=== vid_pattern_gen_flat ===
vid_pattern_gen_flat/placement.png
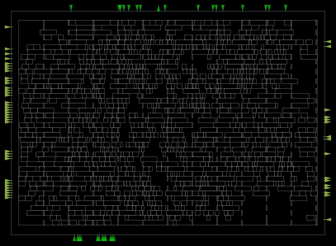
vid_pattern_gen_flat/placement_by_type.png
Drawn at 3 px/um.
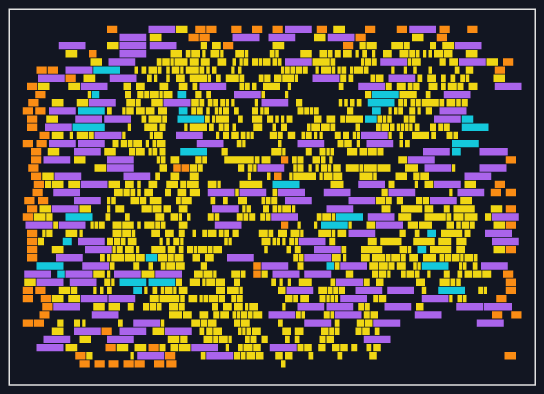
===== src/rtl/vid_pattern_gen_pkg.sv =====
// Shared video types for the pattern generator: FSM states, pattern
// encodings, latched-config payload and the blank-length helper.
package vid_pattern_gen_pkg;

    localparam int unsigned CNT_W   = 16;
    localparam int unsigned FRAME_W = 8;

    typedef enum logic [1:0] {
        IDLE   = 2'd0,
        LINE   = 2'd1,
        HBLANK = 2'd2,
        VBLANK = 2'd3
    } state_e;

    typedef enum logic [1:0] {
        PAT_HRAMP = 2'd0,
        PAT_VRAMP = 2'd1,
        PAT_CHECK = 2'd2,
        PAT_DIAG  = 2'd3
    } pat_sel_e;

    // Frame configuration captured at frame start.
    typedef struct packed {
        logic [CNT_W-1:0] width;
        logic [CNT_W-1:0] height;
        logic [CNT_W-1:0] hblank;
        logic [CNT_W-1:0] vblank;
        pat_sel_e         pat;
    } vid_cfg_t;

    // Down-counter load for a blank of max(len,1) cycles.
    function automatic logic [CNT_W-1:0] blank_load(input logic [CNT_W-1:0] len);
        return (len == '0) ? '0 : len - CNT_W'(1);
    endfunction

endpackage


===== src/rtl/vid_pattern_gen_if.sv =====
// Video output bundle of the pattern generator.
//   do_o         pixel data
//   de_o         pixel valid
//   hs_o         high outside the active line
//   vs_o         high outside the active frame
//   frame_done_o one-cycle pulse at the end of each frame
interface vid_pattern_gen_if #(
    parameter int unsigned DATA_WIDTH = 8
);
    logic [DATA_WIDTH-1:0] do_o;
    logic                  de_o;
    logic                  hs_o;
    logic                  vs_o;
    logic                  frame_done_o;

    modport master (output do_o, de_o, hs_o, vs_o, frame_done_o);
    modport slave  (input  do_o, de_o, hs_o, vs_o, frame_done_o);
endinterface


===== src/rtl/vid_pattern_lut.sv =====
// Combinational pixel generator.
//   sel   pattern select
//   x, y  slot and line counters
//   f     frame counter
//   pix_c pixel value, truncated to DATA_WIDTH
module vid_pattern_lut
    import vid_pattern_gen_pkg::*;
#(
    parameter int unsigned DATA_WIDTH = 8
) (
    input  pat_sel_e               sel,
    input  logic [CNT_W-1:0]       x,
    input  logic [CNT_W-1:0]       y,
    input  logic [FRAME_W-1:0]     f,
    output logic [DATA_WIDTH-1:0]  pix_c
);

    logic [CNT_W-1:0] diag;

    assign diag = x + y + CNT_W'(f);

    always_comb begin
        pix_c = '0;
        case (sel)
            PAT_HRAMP: pix_c = DATA_WIDTH'(x);
            PAT_VRAMP: pix_c = DATA_WIDTH'(y);
            PAT_CHECK: pix_c = (x[3] ^ y[3]) ? '1 : '0;
            PAT_DIAG:  pix_c = DATA_WIDTH'(diag);
            default:   pix_c = '0;
        endcase
    end

endmodule


===== src/rtl/vid_pattern_gen.sv =====
// Video test-pattern generator: frame/line timing FSM, x/y/frame counters
// and registered video outputs.
//   clk, rst        clock, asynchronous active-low reset
//   enable_i        run request
//   cfg_*_i         width, height, hblank, vblank (latched at frame start)
//   pattern_sel_i   pattern select (latched at frame start)
//   vid             video output bundle (do/de/hs/vs/frame_done)
module vid_pattern_gen
    import vid_pattern_gen_pkg::*;
#(
    parameter int unsigned DATA_WIDTH    = 8,
    parameter int unsigned SPARSE_OUTPUT = 0
) (
    input  logic              clk,
    input  logic              rst,
    input  logic              enable_i,
    input  logic [CNT_W-1:0]  cfg_width_i,
    input  logic [CNT_W-1:0]  cfg_height_i,
    input  logic [CNT_W-1:0]  cfg_hblank_i,
    input  logic [CNT_W-1:0]  cfg_vblank_i,
    input  logic [1:0]        pattern_sel_i,
    vid_pattern_gen_if.master vid
);

    localparam int unsigned SUB_W = (SPARSE_OUTPUT > 0) ? $clog2(SPARSE_OUTPUT + 1) : 1;
    localparam logic [SUB_W-1:0] SUB_LAST = SUB_W'(SPARSE_OUTPUT);

    state_e                 state_q, state_n;
    vid_cfg_t               cfg_q, cfg_n, cfg_in_c;
    logic [CNT_W-1:0]       x_q, x_n, y_q, y_n, bcnt_q, bcnt_n;
    logic [SUB_W-1:0]       sub_q, sub_n;
    logic [FRAME_W-1:0]     frame_q, frame_n;
    logic [DATA_WIDTH-1:0]  do_q, do_n, pix_c;
    logic                   de_q, de_n, hs_q, hs_n, vs_q, vs_n, fd_q, fd_n;
    logic                   start;
    logic                   cfg_empty_c;

    assign cfg_in_c    = '{width:  cfg_width_i,  height: cfg_height_i,
                           hblank: cfg_hblank_i, vblank: cfg_vblank_i,
                           pat:    pat_sel_e'(pattern_sel_i)};
    assign cfg_empty_c = (cfg_width_i == '0) || (cfg_height_i == '0);

    vid_pattern_lut #(.DATA_WIDTH(DATA_WIDTH)) u_lut (
        .sel   (cfg_q.pat),
        .x     (x_q),
        .y     (y_q),
        .f     (frame_q),
        .pix_c (pix_c)
    );

    // State, counters and output registers.
    always_ff @(posedge clk or negedge rst) begin
        if (!rst) begin
            state_q <= IDLE;
            cfg_q   <= '0;
            x_q     <= '0;
            y_q     <= '0;
            bcnt_q  <= '0;
            sub_q   <= '0;
            frame_q <= '0;
            do_q    <= '0;
            de_q    <= 1'b0;
            hs_q    <= 1'b1;
            vs_q    <= 1'b1;
            fd_q    <= 1'b0;
        end else begin
            state_q <= state_n;
            cfg_q   <= cfg_n;
            x_q     <= x_n;
            y_q     <= y_n;
            bcnt_q  <= bcnt_n;
            sub_q   <= sub_n;
            frame_q <= frame_n;
            do_q    <= do_n;
            de_q    <= de_n;
            hs_q    <= hs_n;
            vs_q    <= vs_n;
            fd_q    <= fd_n;
        end
    end

    // Next state, counters and next output values.
    always_comb begin
        state_n = state_q;
        cfg_n   = cfg_q;
        x_n     = x_q;
        y_n     = y_q;
        bcnt_n  = bcnt_q;
        sub_n   = sub_q;
        frame_n = frame_q;
        do_n    = do_q;
        de_n    = 1'b0;
        hs_n    = 1'b1;
        vs_n    = 1'b1;
        fd_n    = 1'b0;
        start   = 1'b0;

        case (state_q)
            IDLE: start = enable_i;
            LINE: begin
                hs_n = 1'b0;
                vs_n = 1'b0;
                // Pixel is presented only in the last cycle of its slot.
                if (sub_q == SUB_LAST) begin
                    de_n  = 1'b1;
                    do_n  = pix_c;
                    sub_n = '0;
                    if (x_q == cfg_q.width - CNT_W'(1)) begin
                        x_n = '0;
                        if (y_q == cfg_q.height - CNT_W'(1)) begin
                            fd_n    = 1'b1;
                            frame_n = frame_q + FRAME_W'(1);
                            state_n = VBLANK;
                            bcnt_n  = blank_load(cfg_q.vblank);
                        end else begin
                            state_n = HBLANK;
                            bcnt_n  = blank_load(cfg_q.hblank);
                        end
                    end else begin
                        x_n = x_q + CNT_W'(1);
                    end
                end else begin
                    sub_n = sub_q + SUB_W'(1);
                end
            end
            HBLANK: begin
                vs_n = 1'b0;
                if (bcnt_q == '0) begin
                    state_n = LINE;
                    y_n     = y_q + CNT_W'(1);
                end else begin
                    bcnt_n = bcnt_q - CNT_W'(1);
                end
            end
            VBLANK: begin
                if (bcnt_q == '0) begin
                    if (enable_i) start   = 1'b1;
                    else          state_n = IDLE;
                end else begin
                    bcnt_n = bcnt_q - CNT_W'(1);
                end
            end
            default: state_n = IDLE;
        endcase

        // Frame start: capture config; an empty frame goes straight to VBLANK.
        if (start) begin
            cfg_n = cfg_in_c;
            x_n   = '0;
            y_n   = '0;
            sub_n = '0;
            if (cfg_empty_c) begin
                state_n = VBLANK;
                bcnt_n  = blank_load(cfg_vblank_i);
            end else begin
                state_n = LINE;
            end
        end
    end

    assign vid.do_o         = do_q;
    assign vid.de_o         = de_q;
    assign vid.hs_o         = hs_q;
    assign vid.vs_o         = vs_q;
    assign vid.frame_done_o = fd_q;

endmodule


===== src/flat_wrapper.sv =====
// flat-port wrapper written by rule: the top's interface ports become plain ports
module vid_pattern_gen_flat import vid_pattern_gen_pkg::*;
#(
    parameter int unsigned DATA_WIDTH    = 8,
    parameter int unsigned SPARSE_OUTPUT = 0
)
  (clk, rst, enable_i, cfg_width_i, cfg_height_i, cfg_hblank_i, cfg_vblank_i, pattern_sel_i, vid_do_o, vid_de_o, vid_hs_o, vid_vs_o, vid_frame_done_o);
  vid_pattern_gen_if #(.DATA_WIDTH(DATA_WIDTH)) vid_i ();
  input  logic clk;
  input  logic rst;
  input  logic enable_i;
  input  logic [CNT_W-1:0] cfg_width_i;
  input  logic [CNT_W-1:0] cfg_height_i;
  input  logic [CNT_W-1:0] cfg_hblank_i;
  input  logic [CNT_W-1:0] cfg_vblank_i;
  input  logic [1:0] pattern_sel_i;
  output wire logic [$bits(vid_i.do_o)-1:0] vid_do_o;
  output wire logic [$bits(vid_i.de_o)-1:0] vid_de_o;
  output wire logic [$bits(vid_i.hs_o)-1:0] vid_hs_o;
  output wire logic [$bits(vid_i.vs_o)-1:0] vid_vs_o;
  output wire logic [$bits(vid_i.frame_done_o)-1:0] vid_frame_done_o;
  assign vid_do_o = vid_i.do_o;
  assign vid_de_o = vid_i.de_o;
  assign vid_hs_o = vid_i.hs_o;
  assign vid_vs_o = vid_i.vs_o;
  assign vid_frame_done_o = vid_i.frame_done_o;
  vid_pattern_gen #(.DATA_WIDTH(DATA_WIDTH), .SPARSE_OUTPUT(SPARSE_OUTPUT)) u_core (.clk(clk), .rst(rst), .enable_i(enable_i), .cfg_width_i(cfg_width_i), .cfg_height_i(cfg_height_i), .cfg_hblank_i(cfg_hblank_i), .cfg_vblank_i(cfg_vblank_i), .pattern_sel_i(pattern_sel_i), .vid(vid_i));
endmodule

===== config.mk =====
export PLATFORM = sky130hd
export DESIGN_NAME = vid_pattern_gen_flat
export DESIGN_NICKNAME = d
export VERILOG_FILES = /design/src/rtl/vid_pattern_gen_pkg.sv /design/src/rtl/vid_pattern_gen_if.sv /design/src/rtl/vid_pattern_lut.sv /design/src/rtl/vid_pattern_gen.sv /design/src/flat_wrapper.sv
export SDC_FILE = /design/constraint.sdc
export NUM_CORES = 1
export LEC_CHECK = 0
export CAP_MARGIN = 20
export CORE_ASPECT_RATIO = 0.7
export CORE_MARGIN = 4
export CORE_UTILIZATION = 47
export DETAILED_ROUTE_END_ITERATION = 7
export GPL_ROUTABILITY_DRIVEN = 0
export PLACE_DENSITY_LB_ADDON = 0.1
export SLEW_MARGIN = 20
export SYNTH_ARGS = -nofsm -noshare
export SYNTH_HDL_FRONTEND = slang
export SYNTH_SLANG_ARGS = --single-unit

===== constraint.sdc =====
create_clock -name clk -period 5.95 [get_ports clk]
set_input_delay 0.8925 -clock clk [delete_from_list [all_inputs] [get_ports clk]]
set_output_delay 0.8925 -clock clk [all_outputs]
set_load 0.1 [all_outputs]

==> impl_report.txt <==
==== FLOW RESULTS ====
----------------------------------------------------
[Run status]
  Run status ........................ complete, no violations

[Drt]
  Total number of vias ........................ just under 8000
  Sum of routed wire segments on met1 ........................ about 13 mm
  Met3 layer wire length in the routed design ........................ approximately 1.9 mm
  DRC violation count after routing ........................ 0
  Routed Antenna Nets ........................ 0

[Final layout]
  Fill cell instance count of the final layout ........................ ~1700
  Most common library cell in the layout ignoring fill and taps ........................ dfrtp_1
  Area used by multi-input combinational logic ........................ between 5000 and 6000 um2
  Clock buffer count in the final layout ........................ 17

[Worst hold path]
  Hold Crit Depth ........................ 1

[Clock tree]
  Root buf cell ........................ clkbuf_16
  Buffer depth of the longest clock path ........................ 2
  CTS sink count ........................ between 100 and 150

[Global route]
  Wire length of the first global-routing pass ........................ 40.5 mm
  Met3 track demand over resource in global routing ........................ under 10%

[Floorplan]
  Tap cell count ........................ about 260
  IO Count ........................ roughly 81

[STA]
  Setup Skew ........................ about 0.0097 ns

[Setup path]
  Reg2Reg Depth ........................ 11
  Slowest stage cell on the critical path ........................ nor4_4
  Category of the critical setup timing path ........................ flip-flop to flip-flop

[Power]
  Leakage power summed over all cells ........................ between 4 and 5 nW
  Net load switching power ........................ 0.508 mW

[Logic synthesis]
  Number of enable-type register cells in the synthesized netlist ........................ 0

----------------------------------------------------
About vid_pattern_gen_flat/placement.png:
Std-Cell Core Area: 19000 um2
total number of sequential cells: 136
register fraction of the total cell area: 31.6%

About vid_pattern_gen_flat/placement_by_type.png:
- yellow: combinational and other logic (cells 813)
- orange: other buffers and delay cells (cells 88)
- purple: flops (cells 136)
- cyan: clock drivers and dummy loads (cells 32)


=== alu_port_arbiter ===
File: src/rtl/alu_port_arbiter.sv
// Two-port round-robin arbiter that sequences one shared ALU through
// EXEC (flag write), FLAG (flag capture) and RESP (one-cycle response).
module alu_port_arbiter #(
    parameter int DATA_W = 16,
    parameter int FUN_W  = 5
) (
    input  logic              Clock,
    input  logic              Reset,

    input  logic              Req0Valid,
    output logic              Req0Ready,
    input  logic [FUN_W-1:0]  Req0FunSel,
    input  logic [DATA_W-1:0] Req0A,
    input  logic [DATA_W-1:0] Req0B,
    input  logic              Req0WF,

    input  logic              Req1Valid,
    output logic              Req1Ready,
    input  logic [FUN_W-1:0]  Req1FunSel,
    input  logic [DATA_W-1:0] Req1A,
    input  logic [DATA_W-1:0] Req1B,
    input  logic              Req1WF,

    output logic              Rsp0Valid,
    output logic [DATA_W-1:0] Rsp0Result,
    output logic [3:0]        Rsp0Flags,
    output logic              Rsp1Valid,
    output logic [DATA_W-1:0] Rsp1Result,
    output logic [3:0]        Rsp1Flags,

    output logic [DATA_W-1:0] AluA,
    output logic [DATA_W-1:0] AluB,
    output logic [FUN_W-1:0]  AluFunSel,
    output logic              AluWF,
    input  logic [DATA_W-1:0] AluOut,
    input  logic [3:0]        AluFlags,

    output logic              Busy
);

    typedef enum logic [1:0] {IDLE, EXEC, FLAG, RESP} state_t;

    state_t            state;
    logic              last_grant;
    logic              owner;
    logic              grant;
    logic              grant_vld;
    logic [DATA_W-1:0] result_q;
    logic [3:0]        flags_q;

    // On a tie the port that did not win last time is favoured.
    always_comb begin
        grant_vld = Req0Valid | Req1Valid;
        if (Req0Valid && Req1Valid)
            grant = ~last_grant;
        else
            grant = Req1Valid;
    end

    assign Req0Ready  = (state == IDLE) && !Reset && grant_vld && !grant;
    assign Req1Ready  = (state == IDLE) && !Reset && grant_vld && grant;
    assign Busy       = (state != IDLE);
    assign Rsp0Result = result_q;
    assign Rsp1Result = result_q;
    assign Rsp0Flags  = flags_q;
    assign Rsp1Flags  = flags_q;

    always_ff @(posedge Clock or posedge Reset) begin
        if (Reset) begin
            state      <= IDLE;
            last_grant <= 1'b1;
            owner      <= 1'b0;
            AluA       <= '0;
            AluB       <= '0;
            AluFunSel  <= '0;
            AluWF      <= 1'b0;
            result_q   <= '0;
            flags_q    <= '0;
            Rsp0Valid  <= 1'b0;
            Rsp1Valid  <= 1'b0;
        end else begin
            case (state)
                IDLE: begin
                    if (grant_vld) begin
                        AluA       <= grant ? Req1A      : Req0A;
                        AluB       <= grant ? Req1B      : Req0B;
                        AluFunSel  <= grant ? Req1FunSel : Req0FunSel;
                        AluWF      <= grant ? Req1WF     : Req0WF;
                        owner      <= grant;
                        last_grant <= grant;
                        state      <= EXEC;
                    end
                end
                EXEC: begin
                    result_q <= AluOut;
                    AluWF    <= 1'b0;
                    state    <= FLAG;
                end
                // The ALU flag register has absorbed the EXEC write by now.
                FLAG: begin
                    flags_q   <= AluFlags;
                    Rsp0Valid <= ~owner;
                    Rsp1Valid <= owner;
                    state     <= RESP;
                end
                RESP: begin
                    Rsp0Valid <= 1'b0;
                    Rsp1Valid <= 1'b0;
                    state     <= IDLE;
                end
                default: state <= IDLE;
            endcase
        end
    end

endmodule

File: config.mk
export PLATFORM = sky130hd
export DESIGN_NAME = alu_port_arbiter
export DESIGN_NICKNAME = d
export VERILOG_FILES = /design/src/rtl/alu_port_arbiter.sv
export SDC_FILE = /design/constraint.sdc
export NUM_CORES = 1
export LEC_CHECK = 0
export CAP_MARGIN = 20
export CORE_UTILIZATION = 41
export DETAILED_ROUTE_END_ITERATION = 10
export MAX_ROUTING_LAYER = met4
export PLACE_DENSITY = 0.85
export REMOVE_ABC_BUFFERS = 1
export SLEW_MARGIN = 20
export SYNTH_ARGS = -nofsm -noshare
export SYNTH_HDL_FRONTEND = slang
export SYNTH_SLANG_ARGS = --single-unit
File: constraint.sdc
create_clock -name Clock -period 6.1 [get_ports Clock]
set_clock_uncertainty 0.1 [all_clocks]
set_input_delay 1.22 -clock Clock [delete_from_list [all_inputs] [get_ports Clock]]
set_output_delay 1.22 -clock Clock [all_outputs]
set_load 0.05 [all_outputs]
alu_port_arbiter/layer_met3.png
Drawn at 3 px/um. Cells faint in the background.
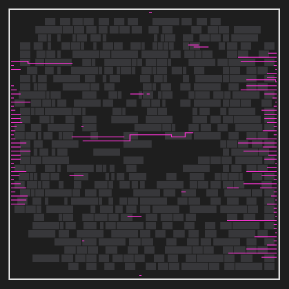
- main direction: horizontal
- share of all routed wire: 5.2%
- longest straight run: 17.2 um
- nets with wire on the layer: 90
- wire length on this layer: 430 um

==> impl_report.txt <==
==== FLOW RESULTS ====
----------------------------------------------------
[Run status]
  Run status ........................ complete, no violations

[Flow run]
  Tool warning count ........................ 29

[Final layout]
  Dominant kind of cell by area ........................ non-clock buffers
  Layout cell share with drive strength beyond 1 ........................ 18.6%
  Register fraction of the total cell area ........................ between 30% and 40%
  Area used by multi-input combinational logic ........................ roughly 1200 um2
  Fill cell instance count of the final layout ........................ between 500 and 600
  Non-Clock Buffer Count ........................ 185
  Utilization of the core after routing ........................ 68.1%
  Total number of sequential cells ........................ between 60 and 70
  Highest-count cells in the layout ignoring fill and taps ........................ clkdlybuf4s50_1 (182), dfrtp_1 (63), a21oi_2 (36)

[Logic synthesis]
  Simple logic cell fraction of the synthesized area ........................ under 10%
  Number of enable-type register cells in the synthesized netlist ........................ 0
  Most numerous cell in the Yosys netlist ........................ dfrtp_1
  Xor and xnor fraction of the mapped netlist area ........................ 0%
  Post-synth design cell area ........................ about 3100 um2
  Unique masters post-synth ........................ 28
  Post-synthesis compound-gate area fraction ........................ approximately 19%
  Mapped Avg Cell Area ........................ 11.6 um2
  Top non-seq family ........................ AND-OR/OR-AND gates
  Synth async-reset ratio ........................ 100%
  Area leader, netlist ........................ dfrtp_1

[Drt]
  DRC violation count after routing ........................ 0
  Sum of routed wire segments on met1 ........................ 3.26 mm
  Routed wire length ........................ between 8 and 9 mm

[Placed design]
  Buffers added on ports ........................ approximately 180
  Dpl ws ........................ roughly 1.4 ns
  Number of placed instances with taps included ........................ 518
  Sum of net half-perimeters after detailed placement ........................ approximately 6.1 mm

[Setup path]
  Slowest stage cell on the critical path ........................ clkdlybuf4s50_1
  Critical Path Sink Type ........................ output port
  Reg2Reg Depth ........................ 6
  Critical path arrival ........................ approximately 3.3 ns
  Crit Path Max Fanout ........................ 39
  Endpoint of the worst setup timing path ........................ Req0Ready
  FF-to-FF End ........................ AluB[6]
  Family of cells with the greatest summed delay on the critical path ........................ buffers and inverters
  Critical path's largest stage delay ........................ ~0.72 ns
  Category of the critical setup timing path ........................ input port to output port
  Startpoint of the most critical register-to-register path ........................ state[0]

[Power]
  Power in sequential cells ........................ 0.782 mW
  Maximum vdd drop ........................ about 0.00033 V
  Part of the total power dissipated in combinational logic ........................ about two thirds
  Total power per unit cell area ........................ between 600 and 700 nW/um2
  Combinational power ........................ about 2.2 mW

[Floorplan]
  IO Count ........................ ~180
  Std-Cell Core Area ........................ 7330 um2
  Overall chip area ........................ 8020 um2
  Rows ........................ 31

[STA]
  Worst slack on hold paths ........................ around 0.41 ns
  Final cycle utilization of the critical path ........................ about three quarters
  Final tally of max-slew violations ........................ 0
  Max_slew headroom ........................ a little over two fifths
  Unrepaired setup endpoints after global routing ........................ false
  Final Hold Viols ........................ 0
  Final Worst Setup Slack ........................ roughly 1.4 ns

[Clock tree]
  Number of H-tree branching levels ........................ 3
  Clock latency of the later-clocked register in the worst-skew pair ........................ ~0.32 ns

[Global route]
  Met3 track demand over resource in global routing ........................ approximately 3%
  Met2 routing resource usage after global routing ........................ between 30% and 40%

[Worst hold path]
  Hold Crit Depth ........................ 2

----------------------------------------------------

=== counter_run_ctrl_flat ===
$ cat config.mk
export PLATFORM = sky130hd
export DESIGN_NAME = counter_run_ctrl_flat
export DESIGN_NICKNAME = d
export VERILOG_FILES = /design/src/rtl/counter_ctrl_pkg.sv /design/src/rtl/counter_run_ctrl_if.sv /design/src/rtl/ctrl_count_core.sv /design/src/rtl/counter_run_ctrl.sv /design/src/flat_wrapper.sv
export SDC_FILE = /design/constraint.sdc
export NUM_CORES = 1
export LEC_CHECK = 0
export CELL_PAD_IN_SITES_DETAIL_PLACEMENT = 0
export CELL_PAD_IN_SITES_GLOBAL_PLACEMENT = 1
export CORE_ASPECT_RATIO = 1.25
export CORE_UTILIZATION = 41
export CTS_CLUSTER_SIZE = 8
export DETAILED_ROUTE_END_ITERATION = 12
export PLACE_DENSITY = 0.87
export SLEW_MARGIN = 20
export SYNTH_ARGS = -nofsm -noshare
export SYNTH_HDL_FRONTEND = slang
export SYNTH_SLANG_ARGS = --single-unit
export TNS_END_PERCENT = 30
$ cat constraint.sdc
create_clock -name clk -period 4.95 [get_ports clk]
set_input_delay 0.99 -clock clk [delete_from_list [all_inputs] [get_ports clk]]
set_output_delay 0.99 -clock clk [all_outputs]
set_load 0.03 [all_outputs]
$ cat src/rtl/counter_ctrl_pkg.sv
// Shared definitions for the counter run controller.
//   - DEFAULT_WIDTH : default counter/load/limit width
//   - OP_*          : 2-bit command opcodes carried on cmd_op
//   - state_e       : controller states
package counter_ctrl_pkg;

    localparam int unsigned DEFAULT_WIDTH = 3;

    localparam logic [1:0] OP_START     = 2'b00;
    localparam logic [1:0] OP_STOP      = 2'b01;
    localparam logic [1:0] OP_LOAD      = 2'b10;
    localparam logic [1:0] OP_SET_LIMIT = 2'b11;

    typedef enum logic [1:0] {
        IDLE = 2'b00,
        RUN  = 2'b01,
        HOLD = 2'b10,
        DONE = 2'b11
    } state_e;

endpackage

$ cat src/rtl/counter_run_ctrl_if.sv
// Command channel of the counter run controller (valid/ready handshake).
//   cmd_valid : command present            (master -> slave)
//   cmd_op    : opcode, see counter_ctrl_pkg (master -> slave)
//   cmd_data  : operand for LOAD/SET_LIMIT (master -> slave)
//   cmd_ready : slave can accept this cycle (slave -> master)
interface counter_run_ctrl_if
    import counter_ctrl_pkg::*;
#(
    parameter int unsigned WIDTH = DEFAULT_WIDTH
) ();

    logic             cmd_valid;
    logic             cmd_ready;
    logic [1:0]       cmd_op;
    logic [WIDTH-1:0] cmd_data;

    modport master (
        output cmd_valid,
        output cmd_op,
        output cmd_data,
        input  cmd_ready
    );

    modport slave (
        input  cmd_valid,
        input  cmd_op,
        input  cmd_data,
        output cmd_ready
    );

endinterface

$ cat src/rtl/ctrl_count_core.sv
// WIDTH-bit count register with synchronous load, enable and direction.
//   clk, reset_n : clock and asynchronous active-low reset (count -> 0)
//   load_i       : load load_val_i (has priority over en_i)
//   en_i         : step the count by one
//   dir_i        : 0 = increment, 1 = decrement (both wrap modulo 2**WIDTH)
//   count_o      : registered count
module ctrl_count_core #(
    parameter int unsigned WIDTH = 3
) (
    input  logic             clk,
    input  logic             reset_n,
    input  logic             load_i,
    input  logic [WIDTH-1:0] load_val_i,
    input  logic             en_i,
    input  logic             dir_i,
    output logic [WIDTH-1:0] count_o
);

    localparam logic [WIDTH-1:0] One = WIDTH'(1);

    logic [WIDTH-1:0] count_q, count_d;

    always_comb begin
        count_d = count_q;
        if (load_i) begin
            count_d = load_val_i;
        end else if (en_i) begin
            count_d = dir_i ? (count_q - One) : (count_q + One);
        end
    end

    always_ff @(posedge clk or negedge reset_n) begin
        if (!reset_n) begin
            count_q <= '0;
        end else begin
            count_q <= count_d;
        end
    end

    assign count_o = count_q;

endmodule

$ cat src/rtl/counter_run_ctrl.sv
// Run controller for a WIDTH-bit counter: START/STOP/LOAD/SET_LIMIT commands
// over a valid/ready channel, one-shot or auto-reload runs between a load
// value and a terminal limit.
//   clk, reset_n  : clock and asynchronous active-low reset
//   cmd_if        : command channel (slave side)
//   auto_reload_i : at terminal count, 1 = reload and keep running, 0 = DONE
//   cnt_dir_i     : only with COUNT_DOWN_EN defined; 1 = count down in RUN
//   count_o       : current count
//   busy_o        : state is RUN
//   tc_pulse_o    : one-cycle pulse after each terminal-count event
//   done_o        : state is DONE
// Optional feature macro: COUNT_DOWN_EN.
module counter_run_ctrl
    import counter_ctrl_pkg::*;
#(
    parameter int unsigned     WIDTH     = DEFAULT_WIDTH,
    parameter logic [WIDTH-1:0] LIMIT_RST = {WIDTH{1'b1}}
) (
    input  logic             clk,
    input  logic             reset_n,
    counter_run_ctrl_if.slave cmd_if,
    input  logic             auto_reload_i,
`ifdef COUNT_DOWN_EN
    input  logic             cnt_dir_i,
`endif
    output logic [WIDTH-1:0] count_o,
    output logic             busy_o,
    output logic             tc_pulse_o,
    output logic             done_o
);

    state_e           state_q, state_d;
    logic [WIDTH-1:0] load_val_q, load_val_d;
    logic [WIDTH-1:0] limit_q, limit_d;
    logic             cmd_ready_q;
    logic             tc_q, tc_d;
    logic             busy_q, done_q;

    logic             core_load, core_en, dir;
    logic [WIDTH-1:0] core_load_val;
    logic [WIDTH-1:0] count;

    logic accept, is_start, is_stop, is_load, is_set_limit, terminal;

`ifdef COUNT_DOWN_EN
    assign dir = cnt_dir_i;
`else
    assign dir = 1'b0;
`endif

    assign accept       = cmd_if.cmd_valid & cmd_ready_q;
    assign is_start     = accept & (cmd_if.cmd_op == OP_START);
    assign is_stop      = accept & (cmd_if.cmd_op == OP_STOP);
    assign is_load      = accept & (cmd_if.cmd_op == OP_LOAD);
    assign is_set_limit = accept & (cmd_if.cmd_op == OP_SET_LIMIT);

    // An accepted STOP wins over a terminal match on the same edge.
    assign terminal = (state_q == RUN) && (count == limit_q) && !is_stop;

    always_comb begin
        state_d       = state_q;
        load_val_d    = load_val_q;
        limit_d       = limit_q;
        tc_d          = 1'b0;
        core_load     = 1'b0;
        core_load_val = load_val_q;
        core_en       = 1'b0;

        if (is_set_limit) begin
            limit_d = cmd_if.cmd_data;
        end

        // While running, LOAD only stages the value for the next reload.
        if (is_load) begin
            load_val_d = cmd_if.cmd_data;
            if (state_q != RUN) begin
                core_load     = 1'b1;
                core_load_val = cmd_if.cmd_data;
            end
        end

        unique case (state_q)
            IDLE, DONE: begin
                if (is_start) begin
                    state_d       = RUN;
                    core_load     = 1'b1;
                    core_load_val = load_val_q;
                end
            end
            HOLD: begin
                if (is_start) begin
                    state_d = RUN;
                end
            end
            RUN: begin
                if (is_stop) begin
                    state_d = HOLD;
                end else if (terminal) begin
                    tc_d = 1'b1;
                    if (auto_reload_i) begin
                        core_load     = 1'b1;
                        core_load_val = load_val_q;
                    end else begin
                        state_d = DONE;
                    end
                end else begin
                    core_en = 1'b1;
                end
            end
        endcase
    end

    always_ff @(posedge clk or negedge reset_n) begin
        if (!reset_n) begin
            state_q     <= IDLE;
            load_val_q  <= '0;
            limit_q     <= LIMIT_RST;
            cmd_ready_q <= 1'b0;
            tc_q        <= 1'b0;
            busy_q      <= 1'b0;
            done_q      <= 1'b0;
        end else begin
            state_q     <= state_d;
            load_val_q  <= load_val_d;
            limit_q     <= limit_d;
            // Drop ready for one cycle after every accept.
            cmd_ready_q <= !accept;
            tc_q        <= tc_d;
            busy_q      <= (state_d == RUN);
            done_q      <= (state_d == DONE);
        end
    end

    ctrl_count_core #(
        .WIDTH (WIDTH)
    ) u_core (
        .clk        (clk),
        .reset_n    (reset_n),
        .load_i     (core_load),
        .load_val_i (core_load_val),
        .en_i       (core_en),
        .dir_i      (dir),
        .count_o    (count)
    );

    assign cmd_if.cmd_ready = cmd_ready_q;
    assign count_o          = count;
    assign busy_o           = busy_q;
    assign tc_pulse_o       = tc_q;
    assign done_o           = done_q;

endmodule

$ cat src/flat_wrapper.sv
// flat-port wrapper written by rule: the top's interface ports become plain ports
module counter_run_ctrl_flat import counter_ctrl_pkg::*;
#(
    parameter int unsigned     WIDTH     = DEFAULT_WIDTH,
    parameter logic [WIDTH-1:0] LIMIT_RST = {WIDTH{1'b1}}
)
  (clk, reset_n, auto_reload_i, count_o, busy_o, tc_pulse_o, done_o, cmd_if_cmd_valid, cmd_if_cmd_op, cmd_if_cmd_data, cmd_if_cmd_ready);
  counter_run_ctrl_if #(.WIDTH(WIDTH)) cmd_if_i ();
  input  logic clk;
  input  logic reset_n;
  input  logic auto_reload_i;
  output logic [WIDTH-1:0] count_o;
  output logic busy_o;
  output logic tc_pulse_o;
  output logic done_o;
  input wire logic [$bits(cmd_if_i.cmd_valid)-1:0] cmd_if_cmd_valid;
  input wire logic [$bits(cmd_if_i.cmd_op)-1:0] cmd_if_cmd_op;
  input wire logic [$bits(cmd_if_i.cmd_data)-1:0] cmd_if_cmd_data;
  output wire logic [$bits(cmd_if_i.cmd_ready)-1:0] cmd_if_cmd_ready;
  assign cmd_if_i.cmd_valid = cmd_if_cmd_valid;
  assign cmd_if_i.cmd_op = cmd_if_cmd_op;
  assign cmd_if_i.cmd_data = cmd_if_cmd_data;
  assign cmd_if_cmd_ready = cmd_if_i.cmd_ready;
  counter_run_ctrl #(.WIDTH(WIDTH), .LIMIT_RST(LIMIT_RST)) u_core (.clk(clk), .reset_n(reset_n), .cmd_if(cmd_if_i), .auto_reload_i(auto_reload_i), .count_o(count_o), .busy_o(busy_o), .tc_pulse_o(tc_pulse_o), .done_o(done_o));
endmodule
counter_run_ctrl_flat/layer_met3.png
Drawn at 6 px/um. Cells faint in the background.
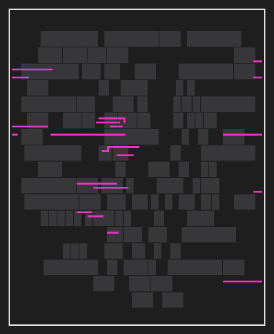
- wire length on this layer: 81.2 um
- main direction: horizontal
- share of all routed wire: 4.6%
- nets with wire on the layer: 18
- longest straight run: 12.2 um

==> impl_report.txt <==
==== FLOW RESULTS ====
----------------------------------------------------
[Run status]
  Run status ........................ complete, no violations

[Setup path]
  Slowest stage cell on the critical path ........................ clkdlybuf4s50_1
  Crit Path Max Fanout ........................ 7
  Critical Path Sink Type ........................ flip-flop
  Startpoint of the most critical register-to-register path ........................ u_core.state_q[1]
  Launching element of the worst setup path ........................ cmd_if_cmd_op[1]
  FF-to-FF End ........................ u_core.u_core.count_o[0]
  Reg2Reg Depth ........................ 6

[Final layout]
  Portion of the layout cell area used by non-clock buffers ........................ about 15%
  Register fraction of the total cell area ........................ around 37%
  Register cell area after layout ........................ between 300 and 400 um2
  Diode count ........................ 0
  Inverters ........................ 4
  Synth-to-Final Area Change ........................ 23.6%
  Fraction of standard cell area in multi-input logic ........................ 42.2%
  Number of nets in the layout ........................ about 120

[Floorplan]
  Width of the die ........................ between 40 and 50 um
  Die outline height ........................ approximately 52 um
  Core utilization before placement ........................ a little under half

[Clock tree]
  Number of buffers created by CTS ........................ 3
  TritonCTS clock tree ........................ yes
  Number of resized instances in the post-cts repair step ........................ 0
  Buffer count from post-CTS setup fixing ........................ 0
  Clock slew seen by the registers of the worst setup and hold paths ........................ around 0.10 ns
  CTS sink count ........................ 15

[Power]
  Heaviest power group ........................ combinational logic
  Internal power component ........................ approximately 0.34 mW
  Register share of total power ........................ 34.2%
  Switching power share of the total ........................ between 40% and 50%
  Maximum vdd drop ........................ 0.000307 V

[Logic synthesis]
  FA/HA/MAJ Cells, Area Fraction ........................ 4.50%
  Post-synth design cell area ........................ approximately 830 um2
  Synth async-reset ratio ........................ 100%
  Top cells by count, synth ........................ nand2_1 (15), dfrtp_1 (12), nor2_1 (8)
  Post-synthesis compound-gate area fraction ........................ about 17%

[Drt]
  DRC violation count after routing ........................ 0
  Drt first-iter violations ........................ 33
  Top layer used by detailed routing ........................ met4

[STA]
  Final setup TNS ........................ 0 ns
  Final Worst Setup Slack ........................ roughly 2.5 ns

[Global route]
  Met2 routing resource usage after global routing ........................ between 30% and 40%
  Number of antenna violations at the first check in global routing ........................ 0
  Vias in the first global route ........................ 666
  Met3 track demand over resource in global routing ........................ 2.07%

[Placed design]
  Number of placed instances with taps included ........................ between 100 and 150
  Weighted congestion reported at the end of routability-driven placement ........................ roughly 0.86

----------------------------------------------------
counter_run_ctrl_flat/flops_by_reg.png
Drawn at 8 px/um.
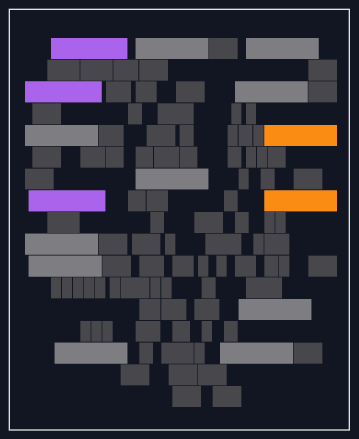
- orange: u_core.state_q (placed flops 2)
- purple: u_core.limit_q (placed flops 3)


=== seq_divider_8bit_flat ===
seq_divider_8bit_flat/layer_met3.png
Drawn at 3 px/um. Cells faint in the background.
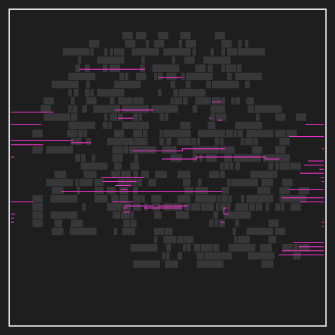
seq_divider_8bit_flat/placement.png
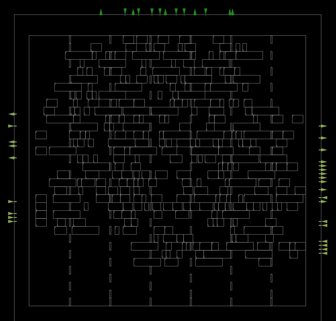
seq_divider_8bit_flat/sizes.png
Drawn at 4 px/um.
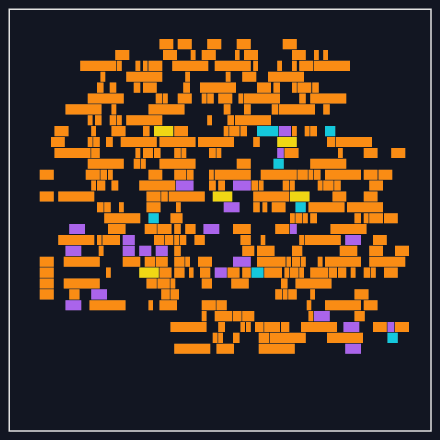
`src/rtl/seq_divider_8bit_pkg.sv`:
```
// Shared arithmetic-library definitions: divider FSM states, default width, counter sizing.
// Optional build macro affecting users of this package: SEQ_DIVIDER_SIGNED_EN.
package arith_pkg;

    typedef enum logic [1:0] {
        IDLE = 2'd0,
        CALC = 2'd1,
        ZERO = 2'd2,
        DONE = 2'd3
    } state_e;

    localparam int DEFAULT_WIDTH = 8;
    localparam int CNT_W         = $clog2(DEFAULT_WIDTH + 1);

    // Counter must hold the value WIDTH itself, hence WIDTH+1 codes.
    function automatic int cnt_width(input int width);
        return $clog2(width + 1);
    endfunction

endpackage

```
`src/rtl/seq_divider_8bit_if.sv`:
```
// Request/result bundle for the sequential divider.
// Handshake: start is honoured only while the divider is idle or in its done cycle;
// operands are captured on that edge, busy is high while iterating, done pulses for
// one cycle when quotient/remainder/div_by_zero become valid, and those stay held.
interface seq_divider_8bit_if
    import arith_pkg::*;
#(
    parameter int WIDTH = DEFAULT_WIDTH
);
    logic             start;
    logic [WIDTH-1:0] dividend;
    logic [WIDTH-1:0] divisor;
    logic             busy;
    logic             done;
    logic [WIDTH-1:0] quotient;
    logic [WIDTH-1:0] remainder;
    logic             div_by_zero;

    modport master (
        output start, dividend, divisor,
        input  busy, done, quotient, remainder, div_by_zero
    );

    modport slave (
        input  start, dividend, divisor,
        output busy, done, quotient, remainder, div_by_zero
    );
endinterface

```
`src/rtl/seq_divider_8bit_div_addsub_stage.sv`:
```
// Combinational N-bit adder/subtractor: sub_i inverts b_i and supplies the carry-in.
module div_addsub_stage #(
    parameter int N = 9
) (
    input  logic [N-1:0] a_i,
    input  logic [N-1:0] b_i,
    input  logic         sub_i,
    output logic [N-1:0] sum_o
);
    assign sum_o = a_i + (b_i ^ {N{sub_i}}) + {{(N-1){1'b0}}, sub_i};
endmodule

```
`src/rtl/seq_divider_8bit.sv`:
```
// Restoring sequential divider, one quotient bit per clock, start/busy/done handshake.
// Define SEQ_DIVIDER_SIGNED_EN for two's-complement operands (truncating division).
module seq_divider_8bit
    import arith_pkg::*;
#(
    parameter int WIDTH = DEFAULT_WIDTH
) (
    input  logic               clk,
    input  logic               rst_n,
    seq_divider_8bit_if.slave  bus,
    output state_e             dbg_state_o
);
    localparam int CW = cnt_width(WIDTH);

    state_e           state_q;
    logic [CW-1:0]    cnt_q;
    logic [WIDTH-1:0] r_q;
    logic [WIDTH-1:0] q_q;
    logic [WIDTH-1:0] d_q;
    logic [WIDTH-1:0] quot_q;
    logic [WIDTH-1:0] rem_q;
    logic             busy_q;
    logic             done_q;
    logic             dbz_q;

    logic [WIDTH:0]   shifted;
    logic [WIDTH:0]   diff;
    logic             fits;
    logic [WIDTH-1:0] r_nxt;
    logic [WIDTH-1:0] q_nxt;
    logic [WIDTH-1:0] dvd_mag;
    logic [WIDTH-1:0] dvs_mag;
    logic [WIDTH-1:0] quot_res;
    logic [WIDTH-1:0] rem_res;
    logic             accept;

    // The partial remainder is always below the divisor, so its (WIDTH+1)th bit
    // is never set between iterations; only the shifted trial value needs it.
    assign shifted = {r_q, q_q[WIDTH-1]};

    div_addsub_stage #(.N(WIDTH + 1)) u_iter (
        .a_i   (shifted),
        .b_i   ({1'b0, d_q}),
        .sub_i (1'b1),
        .sum_o (diff)
    );

    assign fits   = ~diff[WIDTH];
    assign r_nxt  = fits ? diff[WIDTH-1:0] : shifted[WIDTH-1:0];
    assign q_nxt  = {q_q[WIDTH-2:0], fits};
    assign accept = ((state_q == IDLE) || (state_q == DONE)) && bus.start;

`ifdef SEQ_DIVIDER_SIGNED_EN
    logic             neg_quot_q;
    logic             neg_rem_q;
    logic [WIDTH-1:0] dvd_neg;
    logic [WIDTH-1:0] dvs_neg;
    logic [WIDTH-1:0] quot_neg;
    logic [WIDTH-1:0] rem_neg;

    div_addsub_stage #(.N(WIDTH)) u_neg_dvd (
        .a_i('0), .b_i(bus.dividend), .sub_i(1'b1), .sum_o(dvd_neg));
    div_addsub_stage #(.N(WIDTH)) u_neg_dvs (
        .a_i('0), .b_i(bus.divisor), .sub_i(1'b1), .sum_o(dvs_neg));
    div_addsub_stage #(.N(WIDTH)) u_neg_quot (
        .a_i('0), .b_i(q_nxt), .sub_i(1'b1), .sum_o(quot_neg));
    div_addsub_stage #(.N(WIDTH)) u_neg_rem (
        .a_i('0), .b_i(r_nxt), .sub_i(1'b1), .sum_o(rem_neg));

    // The most-negative value negates to itself, which reads correctly as an unsigned magnitude.
    assign dvd_mag  = bus.dividend[WIDTH-1] ? dvd_neg : bus.dividend;
    assign dvs_mag  = bus.divisor[WIDTH-1]  ? dvs_neg : bus.divisor;
    assign quot_res = neg_quot_q ? quot_neg : q_nxt;
    assign rem_res  = neg_rem_q  ? rem_neg  : r_nxt;

    always_ff @(posedge clk or negedge rst_n) begin
        if (!rst_n) begin
            neg_quot_q <= 1'b0;
            neg_rem_q  <= 1'b0;
        end else if (accept) begin
            neg_quot_q <= bus.dividend[WIDTH-1] ^ bus.divisor[WIDTH-1];
            neg_rem_q  <= bus.dividend[WIDTH-1];
        end
    end
`else
    assign dvd_mag  = bus.dividend;
    assign dvs_mag  = bus.divisor;
    assign quot_res = q_nxt;
    assign rem_res  = r_nxt;
`endif

    always_ff @(posedge clk or negedge rst_n) begin
        if (!rst_n) begin
            state_q <= IDLE;
            cnt_q   <= '0;
            r_q     <= '0;
            q_q     <= '0;
            d_q     <= '0;
            quot_q  <= '0;
            rem_q   <= '0;
            busy_q  <= 1'b0;
            done_q  <= 1'b0;
            dbz_q   <= 1'b0;
        end else begin
            case (state_q)
                IDLE, DONE: begin
                    done_q <= 1'b0;
                    if (accept) begin
                        r_q   <= '0;
                        d_q   <= dvs_mag;
                        dbz_q <= 1'b0;
                        if (bus.divisor == '0) begin
                            // Raw dividend is parked in q_q; it becomes the remainder.
                            q_q     <= bus.dividend;
                            state_q <= ZERO;
                        end else begin
                            q_q     <= dvd_mag;
                            cnt_q   <= CW'(WIDTH);
                            busy_q  <= 1'b1;
                            state_q <= CALC;
                        end
                    end else begin
                        state_q <= IDLE;
                    end
                end
                CALC: begin
                    r_q   <= r_nxt;
                    q_q   <= q_nxt;
                    cnt_q <= cnt_q - CW'(1);
                    if (cnt_q == CW'(1)) begin
                        quot_q  <= quot_res;
                        rem_q   <= rem_res;
                        busy_q  <= 1'b0;
                        done_q  <= 1'b1;
                        state_q <= DONE;
                    end
                end
                ZERO: begin
                    quot_q  <= '1;
                    rem_q   <= q_q;
                    dbz_q   <= 1'b1;
                    done_q  <= 1'b1;
                    state_q <= DONE;
                end
                default: state_q <= IDLE;
            endcase
        end
    end

    assign bus.busy        = busy_q;
    assign bus.done        = done_q;
    assign bus.quotient    = quot_q;
    assign bus.remainder   = rem_q;
    assign bus.div_by_zero = dbz_q;
    assign dbg_state_o     = state_q;

endmodule
```
`src/flat_wrapper.sv`:
```
// flat-port wrapper written by rule: the top's interface ports become plain ports
module seq_divider_8bit_flat import arith_pkg::*;
#(
    parameter int WIDTH = DEFAULT_WIDTH
)
  (clk, rst_n, dbg_state_o, bus_start, bus_dividend, bus_divisor, bus_busy, bus_done, bus_quotient, bus_remainder, bus_div_by_zero);
  seq_divider_8bit_if #(.WIDTH(WIDTH)) bus_i ();
  input  logic clk;
  input  logic rst_n;
  output state_e dbg_state_o;
  input wire logic [$bits(bus_i.start)-1:0] bus_start;
  input wire logic [$bits(bus_i.dividend)-1:0] bus_dividend;
  input wire logic [$bits(bus_i.divisor)-1:0] bus_divisor;
  output wire logic [$bits(bus_i.busy)-1:0] bus_busy;
  output wire logic [$bits(bus_i.done)-1:0] bus_done;
  output wire logic [$bits(bus_i.quotient)-1:0] bus_quotient;
  output wire logic [$bits(bus_i.remainder)-1:0] bus_remainder;
  output wire logic [$bits(bus_i.div_by_zero)-1:0] bus_div_by_zero;
  assign bus_i.start = bus_start;
  assign bus_i.dividend = bus_dividend;
  assign bus_i.divisor = bus_divisor;
  assign bus_busy = bus_i.busy;
  assign bus_done = bus_i.done;
  assign bus_quotient = bus_i.quotient;
  assign bus_remainder = bus_i.remainder;
  assign bus_div_by_zero = bus_i.div_by_zero;
  seq_divider_8bit #(.WIDTH(WIDTH)) u_core (.clk(clk), .rst_n(rst_n), .bus(bus_i), .dbg_state_o(dbg_state_o));
endmodule
```
`config.mk`:
```
export PLATFORM = sky130hd
export DESIGN_NAME = seq_divider_8bit_flat
export DESIGN_NICKNAME = d
export VERILOG_FILES = /design/src/rtl/seq_divider_8bit_pkg.sv /design/src/rtl/seq_divider_8bit_if.sv /design/src/rtl/seq_divider_8bit_div_addsub_stage.sv /design/src/rtl/seq_divider_8bit.sv /design/src/flat_wrapper.sv
export SDC_FILE = /design/constraint.sdc
export NUM_CORES = 1
export LEC_CHECK = 0
export CORE_MARGIN = 5
export CORE_UTILIZATION = 30
export CTS_CLUSTER_SIZE = 14
export DETAILED_ROUTE_END_ITERATION = 6
export PLACE_DENSITY = 0.54
export SYNTH_ARGS = -nofsm -noshare
export SYNTH_HDL_FRONTEND = slang
export SYNTH_SLANG_ARGS = --single-unit
export TNS_END_PERCENT = 20
```
`constraint.sdc`:
```
create_clock -name clk -period 8 [get_ports clk]
set_clock_uncertainty 0.2 [all_clocks]
set_input_delay 0.8 -clock clk [delete_from_list [all_inputs] [get_ports clk]]
set_output_delay 0.8 -clock clk [all_outputs]
set_load 0.1 [all_outputs]
```
==> impl_report.txt <==
==== FLOW RESULTS ====
----------------------------------------------------
[Worst hold path]
  Startpoint of the most critical hold path ........................ u_core.bus.quotient[2]

[Clock tree]
  Buffer depth of the longest clock path ........................ 2
  Number of H-tree branching levels ........................ 2
  TritonCTS clock tree ........................ yes
  Root buf cell ........................ clkbuf_8
  Number of buffers created by CTS ........................ 5

[Final layout]
  Combinational gate count ........................ between 150 and 200
  Area used by multi-input combinational logic ........................ 1350 um2
  Diode count ........................ 0
  Layout cell share with drive strength beyond 1 ........................ approximately 11%
  Most common library cell in the layout ignoring fill and taps ........................ dfrtp_1

[Flow run]
  Total of max-cap violations ........................ 0

[Floorplan]
  Width of the die ........................ around 110 um
  Rows ........................ 34

[Global route]
  Vias in the first global route ........................ roughly 2200
  Wire length of the first global-routing pass ........................ between 10 and 15 mm
  Met3 track demand over resource in global routing ........................ approximately 3.3%

[Logic synthesis]
  FA/HA/MAJ Cells, Area Fraction ........................ ~6.3%
  Share of cell area taken by muxes after synthesis ........................ about a tenth
  Most numerous cell in the Yosys netlist ........................ dfrtp_1
  Synth async-reset ratio ........................ 100%
  Top non-seq family ........................ AND-OR/OR-AND gates
  Xor and xnor fraction of the mapped netlist area ........................ 1.29%
  Prevailing post-synth register cell ........................ dfrtp_1
  Flops out of synthesis ........................ about 49

[Setup path]
  FF-to-FF End ........................ u_core.bus.remainder[7]
  Startpoint of the most critical register-to-register path ........................ u_core.q_q[7]

[Placed design]
  Dpl ws ........................ roughly 5.1 ns
  Buffers added on ports ........................ 39

[STA]
  Final setup TNS ........................ 0 ns
  Worst Tran Pin Value ........................ between 0.9 and 1 ns
  Shortest clock period the worst path allows after layout ........................ a little under 3 ns
  Final Hold Viols ........................ 0
  Setup-failing EPs final ........................ 0

[Drt]
  Routed wire length ........................ ~6.6 mm
  Sum of routed wire segments on met1 ........................ around 3.3 mm
  Total number of vias ........................ between 2000 and 2500

[Run status]
  Run status ........................ complete, no violations

----------------------------------------------------
About seq_divider_8bit_flat/layer_met3.png:
- share of all routed wire: 6.7%
- wire length on this layer: 442 um
- main direction: horizontal
- nets with wire on the layer: 43
- longest straight run: 53.4 um

About seq_divider_8bit_flat/placement.png:
tap cell count: 108
Cell Count, Final, Fillers Out: 424

About seq_divider_8bit_flat/sizes.png:
- orange: _0 and _1 cells (cells 282)
- cyan: _3 and _4 cells (cells 7)
- purple: _2 cells (cells 22)
- yellow: _6 and larger (cells 5)


=== uart_tx ===
uart_tx/placement.png
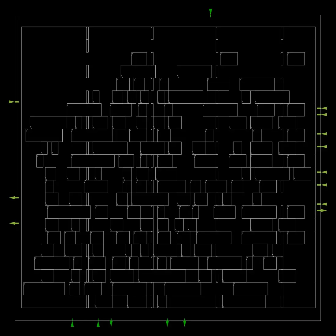
[src/rtl/uart_pkg.sv]
// Shared UART types: parity modes (also used by the receiver) and transmitter FSM states.
package uart_pkg;

  typedef enum logic [1:0] {
    PARITY_NONE,
    PARITY_ODD,
    PARITY_EVEN
  } parity_e;

  typedef enum logic [2:0] {
    ST_IDLE,
    ST_START,
    ST_DATA,
    ST_PARITY,
    ST_STOP
  } tx_state_e;

  // ones_odd is the XOR of the data bits; EVEN sends it as-is, ODD sends its inverse.
  function automatic logic parity_bit(parity_e mode, logic ones_odd);
    return (mode == PARITY_ODD) ? ~ones_odd : ones_odd;
  endfunction

endpackage

[src/rtl/strobe_div.sv]
// Free-running divider: one-cycle strobe every DIV cycles, restarted from RESET_VAL by i_reset.
module strobe_div #(
  parameter int DIV       = 2,
  parameter int RESET_VAL = 0
) (
  input  logic i_clk,
  input  logic i_reset,
  output logic o_strobe
);

  localparam int W = (DIV > 1) ? $clog2(DIV) : 1;
  localparam logic [W-1:0] LAST = W'(DIV - 1);

  logic [W-1:0] count;

  always_ff @(posedge i_clk) begin
    if (i_reset) begin
      count <= W'(RESET_VAL);
    end else if (count == LAST) begin
      count <= '0;
    end else begin
      count <= count + W'(1);
    end
  end

  assign o_strobe = (count == LAST);

endmodule

[src/rtl/uart_tx.sv]
// UART transmitter: valid/ready word input, framed serial output with optional parity and 1-2 stop bits.
module uart_tx
  import uart_pkg::*;
#(
  parameter int      BAUD_DIV  = 3,
  parameter int      DATA_BITS = 8,
  parameter parity_e PARITY    = PARITY_NONE,
  parameter int      STOP_BITS = 1
) (
  input  logic                 i_clk,
  input  logic                 i_reset,
  input  logic [DATA_BITS-1:0] i_data,
  input  logic                 i_valid,
  output logic                 o_ready,
  output logic                 o_tx,
  output logic                 o_busy,
  output tx_state_e            o_state
);

  // Handshake: a word is accepted on any cycle where i_valid && o_ready (o_ready is
  // forced low during reset); i_data is captured on that cycle only.

  localparam int CNT_W = $clog2(DATA_BITS + 1);
  localparam logic [CNT_W-1:0] LAST_BIT = CNT_W'(DATA_BITS - 1);
  localparam logic LAST_STOP = (STOP_BITS == 2);

  tx_state_e            state;
  logic [DATA_BITS-1:0] shreg;
  logic [CNT_W-1:0]     bit_cnt;
  logic                 stop_cnt;
  logic                 par_bit;
  logic                 strobe;
  logic                 div_clear;
  logic                 last_stop;
  logic                 handshake;

  // Divider is held cleared while idle so each frame's bit edges align to its handshake.
  assign div_clear = i_reset || (state == ST_IDLE);

  strobe_div #(
    .DIV      (BAUD_DIV),
    .RESET_VAL(0)
  ) u_baud (
    .i_clk   (i_clk),
    .i_reset (div_clear),
    .o_strobe(strobe)
  );

  assign last_stop = (state == ST_STOP) && strobe && (stop_cnt == LAST_STOP);
  assign o_ready   = !i_reset && ((state == ST_IDLE) || last_stop);
  assign handshake = i_valid && o_ready;
  assign o_state   = state;

  always_ff @(posedge i_clk) begin
    if (i_reset) begin
      state    <= ST_IDLE;
      o_tx     <= 1'b1;
      o_busy   <= 1'b0;
      shreg    <= '0;
      bit_cnt  <= '0;
      stop_cnt <= 1'b0;
      par_bit  <= 1'b0;
    end else begin
      case (state)
        ST_IDLE: begin
          if (handshake) begin
            state   <= ST_START;
            o_tx    <= 1'b0;
            o_busy  <= 1'b1;
            shreg   <= i_data;
            par_bit <= parity_bit(PARITY, ^i_data);
          end
        end
        ST_START: begin
          if (strobe) begin
            state   <= ST_DATA;
            o_tx    <= shreg[0];
            shreg   <= shreg >> 1;
            bit_cnt <= '0;
          end
        end
        ST_DATA: begin
          if (strobe) begin
            if (bit_cnt == LAST_BIT) begin
              if (PARITY != PARITY_NONE) begin
                state <= ST_PARITY;
                o_tx  <= par_bit;
              end else begin
                state    <= ST_STOP;
                o_tx     <= 1'b1;
                stop_cnt <= 1'b0;
              end
            end else begin
              o_tx    <= shreg[0];
              shreg   <= shreg >> 1;
              bit_cnt <= bit_cnt + CNT_W'(1);
            end
          end
        end
        ST_PARITY: begin
          if (strobe) begin
            state    <= ST_STOP;
            o_tx     <= 1'b1;
            stop_cnt <= 1'b0;
          end
        end
        ST_STOP: begin
          if (last_stop) begin
            // A word accepted in the last stop cycle starts its frame with no idle gap.
            if (handshake) begin
              state   <= ST_START;
              o_tx    <= 1'b0;
              shreg   <= i_data;
              par_bit <= parity_bit(PARITY, ^i_data);
            end else begin
              state  <= ST_IDLE;
              o_busy <= 1'b0;
            end
          end else if (strobe) begin
            stop_cnt <= 1'b1;
          end
        end
        default: begin
          state <= ST_IDLE;
          o_tx  <= 1'b1;
        end
      endcase
    end
  end

endmodule

[config.mk]
export PLATFORM = sky130hd
export DESIGN_NAME = uart_tx
export DESIGN_NICKNAME = d
export VERILOG_FILES = /design/src/rtl/uart_pkg.sv /design/src/rtl/strobe_div.sv /design/src/rtl/uart_tx.sv
export SDC_FILE = /design/constraint.sdc
export NUM_CORES = 1
export LEC_CHECK = 0
export CAP_MARGIN = 20
export CELL_PAD_IN_SITES_DETAIL_PLACEMENT = 1
export CELL_PAD_IN_SITES_GLOBAL_PLACEMENT = 2
export CORE_MARGIN = 1
export CORE_UTILIZATION = 29
export DETAILED_ROUTE_END_ITERATION = 6
export PLACE_DENSITY = 0.81
export SLEW_MARGIN = 20
export SYNTH_ARGS = -nofsm -noshare
export SYNTH_HDL_FRONTEND = slang
export SYNTH_SLANG_ARGS = --single-unit
[constraint.sdc]
create_clock -name i_clk -period 1.7 [get_ports i_clk]
set_input_delay 0.17 -clock i_clk [delete_from_list [all_inputs] [get_ports i_clk]]
set_output_delay 0.17 -clock i_clk [all_outputs]
set_load 0.05 [all_outputs]
==> impl_report.txt <==
==== FLOW RESULTS ====
----------------------------------------------------
[Run status]
  Run status ........................ complete, no violations

[Logic synthesis]
  Yosys cell count ........................ 125
  Top area cell types ........................ dfxtp_1 (35%), mux2i_1 (7.8%), a211oi_2 (7.6%)
  Mapped Avg Cell Area ........................ around 9.2 um2

[Floorplan]
  Rows ........................ 22
  Die outline height ........................ 65.1 um
  Core utilization before placement ........................ approximately 31%
  IO Count ........................ 17

[Setup path]
  Critical Path Sink Type ........................ output port
  Cell count along the critical path ........................ 5
  Critical path arrival ........................ approximately 1.5 ns
  Slowest stage cell on the critical path ........................ a2111oi_4
  Family of cells with the greatest summed delay on the critical path ........................ AND-OR/OR-AND gates
  Count of buffering cells on the critical path with inverters included ........................ 2
  Startpoint of the most critical register-to-register path ........................ bit_cnt[0]

[Drt]
  Met3 layer wire length in the routed design ........................ 79 um
  WL met2 ........................ 1.67 mm

[STA]
  Max Clock Freq ........................ 0.593 GHz
  Max_slew headroom ........................ approximately 66%
  Worst Tran Pin Value ........................ 0.505 ns

[Final layout]
  Highest-count cells in the layout ignoring fill and taps ........................ buf_4 (19), dfxtp_1 (15), clkdlybuf4s50_1 (12)
  Inverters ........................ 3
  Number of nets in the layout ........................ about 170
  Proportion of cell area spent on the clock network ........................ between 4 and 5%
  Largest register FFs ........................ 8
  Most common library cell in the layout ignoring fill and taps ........................ buf_4
  Fill cell instance count of the final layout ........................ roughly 460

[Clock tree]
  Number of resized instances in the post-cts repair step ........................ 3

[Placed design]
  Dpl ws ........................ -0.116 ns
  Sum of net half-perimeters after detailed placement ........................ roughly 2.3 mm
  Weighted congestion reported at the end of routability-driven placement ........................ ~0.76

[Global route]
  Top Usage Layer GRT ........................ met2

[Power]
  Net load switching power ........................ roughly 0.31 mW
  Combinational power ........................ 0.252 mW

----------------------------------------------------
About uart_tx/placement.png:
tap cell count: 48
utilization of the core after routing: 42.7%
Cell Count, Final, Fillers Out: 200


=== block_interleaver_stream_flat ===
block_interleaver_stream_flat/placement.png
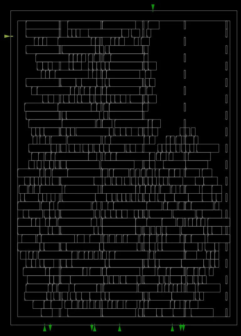
--- src/rtl/block_interleaver_stream_if.sv ---
// ---------------------------------------------------------------------------
// block_interleaver_stream_if
//
// Groups the serial stream handshakes of the block interleaver.
//
// Signals:
//   in_valid  : producer -> interleaver, in_bit is valid
//   in_ready  : interleaver -> producer, in_bit is accepted this cycle
//   in_bit    : producer -> interleaver, serial data bit
//   mode      : producer -> interleaver, 0 = interleave, 1 = deinterleave
//               (taken on a block's first accepted bit)
//   out_valid : interleaver -> consumer, out_bit is valid
//   out_ready : consumer -> interleaver, out_bit is taken this cycle
//   out_bit   : interleaver -> consumer, serial data bit
//   out_last  : interleaver -> consumer, marks the final bit of a block
//
// Modports:
//   master : the environment side (drives inputs, consumes outputs)
//   slave  : the interleaver side
// ---------------------------------------------------------------------------
interface block_interleaver_stream_if;
    logic in_valid;
    logic in_ready;
    logic in_bit;
    logic mode;
    logic out_valid;
    logic out_ready;
    logic out_bit;
    logic out_last;

    modport master (
        output in_valid, in_bit, mode, out_ready,
        input  in_ready, out_valid, out_bit, out_last
    );

    modport slave (
        input  in_valid, in_bit, mode, out_ready,
        output in_ready, out_valid, out_bit, out_last
    );
endinterface

--- src/rtl/block_interleaver_stream.sv ---
// ---------------------------------------------------------------------------
// block_interleaver_stream
//
// Bit-serial block interleaver / deinterleaver with ping-pong buffering.
// A block is S codewords of N bits (L = N*S bits). One bank fills while the
// other drains, so a continuous stream runs at one bit per cycle. The
// interleave/deinterleave choice is captured per block with its first bit.
//
// Parameters:
//   N : codeword length in bits (>= 2)
//   S : codewords per block (>= 2)
//
// Ports:
//   clk : rising-edge clock
//   rst : synchronous, active-high reset
//   bus : stream handshakes (slave modport of block_interleaver_stream_if)
// ---------------------------------------------------------------------------
module block_interleaver_stream #(
    parameter int N = 7,
    parameter int S = 4
) (
    input  logic                          clk,
    input  logic                          rst,
    block_interleaver_stream_if.slave     bus
);

    localparam int L  = N * S;
    localparam int AW = $clog2(L);

    localparam logic [AW-1:0] LAST_IDX = AW'(L - 1);
    localparam logic [AW-1:0] N_MAX    = AW'(N - 1);
    localparam logic [AW-1:0] S_MAX    = AW'(S - 1);
    localparam logic [AW-1:0] N_W      = AW'(N);
    localparam logic [AW-1:0] S_W      = AW'(S);

    typedef enum logic [1:0] {
        EMPTY,
        FILLING,
        FULL,
        DRAINING
    } bank_state_t;

    bank_state_t   state_q [2];
    bank_state_t   state_d [2];
    logic [L-1:0]  mem [2];
    logic          bank_mode [2];

    logic          wb;
    logic          rb;
    logic [AW-1:0] w;
    logic [AW-1:0] outer;
    logic [AW-1:0] inner;

    logic          in_ready;
    logic          accept;
    logic          rd_avail;
    logic          load;
    logic          rd_mode;
    logic          inner_wrap;
    logic          outer_max;
    logic          rd_last;
    logic [AW-1:0] rd_addr;

    logic          out_valid_q;
    logic          out_bit_q;
    logic          out_last_q;

    // Per-bank state register.
    always_ff @(posedge clk) begin
        if (rst) begin
            state_q[0] <= EMPTY;
            state_q[1] <= EMPTY;
        end else begin
            state_q[0] <= state_d[0];
            state_q[1] <= state_d[1];
        end
    end

    // Bank state transitions. The write bank is only ever EMPTY/FILLING and
    // the read bank only FULL/DRAINING, so both updates hit different banks.
    always_comb begin
        state_d[0] = state_q[0];
        state_d[1] = state_q[1];
        if (accept) begin
            state_d[wb] = (w == LAST_IDX) ? FULL : FILLING;
        end
        if (load) begin
            state_d[rb] = rd_last ? EMPTY : DRAINING;
        end
    end

    // Handshake decisions and read addressing.
    // The read position is held as two nested counters; the inner counter
    // always multiplies the row pitch, which makes both modes share one
    // address expression with only the pitch and limits swapped:
    //   interleave   : inner = i (0..S-1), outer = j (0..N-1), addr = N*i + j
    //   deinterleave : inner = j (0..N-1), outer = i (0..S-1), addr = S*j + i
    always_comb begin
        in_ready   = (state_q[wb] == EMPTY) || (state_q[wb] == FILLING);
        accept     = bus.in_valid & in_ready;
        rd_avail   = (state_q[rb] == FULL) || (state_q[rb] == DRAINING);
        load       = rd_avail & (~out_valid_q | bus.out_ready);
        rd_mode    = bank_mode[rb];
        inner_wrap = rd_mode ? (inner == N_MAX) : (inner == S_MAX);
        outer_max  = rd_mode ? (outer == S_MAX) : (outer == N_MAX);
        rd_last    = inner_wrap & outer_max;
        rd_addr    = rd_mode ? (S_W * inner + outer) : (N_W * inner + outer);
    end

    // Write pointer, write index and per-bank mode capture.
    always_ff @(posedge clk) begin
        if (rst) begin
            wb           <= 1'b0;
            w            <= '0;
            bank_mode[0] <= 1'b0;
            bank_mode[1] <= 1'b0;
        end else if (accept) begin
            if (w == '0) begin
                bank_mode[wb] <= bus.mode;
            end
            if (w == LAST_IDX) begin
                w  <= '0;
                wb <= ~wb;
            end else begin
                w <= w + 1'b1;
            end
        end
    end

    // Bank storage; contents need no reset because bank state gates reads.
    always_ff @(posedge clk) begin
        if (accept) begin
            mem[wb][w] <= bus.in_bit;
        end
    end

    // Output register and read counters.
    always_ff @(posedge clk) begin
        if (rst) begin
            rb          <= 1'b0;
            outer       <= '0;
            inner       <= '0;
            out_valid_q <= 1'b0;
            out_bit_q   <= 1'b0;
            out_last_q  <= 1'b0;
        end else if (load) begin
            out_valid_q <= 1'b1;
            out_bit_q   <= mem[rb][rd_addr];
            out_last_q  <= rd_last;
            if (inner_wrap) begin
                inner <= '0;
                if (rd_last) begin
                    outer <= '0;
                    rb    <= ~rb;
                end else begin
                    outer <= outer + 1'b1;
                end
            end else begin
                inner <= inner + 1'b1;
            end
        end else if (bus.out_ready) begin
            out_valid_q <= 1'b0;
        end
    end

    assign bus.in_ready  = in_ready;
    assign bus.out_valid = out_valid_q;
    assign bus.out_bit   = out_bit_q;
    assign bus.out_last  = out_last_q;

endmodule

--- src/flat_wrapper.sv ---
// flat-port wrapper written by rule: the top's interface ports become plain ports
module block_interleaver_stream_flat 
#(
    parameter int N = 7,
    parameter int S = 4
)
  (clk, rst, bus_in_valid, bus_in_bit, bus_mode, bus_out_ready, bus_in_ready, bus_out_valid, bus_out_bit, bus_out_last);
  block_interleaver_stream_if bus_i ();
  input  logic clk;
  input  logic rst;
  input wire logic [$bits(bus_i.in_valid)-1:0] bus_in_valid;
  input wire logic [$bits(bus_i.in_bit)-1:0] bus_in_bit;
  input wire logic [$bits(bus_i.mode)-1:0] bus_mode;
  input wire logic [$bits(bus_i.out_ready)-1:0] bus_out_ready;
  output wire logic [$bits(bus_i.in_ready)-1:0] bus_in_ready;
  output wire logic [$bits(bus_i.out_valid)-1:0] bus_out_valid;
  output wire logic [$bits(bus_i.out_bit)-1:0] bus_out_bit;
  output wire logic [$bits(bus_i.out_last)-1:0] bus_out_last;
  assign bus_i.in_valid = bus_in_valid;
  assign bus_i.in_bit = bus_in_bit;
  assign bus_i.mode = bus_mode;
  assign bus_i.out_ready = bus_out_ready;
  assign bus_in_ready = bus_i.in_ready;
  assign bus_out_valid = bus_i.out_valid;
  assign bus_out_bit = bus_i.out_bit;
  assign bus_out_last = bus_i.out_last;
  block_interleaver_stream #(.N(N), .S(S)) u_core (.clk(clk), .rst(rst), .bus(bus_i));
endmodule
--- config.mk ---
export PLATFORM = sky130hd
export DESIGN_NAME = block_interleaver_stream_flat
export DESIGN_NICKNAME = d
export VERILOG_FILES = /design/src/rtl/block_interleaver_stream_if.sv /design/src/rtl/block_interleaver_stream.sv /design/src/flat_wrapper.sv
export SDC_FILE = /design/constraint.sdc
export NUM_CORES = 1
export LEC_CHECK = 0
export ABC_AREA = 1
export CAP_MARGIN = 20
export CORE_AREA = 2 2 73 102
export DETAILED_ROUTE_END_ITERATION = 12
export DIE_AREA = 0 0 75 104
export MAX_ROUTING_LAYER = met4
export PLACE_DENSITY = 0.94
export SLEW_MARGIN = 20
export SYNTH_ARGS = -nofsm -noshare
export SYNTH_HDL_FRONTEND = slang
export SYNTH_SLANG_ARGS = --single-unit
--- constraint.sdc ---
create_clock -name clk -period 4.2 [get_ports clk]
set_input_delay 0.63 -clock clk [delete_from_list [all_inputs] [get_ports clk]]
set_output_delay 0.63 -clock clk [all_outputs]
set_load 0.005 [all_outputs]
==> impl_report.txt <==
==== FLOW RESULTS ====
----------------------------------------------------
[Run status]
  Run status ........................ complete, no violations

[Logic synthesis]
  Mapped Avg Cell Area ........................ 8.91 um2
  Yosys Chip Area ........................ around 4500 um2
  Share of cell area taken by muxes after synthesis ........................ between 1.5 and 2%
  Yosys warning tally ........................ 0

[Global route]
  Number of antenna violations at the first check in global routing ........................ 0

[Final layout]
  Combinational gate count ........................ 349
  Non-Clock Buffer Count ........................ 12
  Synth-to-Final Area Change ........................ 7.20%
  Most common library cell in the layout ignoring fill and taps ........................ nand2_1

[Setup path]
  Category of the critical setup timing path ........................ flip-flop to flip-flop
  Family of cells with the greatest summed delay on the critical path ........................ adder cells
  Startpoint of the most critical register-to-register path ........................ u_core.inner[1]
  Critical Path Sink Type ........................ flip-flop
  Slowest stage cell on the critical path ........................ dfxtp_1

[STA]
  Shortest clock period the worst path allows after layout ........................ 3.19 ns
  Setup-failing EPs final ........................ 0

[Power]
  Power in the clock group ........................ ~0.58 mW
  Register share of total power ........................ a little under three fifths

[Floorplan]
  IO Count ........................ 10
  Width of the die ........................ 75 um

[Placed design]
  Weighted congestion reported at the end of routability-driven placement ........................ ~0.96

----------------------------------------------------
## Picture notes: block_interleaver_stream_flat/placement.png
utilization of the core after routing: 70.0%
fill cell instance count of the final layout: 478
total number of sequential cells: 82


=== opb_register_simulink2ppc_flat ===
opb_register_simulink2ppc_flat/flops_by_reg.png
Drawn at 3 px/um.
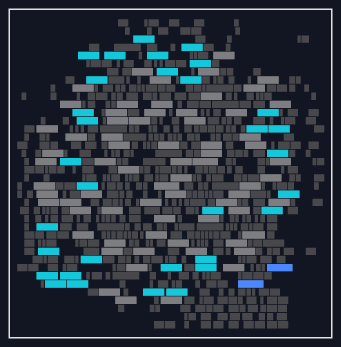
opb_register_simulink2ppc_flat/sizes.png
Drawn at 3 px/um.
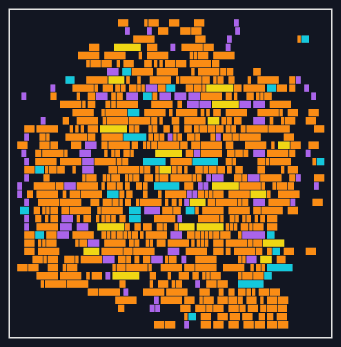
opb_register_simulink2ppc_flat/placement_by_type.png
Drawn at 4 px/um.
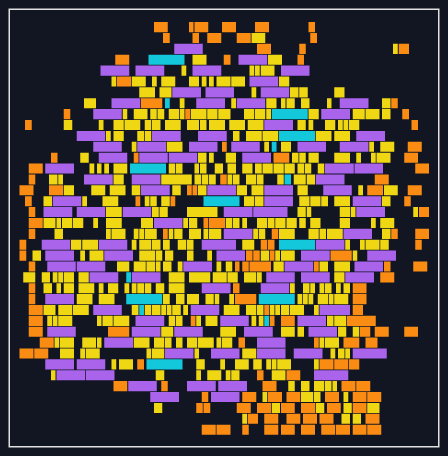
## src/rtl/opb_register_simulink2ppc_pkg.sv

```systemverilog
// opb_reg_pkg: register offsets, status bit positions and slave FSM states
package opb_reg_pkg;
  localparam logic [1:0] REG_DATA   = 2'd0;
  localparam logic [1:0] REG_STATUS = 2'd1;
  localparam logic [1:0] REG_COUNT  = 2'd2;
  localparam int ST_NEW = 0;
  localparam int ST_OVR = 1;
  typedef enum logic [1:0] {IDLE, DECODE, ACK, WAIT} state_t;
endpackage

```

## src/rtl/opb_register_simulink2ppc_if.sv

```systemverilog
// opb_register_simulink2ppc_if: OPB slave-side bus signals, OPB big-endian bit numbering
interface opb_register_simulink2ppc_if;
  logic [0:31] OPB_ABus;
  logic [0:3]  OPB_BE;
  logic [0:31] OPB_DBus;
  logic        OPB_RNW;
  logic        OPB_select;
  logic        OPB_seqAddr;
  logic [0:31] Sl_DBus;
  logic        Sl_errAck;
  logic        Sl_retry;
  logic        Sl_toutSup;
  logic        Sl_xferAck;
  modport master (output OPB_ABus, OPB_BE, OPB_DBus, OPB_RNW, OPB_select, OPB_seqAddr,
                  input Sl_DBus, Sl_errAck, Sl_retry, Sl_toutSup, Sl_xferAck);
  modport slave  (input OPB_ABus, OPB_BE, OPB_DBus, OPB_RNW, OPB_select, OPB_seqAddr,
                  output Sl_DBus, Sl_errAck, Sl_retry, Sl_toutSup, Sl_xferAck);
endinterface

```

## src/rtl/opb_register_simulink2ppc_slave.sv

```systemverilog
// opb_slave_if: window decode, IDLE/DECODE/ACK/WAIT handshake, read snapshot and OR-bus gating
module opb_slave_if
  import opb_reg_pkg::*;
#(
  parameter logic [31:0] C_BASEADDR = 32'h0100_1200,
  parameter logic [31:0] C_HIGHADDR = 32'h0100_12FF
) (
  input  logic                              i_clk,
  input  logic                              i_rst_n,
  opb_register_simulink2ppc_if.slave        opb,
  input  logic [31:0]                       i_rd_word,
  output logic [1:0]                        o_addr_off,
  output logic [1:0]                        o_off,
  output logic                              o_rnw,
  output logic                              o_ack
);
  state_t      r_state, w_next;
  logic [31:0] w_addr, r_rdata;
  logic        w_hit;
  assign w_addr     = opb.OPB_ABus;
  assign w_hit      = opb.OPB_select && (w_addr >= C_BASEADDR) && (w_addr <= C_HIGHADDR);
  assign o_addr_off = w_addr[3:2] - C_BASEADDR[3:2];
  assign o_ack      = (r_state == ACK);
  assign opb.Sl_xferAck = o_ack;
  assign opb.Sl_DBus    = (o_ack && o_rnw) ? r_rdata : 32'd0;
  assign opb.Sl_errAck  = 1'b0;
  assign opb.Sl_retry   = 1'b0;
  assign opb.Sl_toutSup = 1'b0;
  // state register; reset aborts any transfer without acking it
  always_ff @(posedge i_clk) begin
    if (!i_rst_n) r_state <= IDLE;
    else          r_state <= w_next;
  end
  // latch offset, direction and the read word while decoding
  always_ff @(posedge i_clk) begin
    if (!i_rst_n) begin
      o_off   <= 2'd0;
      o_rnw   <= 1'b0;
      r_rdata <= 32'd0;
    end else if (r_state == DECODE) begin
      o_off   <= o_addr_off;
      o_rnw   <= opb.OPB_RNW;
      r_rdata <= i_rd_word;
    end
  end
  // next state: one ack per select, dropped select in DECODE abandons the cycle
  always_comb begin
    w_next = r_state;
    w_next = (r_state == IDLE)   ? (w_hit ? DECODE : IDLE) :
             (r_state == DECODE) ? (opb.OPB_select ? ACK : IDLE) :
             (r_state == ACK)    ? WAIT :
                                   (opb.OPB_select ? WAIT : IDLE);
  end
endmodule

```

## src/rtl/opb_register_simulink2ppc.sv

```systemverilog
// opb_register_simulink2ppc: captures a fabric word and exposes DATA/STATUS/COUNT to the PPC over OPB
module opb_register_simulink2ppc
  import opb_reg_pkg::*;
#(
  parameter logic [31:0] C_BASEADDR   = 32'h0100_1200,
  parameter logic [31:0] C_HIGHADDR   = 32'h0100_12FF,
  parameter int          C_OPB_AWIDTH = 32,
  parameter int          C_OPB_DWIDTH = 32,
  parameter              C_FAMILY     = "virtex5"
) (
  input  logic                        OPB_Clk,
  input  logic                        OPB_Rst,
  opb_register_simulink2ppc_if.slave  opb,
  input  logic [31:0]                 user_data_in,
  input  logic                        user_data_valid
);
  logic [31:0] r_data, r_count, w_rd_word;
  logic        r_new, r_ovr;
  logic [1:0]  w_addr_off, w_off, w_w1c;
  logic        w_rnw, w_ack, w_rd_clr, w_new_clr, w_ovr_set;
  logic        w_unused;
  opb_slave_if #(.C_BASEADDR(C_BASEADDR), .C_HIGHADDR(C_HIGHADDR)) u_slave (
    .i_clk(OPB_Clk), .i_rst_n(OPB_Rst), .opb(opb), .i_rd_word(w_rd_word),
    .o_addr_off(w_addr_off), .o_off(w_off), .o_rnw(w_rnw), .o_ack(w_ack)
  );
  assign w_unused  = ^{opb.OPB_seqAddr, opb.OPB_DBus[0:29], opb.OPB_BE[0:2],
                       C_OPB_AWIDTH[0], C_OPB_DWIDTH[0], C_FAMILY[0]};
  assign w_rd_word = (w_addr_off == REG_DATA)   ? r_data :
                     (w_addr_off == REG_STATUS) ? {30'd0, r_ovr, r_new} :
                     (w_addr_off == REG_COUNT)  ? r_count : 32'd0;
  assign w_rd_clr  = w_ack && w_rnw && (w_off == REG_DATA);
  assign w_w1c     = (w_ack && !w_rnw && (w_off == REG_STATUS) && opb.OPB_BE[3]) ? opb.OPB_DBus[30:31] : 2'b00;
  assign w_new_clr = w_rd_clr || w_w1c[ST_NEW];
  assign w_ovr_set = user_data_valid && r_new && !w_new_clr;
  // capture register, counter and sticky flags; a set always beats a clear
  always_ff @(posedge OPB_Clk) begin
    if (!OPB_Rst) begin
      r_data  <= 32'd0;
      r_count <= 32'd0;
      r_new   <= 1'b0;
      r_ovr   <= 1'b0;
    end else begin
      if (user_data_valid) begin
        r_data  <= user_data_in;
        r_count <= r_count + 32'd1;
      end
      r_new <= user_data_valid || (r_new && !w_new_clr);
      r_ovr <= w_ovr_set || (r_ovr && !w_w1c[ST_OVR]);
    end
  end
endmodule

```

## src/flat_wrapper.sv

```systemverilog
// flat-port wrapper written by rule: the top's interface ports become plain ports
module opb_register_simulink2ppc_flat import opb_reg_pkg::*;
#(
  parameter logic [31:0] C_BASEADDR   = 32'h0100_1200,
  parameter logic [31:0] C_HIGHADDR   = 32'h0100_12FF,
  parameter int          C_OPB_AWIDTH = 32,
  parameter int          C_OPB_DWIDTH = 32,
  parameter              C_FAMILY     = "       "
)
  (OPB_Clk, OPB_Rst, user_data_in, user_data_valid, opb_OPB_ABus, opb_OPB_BE, opb_OPB_DBus, opb_OPB_RNW, opb_OPB_select, opb_OPB_seqAddr, opb_Sl_DBus, opb_Sl_errAck, opb_Sl_retry, opb_Sl_toutSup, opb_Sl_xferAck);
  opb_register_simulink2ppc_if opb_i ();
  input  logic OPB_Clk;
  input  logic OPB_Rst;
  input  logic [31:0] user_data_in;
  input  logic user_data_valid;
  input wire logic [$bits(opb_i.OPB_ABus)-1:0] opb_OPB_ABus;
  input wire logic [$bits(opb_i.OPB_BE)-1:0] opb_OPB_BE;
  input wire logic [$bits(opb_i.OPB_DBus)-1:0] opb_OPB_DBus;
  input wire logic [$bits(opb_i.OPB_RNW)-1:0] opb_OPB_RNW;
  input wire logic [$bits(opb_i.OPB_select)-1:0] opb_OPB_select;
  input wire logic [$bits(opb_i.OPB_seqAddr)-1:0] opb_OPB_seqAddr;
  output wire logic [$bits(opb_i.Sl_DBus)-1:0] opb_Sl_DBus;
  output wire logic [$bits(opb_i.Sl_errAck)-1:0] opb_Sl_errAck;
  output wire logic [$bits(opb_i.Sl_retry)-1:0] opb_Sl_retry;
  output wire logic [$bits(opb_i.Sl_toutSup)-1:0] opb_Sl_toutSup;
  output wire logic [$bits(opb_i.Sl_xferAck)-1:0] opb_Sl_xferAck;
  assign opb_i.OPB_ABus = opb_OPB_ABus;
  assign opb_i.OPB_BE = opb_OPB_BE;
  assign opb_i.OPB_DBus = opb_OPB_DBus;
  assign opb_i.OPB_RNW = opb_OPB_RNW;
  assign opb_i.OPB_select = opb_OPB_select;
  assign opb_i.OPB_seqAddr = opb_OPB_seqAddr;
  assign opb_Sl_DBus = opb_i.Sl_DBus;
  assign opb_Sl_errAck = opb_i.Sl_errAck;
  assign opb_Sl_retry = opb_i.Sl_retry;
  assign opb_Sl_toutSup = opb_i.Sl_toutSup;
  assign opb_Sl_xferAck = opb_i.Sl_xferAck;
  opb_register_simulink2ppc #(.C_BASEADDR(C_BASEADDR), .C_HIGHADDR(C_HIGHADDR), .C_OPB_AWIDTH(C_OPB_AWIDTH), .C_OPB_DWIDTH(C_OPB_DWIDTH), .C_FAMILY(C_FAMILY)) u_core (.OPB_Clk(OPB_Clk), .OPB_Rst(OPB_Rst), .opb(opb_i), .user_data_in(user_data_in), .user_data_valid(user_data_valid));
endmodule
```

## config.mk

```make
export PLATFORM = sky130hd
export DESIGN_NAME = opb_register_simulink2ppc_flat
export DESIGN_NICKNAME = d
export VERILOG_FILES = /design/src/rtl/opb_register_simulink2ppc_pkg.sv /design/src/rtl/opb_register_simulink2ppc_if.sv /design/src/rtl/opb_register_simulink2ppc_slave.sv /design/src/rtl/opb_register_simulink2ppc.sv /design/src/flat_wrapper.sv
export SDC_FILE = /design/constraint.sdc
export NUM_CORES = 1
export LEC_CHECK = 0
export CORE_AREA = 2 2 105 107
export CTS_BUF_LIST = sky130_fd_sc_hd__clkbuf_16
export DETAILED_ROUTE_END_ITERATION = 8
export DIE_AREA = 0 0 107 109
export GPL_TIMING_DRIVEN = 0
export HOLD_SLACK_MARGIN = 0.05
export PLACE_DENSITY = 0.85
export RECOVER_POWER = 100
export SYNTH_ARGS = -nofsm -noshare
export SYNTH_HDL_FRONTEND = slang
export SYNTH_SLANG_ARGS = --single-unit
```

## constraint.sdc

```tcl
create_clock -name OPB_Clk -period 1.9 [get_ports OPB_Clk]
set_input_delay 0.38 -clock OPB_Clk [delete_from_list [all_inputs] [get_ports OPB_Clk]]
set_output_delay 0.38 -clock OPB_Clk [all_outputs]
set_load 0.01 [all_outputs]
```

==> impl_report.txt <==
==== FLOW RESULTS ====
----------------------------------------------------
[Drt]
  Vias per Instance ........................ 5.43
  Pre-antenna DRT Iters ........................ 6

[Final layout]
  Area used by multi-input combinational logic ........................ 2460 um2
  Combinational gate count ........................ between 300 and 400
  Most common library cell in the layout ignoring fill and taps ........................ dfxtp_1

[Floorplan]
  Width of the die ........................ 107 um

[Global route]
  Met1 routing resource usage after global routing ........................ ~26%
  Global route overflow ........................ 0

[Clock tree]
  CTS sink count ........................ between 100 and 150
  Number of resized instances in the post-cts repair step ........................ about 150

[Placed design]
  Post-placement cell area ........................ between 5000 and 6000 um2

[Setup path]
  Launching element of the worst setup path ........................ u_core.u_slave.r_state[0]
  Cell-by-cell trace of the critical path ........................ and3b_2 > buf_12 > buf_8 > and2_4 > buf_2
  Reg2Reg Depth ........................ 5

[STA]
  Final Hold Viols ........................ 0
  Setup-failing EPs final ........................ 0
  Worst slack on hold paths ........................ around 0.48 ns

[Run status]
  Run status ........................ complete, no violations

[Power]
  Overall power of the completed layout ........................ about 4.2 mW

[Flow run]
  Total of max-cap violations ........................ 0

----------------------------------------------------
About opb_register_simulink2ppc_flat/flops_by_reg.png:
- blue: u_core.u_slave.r_state (placed flops 2)
- cyan: u_core.r_data (placed flops 32; where widely spread)
- not coloured: 69

About opb_register_simulink2ppc_flat/sizes.png:
- purple: _2 cells (cells 77)
- orange: _0 and _1 cells (cells 513)
- yellow: _6 and larger (cells 19)
- cyan: _3 and _4 cells (cells 25)

About opb_register_simulink2ppc_flat/placement_by_type.png:
- purple: flops (cells 103)
- yellow: combinational and other logic (cells 375)
- cyan: clock drivers and dummy loads (cells 15)
- orange: other buffers and delay cells (cells 141)


=== ship_placement_ctrl ===
ship_placement_ctrl/metal_density.png
Drawn at 1 px/um. 31 x 32 tiles, from white (low) to dark blue (high), scaled to the fullest tile. Values are wire area over tile area, all layers added.
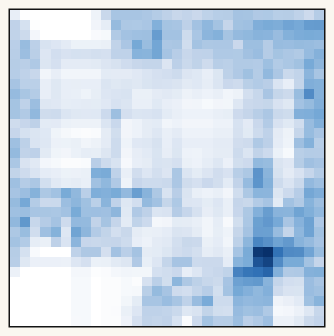
ship_placement_ctrl/placement_by_type.png
Drawn at 1.5 px/um.
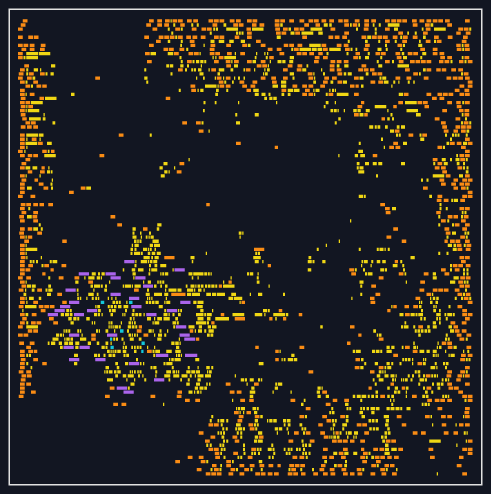
ship_placement_ctrl/placement.png
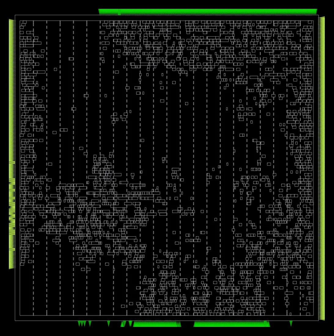
`config.mk`:
```
export PLATFORM = sky130hd
export DESIGN_NAME = ship_placement_ctrl
export DESIGN_NICKNAME = d
export VERILOG_FILES = /design/src/rtl/game_types.sv /design/src/rtl/cursor_clamp.sv /design/src/rtl/ship_placement_ctrl.sv
export SDC_FILE = /design/constraint.sdc
export NUM_CORES = 1
export LEC_CHECK = 0
export CAP_MARGIN = 5
export CORE_AREA = 5 5 309 311
export CTS_BUF_LIST = sky130_fd_sc_hd__clkbuf_4
export CTS_CLUSTER_DIAMETER = 60
export CTS_CLUSTER_SIZE = 28
export DETAILED_ROUTE_END_ITERATION = 12
export DIE_AREA = 0 0 314 316
export HOLD_SLACK_MARGIN = 0.08
export MAX_ROUTING_LAYER = met4
export PLACE_DENSITY = 0.45
export SLEW_MARGIN = 20
export SYNTH_ARGS = -nofsm -noshare
export SYNTH_HDL_FRONTEND = slang
export SYNTH_SLANG_ARGS = --single-unit
```
`constraint.sdc`:
```
create_clock -name clk -period 8.3 [get_ports clk]
set_input_delay 1.66 -clock clk [delete_from_list [all_inputs] [get_ports clk]]
set_output_delay 1.66 -clock clk [all_outputs]
set_load 0.01 [all_outputs]
```
`src/rtl/game_types.sv`:
```
// Shared board and fleet definitions for the placement phase.
package game_types;

  typedef enum logic [2:0] {
    EMPTY = 3'd0,
    SHIP  = 3'd1,
    HIT   = 3'd2,
    MISS  = 3'd3
  } cell_t;

  // Indexed board[y][x]; sized for the largest supported 16x16 grid.
  typedef logic [15:0][15:0][2:0] board_t;

  localparam logic [0:4][3:0] SHIP_LENGTHS = {4'd5, 4'd4, 4'd3, 4'd3, 4'd2};

  typedef enum logic [2:0] {
    IDLE, CLEAR, AIM, CHECK, WRITE, NEXT, DONE
  } placement_state_t;

  typedef enum logic [2:0] {
    REQ_NONE, REQ_UP, REQ_DOWN, REQ_LEFT, REQ_RIGHT, REQ_ROTATE
  } cursor_req_t;

  function automatic logic [3:0] ship_length(input logic [2:0] idx);
    return (idx < 3'd5) ? SHIP_LENGTHS[idx] : 4'd0;
  endfunction

endpackage

```
`src/rtl/cursor_clamp.sv`:
```
// Next legal preview cursor for one move or rotate request.
module cursor_clamp
  import game_types::*;
#(
  parameter int GRID_ROWS = 10,
  parameter int GRID_COLS = 10
) (
  input  logic [3:0]  x,
  input  logic [3:0]  y,
  input  logic [3:0]  len,
  input  logic        orientation,
  input  cursor_req_t req,
  output logic [3:0]  next_x,
  output logic [3:0]  next_y,
  output logic        next_orientation
);

  logic [4:0] max_x;
  logic [4:0] max_y;
  logic [4:0] mx;
  logic [4:0] my;

  always_comb begin
    next_orientation = (req == REQ_ROTATE) ? ~orientation : orientation;
    // Limits follow the orientation after a rotate so the ship stays on the board.
    max_x = next_orientation ? 5'(GRID_COLS - 1) : 5'(GRID_COLS) - {1'b0, len};
    max_y = next_orientation ? 5'(GRID_ROWS) - {1'b0, len} : 5'(GRID_ROWS - 1);
    mx = {1'b0, x};
    my = {1'b0, y};
    case (req)
      REQ_UP:    if (my != 5'd0) my = my - 5'd1;
      REQ_DOWN:  my = my + 5'd1;
      REQ_LEFT:  if (mx != 5'd0) mx = mx - 5'd1;
      REQ_RIGHT: mx = mx + 5'd1;
      default:   ;
    endcase
    if (mx > max_x) mx = max_x;
    if (my > max_y) my = max_y;
    next_x = mx[3:0];
    next_y = my[3:0];
  end

endmodule

```
`src/rtl/ship_placement_ctrl.sv`:
```
// Placement-phase sequencer: clears the board, aims, overlap-checks and writes each ship.
module ship_placement_ctrl
  import game_types::*;
#(
  parameter int GRID_ROWS = 10,
  parameter int GRID_COLS = 10,
  parameter int NUM_SHIPS = 5
) (
  input  logic       clk,
  input  logic       reset,
  input  logic       start,
  input  logic       btn_up,
  input  logic       btn_down,
  input  logic       btn_left,
  input  logic       btn_right,
  input  logic       btn_rotate,
  input  logic       btn_place,
  input  board_t     board,
  output logic       wr_en,
  output logic [3:0] wr_x,
  output logic [3:0] wr_y,
  output logic [2:0] wr_cell,
  output logic [3:0] cursor_x,
  output logic [3:0] cursor_y,
  output logic [3:0] current_ship_length,
  output logic       current_orientation,
  output logic [2:0] ship_idx,
  output logic       reject,
  output logic       busy,
  output logic       done
);

  placement_state_t state;
  cursor_req_t      req;
  logic [3:0]       k;
  logic [3:0]       len;
  logic [3:0]       cell_x;
  logic [3:0]       cell_y;
  logic [3:0]       nx;
  logic [3:0]       ny;
  logic             norient;

  assign len = ship_length(ship_idx);

  always_comb begin
    req = REQ_NONE;
    if (btn_rotate)     req = REQ_ROTATE;
    else if (btn_up)    req = REQ_UP;
    else if (btn_down)  req = REQ_DOWN;
    else if (btn_left)  req = REQ_LEFT;
    else if (btn_right) req = REQ_RIGHT;
  end

  always_comb begin
    cell_x = current_orientation ? cursor_x : cursor_x + k;
    cell_y = current_orientation ? cursor_y + k : cursor_y;
  end

  cursor_clamp #(
    .GRID_ROWS(GRID_ROWS),
    .GRID_COLS(GRID_COLS)
  ) u_clamp (
    .x               (cursor_x),
    .y               (cursor_y),
    .len             (len),
    .orientation     (current_orientation),
    .req             (req),
    .next_x          (nx),
    .next_y          (ny),
    .next_orientation(norient)
  );

  always_ff @(posedge clk) begin
    if (reset) begin
      state               <= IDLE;
      k                   <= 4'd0;
      wr_en               <= 1'b0;
      wr_x                <= 4'd0;
      wr_y                <= 4'd0;
      wr_cell             <= 3'd0;
      cursor_x            <= 4'd0;
      cursor_y            <= 4'd0;
      current_ship_length <= 4'd0;
      current_orientation <= 1'b0;
      ship_idx            <= 3'd0;
      reject              <= 1'b0;
      busy                <= 1'b0;
      done                <= 1'b0;
    end else begin
      reject <= 1'b0;
      case (state)
        IDLE, DONE, AIM: begin
          if (start) begin
            state               <= CLEAR;
            wr_en               <= 1'b1;
            wr_x                <= 4'd0;
            wr_y                <= 4'd0;
            wr_cell             <= EMPTY;
            busy                <= 1'b1;
            done                <= 1'b0;
            current_ship_length <= 4'd0;
          end else if (state == AIM) begin
            if (btn_place) begin
              state <= CHECK;
              k     <= 4'd0;
              busy  <= 1'b1;
            end else begin
              cursor_x            <= nx;
              cursor_y            <= ny;
              current_orientation <= norient;
            end
          end
        end
        CLEAR: begin
          if (wr_x == 4'(GRID_COLS - 1) && wr_y == 4'(GRID_ROWS - 1)) begin
            state               <= AIM;
            wr_en               <= 1'b0;
            busy                <= 1'b0;
            ship_idx            <= 3'd0;
            cursor_x            <= 4'd0;
            cursor_y            <= 4'd0;
            current_orientation <= 1'b0;
            current_ship_length <= ship_length(3'd0);
          end else if (wr_x == 4'(GRID_COLS - 1)) begin
            wr_x <= 4'd0;
            wr_y <= wr_y + 4'd1;
          end else begin
            wr_x <= wr_x + 4'd1;
          end
        end
        CHECK: begin
          if (board[cell_y][cell_x] != EMPTY) begin
            state  <= AIM;
            reject <= 1'b1;
            busy   <= 1'b0;
          end else if (k == len - 4'd1) begin
            // Whole footprint is free: present the first write straight away.
            state               <= WRITE;
            k                   <= 4'd0;
            wr_en               <= 1'b1;
            wr_x                <= cursor_x;
            wr_y                <= cursor_y;
            wr_cell             <= SHIP;
            current_ship_length <= 4'd0;
          end else begin
            k <= k + 4'd1;
          end
        end
        WRITE: begin
          if (k == len - 4'd1) begin
            state <= NEXT;
            wr_en <= 1'b0;
            busy  <= 1'b0;
          end else begin
            k <= k + 4'd1;
            if (current_orientation) wr_y <= wr_y + 4'd1;
            else                     wr_x <= wr_x + 4'd1;
          end
        end
        NEXT: begin
          if (ship_idx == 3'(NUM_SHIPS - 1)) begin
            state <= DONE;
            done  <= 1'b1;
          end else begin
            state               <= AIM;
            ship_idx            <= ship_idx + 3'd1;
            cursor_x            <= 4'd0;
            cursor_y            <= 4'd0;
            current_orientation <= 1'b0;
            current_ship_length <= ship_length(ship_idx + 3'd1);
          end
        end
        default: state <= IDLE;
      endcase
    end
  end

endmodule

```
==> impl_report.txt <==
==== FLOW RESULTS ====
----------------------------------------------------
[Run status]
  Run status ........................ complete, but fails checks
  Violations in the final reports ........................ max-slew violations

[Clock tree]
  Post-cts hold buffer count ........................ 0
  Buffer depth of the longest clock path ........................ 2
  TritonCTS clock tree ........................ yes
  Number of H-tree branching levels ........................ 2

[Final layout]
  Utilization of the core after routing ........................ a little over a fifth
  Diode count ........................ 40
  Cell Count, Final, Fillers Out ........................ 3434
  Register cell area after layout ........................ 709 um2
  Proportion of cell area spent on the clock network ........................ 0.239%
  Synth-to-Final Area Change ........................ 97.4%
  Dominant kind of cell by area ........................ logic gates
  Clock buffer count in the final layout ........................ 5
  Number of nets in the layout ........................ roughly 3000

[Floorplan]
  Die outline height ........................ between 300 and 400 um
  IO Count ........................ 808

[STA]
  Worst slack on hold paths ........................ about 0.48 ns
  Setup-failing EPs final ........................ 0
  Final tally of max-slew violations ........................ 2
  Shortest clock period the worst path allows after layout ........................ about 6.3 ns
  Final cycle utilization of the critical path ........................ about 76%
  Final Worst Setup Slack ........................ around 2.0 ns
  Worst Tran Pin Value ........................ 1.53 ns
  Final setup TNS ........................ 0 ns

[Logic synthesis]
  Simple logic cell fraction of the synthesized area ........................ about 30%
  Post-synth design cell area ........................ between 9000 and 10000 um2
  Synth async-reset ratio ........................ 0%
  Xor and xnor fraction of the mapped netlist area ........................ under 10%
  Top area cell types ........................ nor3_1 (8.8%), dfxtp_1 (7.1%), mux4_2 (7.1%)
  Prevailing post-synth register cell ........................ dfxtp_1
  Number of enable-type register cells in the synthesized netlist ........................ 0
  Share of cell area taken by muxes after synthesis ........................ between 10% and 20%

[Setup path]
  Critical path's largest stage delay ........................ 1.26 ns
  Critical Path Sink Type ........................ flip-flop
  Reg2Reg Depth ........................ 13
  Crit Path Max Fanout ........................ 39
  Family of cells with the greatest summed delay on the critical path ........................ AND-OR/OR-AND gates
  Cell mode on critical path ........................ a31oi_1

[Global route]
  Maximum number of pins on one net before global-route repair ........................ approximately 84
  Met3 track demand over resource in global routing ........................ about 4.7%
  Met2 routing resource usage after global routing ........................ around a third

[Drt]
  Met3 layer wire length in the routed design ........................ approximately 6.9 mm
  WL met2 ........................ just under 50 mm
  Total number of vias ........................ 15500
  Pre-antenna DRT Iters ........................ 7

[Power]
  Power in the clock group ........................ ~0.095 mW
  Overall power of the completed layout ........................ around 1.1 mW
  Power in sequential cells ........................ 0.201 mW
  Part of the total power dissipated in combinational logic ........................ 73.0%

[Worst hold path]
  Endpoint with the worst hold slack ........................ wr_cell[0]
  Startpoint of the most critical hold path ........................ wr_cell[0]
  Hold Crit Depth ........................ 2

[Placed design]
  Buffers added on ports ........................ roughly 800

[Flow run]
  Total of max-cap violations ........................ 0

----------------------------------------------------
## Picture notes: ship_placement_ctrl/metal_density.png
- fullest tile: 0.70
- emptiest ninth of the die: bottom left
- mean over tiles: 0.17

## Picture notes: ship_placement_ctrl/placement_by_type.png
- yellow: combinational and other logic (cells 1306)
- purple: flops (cells 35)
- cyan: clock drivers and dummy loads (cells 7)
- orange: other buffers and delay cells (cells 849)

## Picture notes: ship_placement_ctrl/placement.png
fill cell instance count of the final layout: 10400
total number of sequential cells: 35
Rows: 112
Std-Cell Core Area: 92500 um2
register fraction of the total cell area: 3.66%


=== alu_b_port_bank ===
## config.mk

```make
export PLATFORM = sky130hd
export DESIGN_NAME = alu_b_port_bank
export DESIGN_NICKNAME = d
export VERILOG_FILES = /design/src/rtl/alu_b_port_bank.sv
export SDC_FILE = /design/constraint.sdc
export NUM_CORES = 1
export LEC_CHECK = 0
export CORE_MARGIN = 2
export CORE_UTILIZATION = 53
export CTS_BUF_LIST = sky130_fd_sc_hd__clkbuf_4 sky130_fd_sc_hd__clkbuf_8
export DETAILED_ROUTE_END_ITERATION = 8
export GPL_ROUTABILITY_DRIVEN = 0
export PLACE_DENSITY_LB_ADDON = 0.25
export REMOVE_ABC_BUFFERS = 1
export SYNTH_ARGS = -nofsm -noshare
export SYNTH_HDL_FRONTEND = slang
export SYNTH_SLANG_ARGS = --single-unit
```

## constraint.sdc

```tcl
create_clock -name clk -period 5.2 [get_ports clk]
set_clock_uncertainty 0.15 [all_clocks]
set_input_delay 0.52 -clock clk [delete_from_list [all_inputs] [get_ports clk]]
set_output_delay 0.52 -clock clk [all_outputs]
set_load 0.01 [all_outputs]
```

## src/rtl/alu_b_port_bank.sv

```systemverilog
// Bank of CHANNELS ALU B operand registers, loaded from the internal bus.
// A write is captured on every clk edge that samples the nwalu strobe low.
// It commits when the strobe's rising edge is seen.
// Parameter limits: WIDTH >= 9, CHANNELS >= 1, 2**SELW >= CHANNELS.
// Ports:
//   clk       system clock, rising edge
//   nreset    synchronous active-low reset
//   nwalu     active-low write strobe; commit on its low-to-high transition
//   ibus      internal bus data
//   mode      load mode: 00 load, 01 complement, 10 zero-extend, 11 sign-extend byte
//   wsel      channel to write, captured with the data
//   rsel      channel driving b, ibus_out and valid
//   nralu     active-low read-back request
//   b         selected operand (combinational mux)
//   ibus_out  registered read-back data
//   ibus_oe   registered read-back drive enable
//   valid     selected channel has been written since reset (combinational)
module alu_b_port_bank #(
    parameter int unsigned WIDTH    = 16,
    parameter int unsigned CHANNELS = 2,
    parameter int unsigned SELW     = 1
) (
    input  logic             clk,
    input  logic             nreset,
    input  logic             nwalu,
    input  logic [WIDTH-1:0] ibus,
    input  logic [1:0]       mode,
    input  logic [SELW-1:0]  wsel,
    input  logic [SELW-1:0]  rsel,
    input  logic             nralu,
    output logic [WIDTH-1:0] b,
    output logic [WIDTH-1:0] ibus_out,
    output logic             ibus_oe,
    output logic             valid
);

    localparam int unsigned EXTW = WIDTH - 8;

    logic [WIDTH-1:0]    regs [CHANNELS];
    logic [CHANNELS-1:0] valid_flags;
    logic                nwalu_q;
    logic [WIDTH-1:0]    hold_data;
    logic [1:0]          hold_mode;
    logic [SELW-1:0]     hold_sel;
    logic                strobe_rise;
    logic [WIDTH-1:0]    load_value;
    logic [WIDTH-1:0]    b_sel;
    logic                valid_sel;

    // Strobe rising edge; nwalu_q resets high so nothing commits straight out of reset.
    assign strobe_rise = !nwalu_q && nwalu;

    // Load-mode transform applied to the held data at commit time.
    always_comb begin
        load_value = hold_data;
        case (hold_mode)
            2'b00:   load_value = hold_data;
            2'b01:   load_value = ~hold_data;
            2'b10:   load_value = {{EXTW{1'b0}}, hold_data[7:0]};
            2'b11:   load_value = {{EXTW{hold_data[7]}}, hold_data[7:0]};
            default: load_value = hold_data;
        endcase
    end

    // Read mux; an out-of-range rsel reads as zero and not valid.
    always_comb begin
        b_sel     = '0;
        valid_sel = 1'b0;
        for (int unsigned i = 0; i < CHANNELS; i++) begin
            if (32'(rsel) == i) begin
                b_sel     = regs[i];
                valid_sel = valid_flags[i];
            end
        end
    end

    assign b     = b_sel;
    assign valid = valid_sel;

    // Strobe sampling, capture of the last low cycle, and registered read-back.
    always_ff @(posedge clk) begin
        if (!nreset) begin
            nwalu_q   <= 1'b1;
            hold_data <= '0;
            hold_mode <= '0;
            hold_sel  <= '0;
            ibus_out  <= '0;
            ibus_oe   <= 1'b0;
        end else begin
            nwalu_q <= nwalu;
            if (!nwalu) begin
                hold_data <= ibus;
                hold_mode <= mode;
                hold_sel  <= wsel;
            end
            ibus_oe  <= ~nralu;
            // Read-back uses the pre-commit register contents on a coincident write.
            ibus_out <= nralu ? '0 : b_sel;
        end
    end

    // Commit into the addressed channel; an out-of-range hold_sel matches nothing.
    always_ff @(posedge clk) begin
        if (!nreset) begin
            for (int unsigned i = 0; i < CHANNELS; i++) begin
                regs[i] <= '0;
            end
            valid_flags <= '0;
        end else begin
            for (int unsigned i = 0; i < CHANNELS; i++) begin
                if (strobe_rise && (32'(hold_sel) == i)) begin
                    regs[i]        <= load_value;
                    valid_flags[i] <= 1'b1;
                end
            end
        end
    end

endmodule
```

alu_b_port_bank/placement_by_type.png
Drawn at 6 px/um.
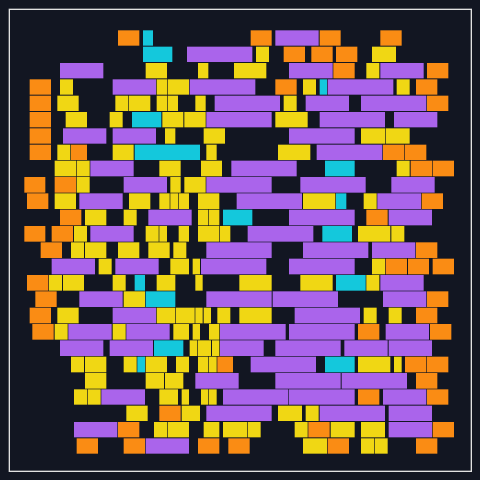
- yellow: combinational and other logic (cells 127)
- cyan: clock drivers and dummy loads (cells 15)
- orange: other buffers and delay cells (cells 59)
- purple: flops (cells 71)

alu_b_port_bank/layer_met3.png
Drawn at 4 px/um. Cells faint in the background.
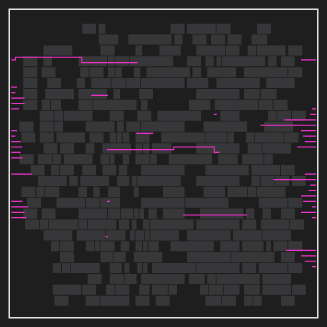
- nets with wire on the layer: 41
- wire length on this layer: 206 um
- longest straight run: 16.6 um
- share of all routed wire: 4.5%

==> impl_report.txt <==
==== FLOW RESULTS ====
----------------------------------------------------
[Power]
  Power in the clock group ........................ 0.397 mW
  Net load switching power ........................ between 0.2 and 0.25 mW
  Switching power share of the total ........................ a little over a fifth
  Heaviest power group ........................ registers

[Drt]
  Per-cell routed wire length ........................ between 10 and 15 um
  Routed wire length ........................ between 4 and 5 mm
  Top layer used by detailed routing ........................ met4
  Routed Antenna Nets ........................ 0

[Final layout]
  Largest register FFs ........................ 32
  Registers with the highest flip-flop counts ........................ regs (32), hold_data (16), ibus_out (16)
  Fraction of standard cell area in multi-input logic ........................ between 20% and 30%
  Synth-to-Final Area Change ........................ 27.7%

[Logic synthesis]
  Gate count after technology mapping ........................ ~210
  Top non-seq family ........................ multiplexers
  FA/HA/MAJ Cells, Area Fraction ........................ 0%
  Xor and xnor fraction of the mapped netlist area ........................ between 2 and 2.5%

[Clock tree]
  Number of buffers created by CTS ........................ 9
  Clock slew seen by the registers of the worst setup and hold paths ........................ roughly 0.070 ns

[Setup path]
  Endpoint of the worst setup timing path ........................ b[1]
  Launching element of the worst setup path ........................ rsel

[Floorplan]
  Core utilization before placement ........................ a little over half

[Flow run]
  Tool warning count ........................ 25

[STA]
  Final Worst Setup Slack ........................ just under 2 ns
  Final setup TNS ........................ 0 ns
  Unrepaired setup endpoints after global routing ........................ false

[Placed design]
  Dpl ws ........................ 1.94 ns
  Sum of net half-perimeters after detailed placement ........................ roughly 3.2 mm

[Run status]
  Run status ........................ complete, no violations

----------------------------------------------------
alu_b_port_bank/sizes.png
Drawn at 4 px/um.
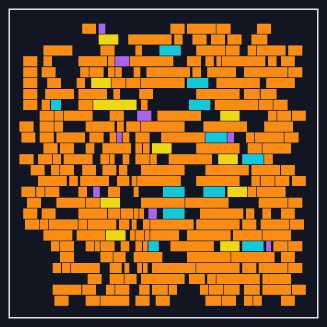
- orange: _0 and _1 cells (cells 243)
- cyan: _3 and _4 cells (cells 11)
- yellow: _6 and larger (cells 10)
- purple: _2 cells (cells 8)


=== dynamic_shift_register_ext_flat ===
`src/rtl/dsr_pkg.sv`:
```
// ----------------------------------------------------------------------------
// dsr_pkg : shared constants and helpers for the dynamic shift register family
// Revision: 1.0
// ----------------------------------------------------------------------------
`default_nettype none

package dsr_pkg;

  // Defaults shared with the single-bit variant.
  localparam int c_def_width    = 8;
  localparam int c_def_selwidth = 5;
  localparam int c_def_oreg     = 1;

  function automatic int clog2(input int value);
    int result;
    int v;
    result = 0;
    v      = value - 1;
    while (v > 0) begin
      result = result + 1;
      v      = v >> 1;
    end
    return result;
  endfunction

  function automatic int fill_width(input int selwidth);
    return selwidth + 1;
  endfunction

endpackage

`default_nettype wire

```
`src/rtl/dynamic_shift_register_ext_if.sv`:
```
// ----------------------------------------------------------------------------
// dynamic_shift_register_ext_if : shift/tap bus of the dynamic shift register
// Revision: 1.0
// ----------------------------------------------------------------------------
`default_nettype none

interface dynamic_shift_register_ext_if #(
  parameter int WIDTH    = 8,
  parameter int SELWIDTH = 5
);
  logic                CE;
  logic                CLR;
  logic [SELWIDTH-1:0] SEL;
  logic [WIDTH-1:0]    SI;
  logic [WIDTH-1:0]    DO;
  logic                DV;
  logic [SELWIDTH:0]   FILL;

  modport master (output CE, CLR, SEL, SI, input  DO, DV, FILL);
  modport slave  (input  CE, CLR, SEL, SI, output DO, DV, FILL);
endinterface

`default_nettype wire

```
`src/rtl/dsr_fill_counter.sv`:
```
// ----------------------------------------------------------------------------
// dsr_fill_counter : saturating count of valid taps, flushed by CLR
// Revision: 1.0
// ----------------------------------------------------------------------------
`default_nettype none

module dsr_fill_counter
  import dsr_pkg::*;
#(
  parameter  int DEPTH   = 32,
  localparam int c_cnt_w = clog2(DEPTH) + 1
) (
  input  wire logic               CLK,
  input  wire logic               RST,
  input  wire logic               CE,
  input  wire logic               CLR,
  output      logic [c_cnt_w-1:0] FILL
);

  localparam logic [c_cnt_w-1:0] c_full = c_cnt_w'(DEPTH);

  logic [c_cnt_w-1:0] fill_d;
  logic [c_cnt_w-1:0] fill_q;

  // A word shifted in during a flush is already valid, hence CE as the LSB.
  always_comb begin
    fill_d = fill_q;
    if (CLR) begin
      fill_d = {{(c_cnt_w-1){1'b0}}, CE};
    end else if (CE && (fill_q != c_full)) begin
      fill_d = fill_q + 1'b1;
    end
  end

  always_ff @(posedge CLK or posedge RST) begin
    if (RST) begin
      fill_q <= '0;
    end else begin
      fill_q <= fill_d;
    end
  end

  assign FILL = fill_q;

endmodule

`default_nettype wire

```
`src/rtl/dynamic_shift_register_ext.sv`:
```
// ----------------------------------------------------------------------------
// dynamic_shift_register_ext : WIDTH-bit tapped delay line with valid tracking
// Revision: 1.0
// ----------------------------------------------------------------------------
`default_nettype none

module dynamic_shift_register_ext
  import dsr_pkg::*;
#(
  parameter int WIDTH    = c_def_width,
  parameter int SELWIDTH = c_def_selwidth,
  parameter int OREG     = c_def_oreg
) (
  input wire logic                     CLK,
  input wire logic                     RST,
  dynamic_shift_register_ext_if.slave  bus
);

  localparam int c_depth  = 2 ** SELWIDTH;
  localparam int c_fill_w = fill_width(SELWIDTH);

  logic [WIDTH-1:0]    taps_q [c_depth];
  logic [WIDTH-1:0]    taps_d [c_depth];
  logic [c_fill_w-1:0] fill;
  logic [WIDTH-1:0]    tap_sel;
  logic                sel_valid;

  always_comb begin
    taps_d = taps_q;
    if (bus.CE) begin
      taps_d[0] = bus.SI;
      for (int k = 1; k < c_depth; k++) begin
        taps_d[k] = taps_q[k-1];
      end
    end
  end

  // No reset on storage so the array maps onto shift-register primitives.
  always_ff @(posedge CLK) begin
    taps_q <= taps_d;
  end

  dsr_fill_counter #(
    .DEPTH (c_depth)
  ) u_fill (
    .CLK  (CLK),
    .RST  (RST),
    .CE   (bus.CE),
    .CLR  (bus.CLR),
    .FILL (fill)
  );

  assign tap_sel   = taps_q[bus.SEL];
  assign sel_valid = ({1'b0, bus.SEL} < fill);
  assign bus.FILL  = fill;

  if (OREG != 0) begin : g_oreg
    logic [WIDTH-1:0] do_d;
    logic [WIDTH-1:0] do_q;
    logic             dv_d;
    logic             dv_q;

    always_comb begin
      do_d = tap_sel;
      dv_d = sel_valid && !bus.CLR;
    end

    always_ff @(posedge CLK or posedge RST) begin
      if (RST) begin
        do_q <= '0;
        dv_q <= 1'b0;
      end else begin
        do_q <= do_d;
        dv_q <= dv_d;
      end
    end

    assign bus.DO = do_q;
    assign bus.DV = dv_q;
  end else begin : g_comb
    assign bus.DO = tap_sel;
    assign bus.DV = sel_valid;
  end

endmodule

`default_nettype wire

```
`src/flat_wrapper.sv`:
```
// flat-port wrapper written by rule: the top's interface ports become plain ports
module dynamic_shift_register_ext_flat import dsr_pkg::*;
#(
  parameter int WIDTH    = c_def_width,
  parameter int SELWIDTH = c_def_selwidth,
  parameter int OREG     = c_def_oreg
)
  (CLK, RST, bus_CE, bus_CLR, bus_SEL, bus_SI, bus_DO, bus_DV, bus_FILL);
  dynamic_shift_register_ext_if #(.WIDTH(WIDTH), .SELWIDTH(SELWIDTH)) bus_i ();
  input wire logic CLK;
  input wire logic RST;
  input wire logic [$bits(bus_i.CE)-1:0] bus_CE;
  input wire logic [$bits(bus_i.CLR)-1:0] bus_CLR;
  input wire logic [$bits(bus_i.SEL)-1:0] bus_SEL;
  input wire logic [$bits(bus_i.SI)-1:0] bus_SI;
  output wire logic [$bits(bus_i.DO)-1:0] bus_DO;
  output wire logic [$bits(bus_i.DV)-1:0] bus_DV;
  output wire logic [$bits(bus_i.FILL)-1:0] bus_FILL;
  assign bus_i.CE = bus_CE;
  assign bus_i.CLR = bus_CLR;
  assign bus_i.SEL = bus_SEL;
  assign bus_i.SI = bus_SI;
  assign bus_DO = bus_i.DO;
  assign bus_DV = bus_i.DV;
  assign bus_FILL = bus_i.FILL;
  dynamic_shift_register_ext #(.WIDTH(WIDTH), .SELWIDTH(SELWIDTH), .OREG(OREG)) u_core (.CLK(CLK), .RST(RST), .bus(bus_i));
endmodule
```
`config.mk`:
```
export PLATFORM = sky130hd
export DESIGN_NAME = dynamic_shift_register_ext_flat
export DESIGN_NICKNAME = d
export VERILOG_FILES = /design/src/rtl/dsr_pkg.sv /design/src/rtl/dynamic_shift_register_ext_if.sv /design/src/rtl/dsr_fill_counter.sv /design/src/rtl/dynamic_shift_register_ext.sv /design/src/flat_wrapper.sv
export SDC_FILE = /design/constraint.sdc
export NUM_CORES = 1
export LEC_CHECK = 0
export CAP_MARGIN = 20
export CORE_MARGIN = 5
export CORE_UTILIZATION = 60
export CTS_CLUSTER_DIAMETER = 30
export DETAILED_ROUTE_END_ITERATION = 8
export GPL_TIMING_DRIVEN = 0
export PLACE_DENSITY = 0.87
export SLEW_MARGIN = 20
export SYNTH_ARGS = -nofsm -noshare
export SYNTH_HDL_FRONTEND = slang
export SYNTH_SLANG_ARGS = --single-unit
```
`constraint.sdc`:
```
create_clock -name CLK -period 3.3 [get_ports CLK]
set_input_delay 0.66 -clock CLK [delete_from_list [all_inputs] [get_ports CLK]]
set_output_delay 0.66 -clock CLK [all_outputs]
set_load 0.03 [all_outputs]
```
dynamic_shift_register_ext_flat/sizes.png
Drawn at 3 px/um.
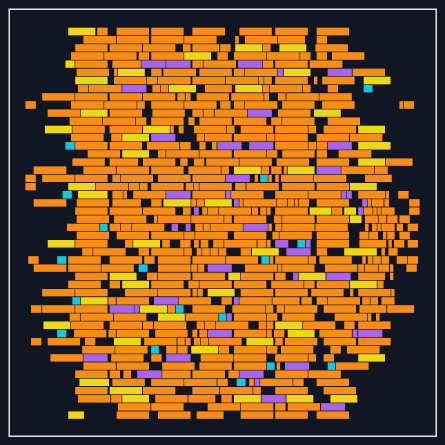
- purple: _2 cells (cells 46)
- orange: _0 and _1 cells (cells 505)
- cyan: _3 and _4 cells (cells 17)
- yellow: _6 and larger (cells 57)

dynamic_shift_register_ext_flat/placement_by_type.png
Drawn at 3 px/um.
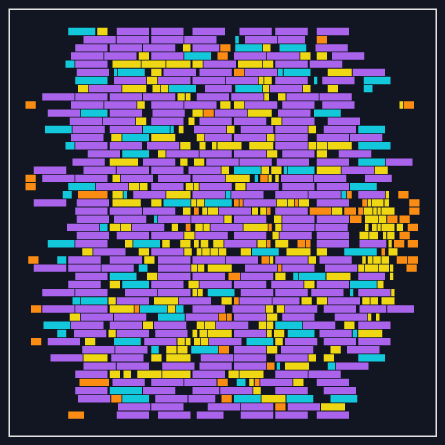
- cyan: clock drivers and dummy loads (cells 77)
- yellow: combinational and other logic (cells 218)
- orange: other buffers and delay cells (cells 59)
- purple: flops (cells 271)

==> impl_report.txt <==
==== FLOW RESULTS ====
----------------------------------------------------
[STA]
  Shortest clock period the worst path allows after layout ........................ roughly 2.5 ns
  Worst slack on hold paths ........................ ~0.44 ns
  Final Hold Viols ........................ 0
  Unrepaired setup endpoints after global routing ........................ false
  Worst Tran Pin Value ........................ between 0.9 and 1 ns
  Max_slew headroom ........................ 39.6%

[Power]
  Combinational power ........................ between 0.5 and 0.6 mW
  Internal power component ........................ 7.02 mW
  Clock share of power ........................ about half
  Maximum vdd drop ........................ between 0.0004 and 0.0005 V
  Overall power of the completed layout ........................ roughly 9 mW

[Final layout]
  Highest-count cells in the layout ignoring fill and taps ........................ edfxtp_1 (256), mux2i_1 (65), a22oi_1 (48)
  Non-Clock Buffer Count ........................ between 50 and 60
  Inverters ........................ 8
  Utilization of the core after routing ........................ 72.8%
  Fill cell instance count of the final layout ........................ 972
  Total number of sequential cells ........................ 271
  Largest register FFs ........................ ~260
  Register fraction of the total cell area ........................ 64.5%
  Layout cell share with drive strength beyond 1 ........................ a little under a fifth
  Most common library cell in the layout ignoring fill and taps ........................ edfxtp_1

[Worst hold path]
  Startpoint of the most critical hold path ........................ u_core.taps_q[130]

[Logic synthesis]
  Most numerous cell in the Yosys netlist ........................ edfxtp_1
  Synth async-reset ratio ........................ 5.54%
  Number of enable-type register cells in the synthesized netlist ........................ about 260
  FA/HA/MAJ Cells, Area Fraction ........................ less than 1%

[Clock tree]
  Clock latency of the later-clocked register in the worst-skew pair ........................ 0.53 ns
  CTS sink count ........................ approximately 270
  Number of buffers created by CTS ........................ roughly 42

[Setup path]
  Flop2flop setup slack ........................ around 1.5 ns
  Crit Path Max Fanout ........................ 10
  Family of cells with the greatest summed delay on the critical path ........................ buffers and inverters
  Reg2Reg Depth ........................ 6
  FF-to-FF End ........................ u_core.u_fill.FILL[1]
  Count of buffering cells on the critical path with inverters included ........................ 3

[Drt]
  Top layer used by detailed routing ........................ met4
  Drt first-iter violations ........................ between 700 and 800
  Per-cell routed wire length ........................ approximately 28 um
  Routed Antenna Nets ........................ 0
  Met3 layer wire length in the routed design ........................ 2.62 mm

[Placed design]
  Post-placement cell area ........................ 11100 um2
  Sum of net half-perimeters after detailed placement ........................ ~13 mm
  Dpl ws ........................ 0.368 ns
  Weighted congestion reported at the end of routability-driven placement ........................ approximately 0.85

[Global route]
  Top Usage Layer GRT ........................ met2
  Global route overflow ........................ 0
  Met2 routing resource usage after global routing ........................ around two fifths
  Wire length of the first global-routing pass ........................ roughly 35 mm
  Met3 track demand over resource in global routing ........................ 6.84%

[Floorplan]
  Die outline height ........................ 142 um
  Overall chip area ........................ ~20000 um2
  Rows ........................ between 40 and 50
  Tap cell count ........................ approximately 230
  Width of the die ........................ between 100 and 150 um

[Flow run]
  Tool warning count ........................ 31
  Total of max-cap violations ........................ 0

[Run status]
  Run status ........................ complete, no violations

----------------------------------------------------

=== iob_native2wb_bridge_flat ===
`src/rtl/iob_native2wb_bridge_if.sv`:
```
// Signal bundle between a native-bus initiator, the bridge and a Wishbone peripheral.
// The slave modport is the bridge's view; master is the initiator/peripheral side.
interface iob_native2wb_bridge_if #(
    parameter int ADDR_W = 12,
    parameter int DATA_W = 32
);
    logic                  valid;
    logic [ADDR_W-1:0]     address;
    logic [DATA_W-1:0]     wdata;
    logic [DATA_W/8-1:0]   wstrb;
    logic [DATA_W-1:0]     rdata;
    logic                  ready;
    logic                  err_o;
    logic                  busy_o;

    logic [ADDR_W+1:0]     wb_adr_o;
    logic [DATA_W-1:0]     wb_dat_o;
    logic [DATA_W/8-1:0]   wb_sel_o;
    logic                  wb_we_o;
    logic                  wb_cyc_o;
    logic                  wb_stb_o;
    logic [DATA_W-1:0]     wb_dat_i;
    logic                  wb_ack_i;
    logic                  wb_err_i;

    modport slave (
        input  valid, address, wdata, wstrb, wb_dat_i, wb_ack_i, wb_err_i,
        output rdata, ready, err_o, busy_o,
               wb_adr_o, wb_dat_o, wb_sel_o, wb_we_o, wb_cyc_o, wb_stb_o
    );

    modport master (
        output valid, address, wdata, wstrb, wb_dat_i, wb_ack_i, wb_err_i,
        input  rdata, ready, err_o, busy_o,
               wb_adr_o, wb_dat_o, wb_sel_o, wb_we_o, wb_cyc_o, wb_stb_o
    );
endinterface

```
`src/rtl/iob_native2wb_bridge.sv`:
```
// Converts each IOb native access into one classic Wishbone cycle, with one access
// in flight, a bounded wait for the slave and a single-cycle ready pulse.
module iob_native2wb_bridge #(
    parameter int ADDR_W    = 12,
    parameter int DATA_W    = 32,
    parameter int TIMEOUT_W = 8
) (
    input logic clk_i,
    input logic arst_n_i,
    iob_native2wb_bridge_if.slave bus
);
    localparam int SEL_W = DATA_W / 8;
    localparam logic [TIMEOUT_W-1:0] CNT_MAX = '1;

    typedef enum logic [1:0] {
        S_IDLE,
        S_WAIT,
        S_RESP
    } state_t;

    state_t               r_state;
    state_t               w_state_next;
    logic [TIMEOUT_W-1:0] r_count;
    logic                 w_accept;
    logic                 w_done;
    logic                 w_fail;

    logic [DATA_W-1:0]    r_rdata;
    logic                 r_ready;
    logic                 r_err;
    logic                 r_busy;
    logic [ADDR_W+1:0]    r_adr;
    logic [DATA_W-1:0]    r_dat;
    logic [SEL_W-1:0]     r_sel;
    logic                 r_we;
    logic                 r_cyc;
    logic                 r_stb;

    always_ff @(posedge clk_i or negedge arst_n_i) begin
        if (!arst_n_i) r_state <= S_IDLE;
        else           r_state <= w_state_next;
    end

    // Slave error beats ack, and ack beats an expiring timeout in the same cycle.
    always_comb begin
        w_state_next = r_state;
        w_accept     = 1'b0;
        w_done       = 1'b0;
        w_fail       = 1'b0;
        case (r_state)
            S_IDLE: begin
                if (bus.valid) begin
                    w_accept     = 1'b1;
                    w_state_next = S_WAIT;
                end
            end
            S_WAIT: begin
                if (bus.wb_err_i) begin
                    w_done = 1'b1;
                    w_fail = 1'b1;
                end else if (bus.wb_ack_i) begin
                    w_done = 1'b1;
                end else if (r_count == CNT_MAX) begin
                    w_done = 1'b1;
                    w_fail = 1'b1;
                end
                if (w_done) w_state_next = S_RESP;
            end
            S_RESP:  w_state_next = S_IDLE;
            default: w_state_next = S_IDLE;
        endcase
    end

    always_ff @(posedge clk_i or negedge arst_n_i) begin
        if (!arst_n_i) begin
            r_count <= '0;
            r_rdata <= '0;
            r_ready <= 1'b0;
            r_err   <= 1'b0;
            r_busy  <= 1'b0;
            r_adr   <= '0;
            r_dat   <= '0;
            r_sel   <= '0;
            r_we    <= 1'b0;
            r_cyc   <= 1'b0;
            r_stb   <= 1'b0;
        end else begin
            r_ready <= 1'b0;
            if (w_accept) begin
                r_adr   <= {bus.address, 2'b00};
                r_dat   <= bus.wdata;
                r_sel   <= (|bus.wstrb) ? bus.wstrb : {SEL_W{1'b1}};
                r_we    <= |bus.wstrb;
                r_cyc   <= 1'b1;
                r_stb   <= 1'b1;
                r_busy  <= 1'b1;
                r_count <= '0;
            end
            if (r_state == S_WAIT) begin
                if (w_done) begin
                    r_cyc   <= 1'b0;
                    r_stb   <= 1'b0;
                    r_we    <= 1'b0;
                    r_ready <= 1'b1;
                    r_err   <= w_fail;
                    r_rdata <= (!w_fail && !r_we) ? bus.wb_dat_i : '0;
                end else begin
                    r_count <= r_count + 1'b1;
                end
            end
            if (r_state == S_RESP) begin
                r_rdata <= '0;
                r_err   <= 1'b0;
                r_busy  <= 1'b0;
            end
        end
    end

    assign bus.rdata    = r_rdata;
    assign bus.ready    = r_ready;
    assign bus.err_o    = r_err;
    assign bus.busy_o   = r_busy;
    assign bus.wb_adr_o = r_adr;
    assign bus.wb_dat_o = r_dat;
    assign bus.wb_sel_o = r_sel;
    assign bus.wb_we_o  = r_we;
    assign bus.wb_cyc_o = r_cyc;
    assign bus.wb_stb_o = r_stb;
endmodule

```
`src/flat_wrapper.sv`:
```
// flat-port wrapper written by rule: the top's interface ports become plain ports
module iob_native2wb_bridge_flat 
#(
    parameter int ADDR_W    = 12,
    parameter int DATA_W    = 32,
    parameter int TIMEOUT_W = 8
)
  (clk_i, arst_n_i, bus_valid, bus_address, bus_wdata, bus_wstrb, bus_wb_dat_i, bus_wb_ack_i, bus_wb_err_i, bus_rdata, bus_ready, bus_err_o, bus_busy_o, bus_wb_adr_o, bus_wb_dat_o, bus_wb_sel_o, bus_wb_we_o, bus_wb_cyc_o, bus_wb_stb_o);
  iob_native2wb_bridge_if #(.ADDR_W(ADDR_W), .DATA_W(DATA_W)) bus_i ();
  input logic clk_i;
  input logic arst_n_i;
  input wire logic [$bits(bus_i.valid)-1:0] bus_valid;
  input wire logic [$bits(bus_i.address)-1:0] bus_address;
  input wire logic [$bits(bus_i.wdata)-1:0] bus_wdata;
  input wire logic [$bits(bus_i.wstrb)-1:0] bus_wstrb;
  input wire logic [$bits(bus_i.wb_dat_i)-1:0] bus_wb_dat_i;
  input wire logic [$bits(bus_i.wb_ack_i)-1:0] bus_wb_ack_i;
  input wire logic [$bits(bus_i.wb_err_i)-1:0] bus_wb_err_i;
  output wire logic [$bits(bus_i.rdata)-1:0] bus_rdata;
  output wire logic [$bits(bus_i.ready)-1:0] bus_ready;
  output wire logic [$bits(bus_i.err_o)-1:0] bus_err_o;
  output wire logic [$bits(bus_i.busy_o)-1:0] bus_busy_o;
  output wire logic [$bits(bus_i.wb_adr_o)-1:0] bus_wb_adr_o;
  output wire logic [$bits(bus_i.wb_dat_o)-1:0] bus_wb_dat_o;
  output wire logic [$bits(bus_i.wb_sel_o)-1:0] bus_wb_sel_o;
  output wire logic [$bits(bus_i.wb_we_o)-1:0] bus_wb_we_o;
  output wire logic [$bits(bus_i.wb_cyc_o)-1:0] bus_wb_cyc_o;
  output wire logic [$bits(bus_i.wb_stb_o)-1:0] bus_wb_stb_o;
  assign bus_i.valid = bus_valid;
  assign bus_i.address = bus_address;
  assign bus_i.wdata = bus_wdata;
  assign bus_i.wstrb = bus_wstrb;
  assign bus_i.wb_dat_i = bus_wb_dat_i;
  assign bus_i.wb_ack_i = bus_wb_ack_i;
  assign bus_i.wb_err_i = bus_wb_err_i;
  assign bus_rdata = bus_i.rdata;
  assign bus_ready = bus_i.ready;
  assign bus_err_o = bus_i.err_o;
  assign bus_busy_o = bus_i.busy_o;
  assign bus_wb_adr_o = bus_i.wb_adr_o;
  assign bus_wb_dat_o = bus_i.wb_dat_o;
  assign bus_wb_sel_o = bus_i.wb_sel_o;
  assign bus_wb_we_o = bus_i.wb_we_o;
  assign bus_wb_cyc_o = bus_i.wb_cyc_o;
  assign bus_wb_stb_o = bus_i.wb_stb_o;
  iob_native2wb_bridge #(.ADDR_W(ADDR_W), .DATA_W(DATA_W), .TIMEOUT_W(TIMEOUT_W)) u_core (.clk_i(clk_i), .arst_n_i(arst_n_i), .bus(bus_i));
endmodule
```
`config.mk`:
```
export PLATFORM = sky130hd
export DESIGN_NAME = iob_native2wb_bridge_flat
export DESIGN_NICKNAME = d
export VERILOG_FILES = /design/src/rtl/iob_native2wb_bridge_if.sv /design/src/rtl/iob_native2wb_bridge.sv /design/src/flat_wrapper.sv
export SDC_FILE = /design/constraint.sdc
export NUM_CORES = 1
export LEC_CHECK = 0
export CAP_MARGIN = 15
export CORE_ASPECT_RATIO = 0.8
export CORE_MARGIN = 3
export CORE_UTILIZATION = 42
export DETAILED_ROUTE_END_ITERATION = 10
export GPL_ROUTABILITY_DRIVEN = 0
export GPL_TIMING_DRIVEN = 0
export PLACE_DENSITY_LB_ADDON = 0.2
export SETUP_SLACK_MARGIN = 0.3
export SYNTH_ARGS = -nofsm -noshare
export SYNTH_HDL_FRONTEND = slang
export SYNTH_SLANG_ARGS = --single-unit
```
`constraint.sdc`:
```
create_clock -name clk_i -period 2.5 [get_ports clk_i]
set_clock_uncertainty 0.1 [all_clocks]
set_input_delay 0.75 -clock clk_i [delete_from_list [all_inputs] [get_ports clk_i]]
set_output_delay 0.75 -clock clk_i [all_outputs]
set_load 0.02 [all_outputs]
```
==> impl_report.txt <==
==== FLOW RESULTS ====
----------------------------------------------------
[Run status]
  Run status ........................ complete, no violations

[Global route]
  Top Usage Layer GRT ........................ met2
  Met2 routing resource usage after global routing ........................ 34.7%
  Met1 routing resource usage after global routing ........................ about a quarter
  Met3 track demand over resource in global routing ........................ around 8.5%
  Vias in the first global route ........................ 3600

[Logic synthesis]
  Top cells by count, synth ........................ nand2_1 (146), dfrtp_1 (96), a32o_1 (32)
  Xor and xnor fraction of the mapped netlist area ........................ 0.226%
  Most numerous cell in the Yosys netlist ........................ nand2_1
  Area leader, netlist ........................ dfrtp_1
  Post-synth design cell area ........................ between 3000 and 4000 um2
  Flops out of synthesis ........................ between 90 and 100
  Synth async-reset ratio ........................ 100%
  Unique masters post-synth ........................ 35
  Prevailing post-synth register cell ........................ dfrtp_1
  Yosys Chip Area ........................ 3880 um2
  Mapped Avg Cell Area ........................ approximately 10 um2
  Yosys cell count ........................ about 370
  FA/HA/MAJ Cells, Area Fraction ........................ about 1.9%
  Seq share, synth ........................ 62.0%

[Power]
  Switching power share of the total ........................ between 30% and 40%
  Register share of total power ........................ approximately a third
  Internal power component ........................ between 4 and 5 mW
  Power in sequential cells ........................ between 2 and 3 mW

[Setup path]
  Count of buffering cells on the critical path with inverters included ........................ 1
  Slowest stage cell on the critical path ........................ clkdlybuf4s50_1
  Category of the critical setup timing path ........................ flip-flop to output port
  Crit Path Max Fanout ........................ 2
  Cell-by-cell trace of the critical path ........................ clkdlybuf4s50_1
  Kind of start point of the critical path ........................ flip-flop
  Reg2Reg Depth ........................ 7
  Cell count along the critical path ........................ 1

[Placed design]
  Buffers added on ports ........................ 170
  Sum of net half-perimeters after detailed placement ........................ slightly below 8 mm

[Floorplan]
  Die outline height ........................ approximately 92 um
  Core utilization before placement ........................ between 40% and 50%
  Rows ........................ 30

[Final layout]
  Synth-to-Final Area Change ........................ 59.1%
  Diode count ........................ 0
  Fraction of standard cell area in multi-input logic ........................ between 20% and 30%
  Total number of sequential cells ........................ around 96
  Number of nets in the layout ........................ approximately 640
  Layout cell share with drive strength beyond 1 ........................ under 10%
  Highest-count cells in the layout ignoring fill and taps ........................ nand2_1 (146), clkdlybuf4s50_1 (138), dfrtp_1 (96)
  Register fraction of the total cell area ........................ 38.9%
  Area used by multi-input combinational logic ........................ about 1300 um2

[Clock tree]
  Root buf cell ........................ clkbuf_16
  Post-cts hold buffer count ........................ 0
  Number of buffers created by CTS ........................ 9
  Clock slew seen by the registers of the worst setup and hold paths ........................ approximately 0.060 ns

[Drt]
  Total number of vias ........................ around 3400

[Flow run]
  Tool warning count ........................ 31

[STA]
  Worst slack on hold paths ........................ around 0.32 ns
  Shortest clock period the worst path allows after layout ........................ between 2 and 2.5 ns
  Final Worst Setup Slack ........................ roughly 0.34 ns
  Final cycle utilization of the critical path ........................ between 80% and 90%
  Unrepaired setup endpoints after global routing ........................ true
  Worst Tran Pin Value ........................ slightly above 0.6 ns

----------------------------------------------------
iob_native2wb_bridge_flat/sizes.png
Drawn at 3 px/um.
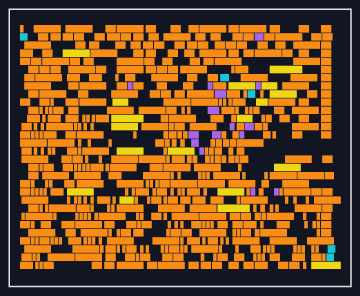
- cyan: _3 and _4 cells (cells 5)
- orange: _0 and _1 cells (cells 520)
- yellow: _6 and larger (cells 18)
- purple: _2 cells (cells 15)

iob_native2wb_bridge_flat/flops_by_reg.png
Drawn at 3 px/um.
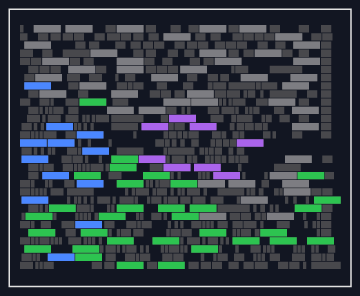
- purple: u_core.r_count (placed flops 8; where middle)
- blue: u_core.bus.wb_adr_o (placed flops 12; where left middle)
- green: u_core.bus.wb_dat_o (placed flops 32)
- not coloured: 44


=== imem_load_arbiter ===
imem_load_arbiter/sizes.png
Drawn at 4 px/um.
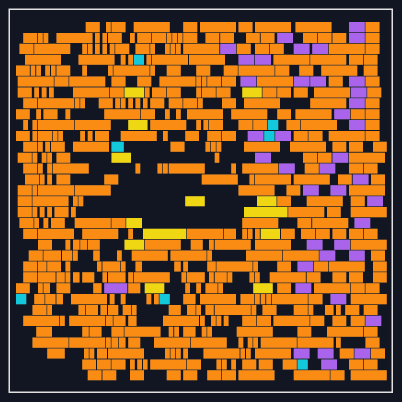
imem_load_arbiter/placement_by_type.png
Drawn at 4 px/um.
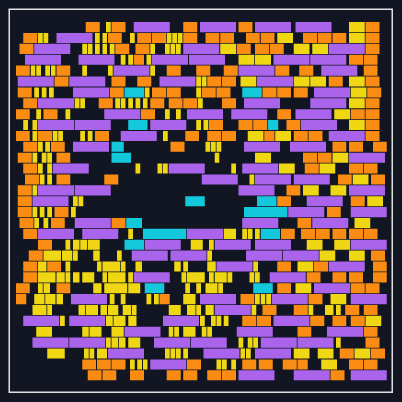
==> src/rtl/imem_load_arbiter_pkg.sv <==
// Shared types and sizing for the instruction-memory load/fetch arbiter.
package imem_pkg;

  localparam int INS_ADDRESS_DEF = 9;
  localparam int INS_W_DEF       = 32;
  localparam int IMEM_WA_W       = INS_ADDRESS_DEF - 2;
  localparam int IMEM_DEPTH      = 2 ** IMEM_WA_W;

  typedef enum logic [1:0] {
    IDLE   = 2'd0,
    LOAD   = 2'd1,
    FINISH = 2'd2,
    RUN    = 2'd3
  } imem_state_e;

endpackage

==> src/rtl/imem_load_arbiter_load_counter.sv <==
// Loader write pointer and remaining-word count; the pointer wraps at memory depth.
module imem_load_counter #(
  parameter int WA_W = 7
) (
  input  logic            clk,
  input  logic            rst_n,
  input  logic            i_start,
  input  logic [WA_W:0]   i_count,
  input  logic            i_step,
  output logic [WA_W-1:0] o_wa,
  output logic            o_last
);

  localparam logic [WA_W-1:0] ONE_WA  = 1;
  localparam logic [WA_W:0]   ONE_REM = 1;

  logic [WA_W-1:0] r_wa;
  logic [WA_W:0]   r_rem;

  always_ff @(posedge clk or negedge rst_n) begin
    if (!rst_n) begin
      r_wa  <= '0;
      r_rem <= '0;
    end else if (i_start) begin
      r_wa  <= '0;
      r_rem <= i_count;
    end else if (i_step) begin
      r_wa  <= r_wa + ONE_WA;
      r_rem <= r_rem - ONE_REM;
    end
  end

  assign o_wa   = r_wa;
  assign o_last = (r_rem == ONE_REM);

endmodule

==> src/rtl/imem_load_arbiter.sv <==
// Single instruction-memory port shared by the program loader (priority) and core fetch.
module imem_load_arbiter
  import imem_pkg::*;
#(
  parameter int INS_ADDRESS = INS_ADDRESS_DEF,
  parameter int INS_W       = INS_W_DEF
) (
  input  logic                   clk,
  input  logic                   rst_n,
  input  logic                   i_load_start,
  input  logic [INS_ADDRESS-2:0] i_load_count,
  input  logic                   i_ld_valid,
  input  logic [INS_W-1:0]       i_ld_data,
  output logic                   o_ld_ready,
  output logic                   o_load_done,
  input  logic                   i_fetch_req,
  input  logic [INS_ADDRESS-1:0] i_fetch_addr,
  output logic [INS_W-1:0]       o_fetch_rd,
  output logic                   o_fetch_valid,
  output logic                   o_fetch_stall,
  output logic                   o_fetch_err,
  output logic [INS_ADDRESS-3:0] o_mem_ra,
  output logic                   o_mem_we,
  output logic [INS_ADDRESS-3:0] o_mem_wa,
  output logic [INS_W-1:0]       o_mem_wd,
  input  logic [INS_W-1:0]       i_mem_rd
);

  localparam int WA_W = INS_ADDRESS - 2;

  imem_state_e     r_state;
  imem_state_e     w_state_next;
  logic            w_start;
  logic            w_hs;
  logic            w_run_req;
  logic            w_issue;
  logic            w_misalign;
  logic            w_last;
  logic [WA_W-1:0] w_wa;

  logic            r_mem_we;
  logic [WA_W-1:0] r_mem_wa;
  logic [INS_W-1:0] r_mem_wd;
  logic [WA_W-1:0] r_ra;
  logic            r_fetch_valid;
  logic            r_fetch_err;
  logic [INS_W-1:0] r_rd_hold;

  assign w_start    = i_load_start && (r_state == IDLE || r_state == RUN);
  assign w_hs       = (r_state == LOAD) && i_ld_valid;
  // A load_start in RUN squashes the fetch presented in the same cycle.
  assign w_run_req  = (r_state == RUN) && i_fetch_req && !i_load_start;
  assign w_issue    = w_run_req && (i_fetch_addr[1:0] == 2'b00);
  assign w_misalign = w_run_req && (i_fetch_addr[1:0] != 2'b00);

  imem_load_counter #(.WA_W(WA_W)) u_load_counter (
    .clk     (clk),
    .rst_n   (rst_n),
    .i_start (w_start),
    .i_count (i_load_count),
    .i_step  (w_hs),
    .o_wa    (w_wa),
    .o_last  (w_last)
  );

  always_ff @(posedge clk or negedge rst_n) begin
    if (!rst_n) r_state <= IDLE;
    else        r_state <= w_state_next;
  end

  always_comb begin
    w_state_next = r_state;
    case (r_state)
      IDLE, RUN: if (i_load_start) w_state_next = (i_load_count == '0) ? FINISH : LOAD;
      LOAD:      if (w_hs && w_last) w_state_next = FINISH;
      FINISH:    w_state_next = RUN;
      default:   w_state_next = IDLE;
    endcase
  end

  always_comb begin
    o_ld_ready    = (r_state == LOAD);
    o_load_done   = (r_state == FINISH);
    o_fetch_stall = !((r_state == RUN) && !i_load_start);
  end

  always_ff @(posedge clk or negedge rst_n) begin
    if (!rst_n) begin
      r_mem_we      <= 1'b0;
      r_mem_wa      <= '0;
      r_mem_wd      <= '0;
      r_ra          <= '0;
      r_fetch_valid <= 1'b0;
      r_fetch_err   <= 1'b0;
      r_rd_hold     <= '0;
    end else begin
      r_mem_we      <= w_hs;
      r_fetch_valid <= w_issue;
      r_fetch_err   <= w_misalign;
      if (w_hs) begin
        r_mem_wa <= w_wa;
        r_mem_wd <= i_ld_data;
      end
      if (w_issue)       r_ra      <= i_fetch_addr[INS_ADDRESS-1:2];
      if (r_fetch_valid) r_rd_hold <= i_mem_rd;
    end
  end

  // Read address goes out combinationally so data returns one cycle after the request.
  assign o_mem_ra      = w_issue ? i_fetch_addr[INS_ADDRESS-1:2] : r_ra;
  assign o_fetch_rd    = r_fetch_valid ? i_mem_rd : r_rd_hold;
  assign o_fetch_valid = r_fetch_valid;
  assign o_fetch_err   = r_fetch_err;
  assign o_mem_we      = r_mem_we;
  assign o_mem_wa      = r_mem_wa;
  assign o_mem_wd      = r_mem_wd;

endmodule

==> config.mk <==
export PLATFORM = sky130hd
export DESIGN_NAME = imem_load_arbiter
export DESIGN_NICKNAME = d
export VERILOG_FILES = /design/src/rtl/imem_load_arbiter_pkg.sv /design/src/rtl/imem_load_arbiter_load_counter.sv /design/src/rtl/imem_load_arbiter.sv
export SDC_FILE = /design/constraint.sdc
export NUM_CORES = 1
export LEC_CHECK = 0
export CORE_UTILIZATION = 45
export DETAILED_ROUTE_END_ITERATION = 8
export HOLD_SLACK_MARGIN = 0.02
export PLACE_DENSITY = 0.85
export SLEW_MARGIN = 5
export SYNTH_ARGS = -nofsm -noshare
export SYNTH_HDL_FRONTEND = slang
export SYNTH_SLANG_ARGS = --single-unit
==> constraint.sdc <==
create_clock -name clk -period 4.7 [get_ports clk]
set_clock_uncertainty 0.1 [all_clocks]
set_input_delay 0.705 -clock clk [delete_from_list [all_inputs] [get_ports clk]]
set_output_delay 0.705 -clock clk [all_outputs]
set_load 0.05 [all_outputs]
==> impl_report.txt <==
==== FLOW RESULTS ====
----------------------------------------------------
[Run status]
  Run status ........................ complete, no violations

[Logic synthesis]
  Post-synth design cell area ........................ 3930 um2
  Number of enable-type register cells in the synthesized netlist ........................ 0
  Mapped Avg Cell Area ........................ about 11 um2
  Synthesized Nets ........................ 448
  Post-synthesis compound-gate area fraction ........................ under 10%
  Prevailing post-synth register cell ........................ dfrtp_1
  Yosys Chip Area ........................ ~3900 um2
  Xor and xnor fraction of the mapped netlist area ........................ a little under 3%
  Share of cell area taken by muxes after synthesis ........................ 11.7%
  Synth async-reset ratio ........................ 100%
  Top non-seq family ........................ simple AND/OR/NAND/NOR gates
  Yosys cell count ........................ 356

[Placed design]
  Dpl ws ........................ about 0.82 ns
  Sum of net half-perimeters after detailed placement ........................ about 7 mm
  Weighted congestion reported at the end of routability-driven placement ........................ roughly 0.76
  Buffers added on ports ........................ 169
  Post-placement cell area ........................ approximately 5700 um2

[STA]
  Final tally of max-slew violations ........................ 0
  Max_slew headroom ........................ 28.8%
  Final cycle utilization of the critical path ........................ around 82%
  Worst slack on hold paths ........................ ~0.37 ns
  Unrepaired setup endpoints after global routing ........................ false
  Final Hold Viols ........................ 0

[Floorplan]
  Core utilization before placement ........................ between 40% and 50%
  Die outline height ........................ approximately 95 um
  Std-Cell Core Area ........................ approximately 8300 um2
  IO Count ........................ ~170

[Drt]
  Total number of vias ........................ roughly 3100
  Vias per Instance ........................ approximately 5
  Top layer used by detailed routing ........................ met4
  Per-cell routed wire length ........................ roughly 15 um
  DRC violation count after routing ........................ 0
  WL met2 ........................ between 4 and 5 mm
  Routed Antenna Nets ........................ 0

[Power]
  Net load switching power ........................ between 2 and 2.5 mW
  Overall power of the completed layout ........................ around 4.4 mW
  Part of the total power dissipated in combinational logic ........................ approximately 56%
  Switching power share of the total ........................ 47.1%
  Heaviest power group ........................ combinational logic
  Clock share of power ........................ a little over an eighth
  Internal power component ........................ about 2.3 mW
  Register share of total power ........................ between 30% and 40%
  Power in the clock group ........................ 0.606 mW
  Total power per unit cell area ........................ approximately 740 nW/um2
  Power in sequential cells ........................ ~1.4 mW

[Setup path]
  Kind of start point of the critical path ........................ input port
  Cell-by-cell trace of the critical path ........................ clkdlybuf4s50_1 > nand3b_1 > or3_1 > mux2_2 > clkdlybuf4s50_1
  Critical path arrival ........................ 3.06 ns
  Crit Path Max Fanout ........................ 8
  Crit path DRT ........................ between 3 and 4 ns
  Launching element of the worst setup path ........................ i_load_start

[Final layout]
  Inverters ........................ 7
  Layout cell share with drive strength beyond 1 ........................ 11.4%
  Portion of the layout cell area used by non-clock buffers ........................ 28.9%
  Fill cell instance count of the final layout ........................ approximately 600
  Non-Clock Buffer Count ........................ between 150 and 200
  Synth-to-Final Area Change ........................ 51.3%
  Highest-count cells in the layout ignoring fill and taps ........................ clkdlybuf4s50_1 (168), nand2_1 (132), dfrtp_1 (98)
  Utilization of the core after routing ........................ 71.2%

[Global route]
  Met3 track demand over resource in global routing ........................ between 5 and 6%
  Vias in the first global route ........................ slightly above 3000
  Wire length of the first global-routing pass ........................ about 14 mm

[Clock tree]
  Number of buffers created by CTS ........................ 9
  Number of resized instances in the post-cts repair step ........................ 0

[Flow run]
  Total of max-cap violations ........................ 0

----------------------------------------------------
About imem_load_arbiter/sizes.png:
- purple: _2 cells (cells 40)
- orange: _0 and _1 cells (cells 468)
- yellow: _6 and larger (cells 13)
- cyan: _3 and _4 cells (cells 7)

About imem_load_arbiter/placement_by_type.png:
- cyan: clock drivers and dummy loads (cells 15)
- yellow: combinational and other logic (cells 242)
- orange: other buffers and delay cells (cells 173)
- purple: flops (cells 98)



==> gallery <==
Cells by drive strength.
shot_01.png
Drawn at 4 px/um.
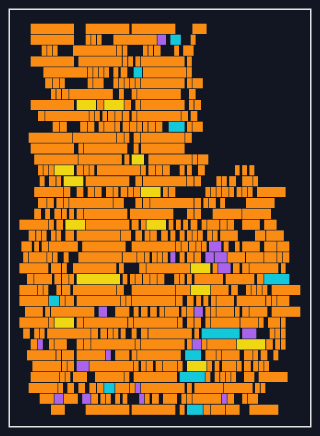
shot_02.png
Drawn at 8 px/um.
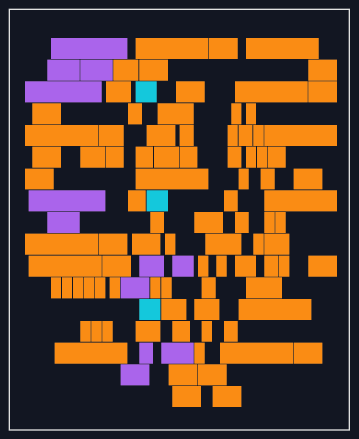
shot_03.png
Drawn at 6 px/um.
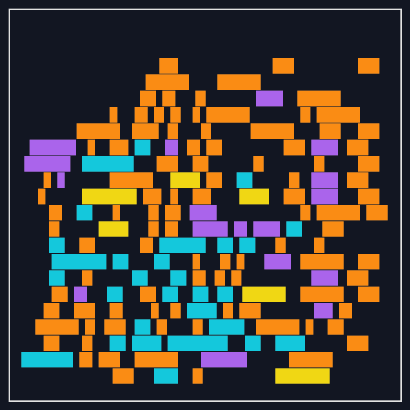
shot_04.png
Drawn at 2 px/um.
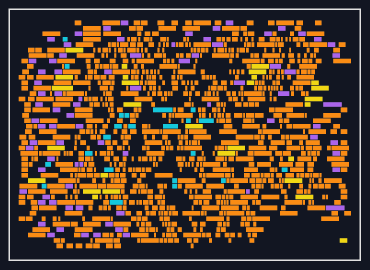
shot_05.png
Drawn at 4 px/um.
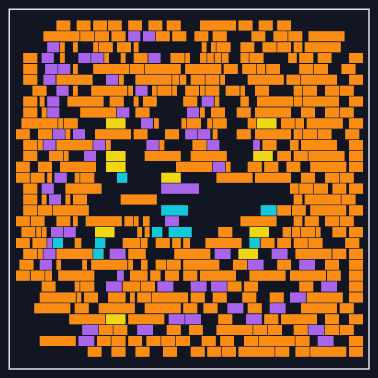
The one with the most cells is shot_04.png.
The one with the largest die is shot_04.png.
shot_01.png is block_interleaver_stream_flat.
shot_05.png is alu_port_arbiter.
shot_03.png is uart_tx.
shot_02.png is counter_run_ctrl_flat.
shot_04.png is vid_pattern_gen_flat.

Key to shot_01.png:
- yellow: _6 and larger (cells 14)
- cyan: _3 and _4 cells (cells 10)
- purple: _2 cells (cells 18)
- orange: _0 and _1 cells (cells 470)


## Gallery

Signal wires on met3.
Plate I
Drawn at 3 px/um. Cells faint in the background.
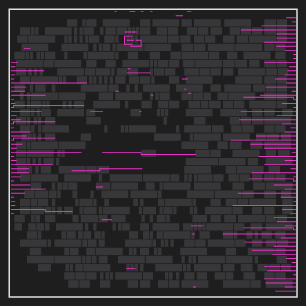
Plate II
Drawn at 2 px/um. Cells faint in the background.
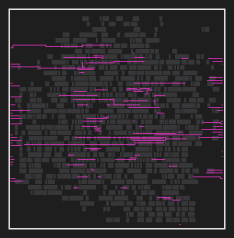
Plate III
Drawn at 2 px/um. Cells faint in the background.
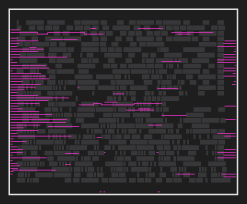
Plate IV
Drawn at 2 px/um. Cells faint in the background.
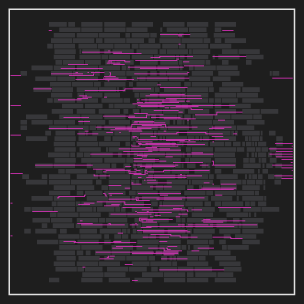
Plate V
Drawn at 1.5 px/um. Cells faint in the background.
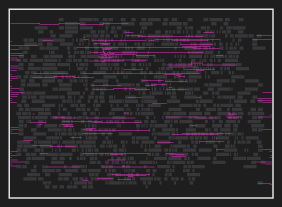
Plate VI
Drawn at 3 px/um. Cells faint in the background.
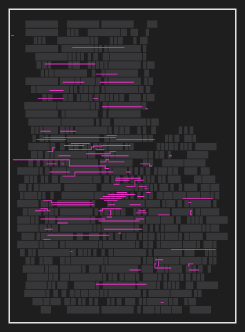
Plate IV comes from dynamic_shift_register_ext_flat.
Plate II comes from opb_register_simulink2ppc_flat.
Plate I comes from imem_load_arbiter.
Plate V comes from vid_pattern_gen_flat.
Plate III comes from iob_native2wb_bridge_flat.
Plate VI comes from block_interleaver_stream_flat.
Of these, smallest die: Plate VI

Power is estimated from default activity; no workload was simulated.
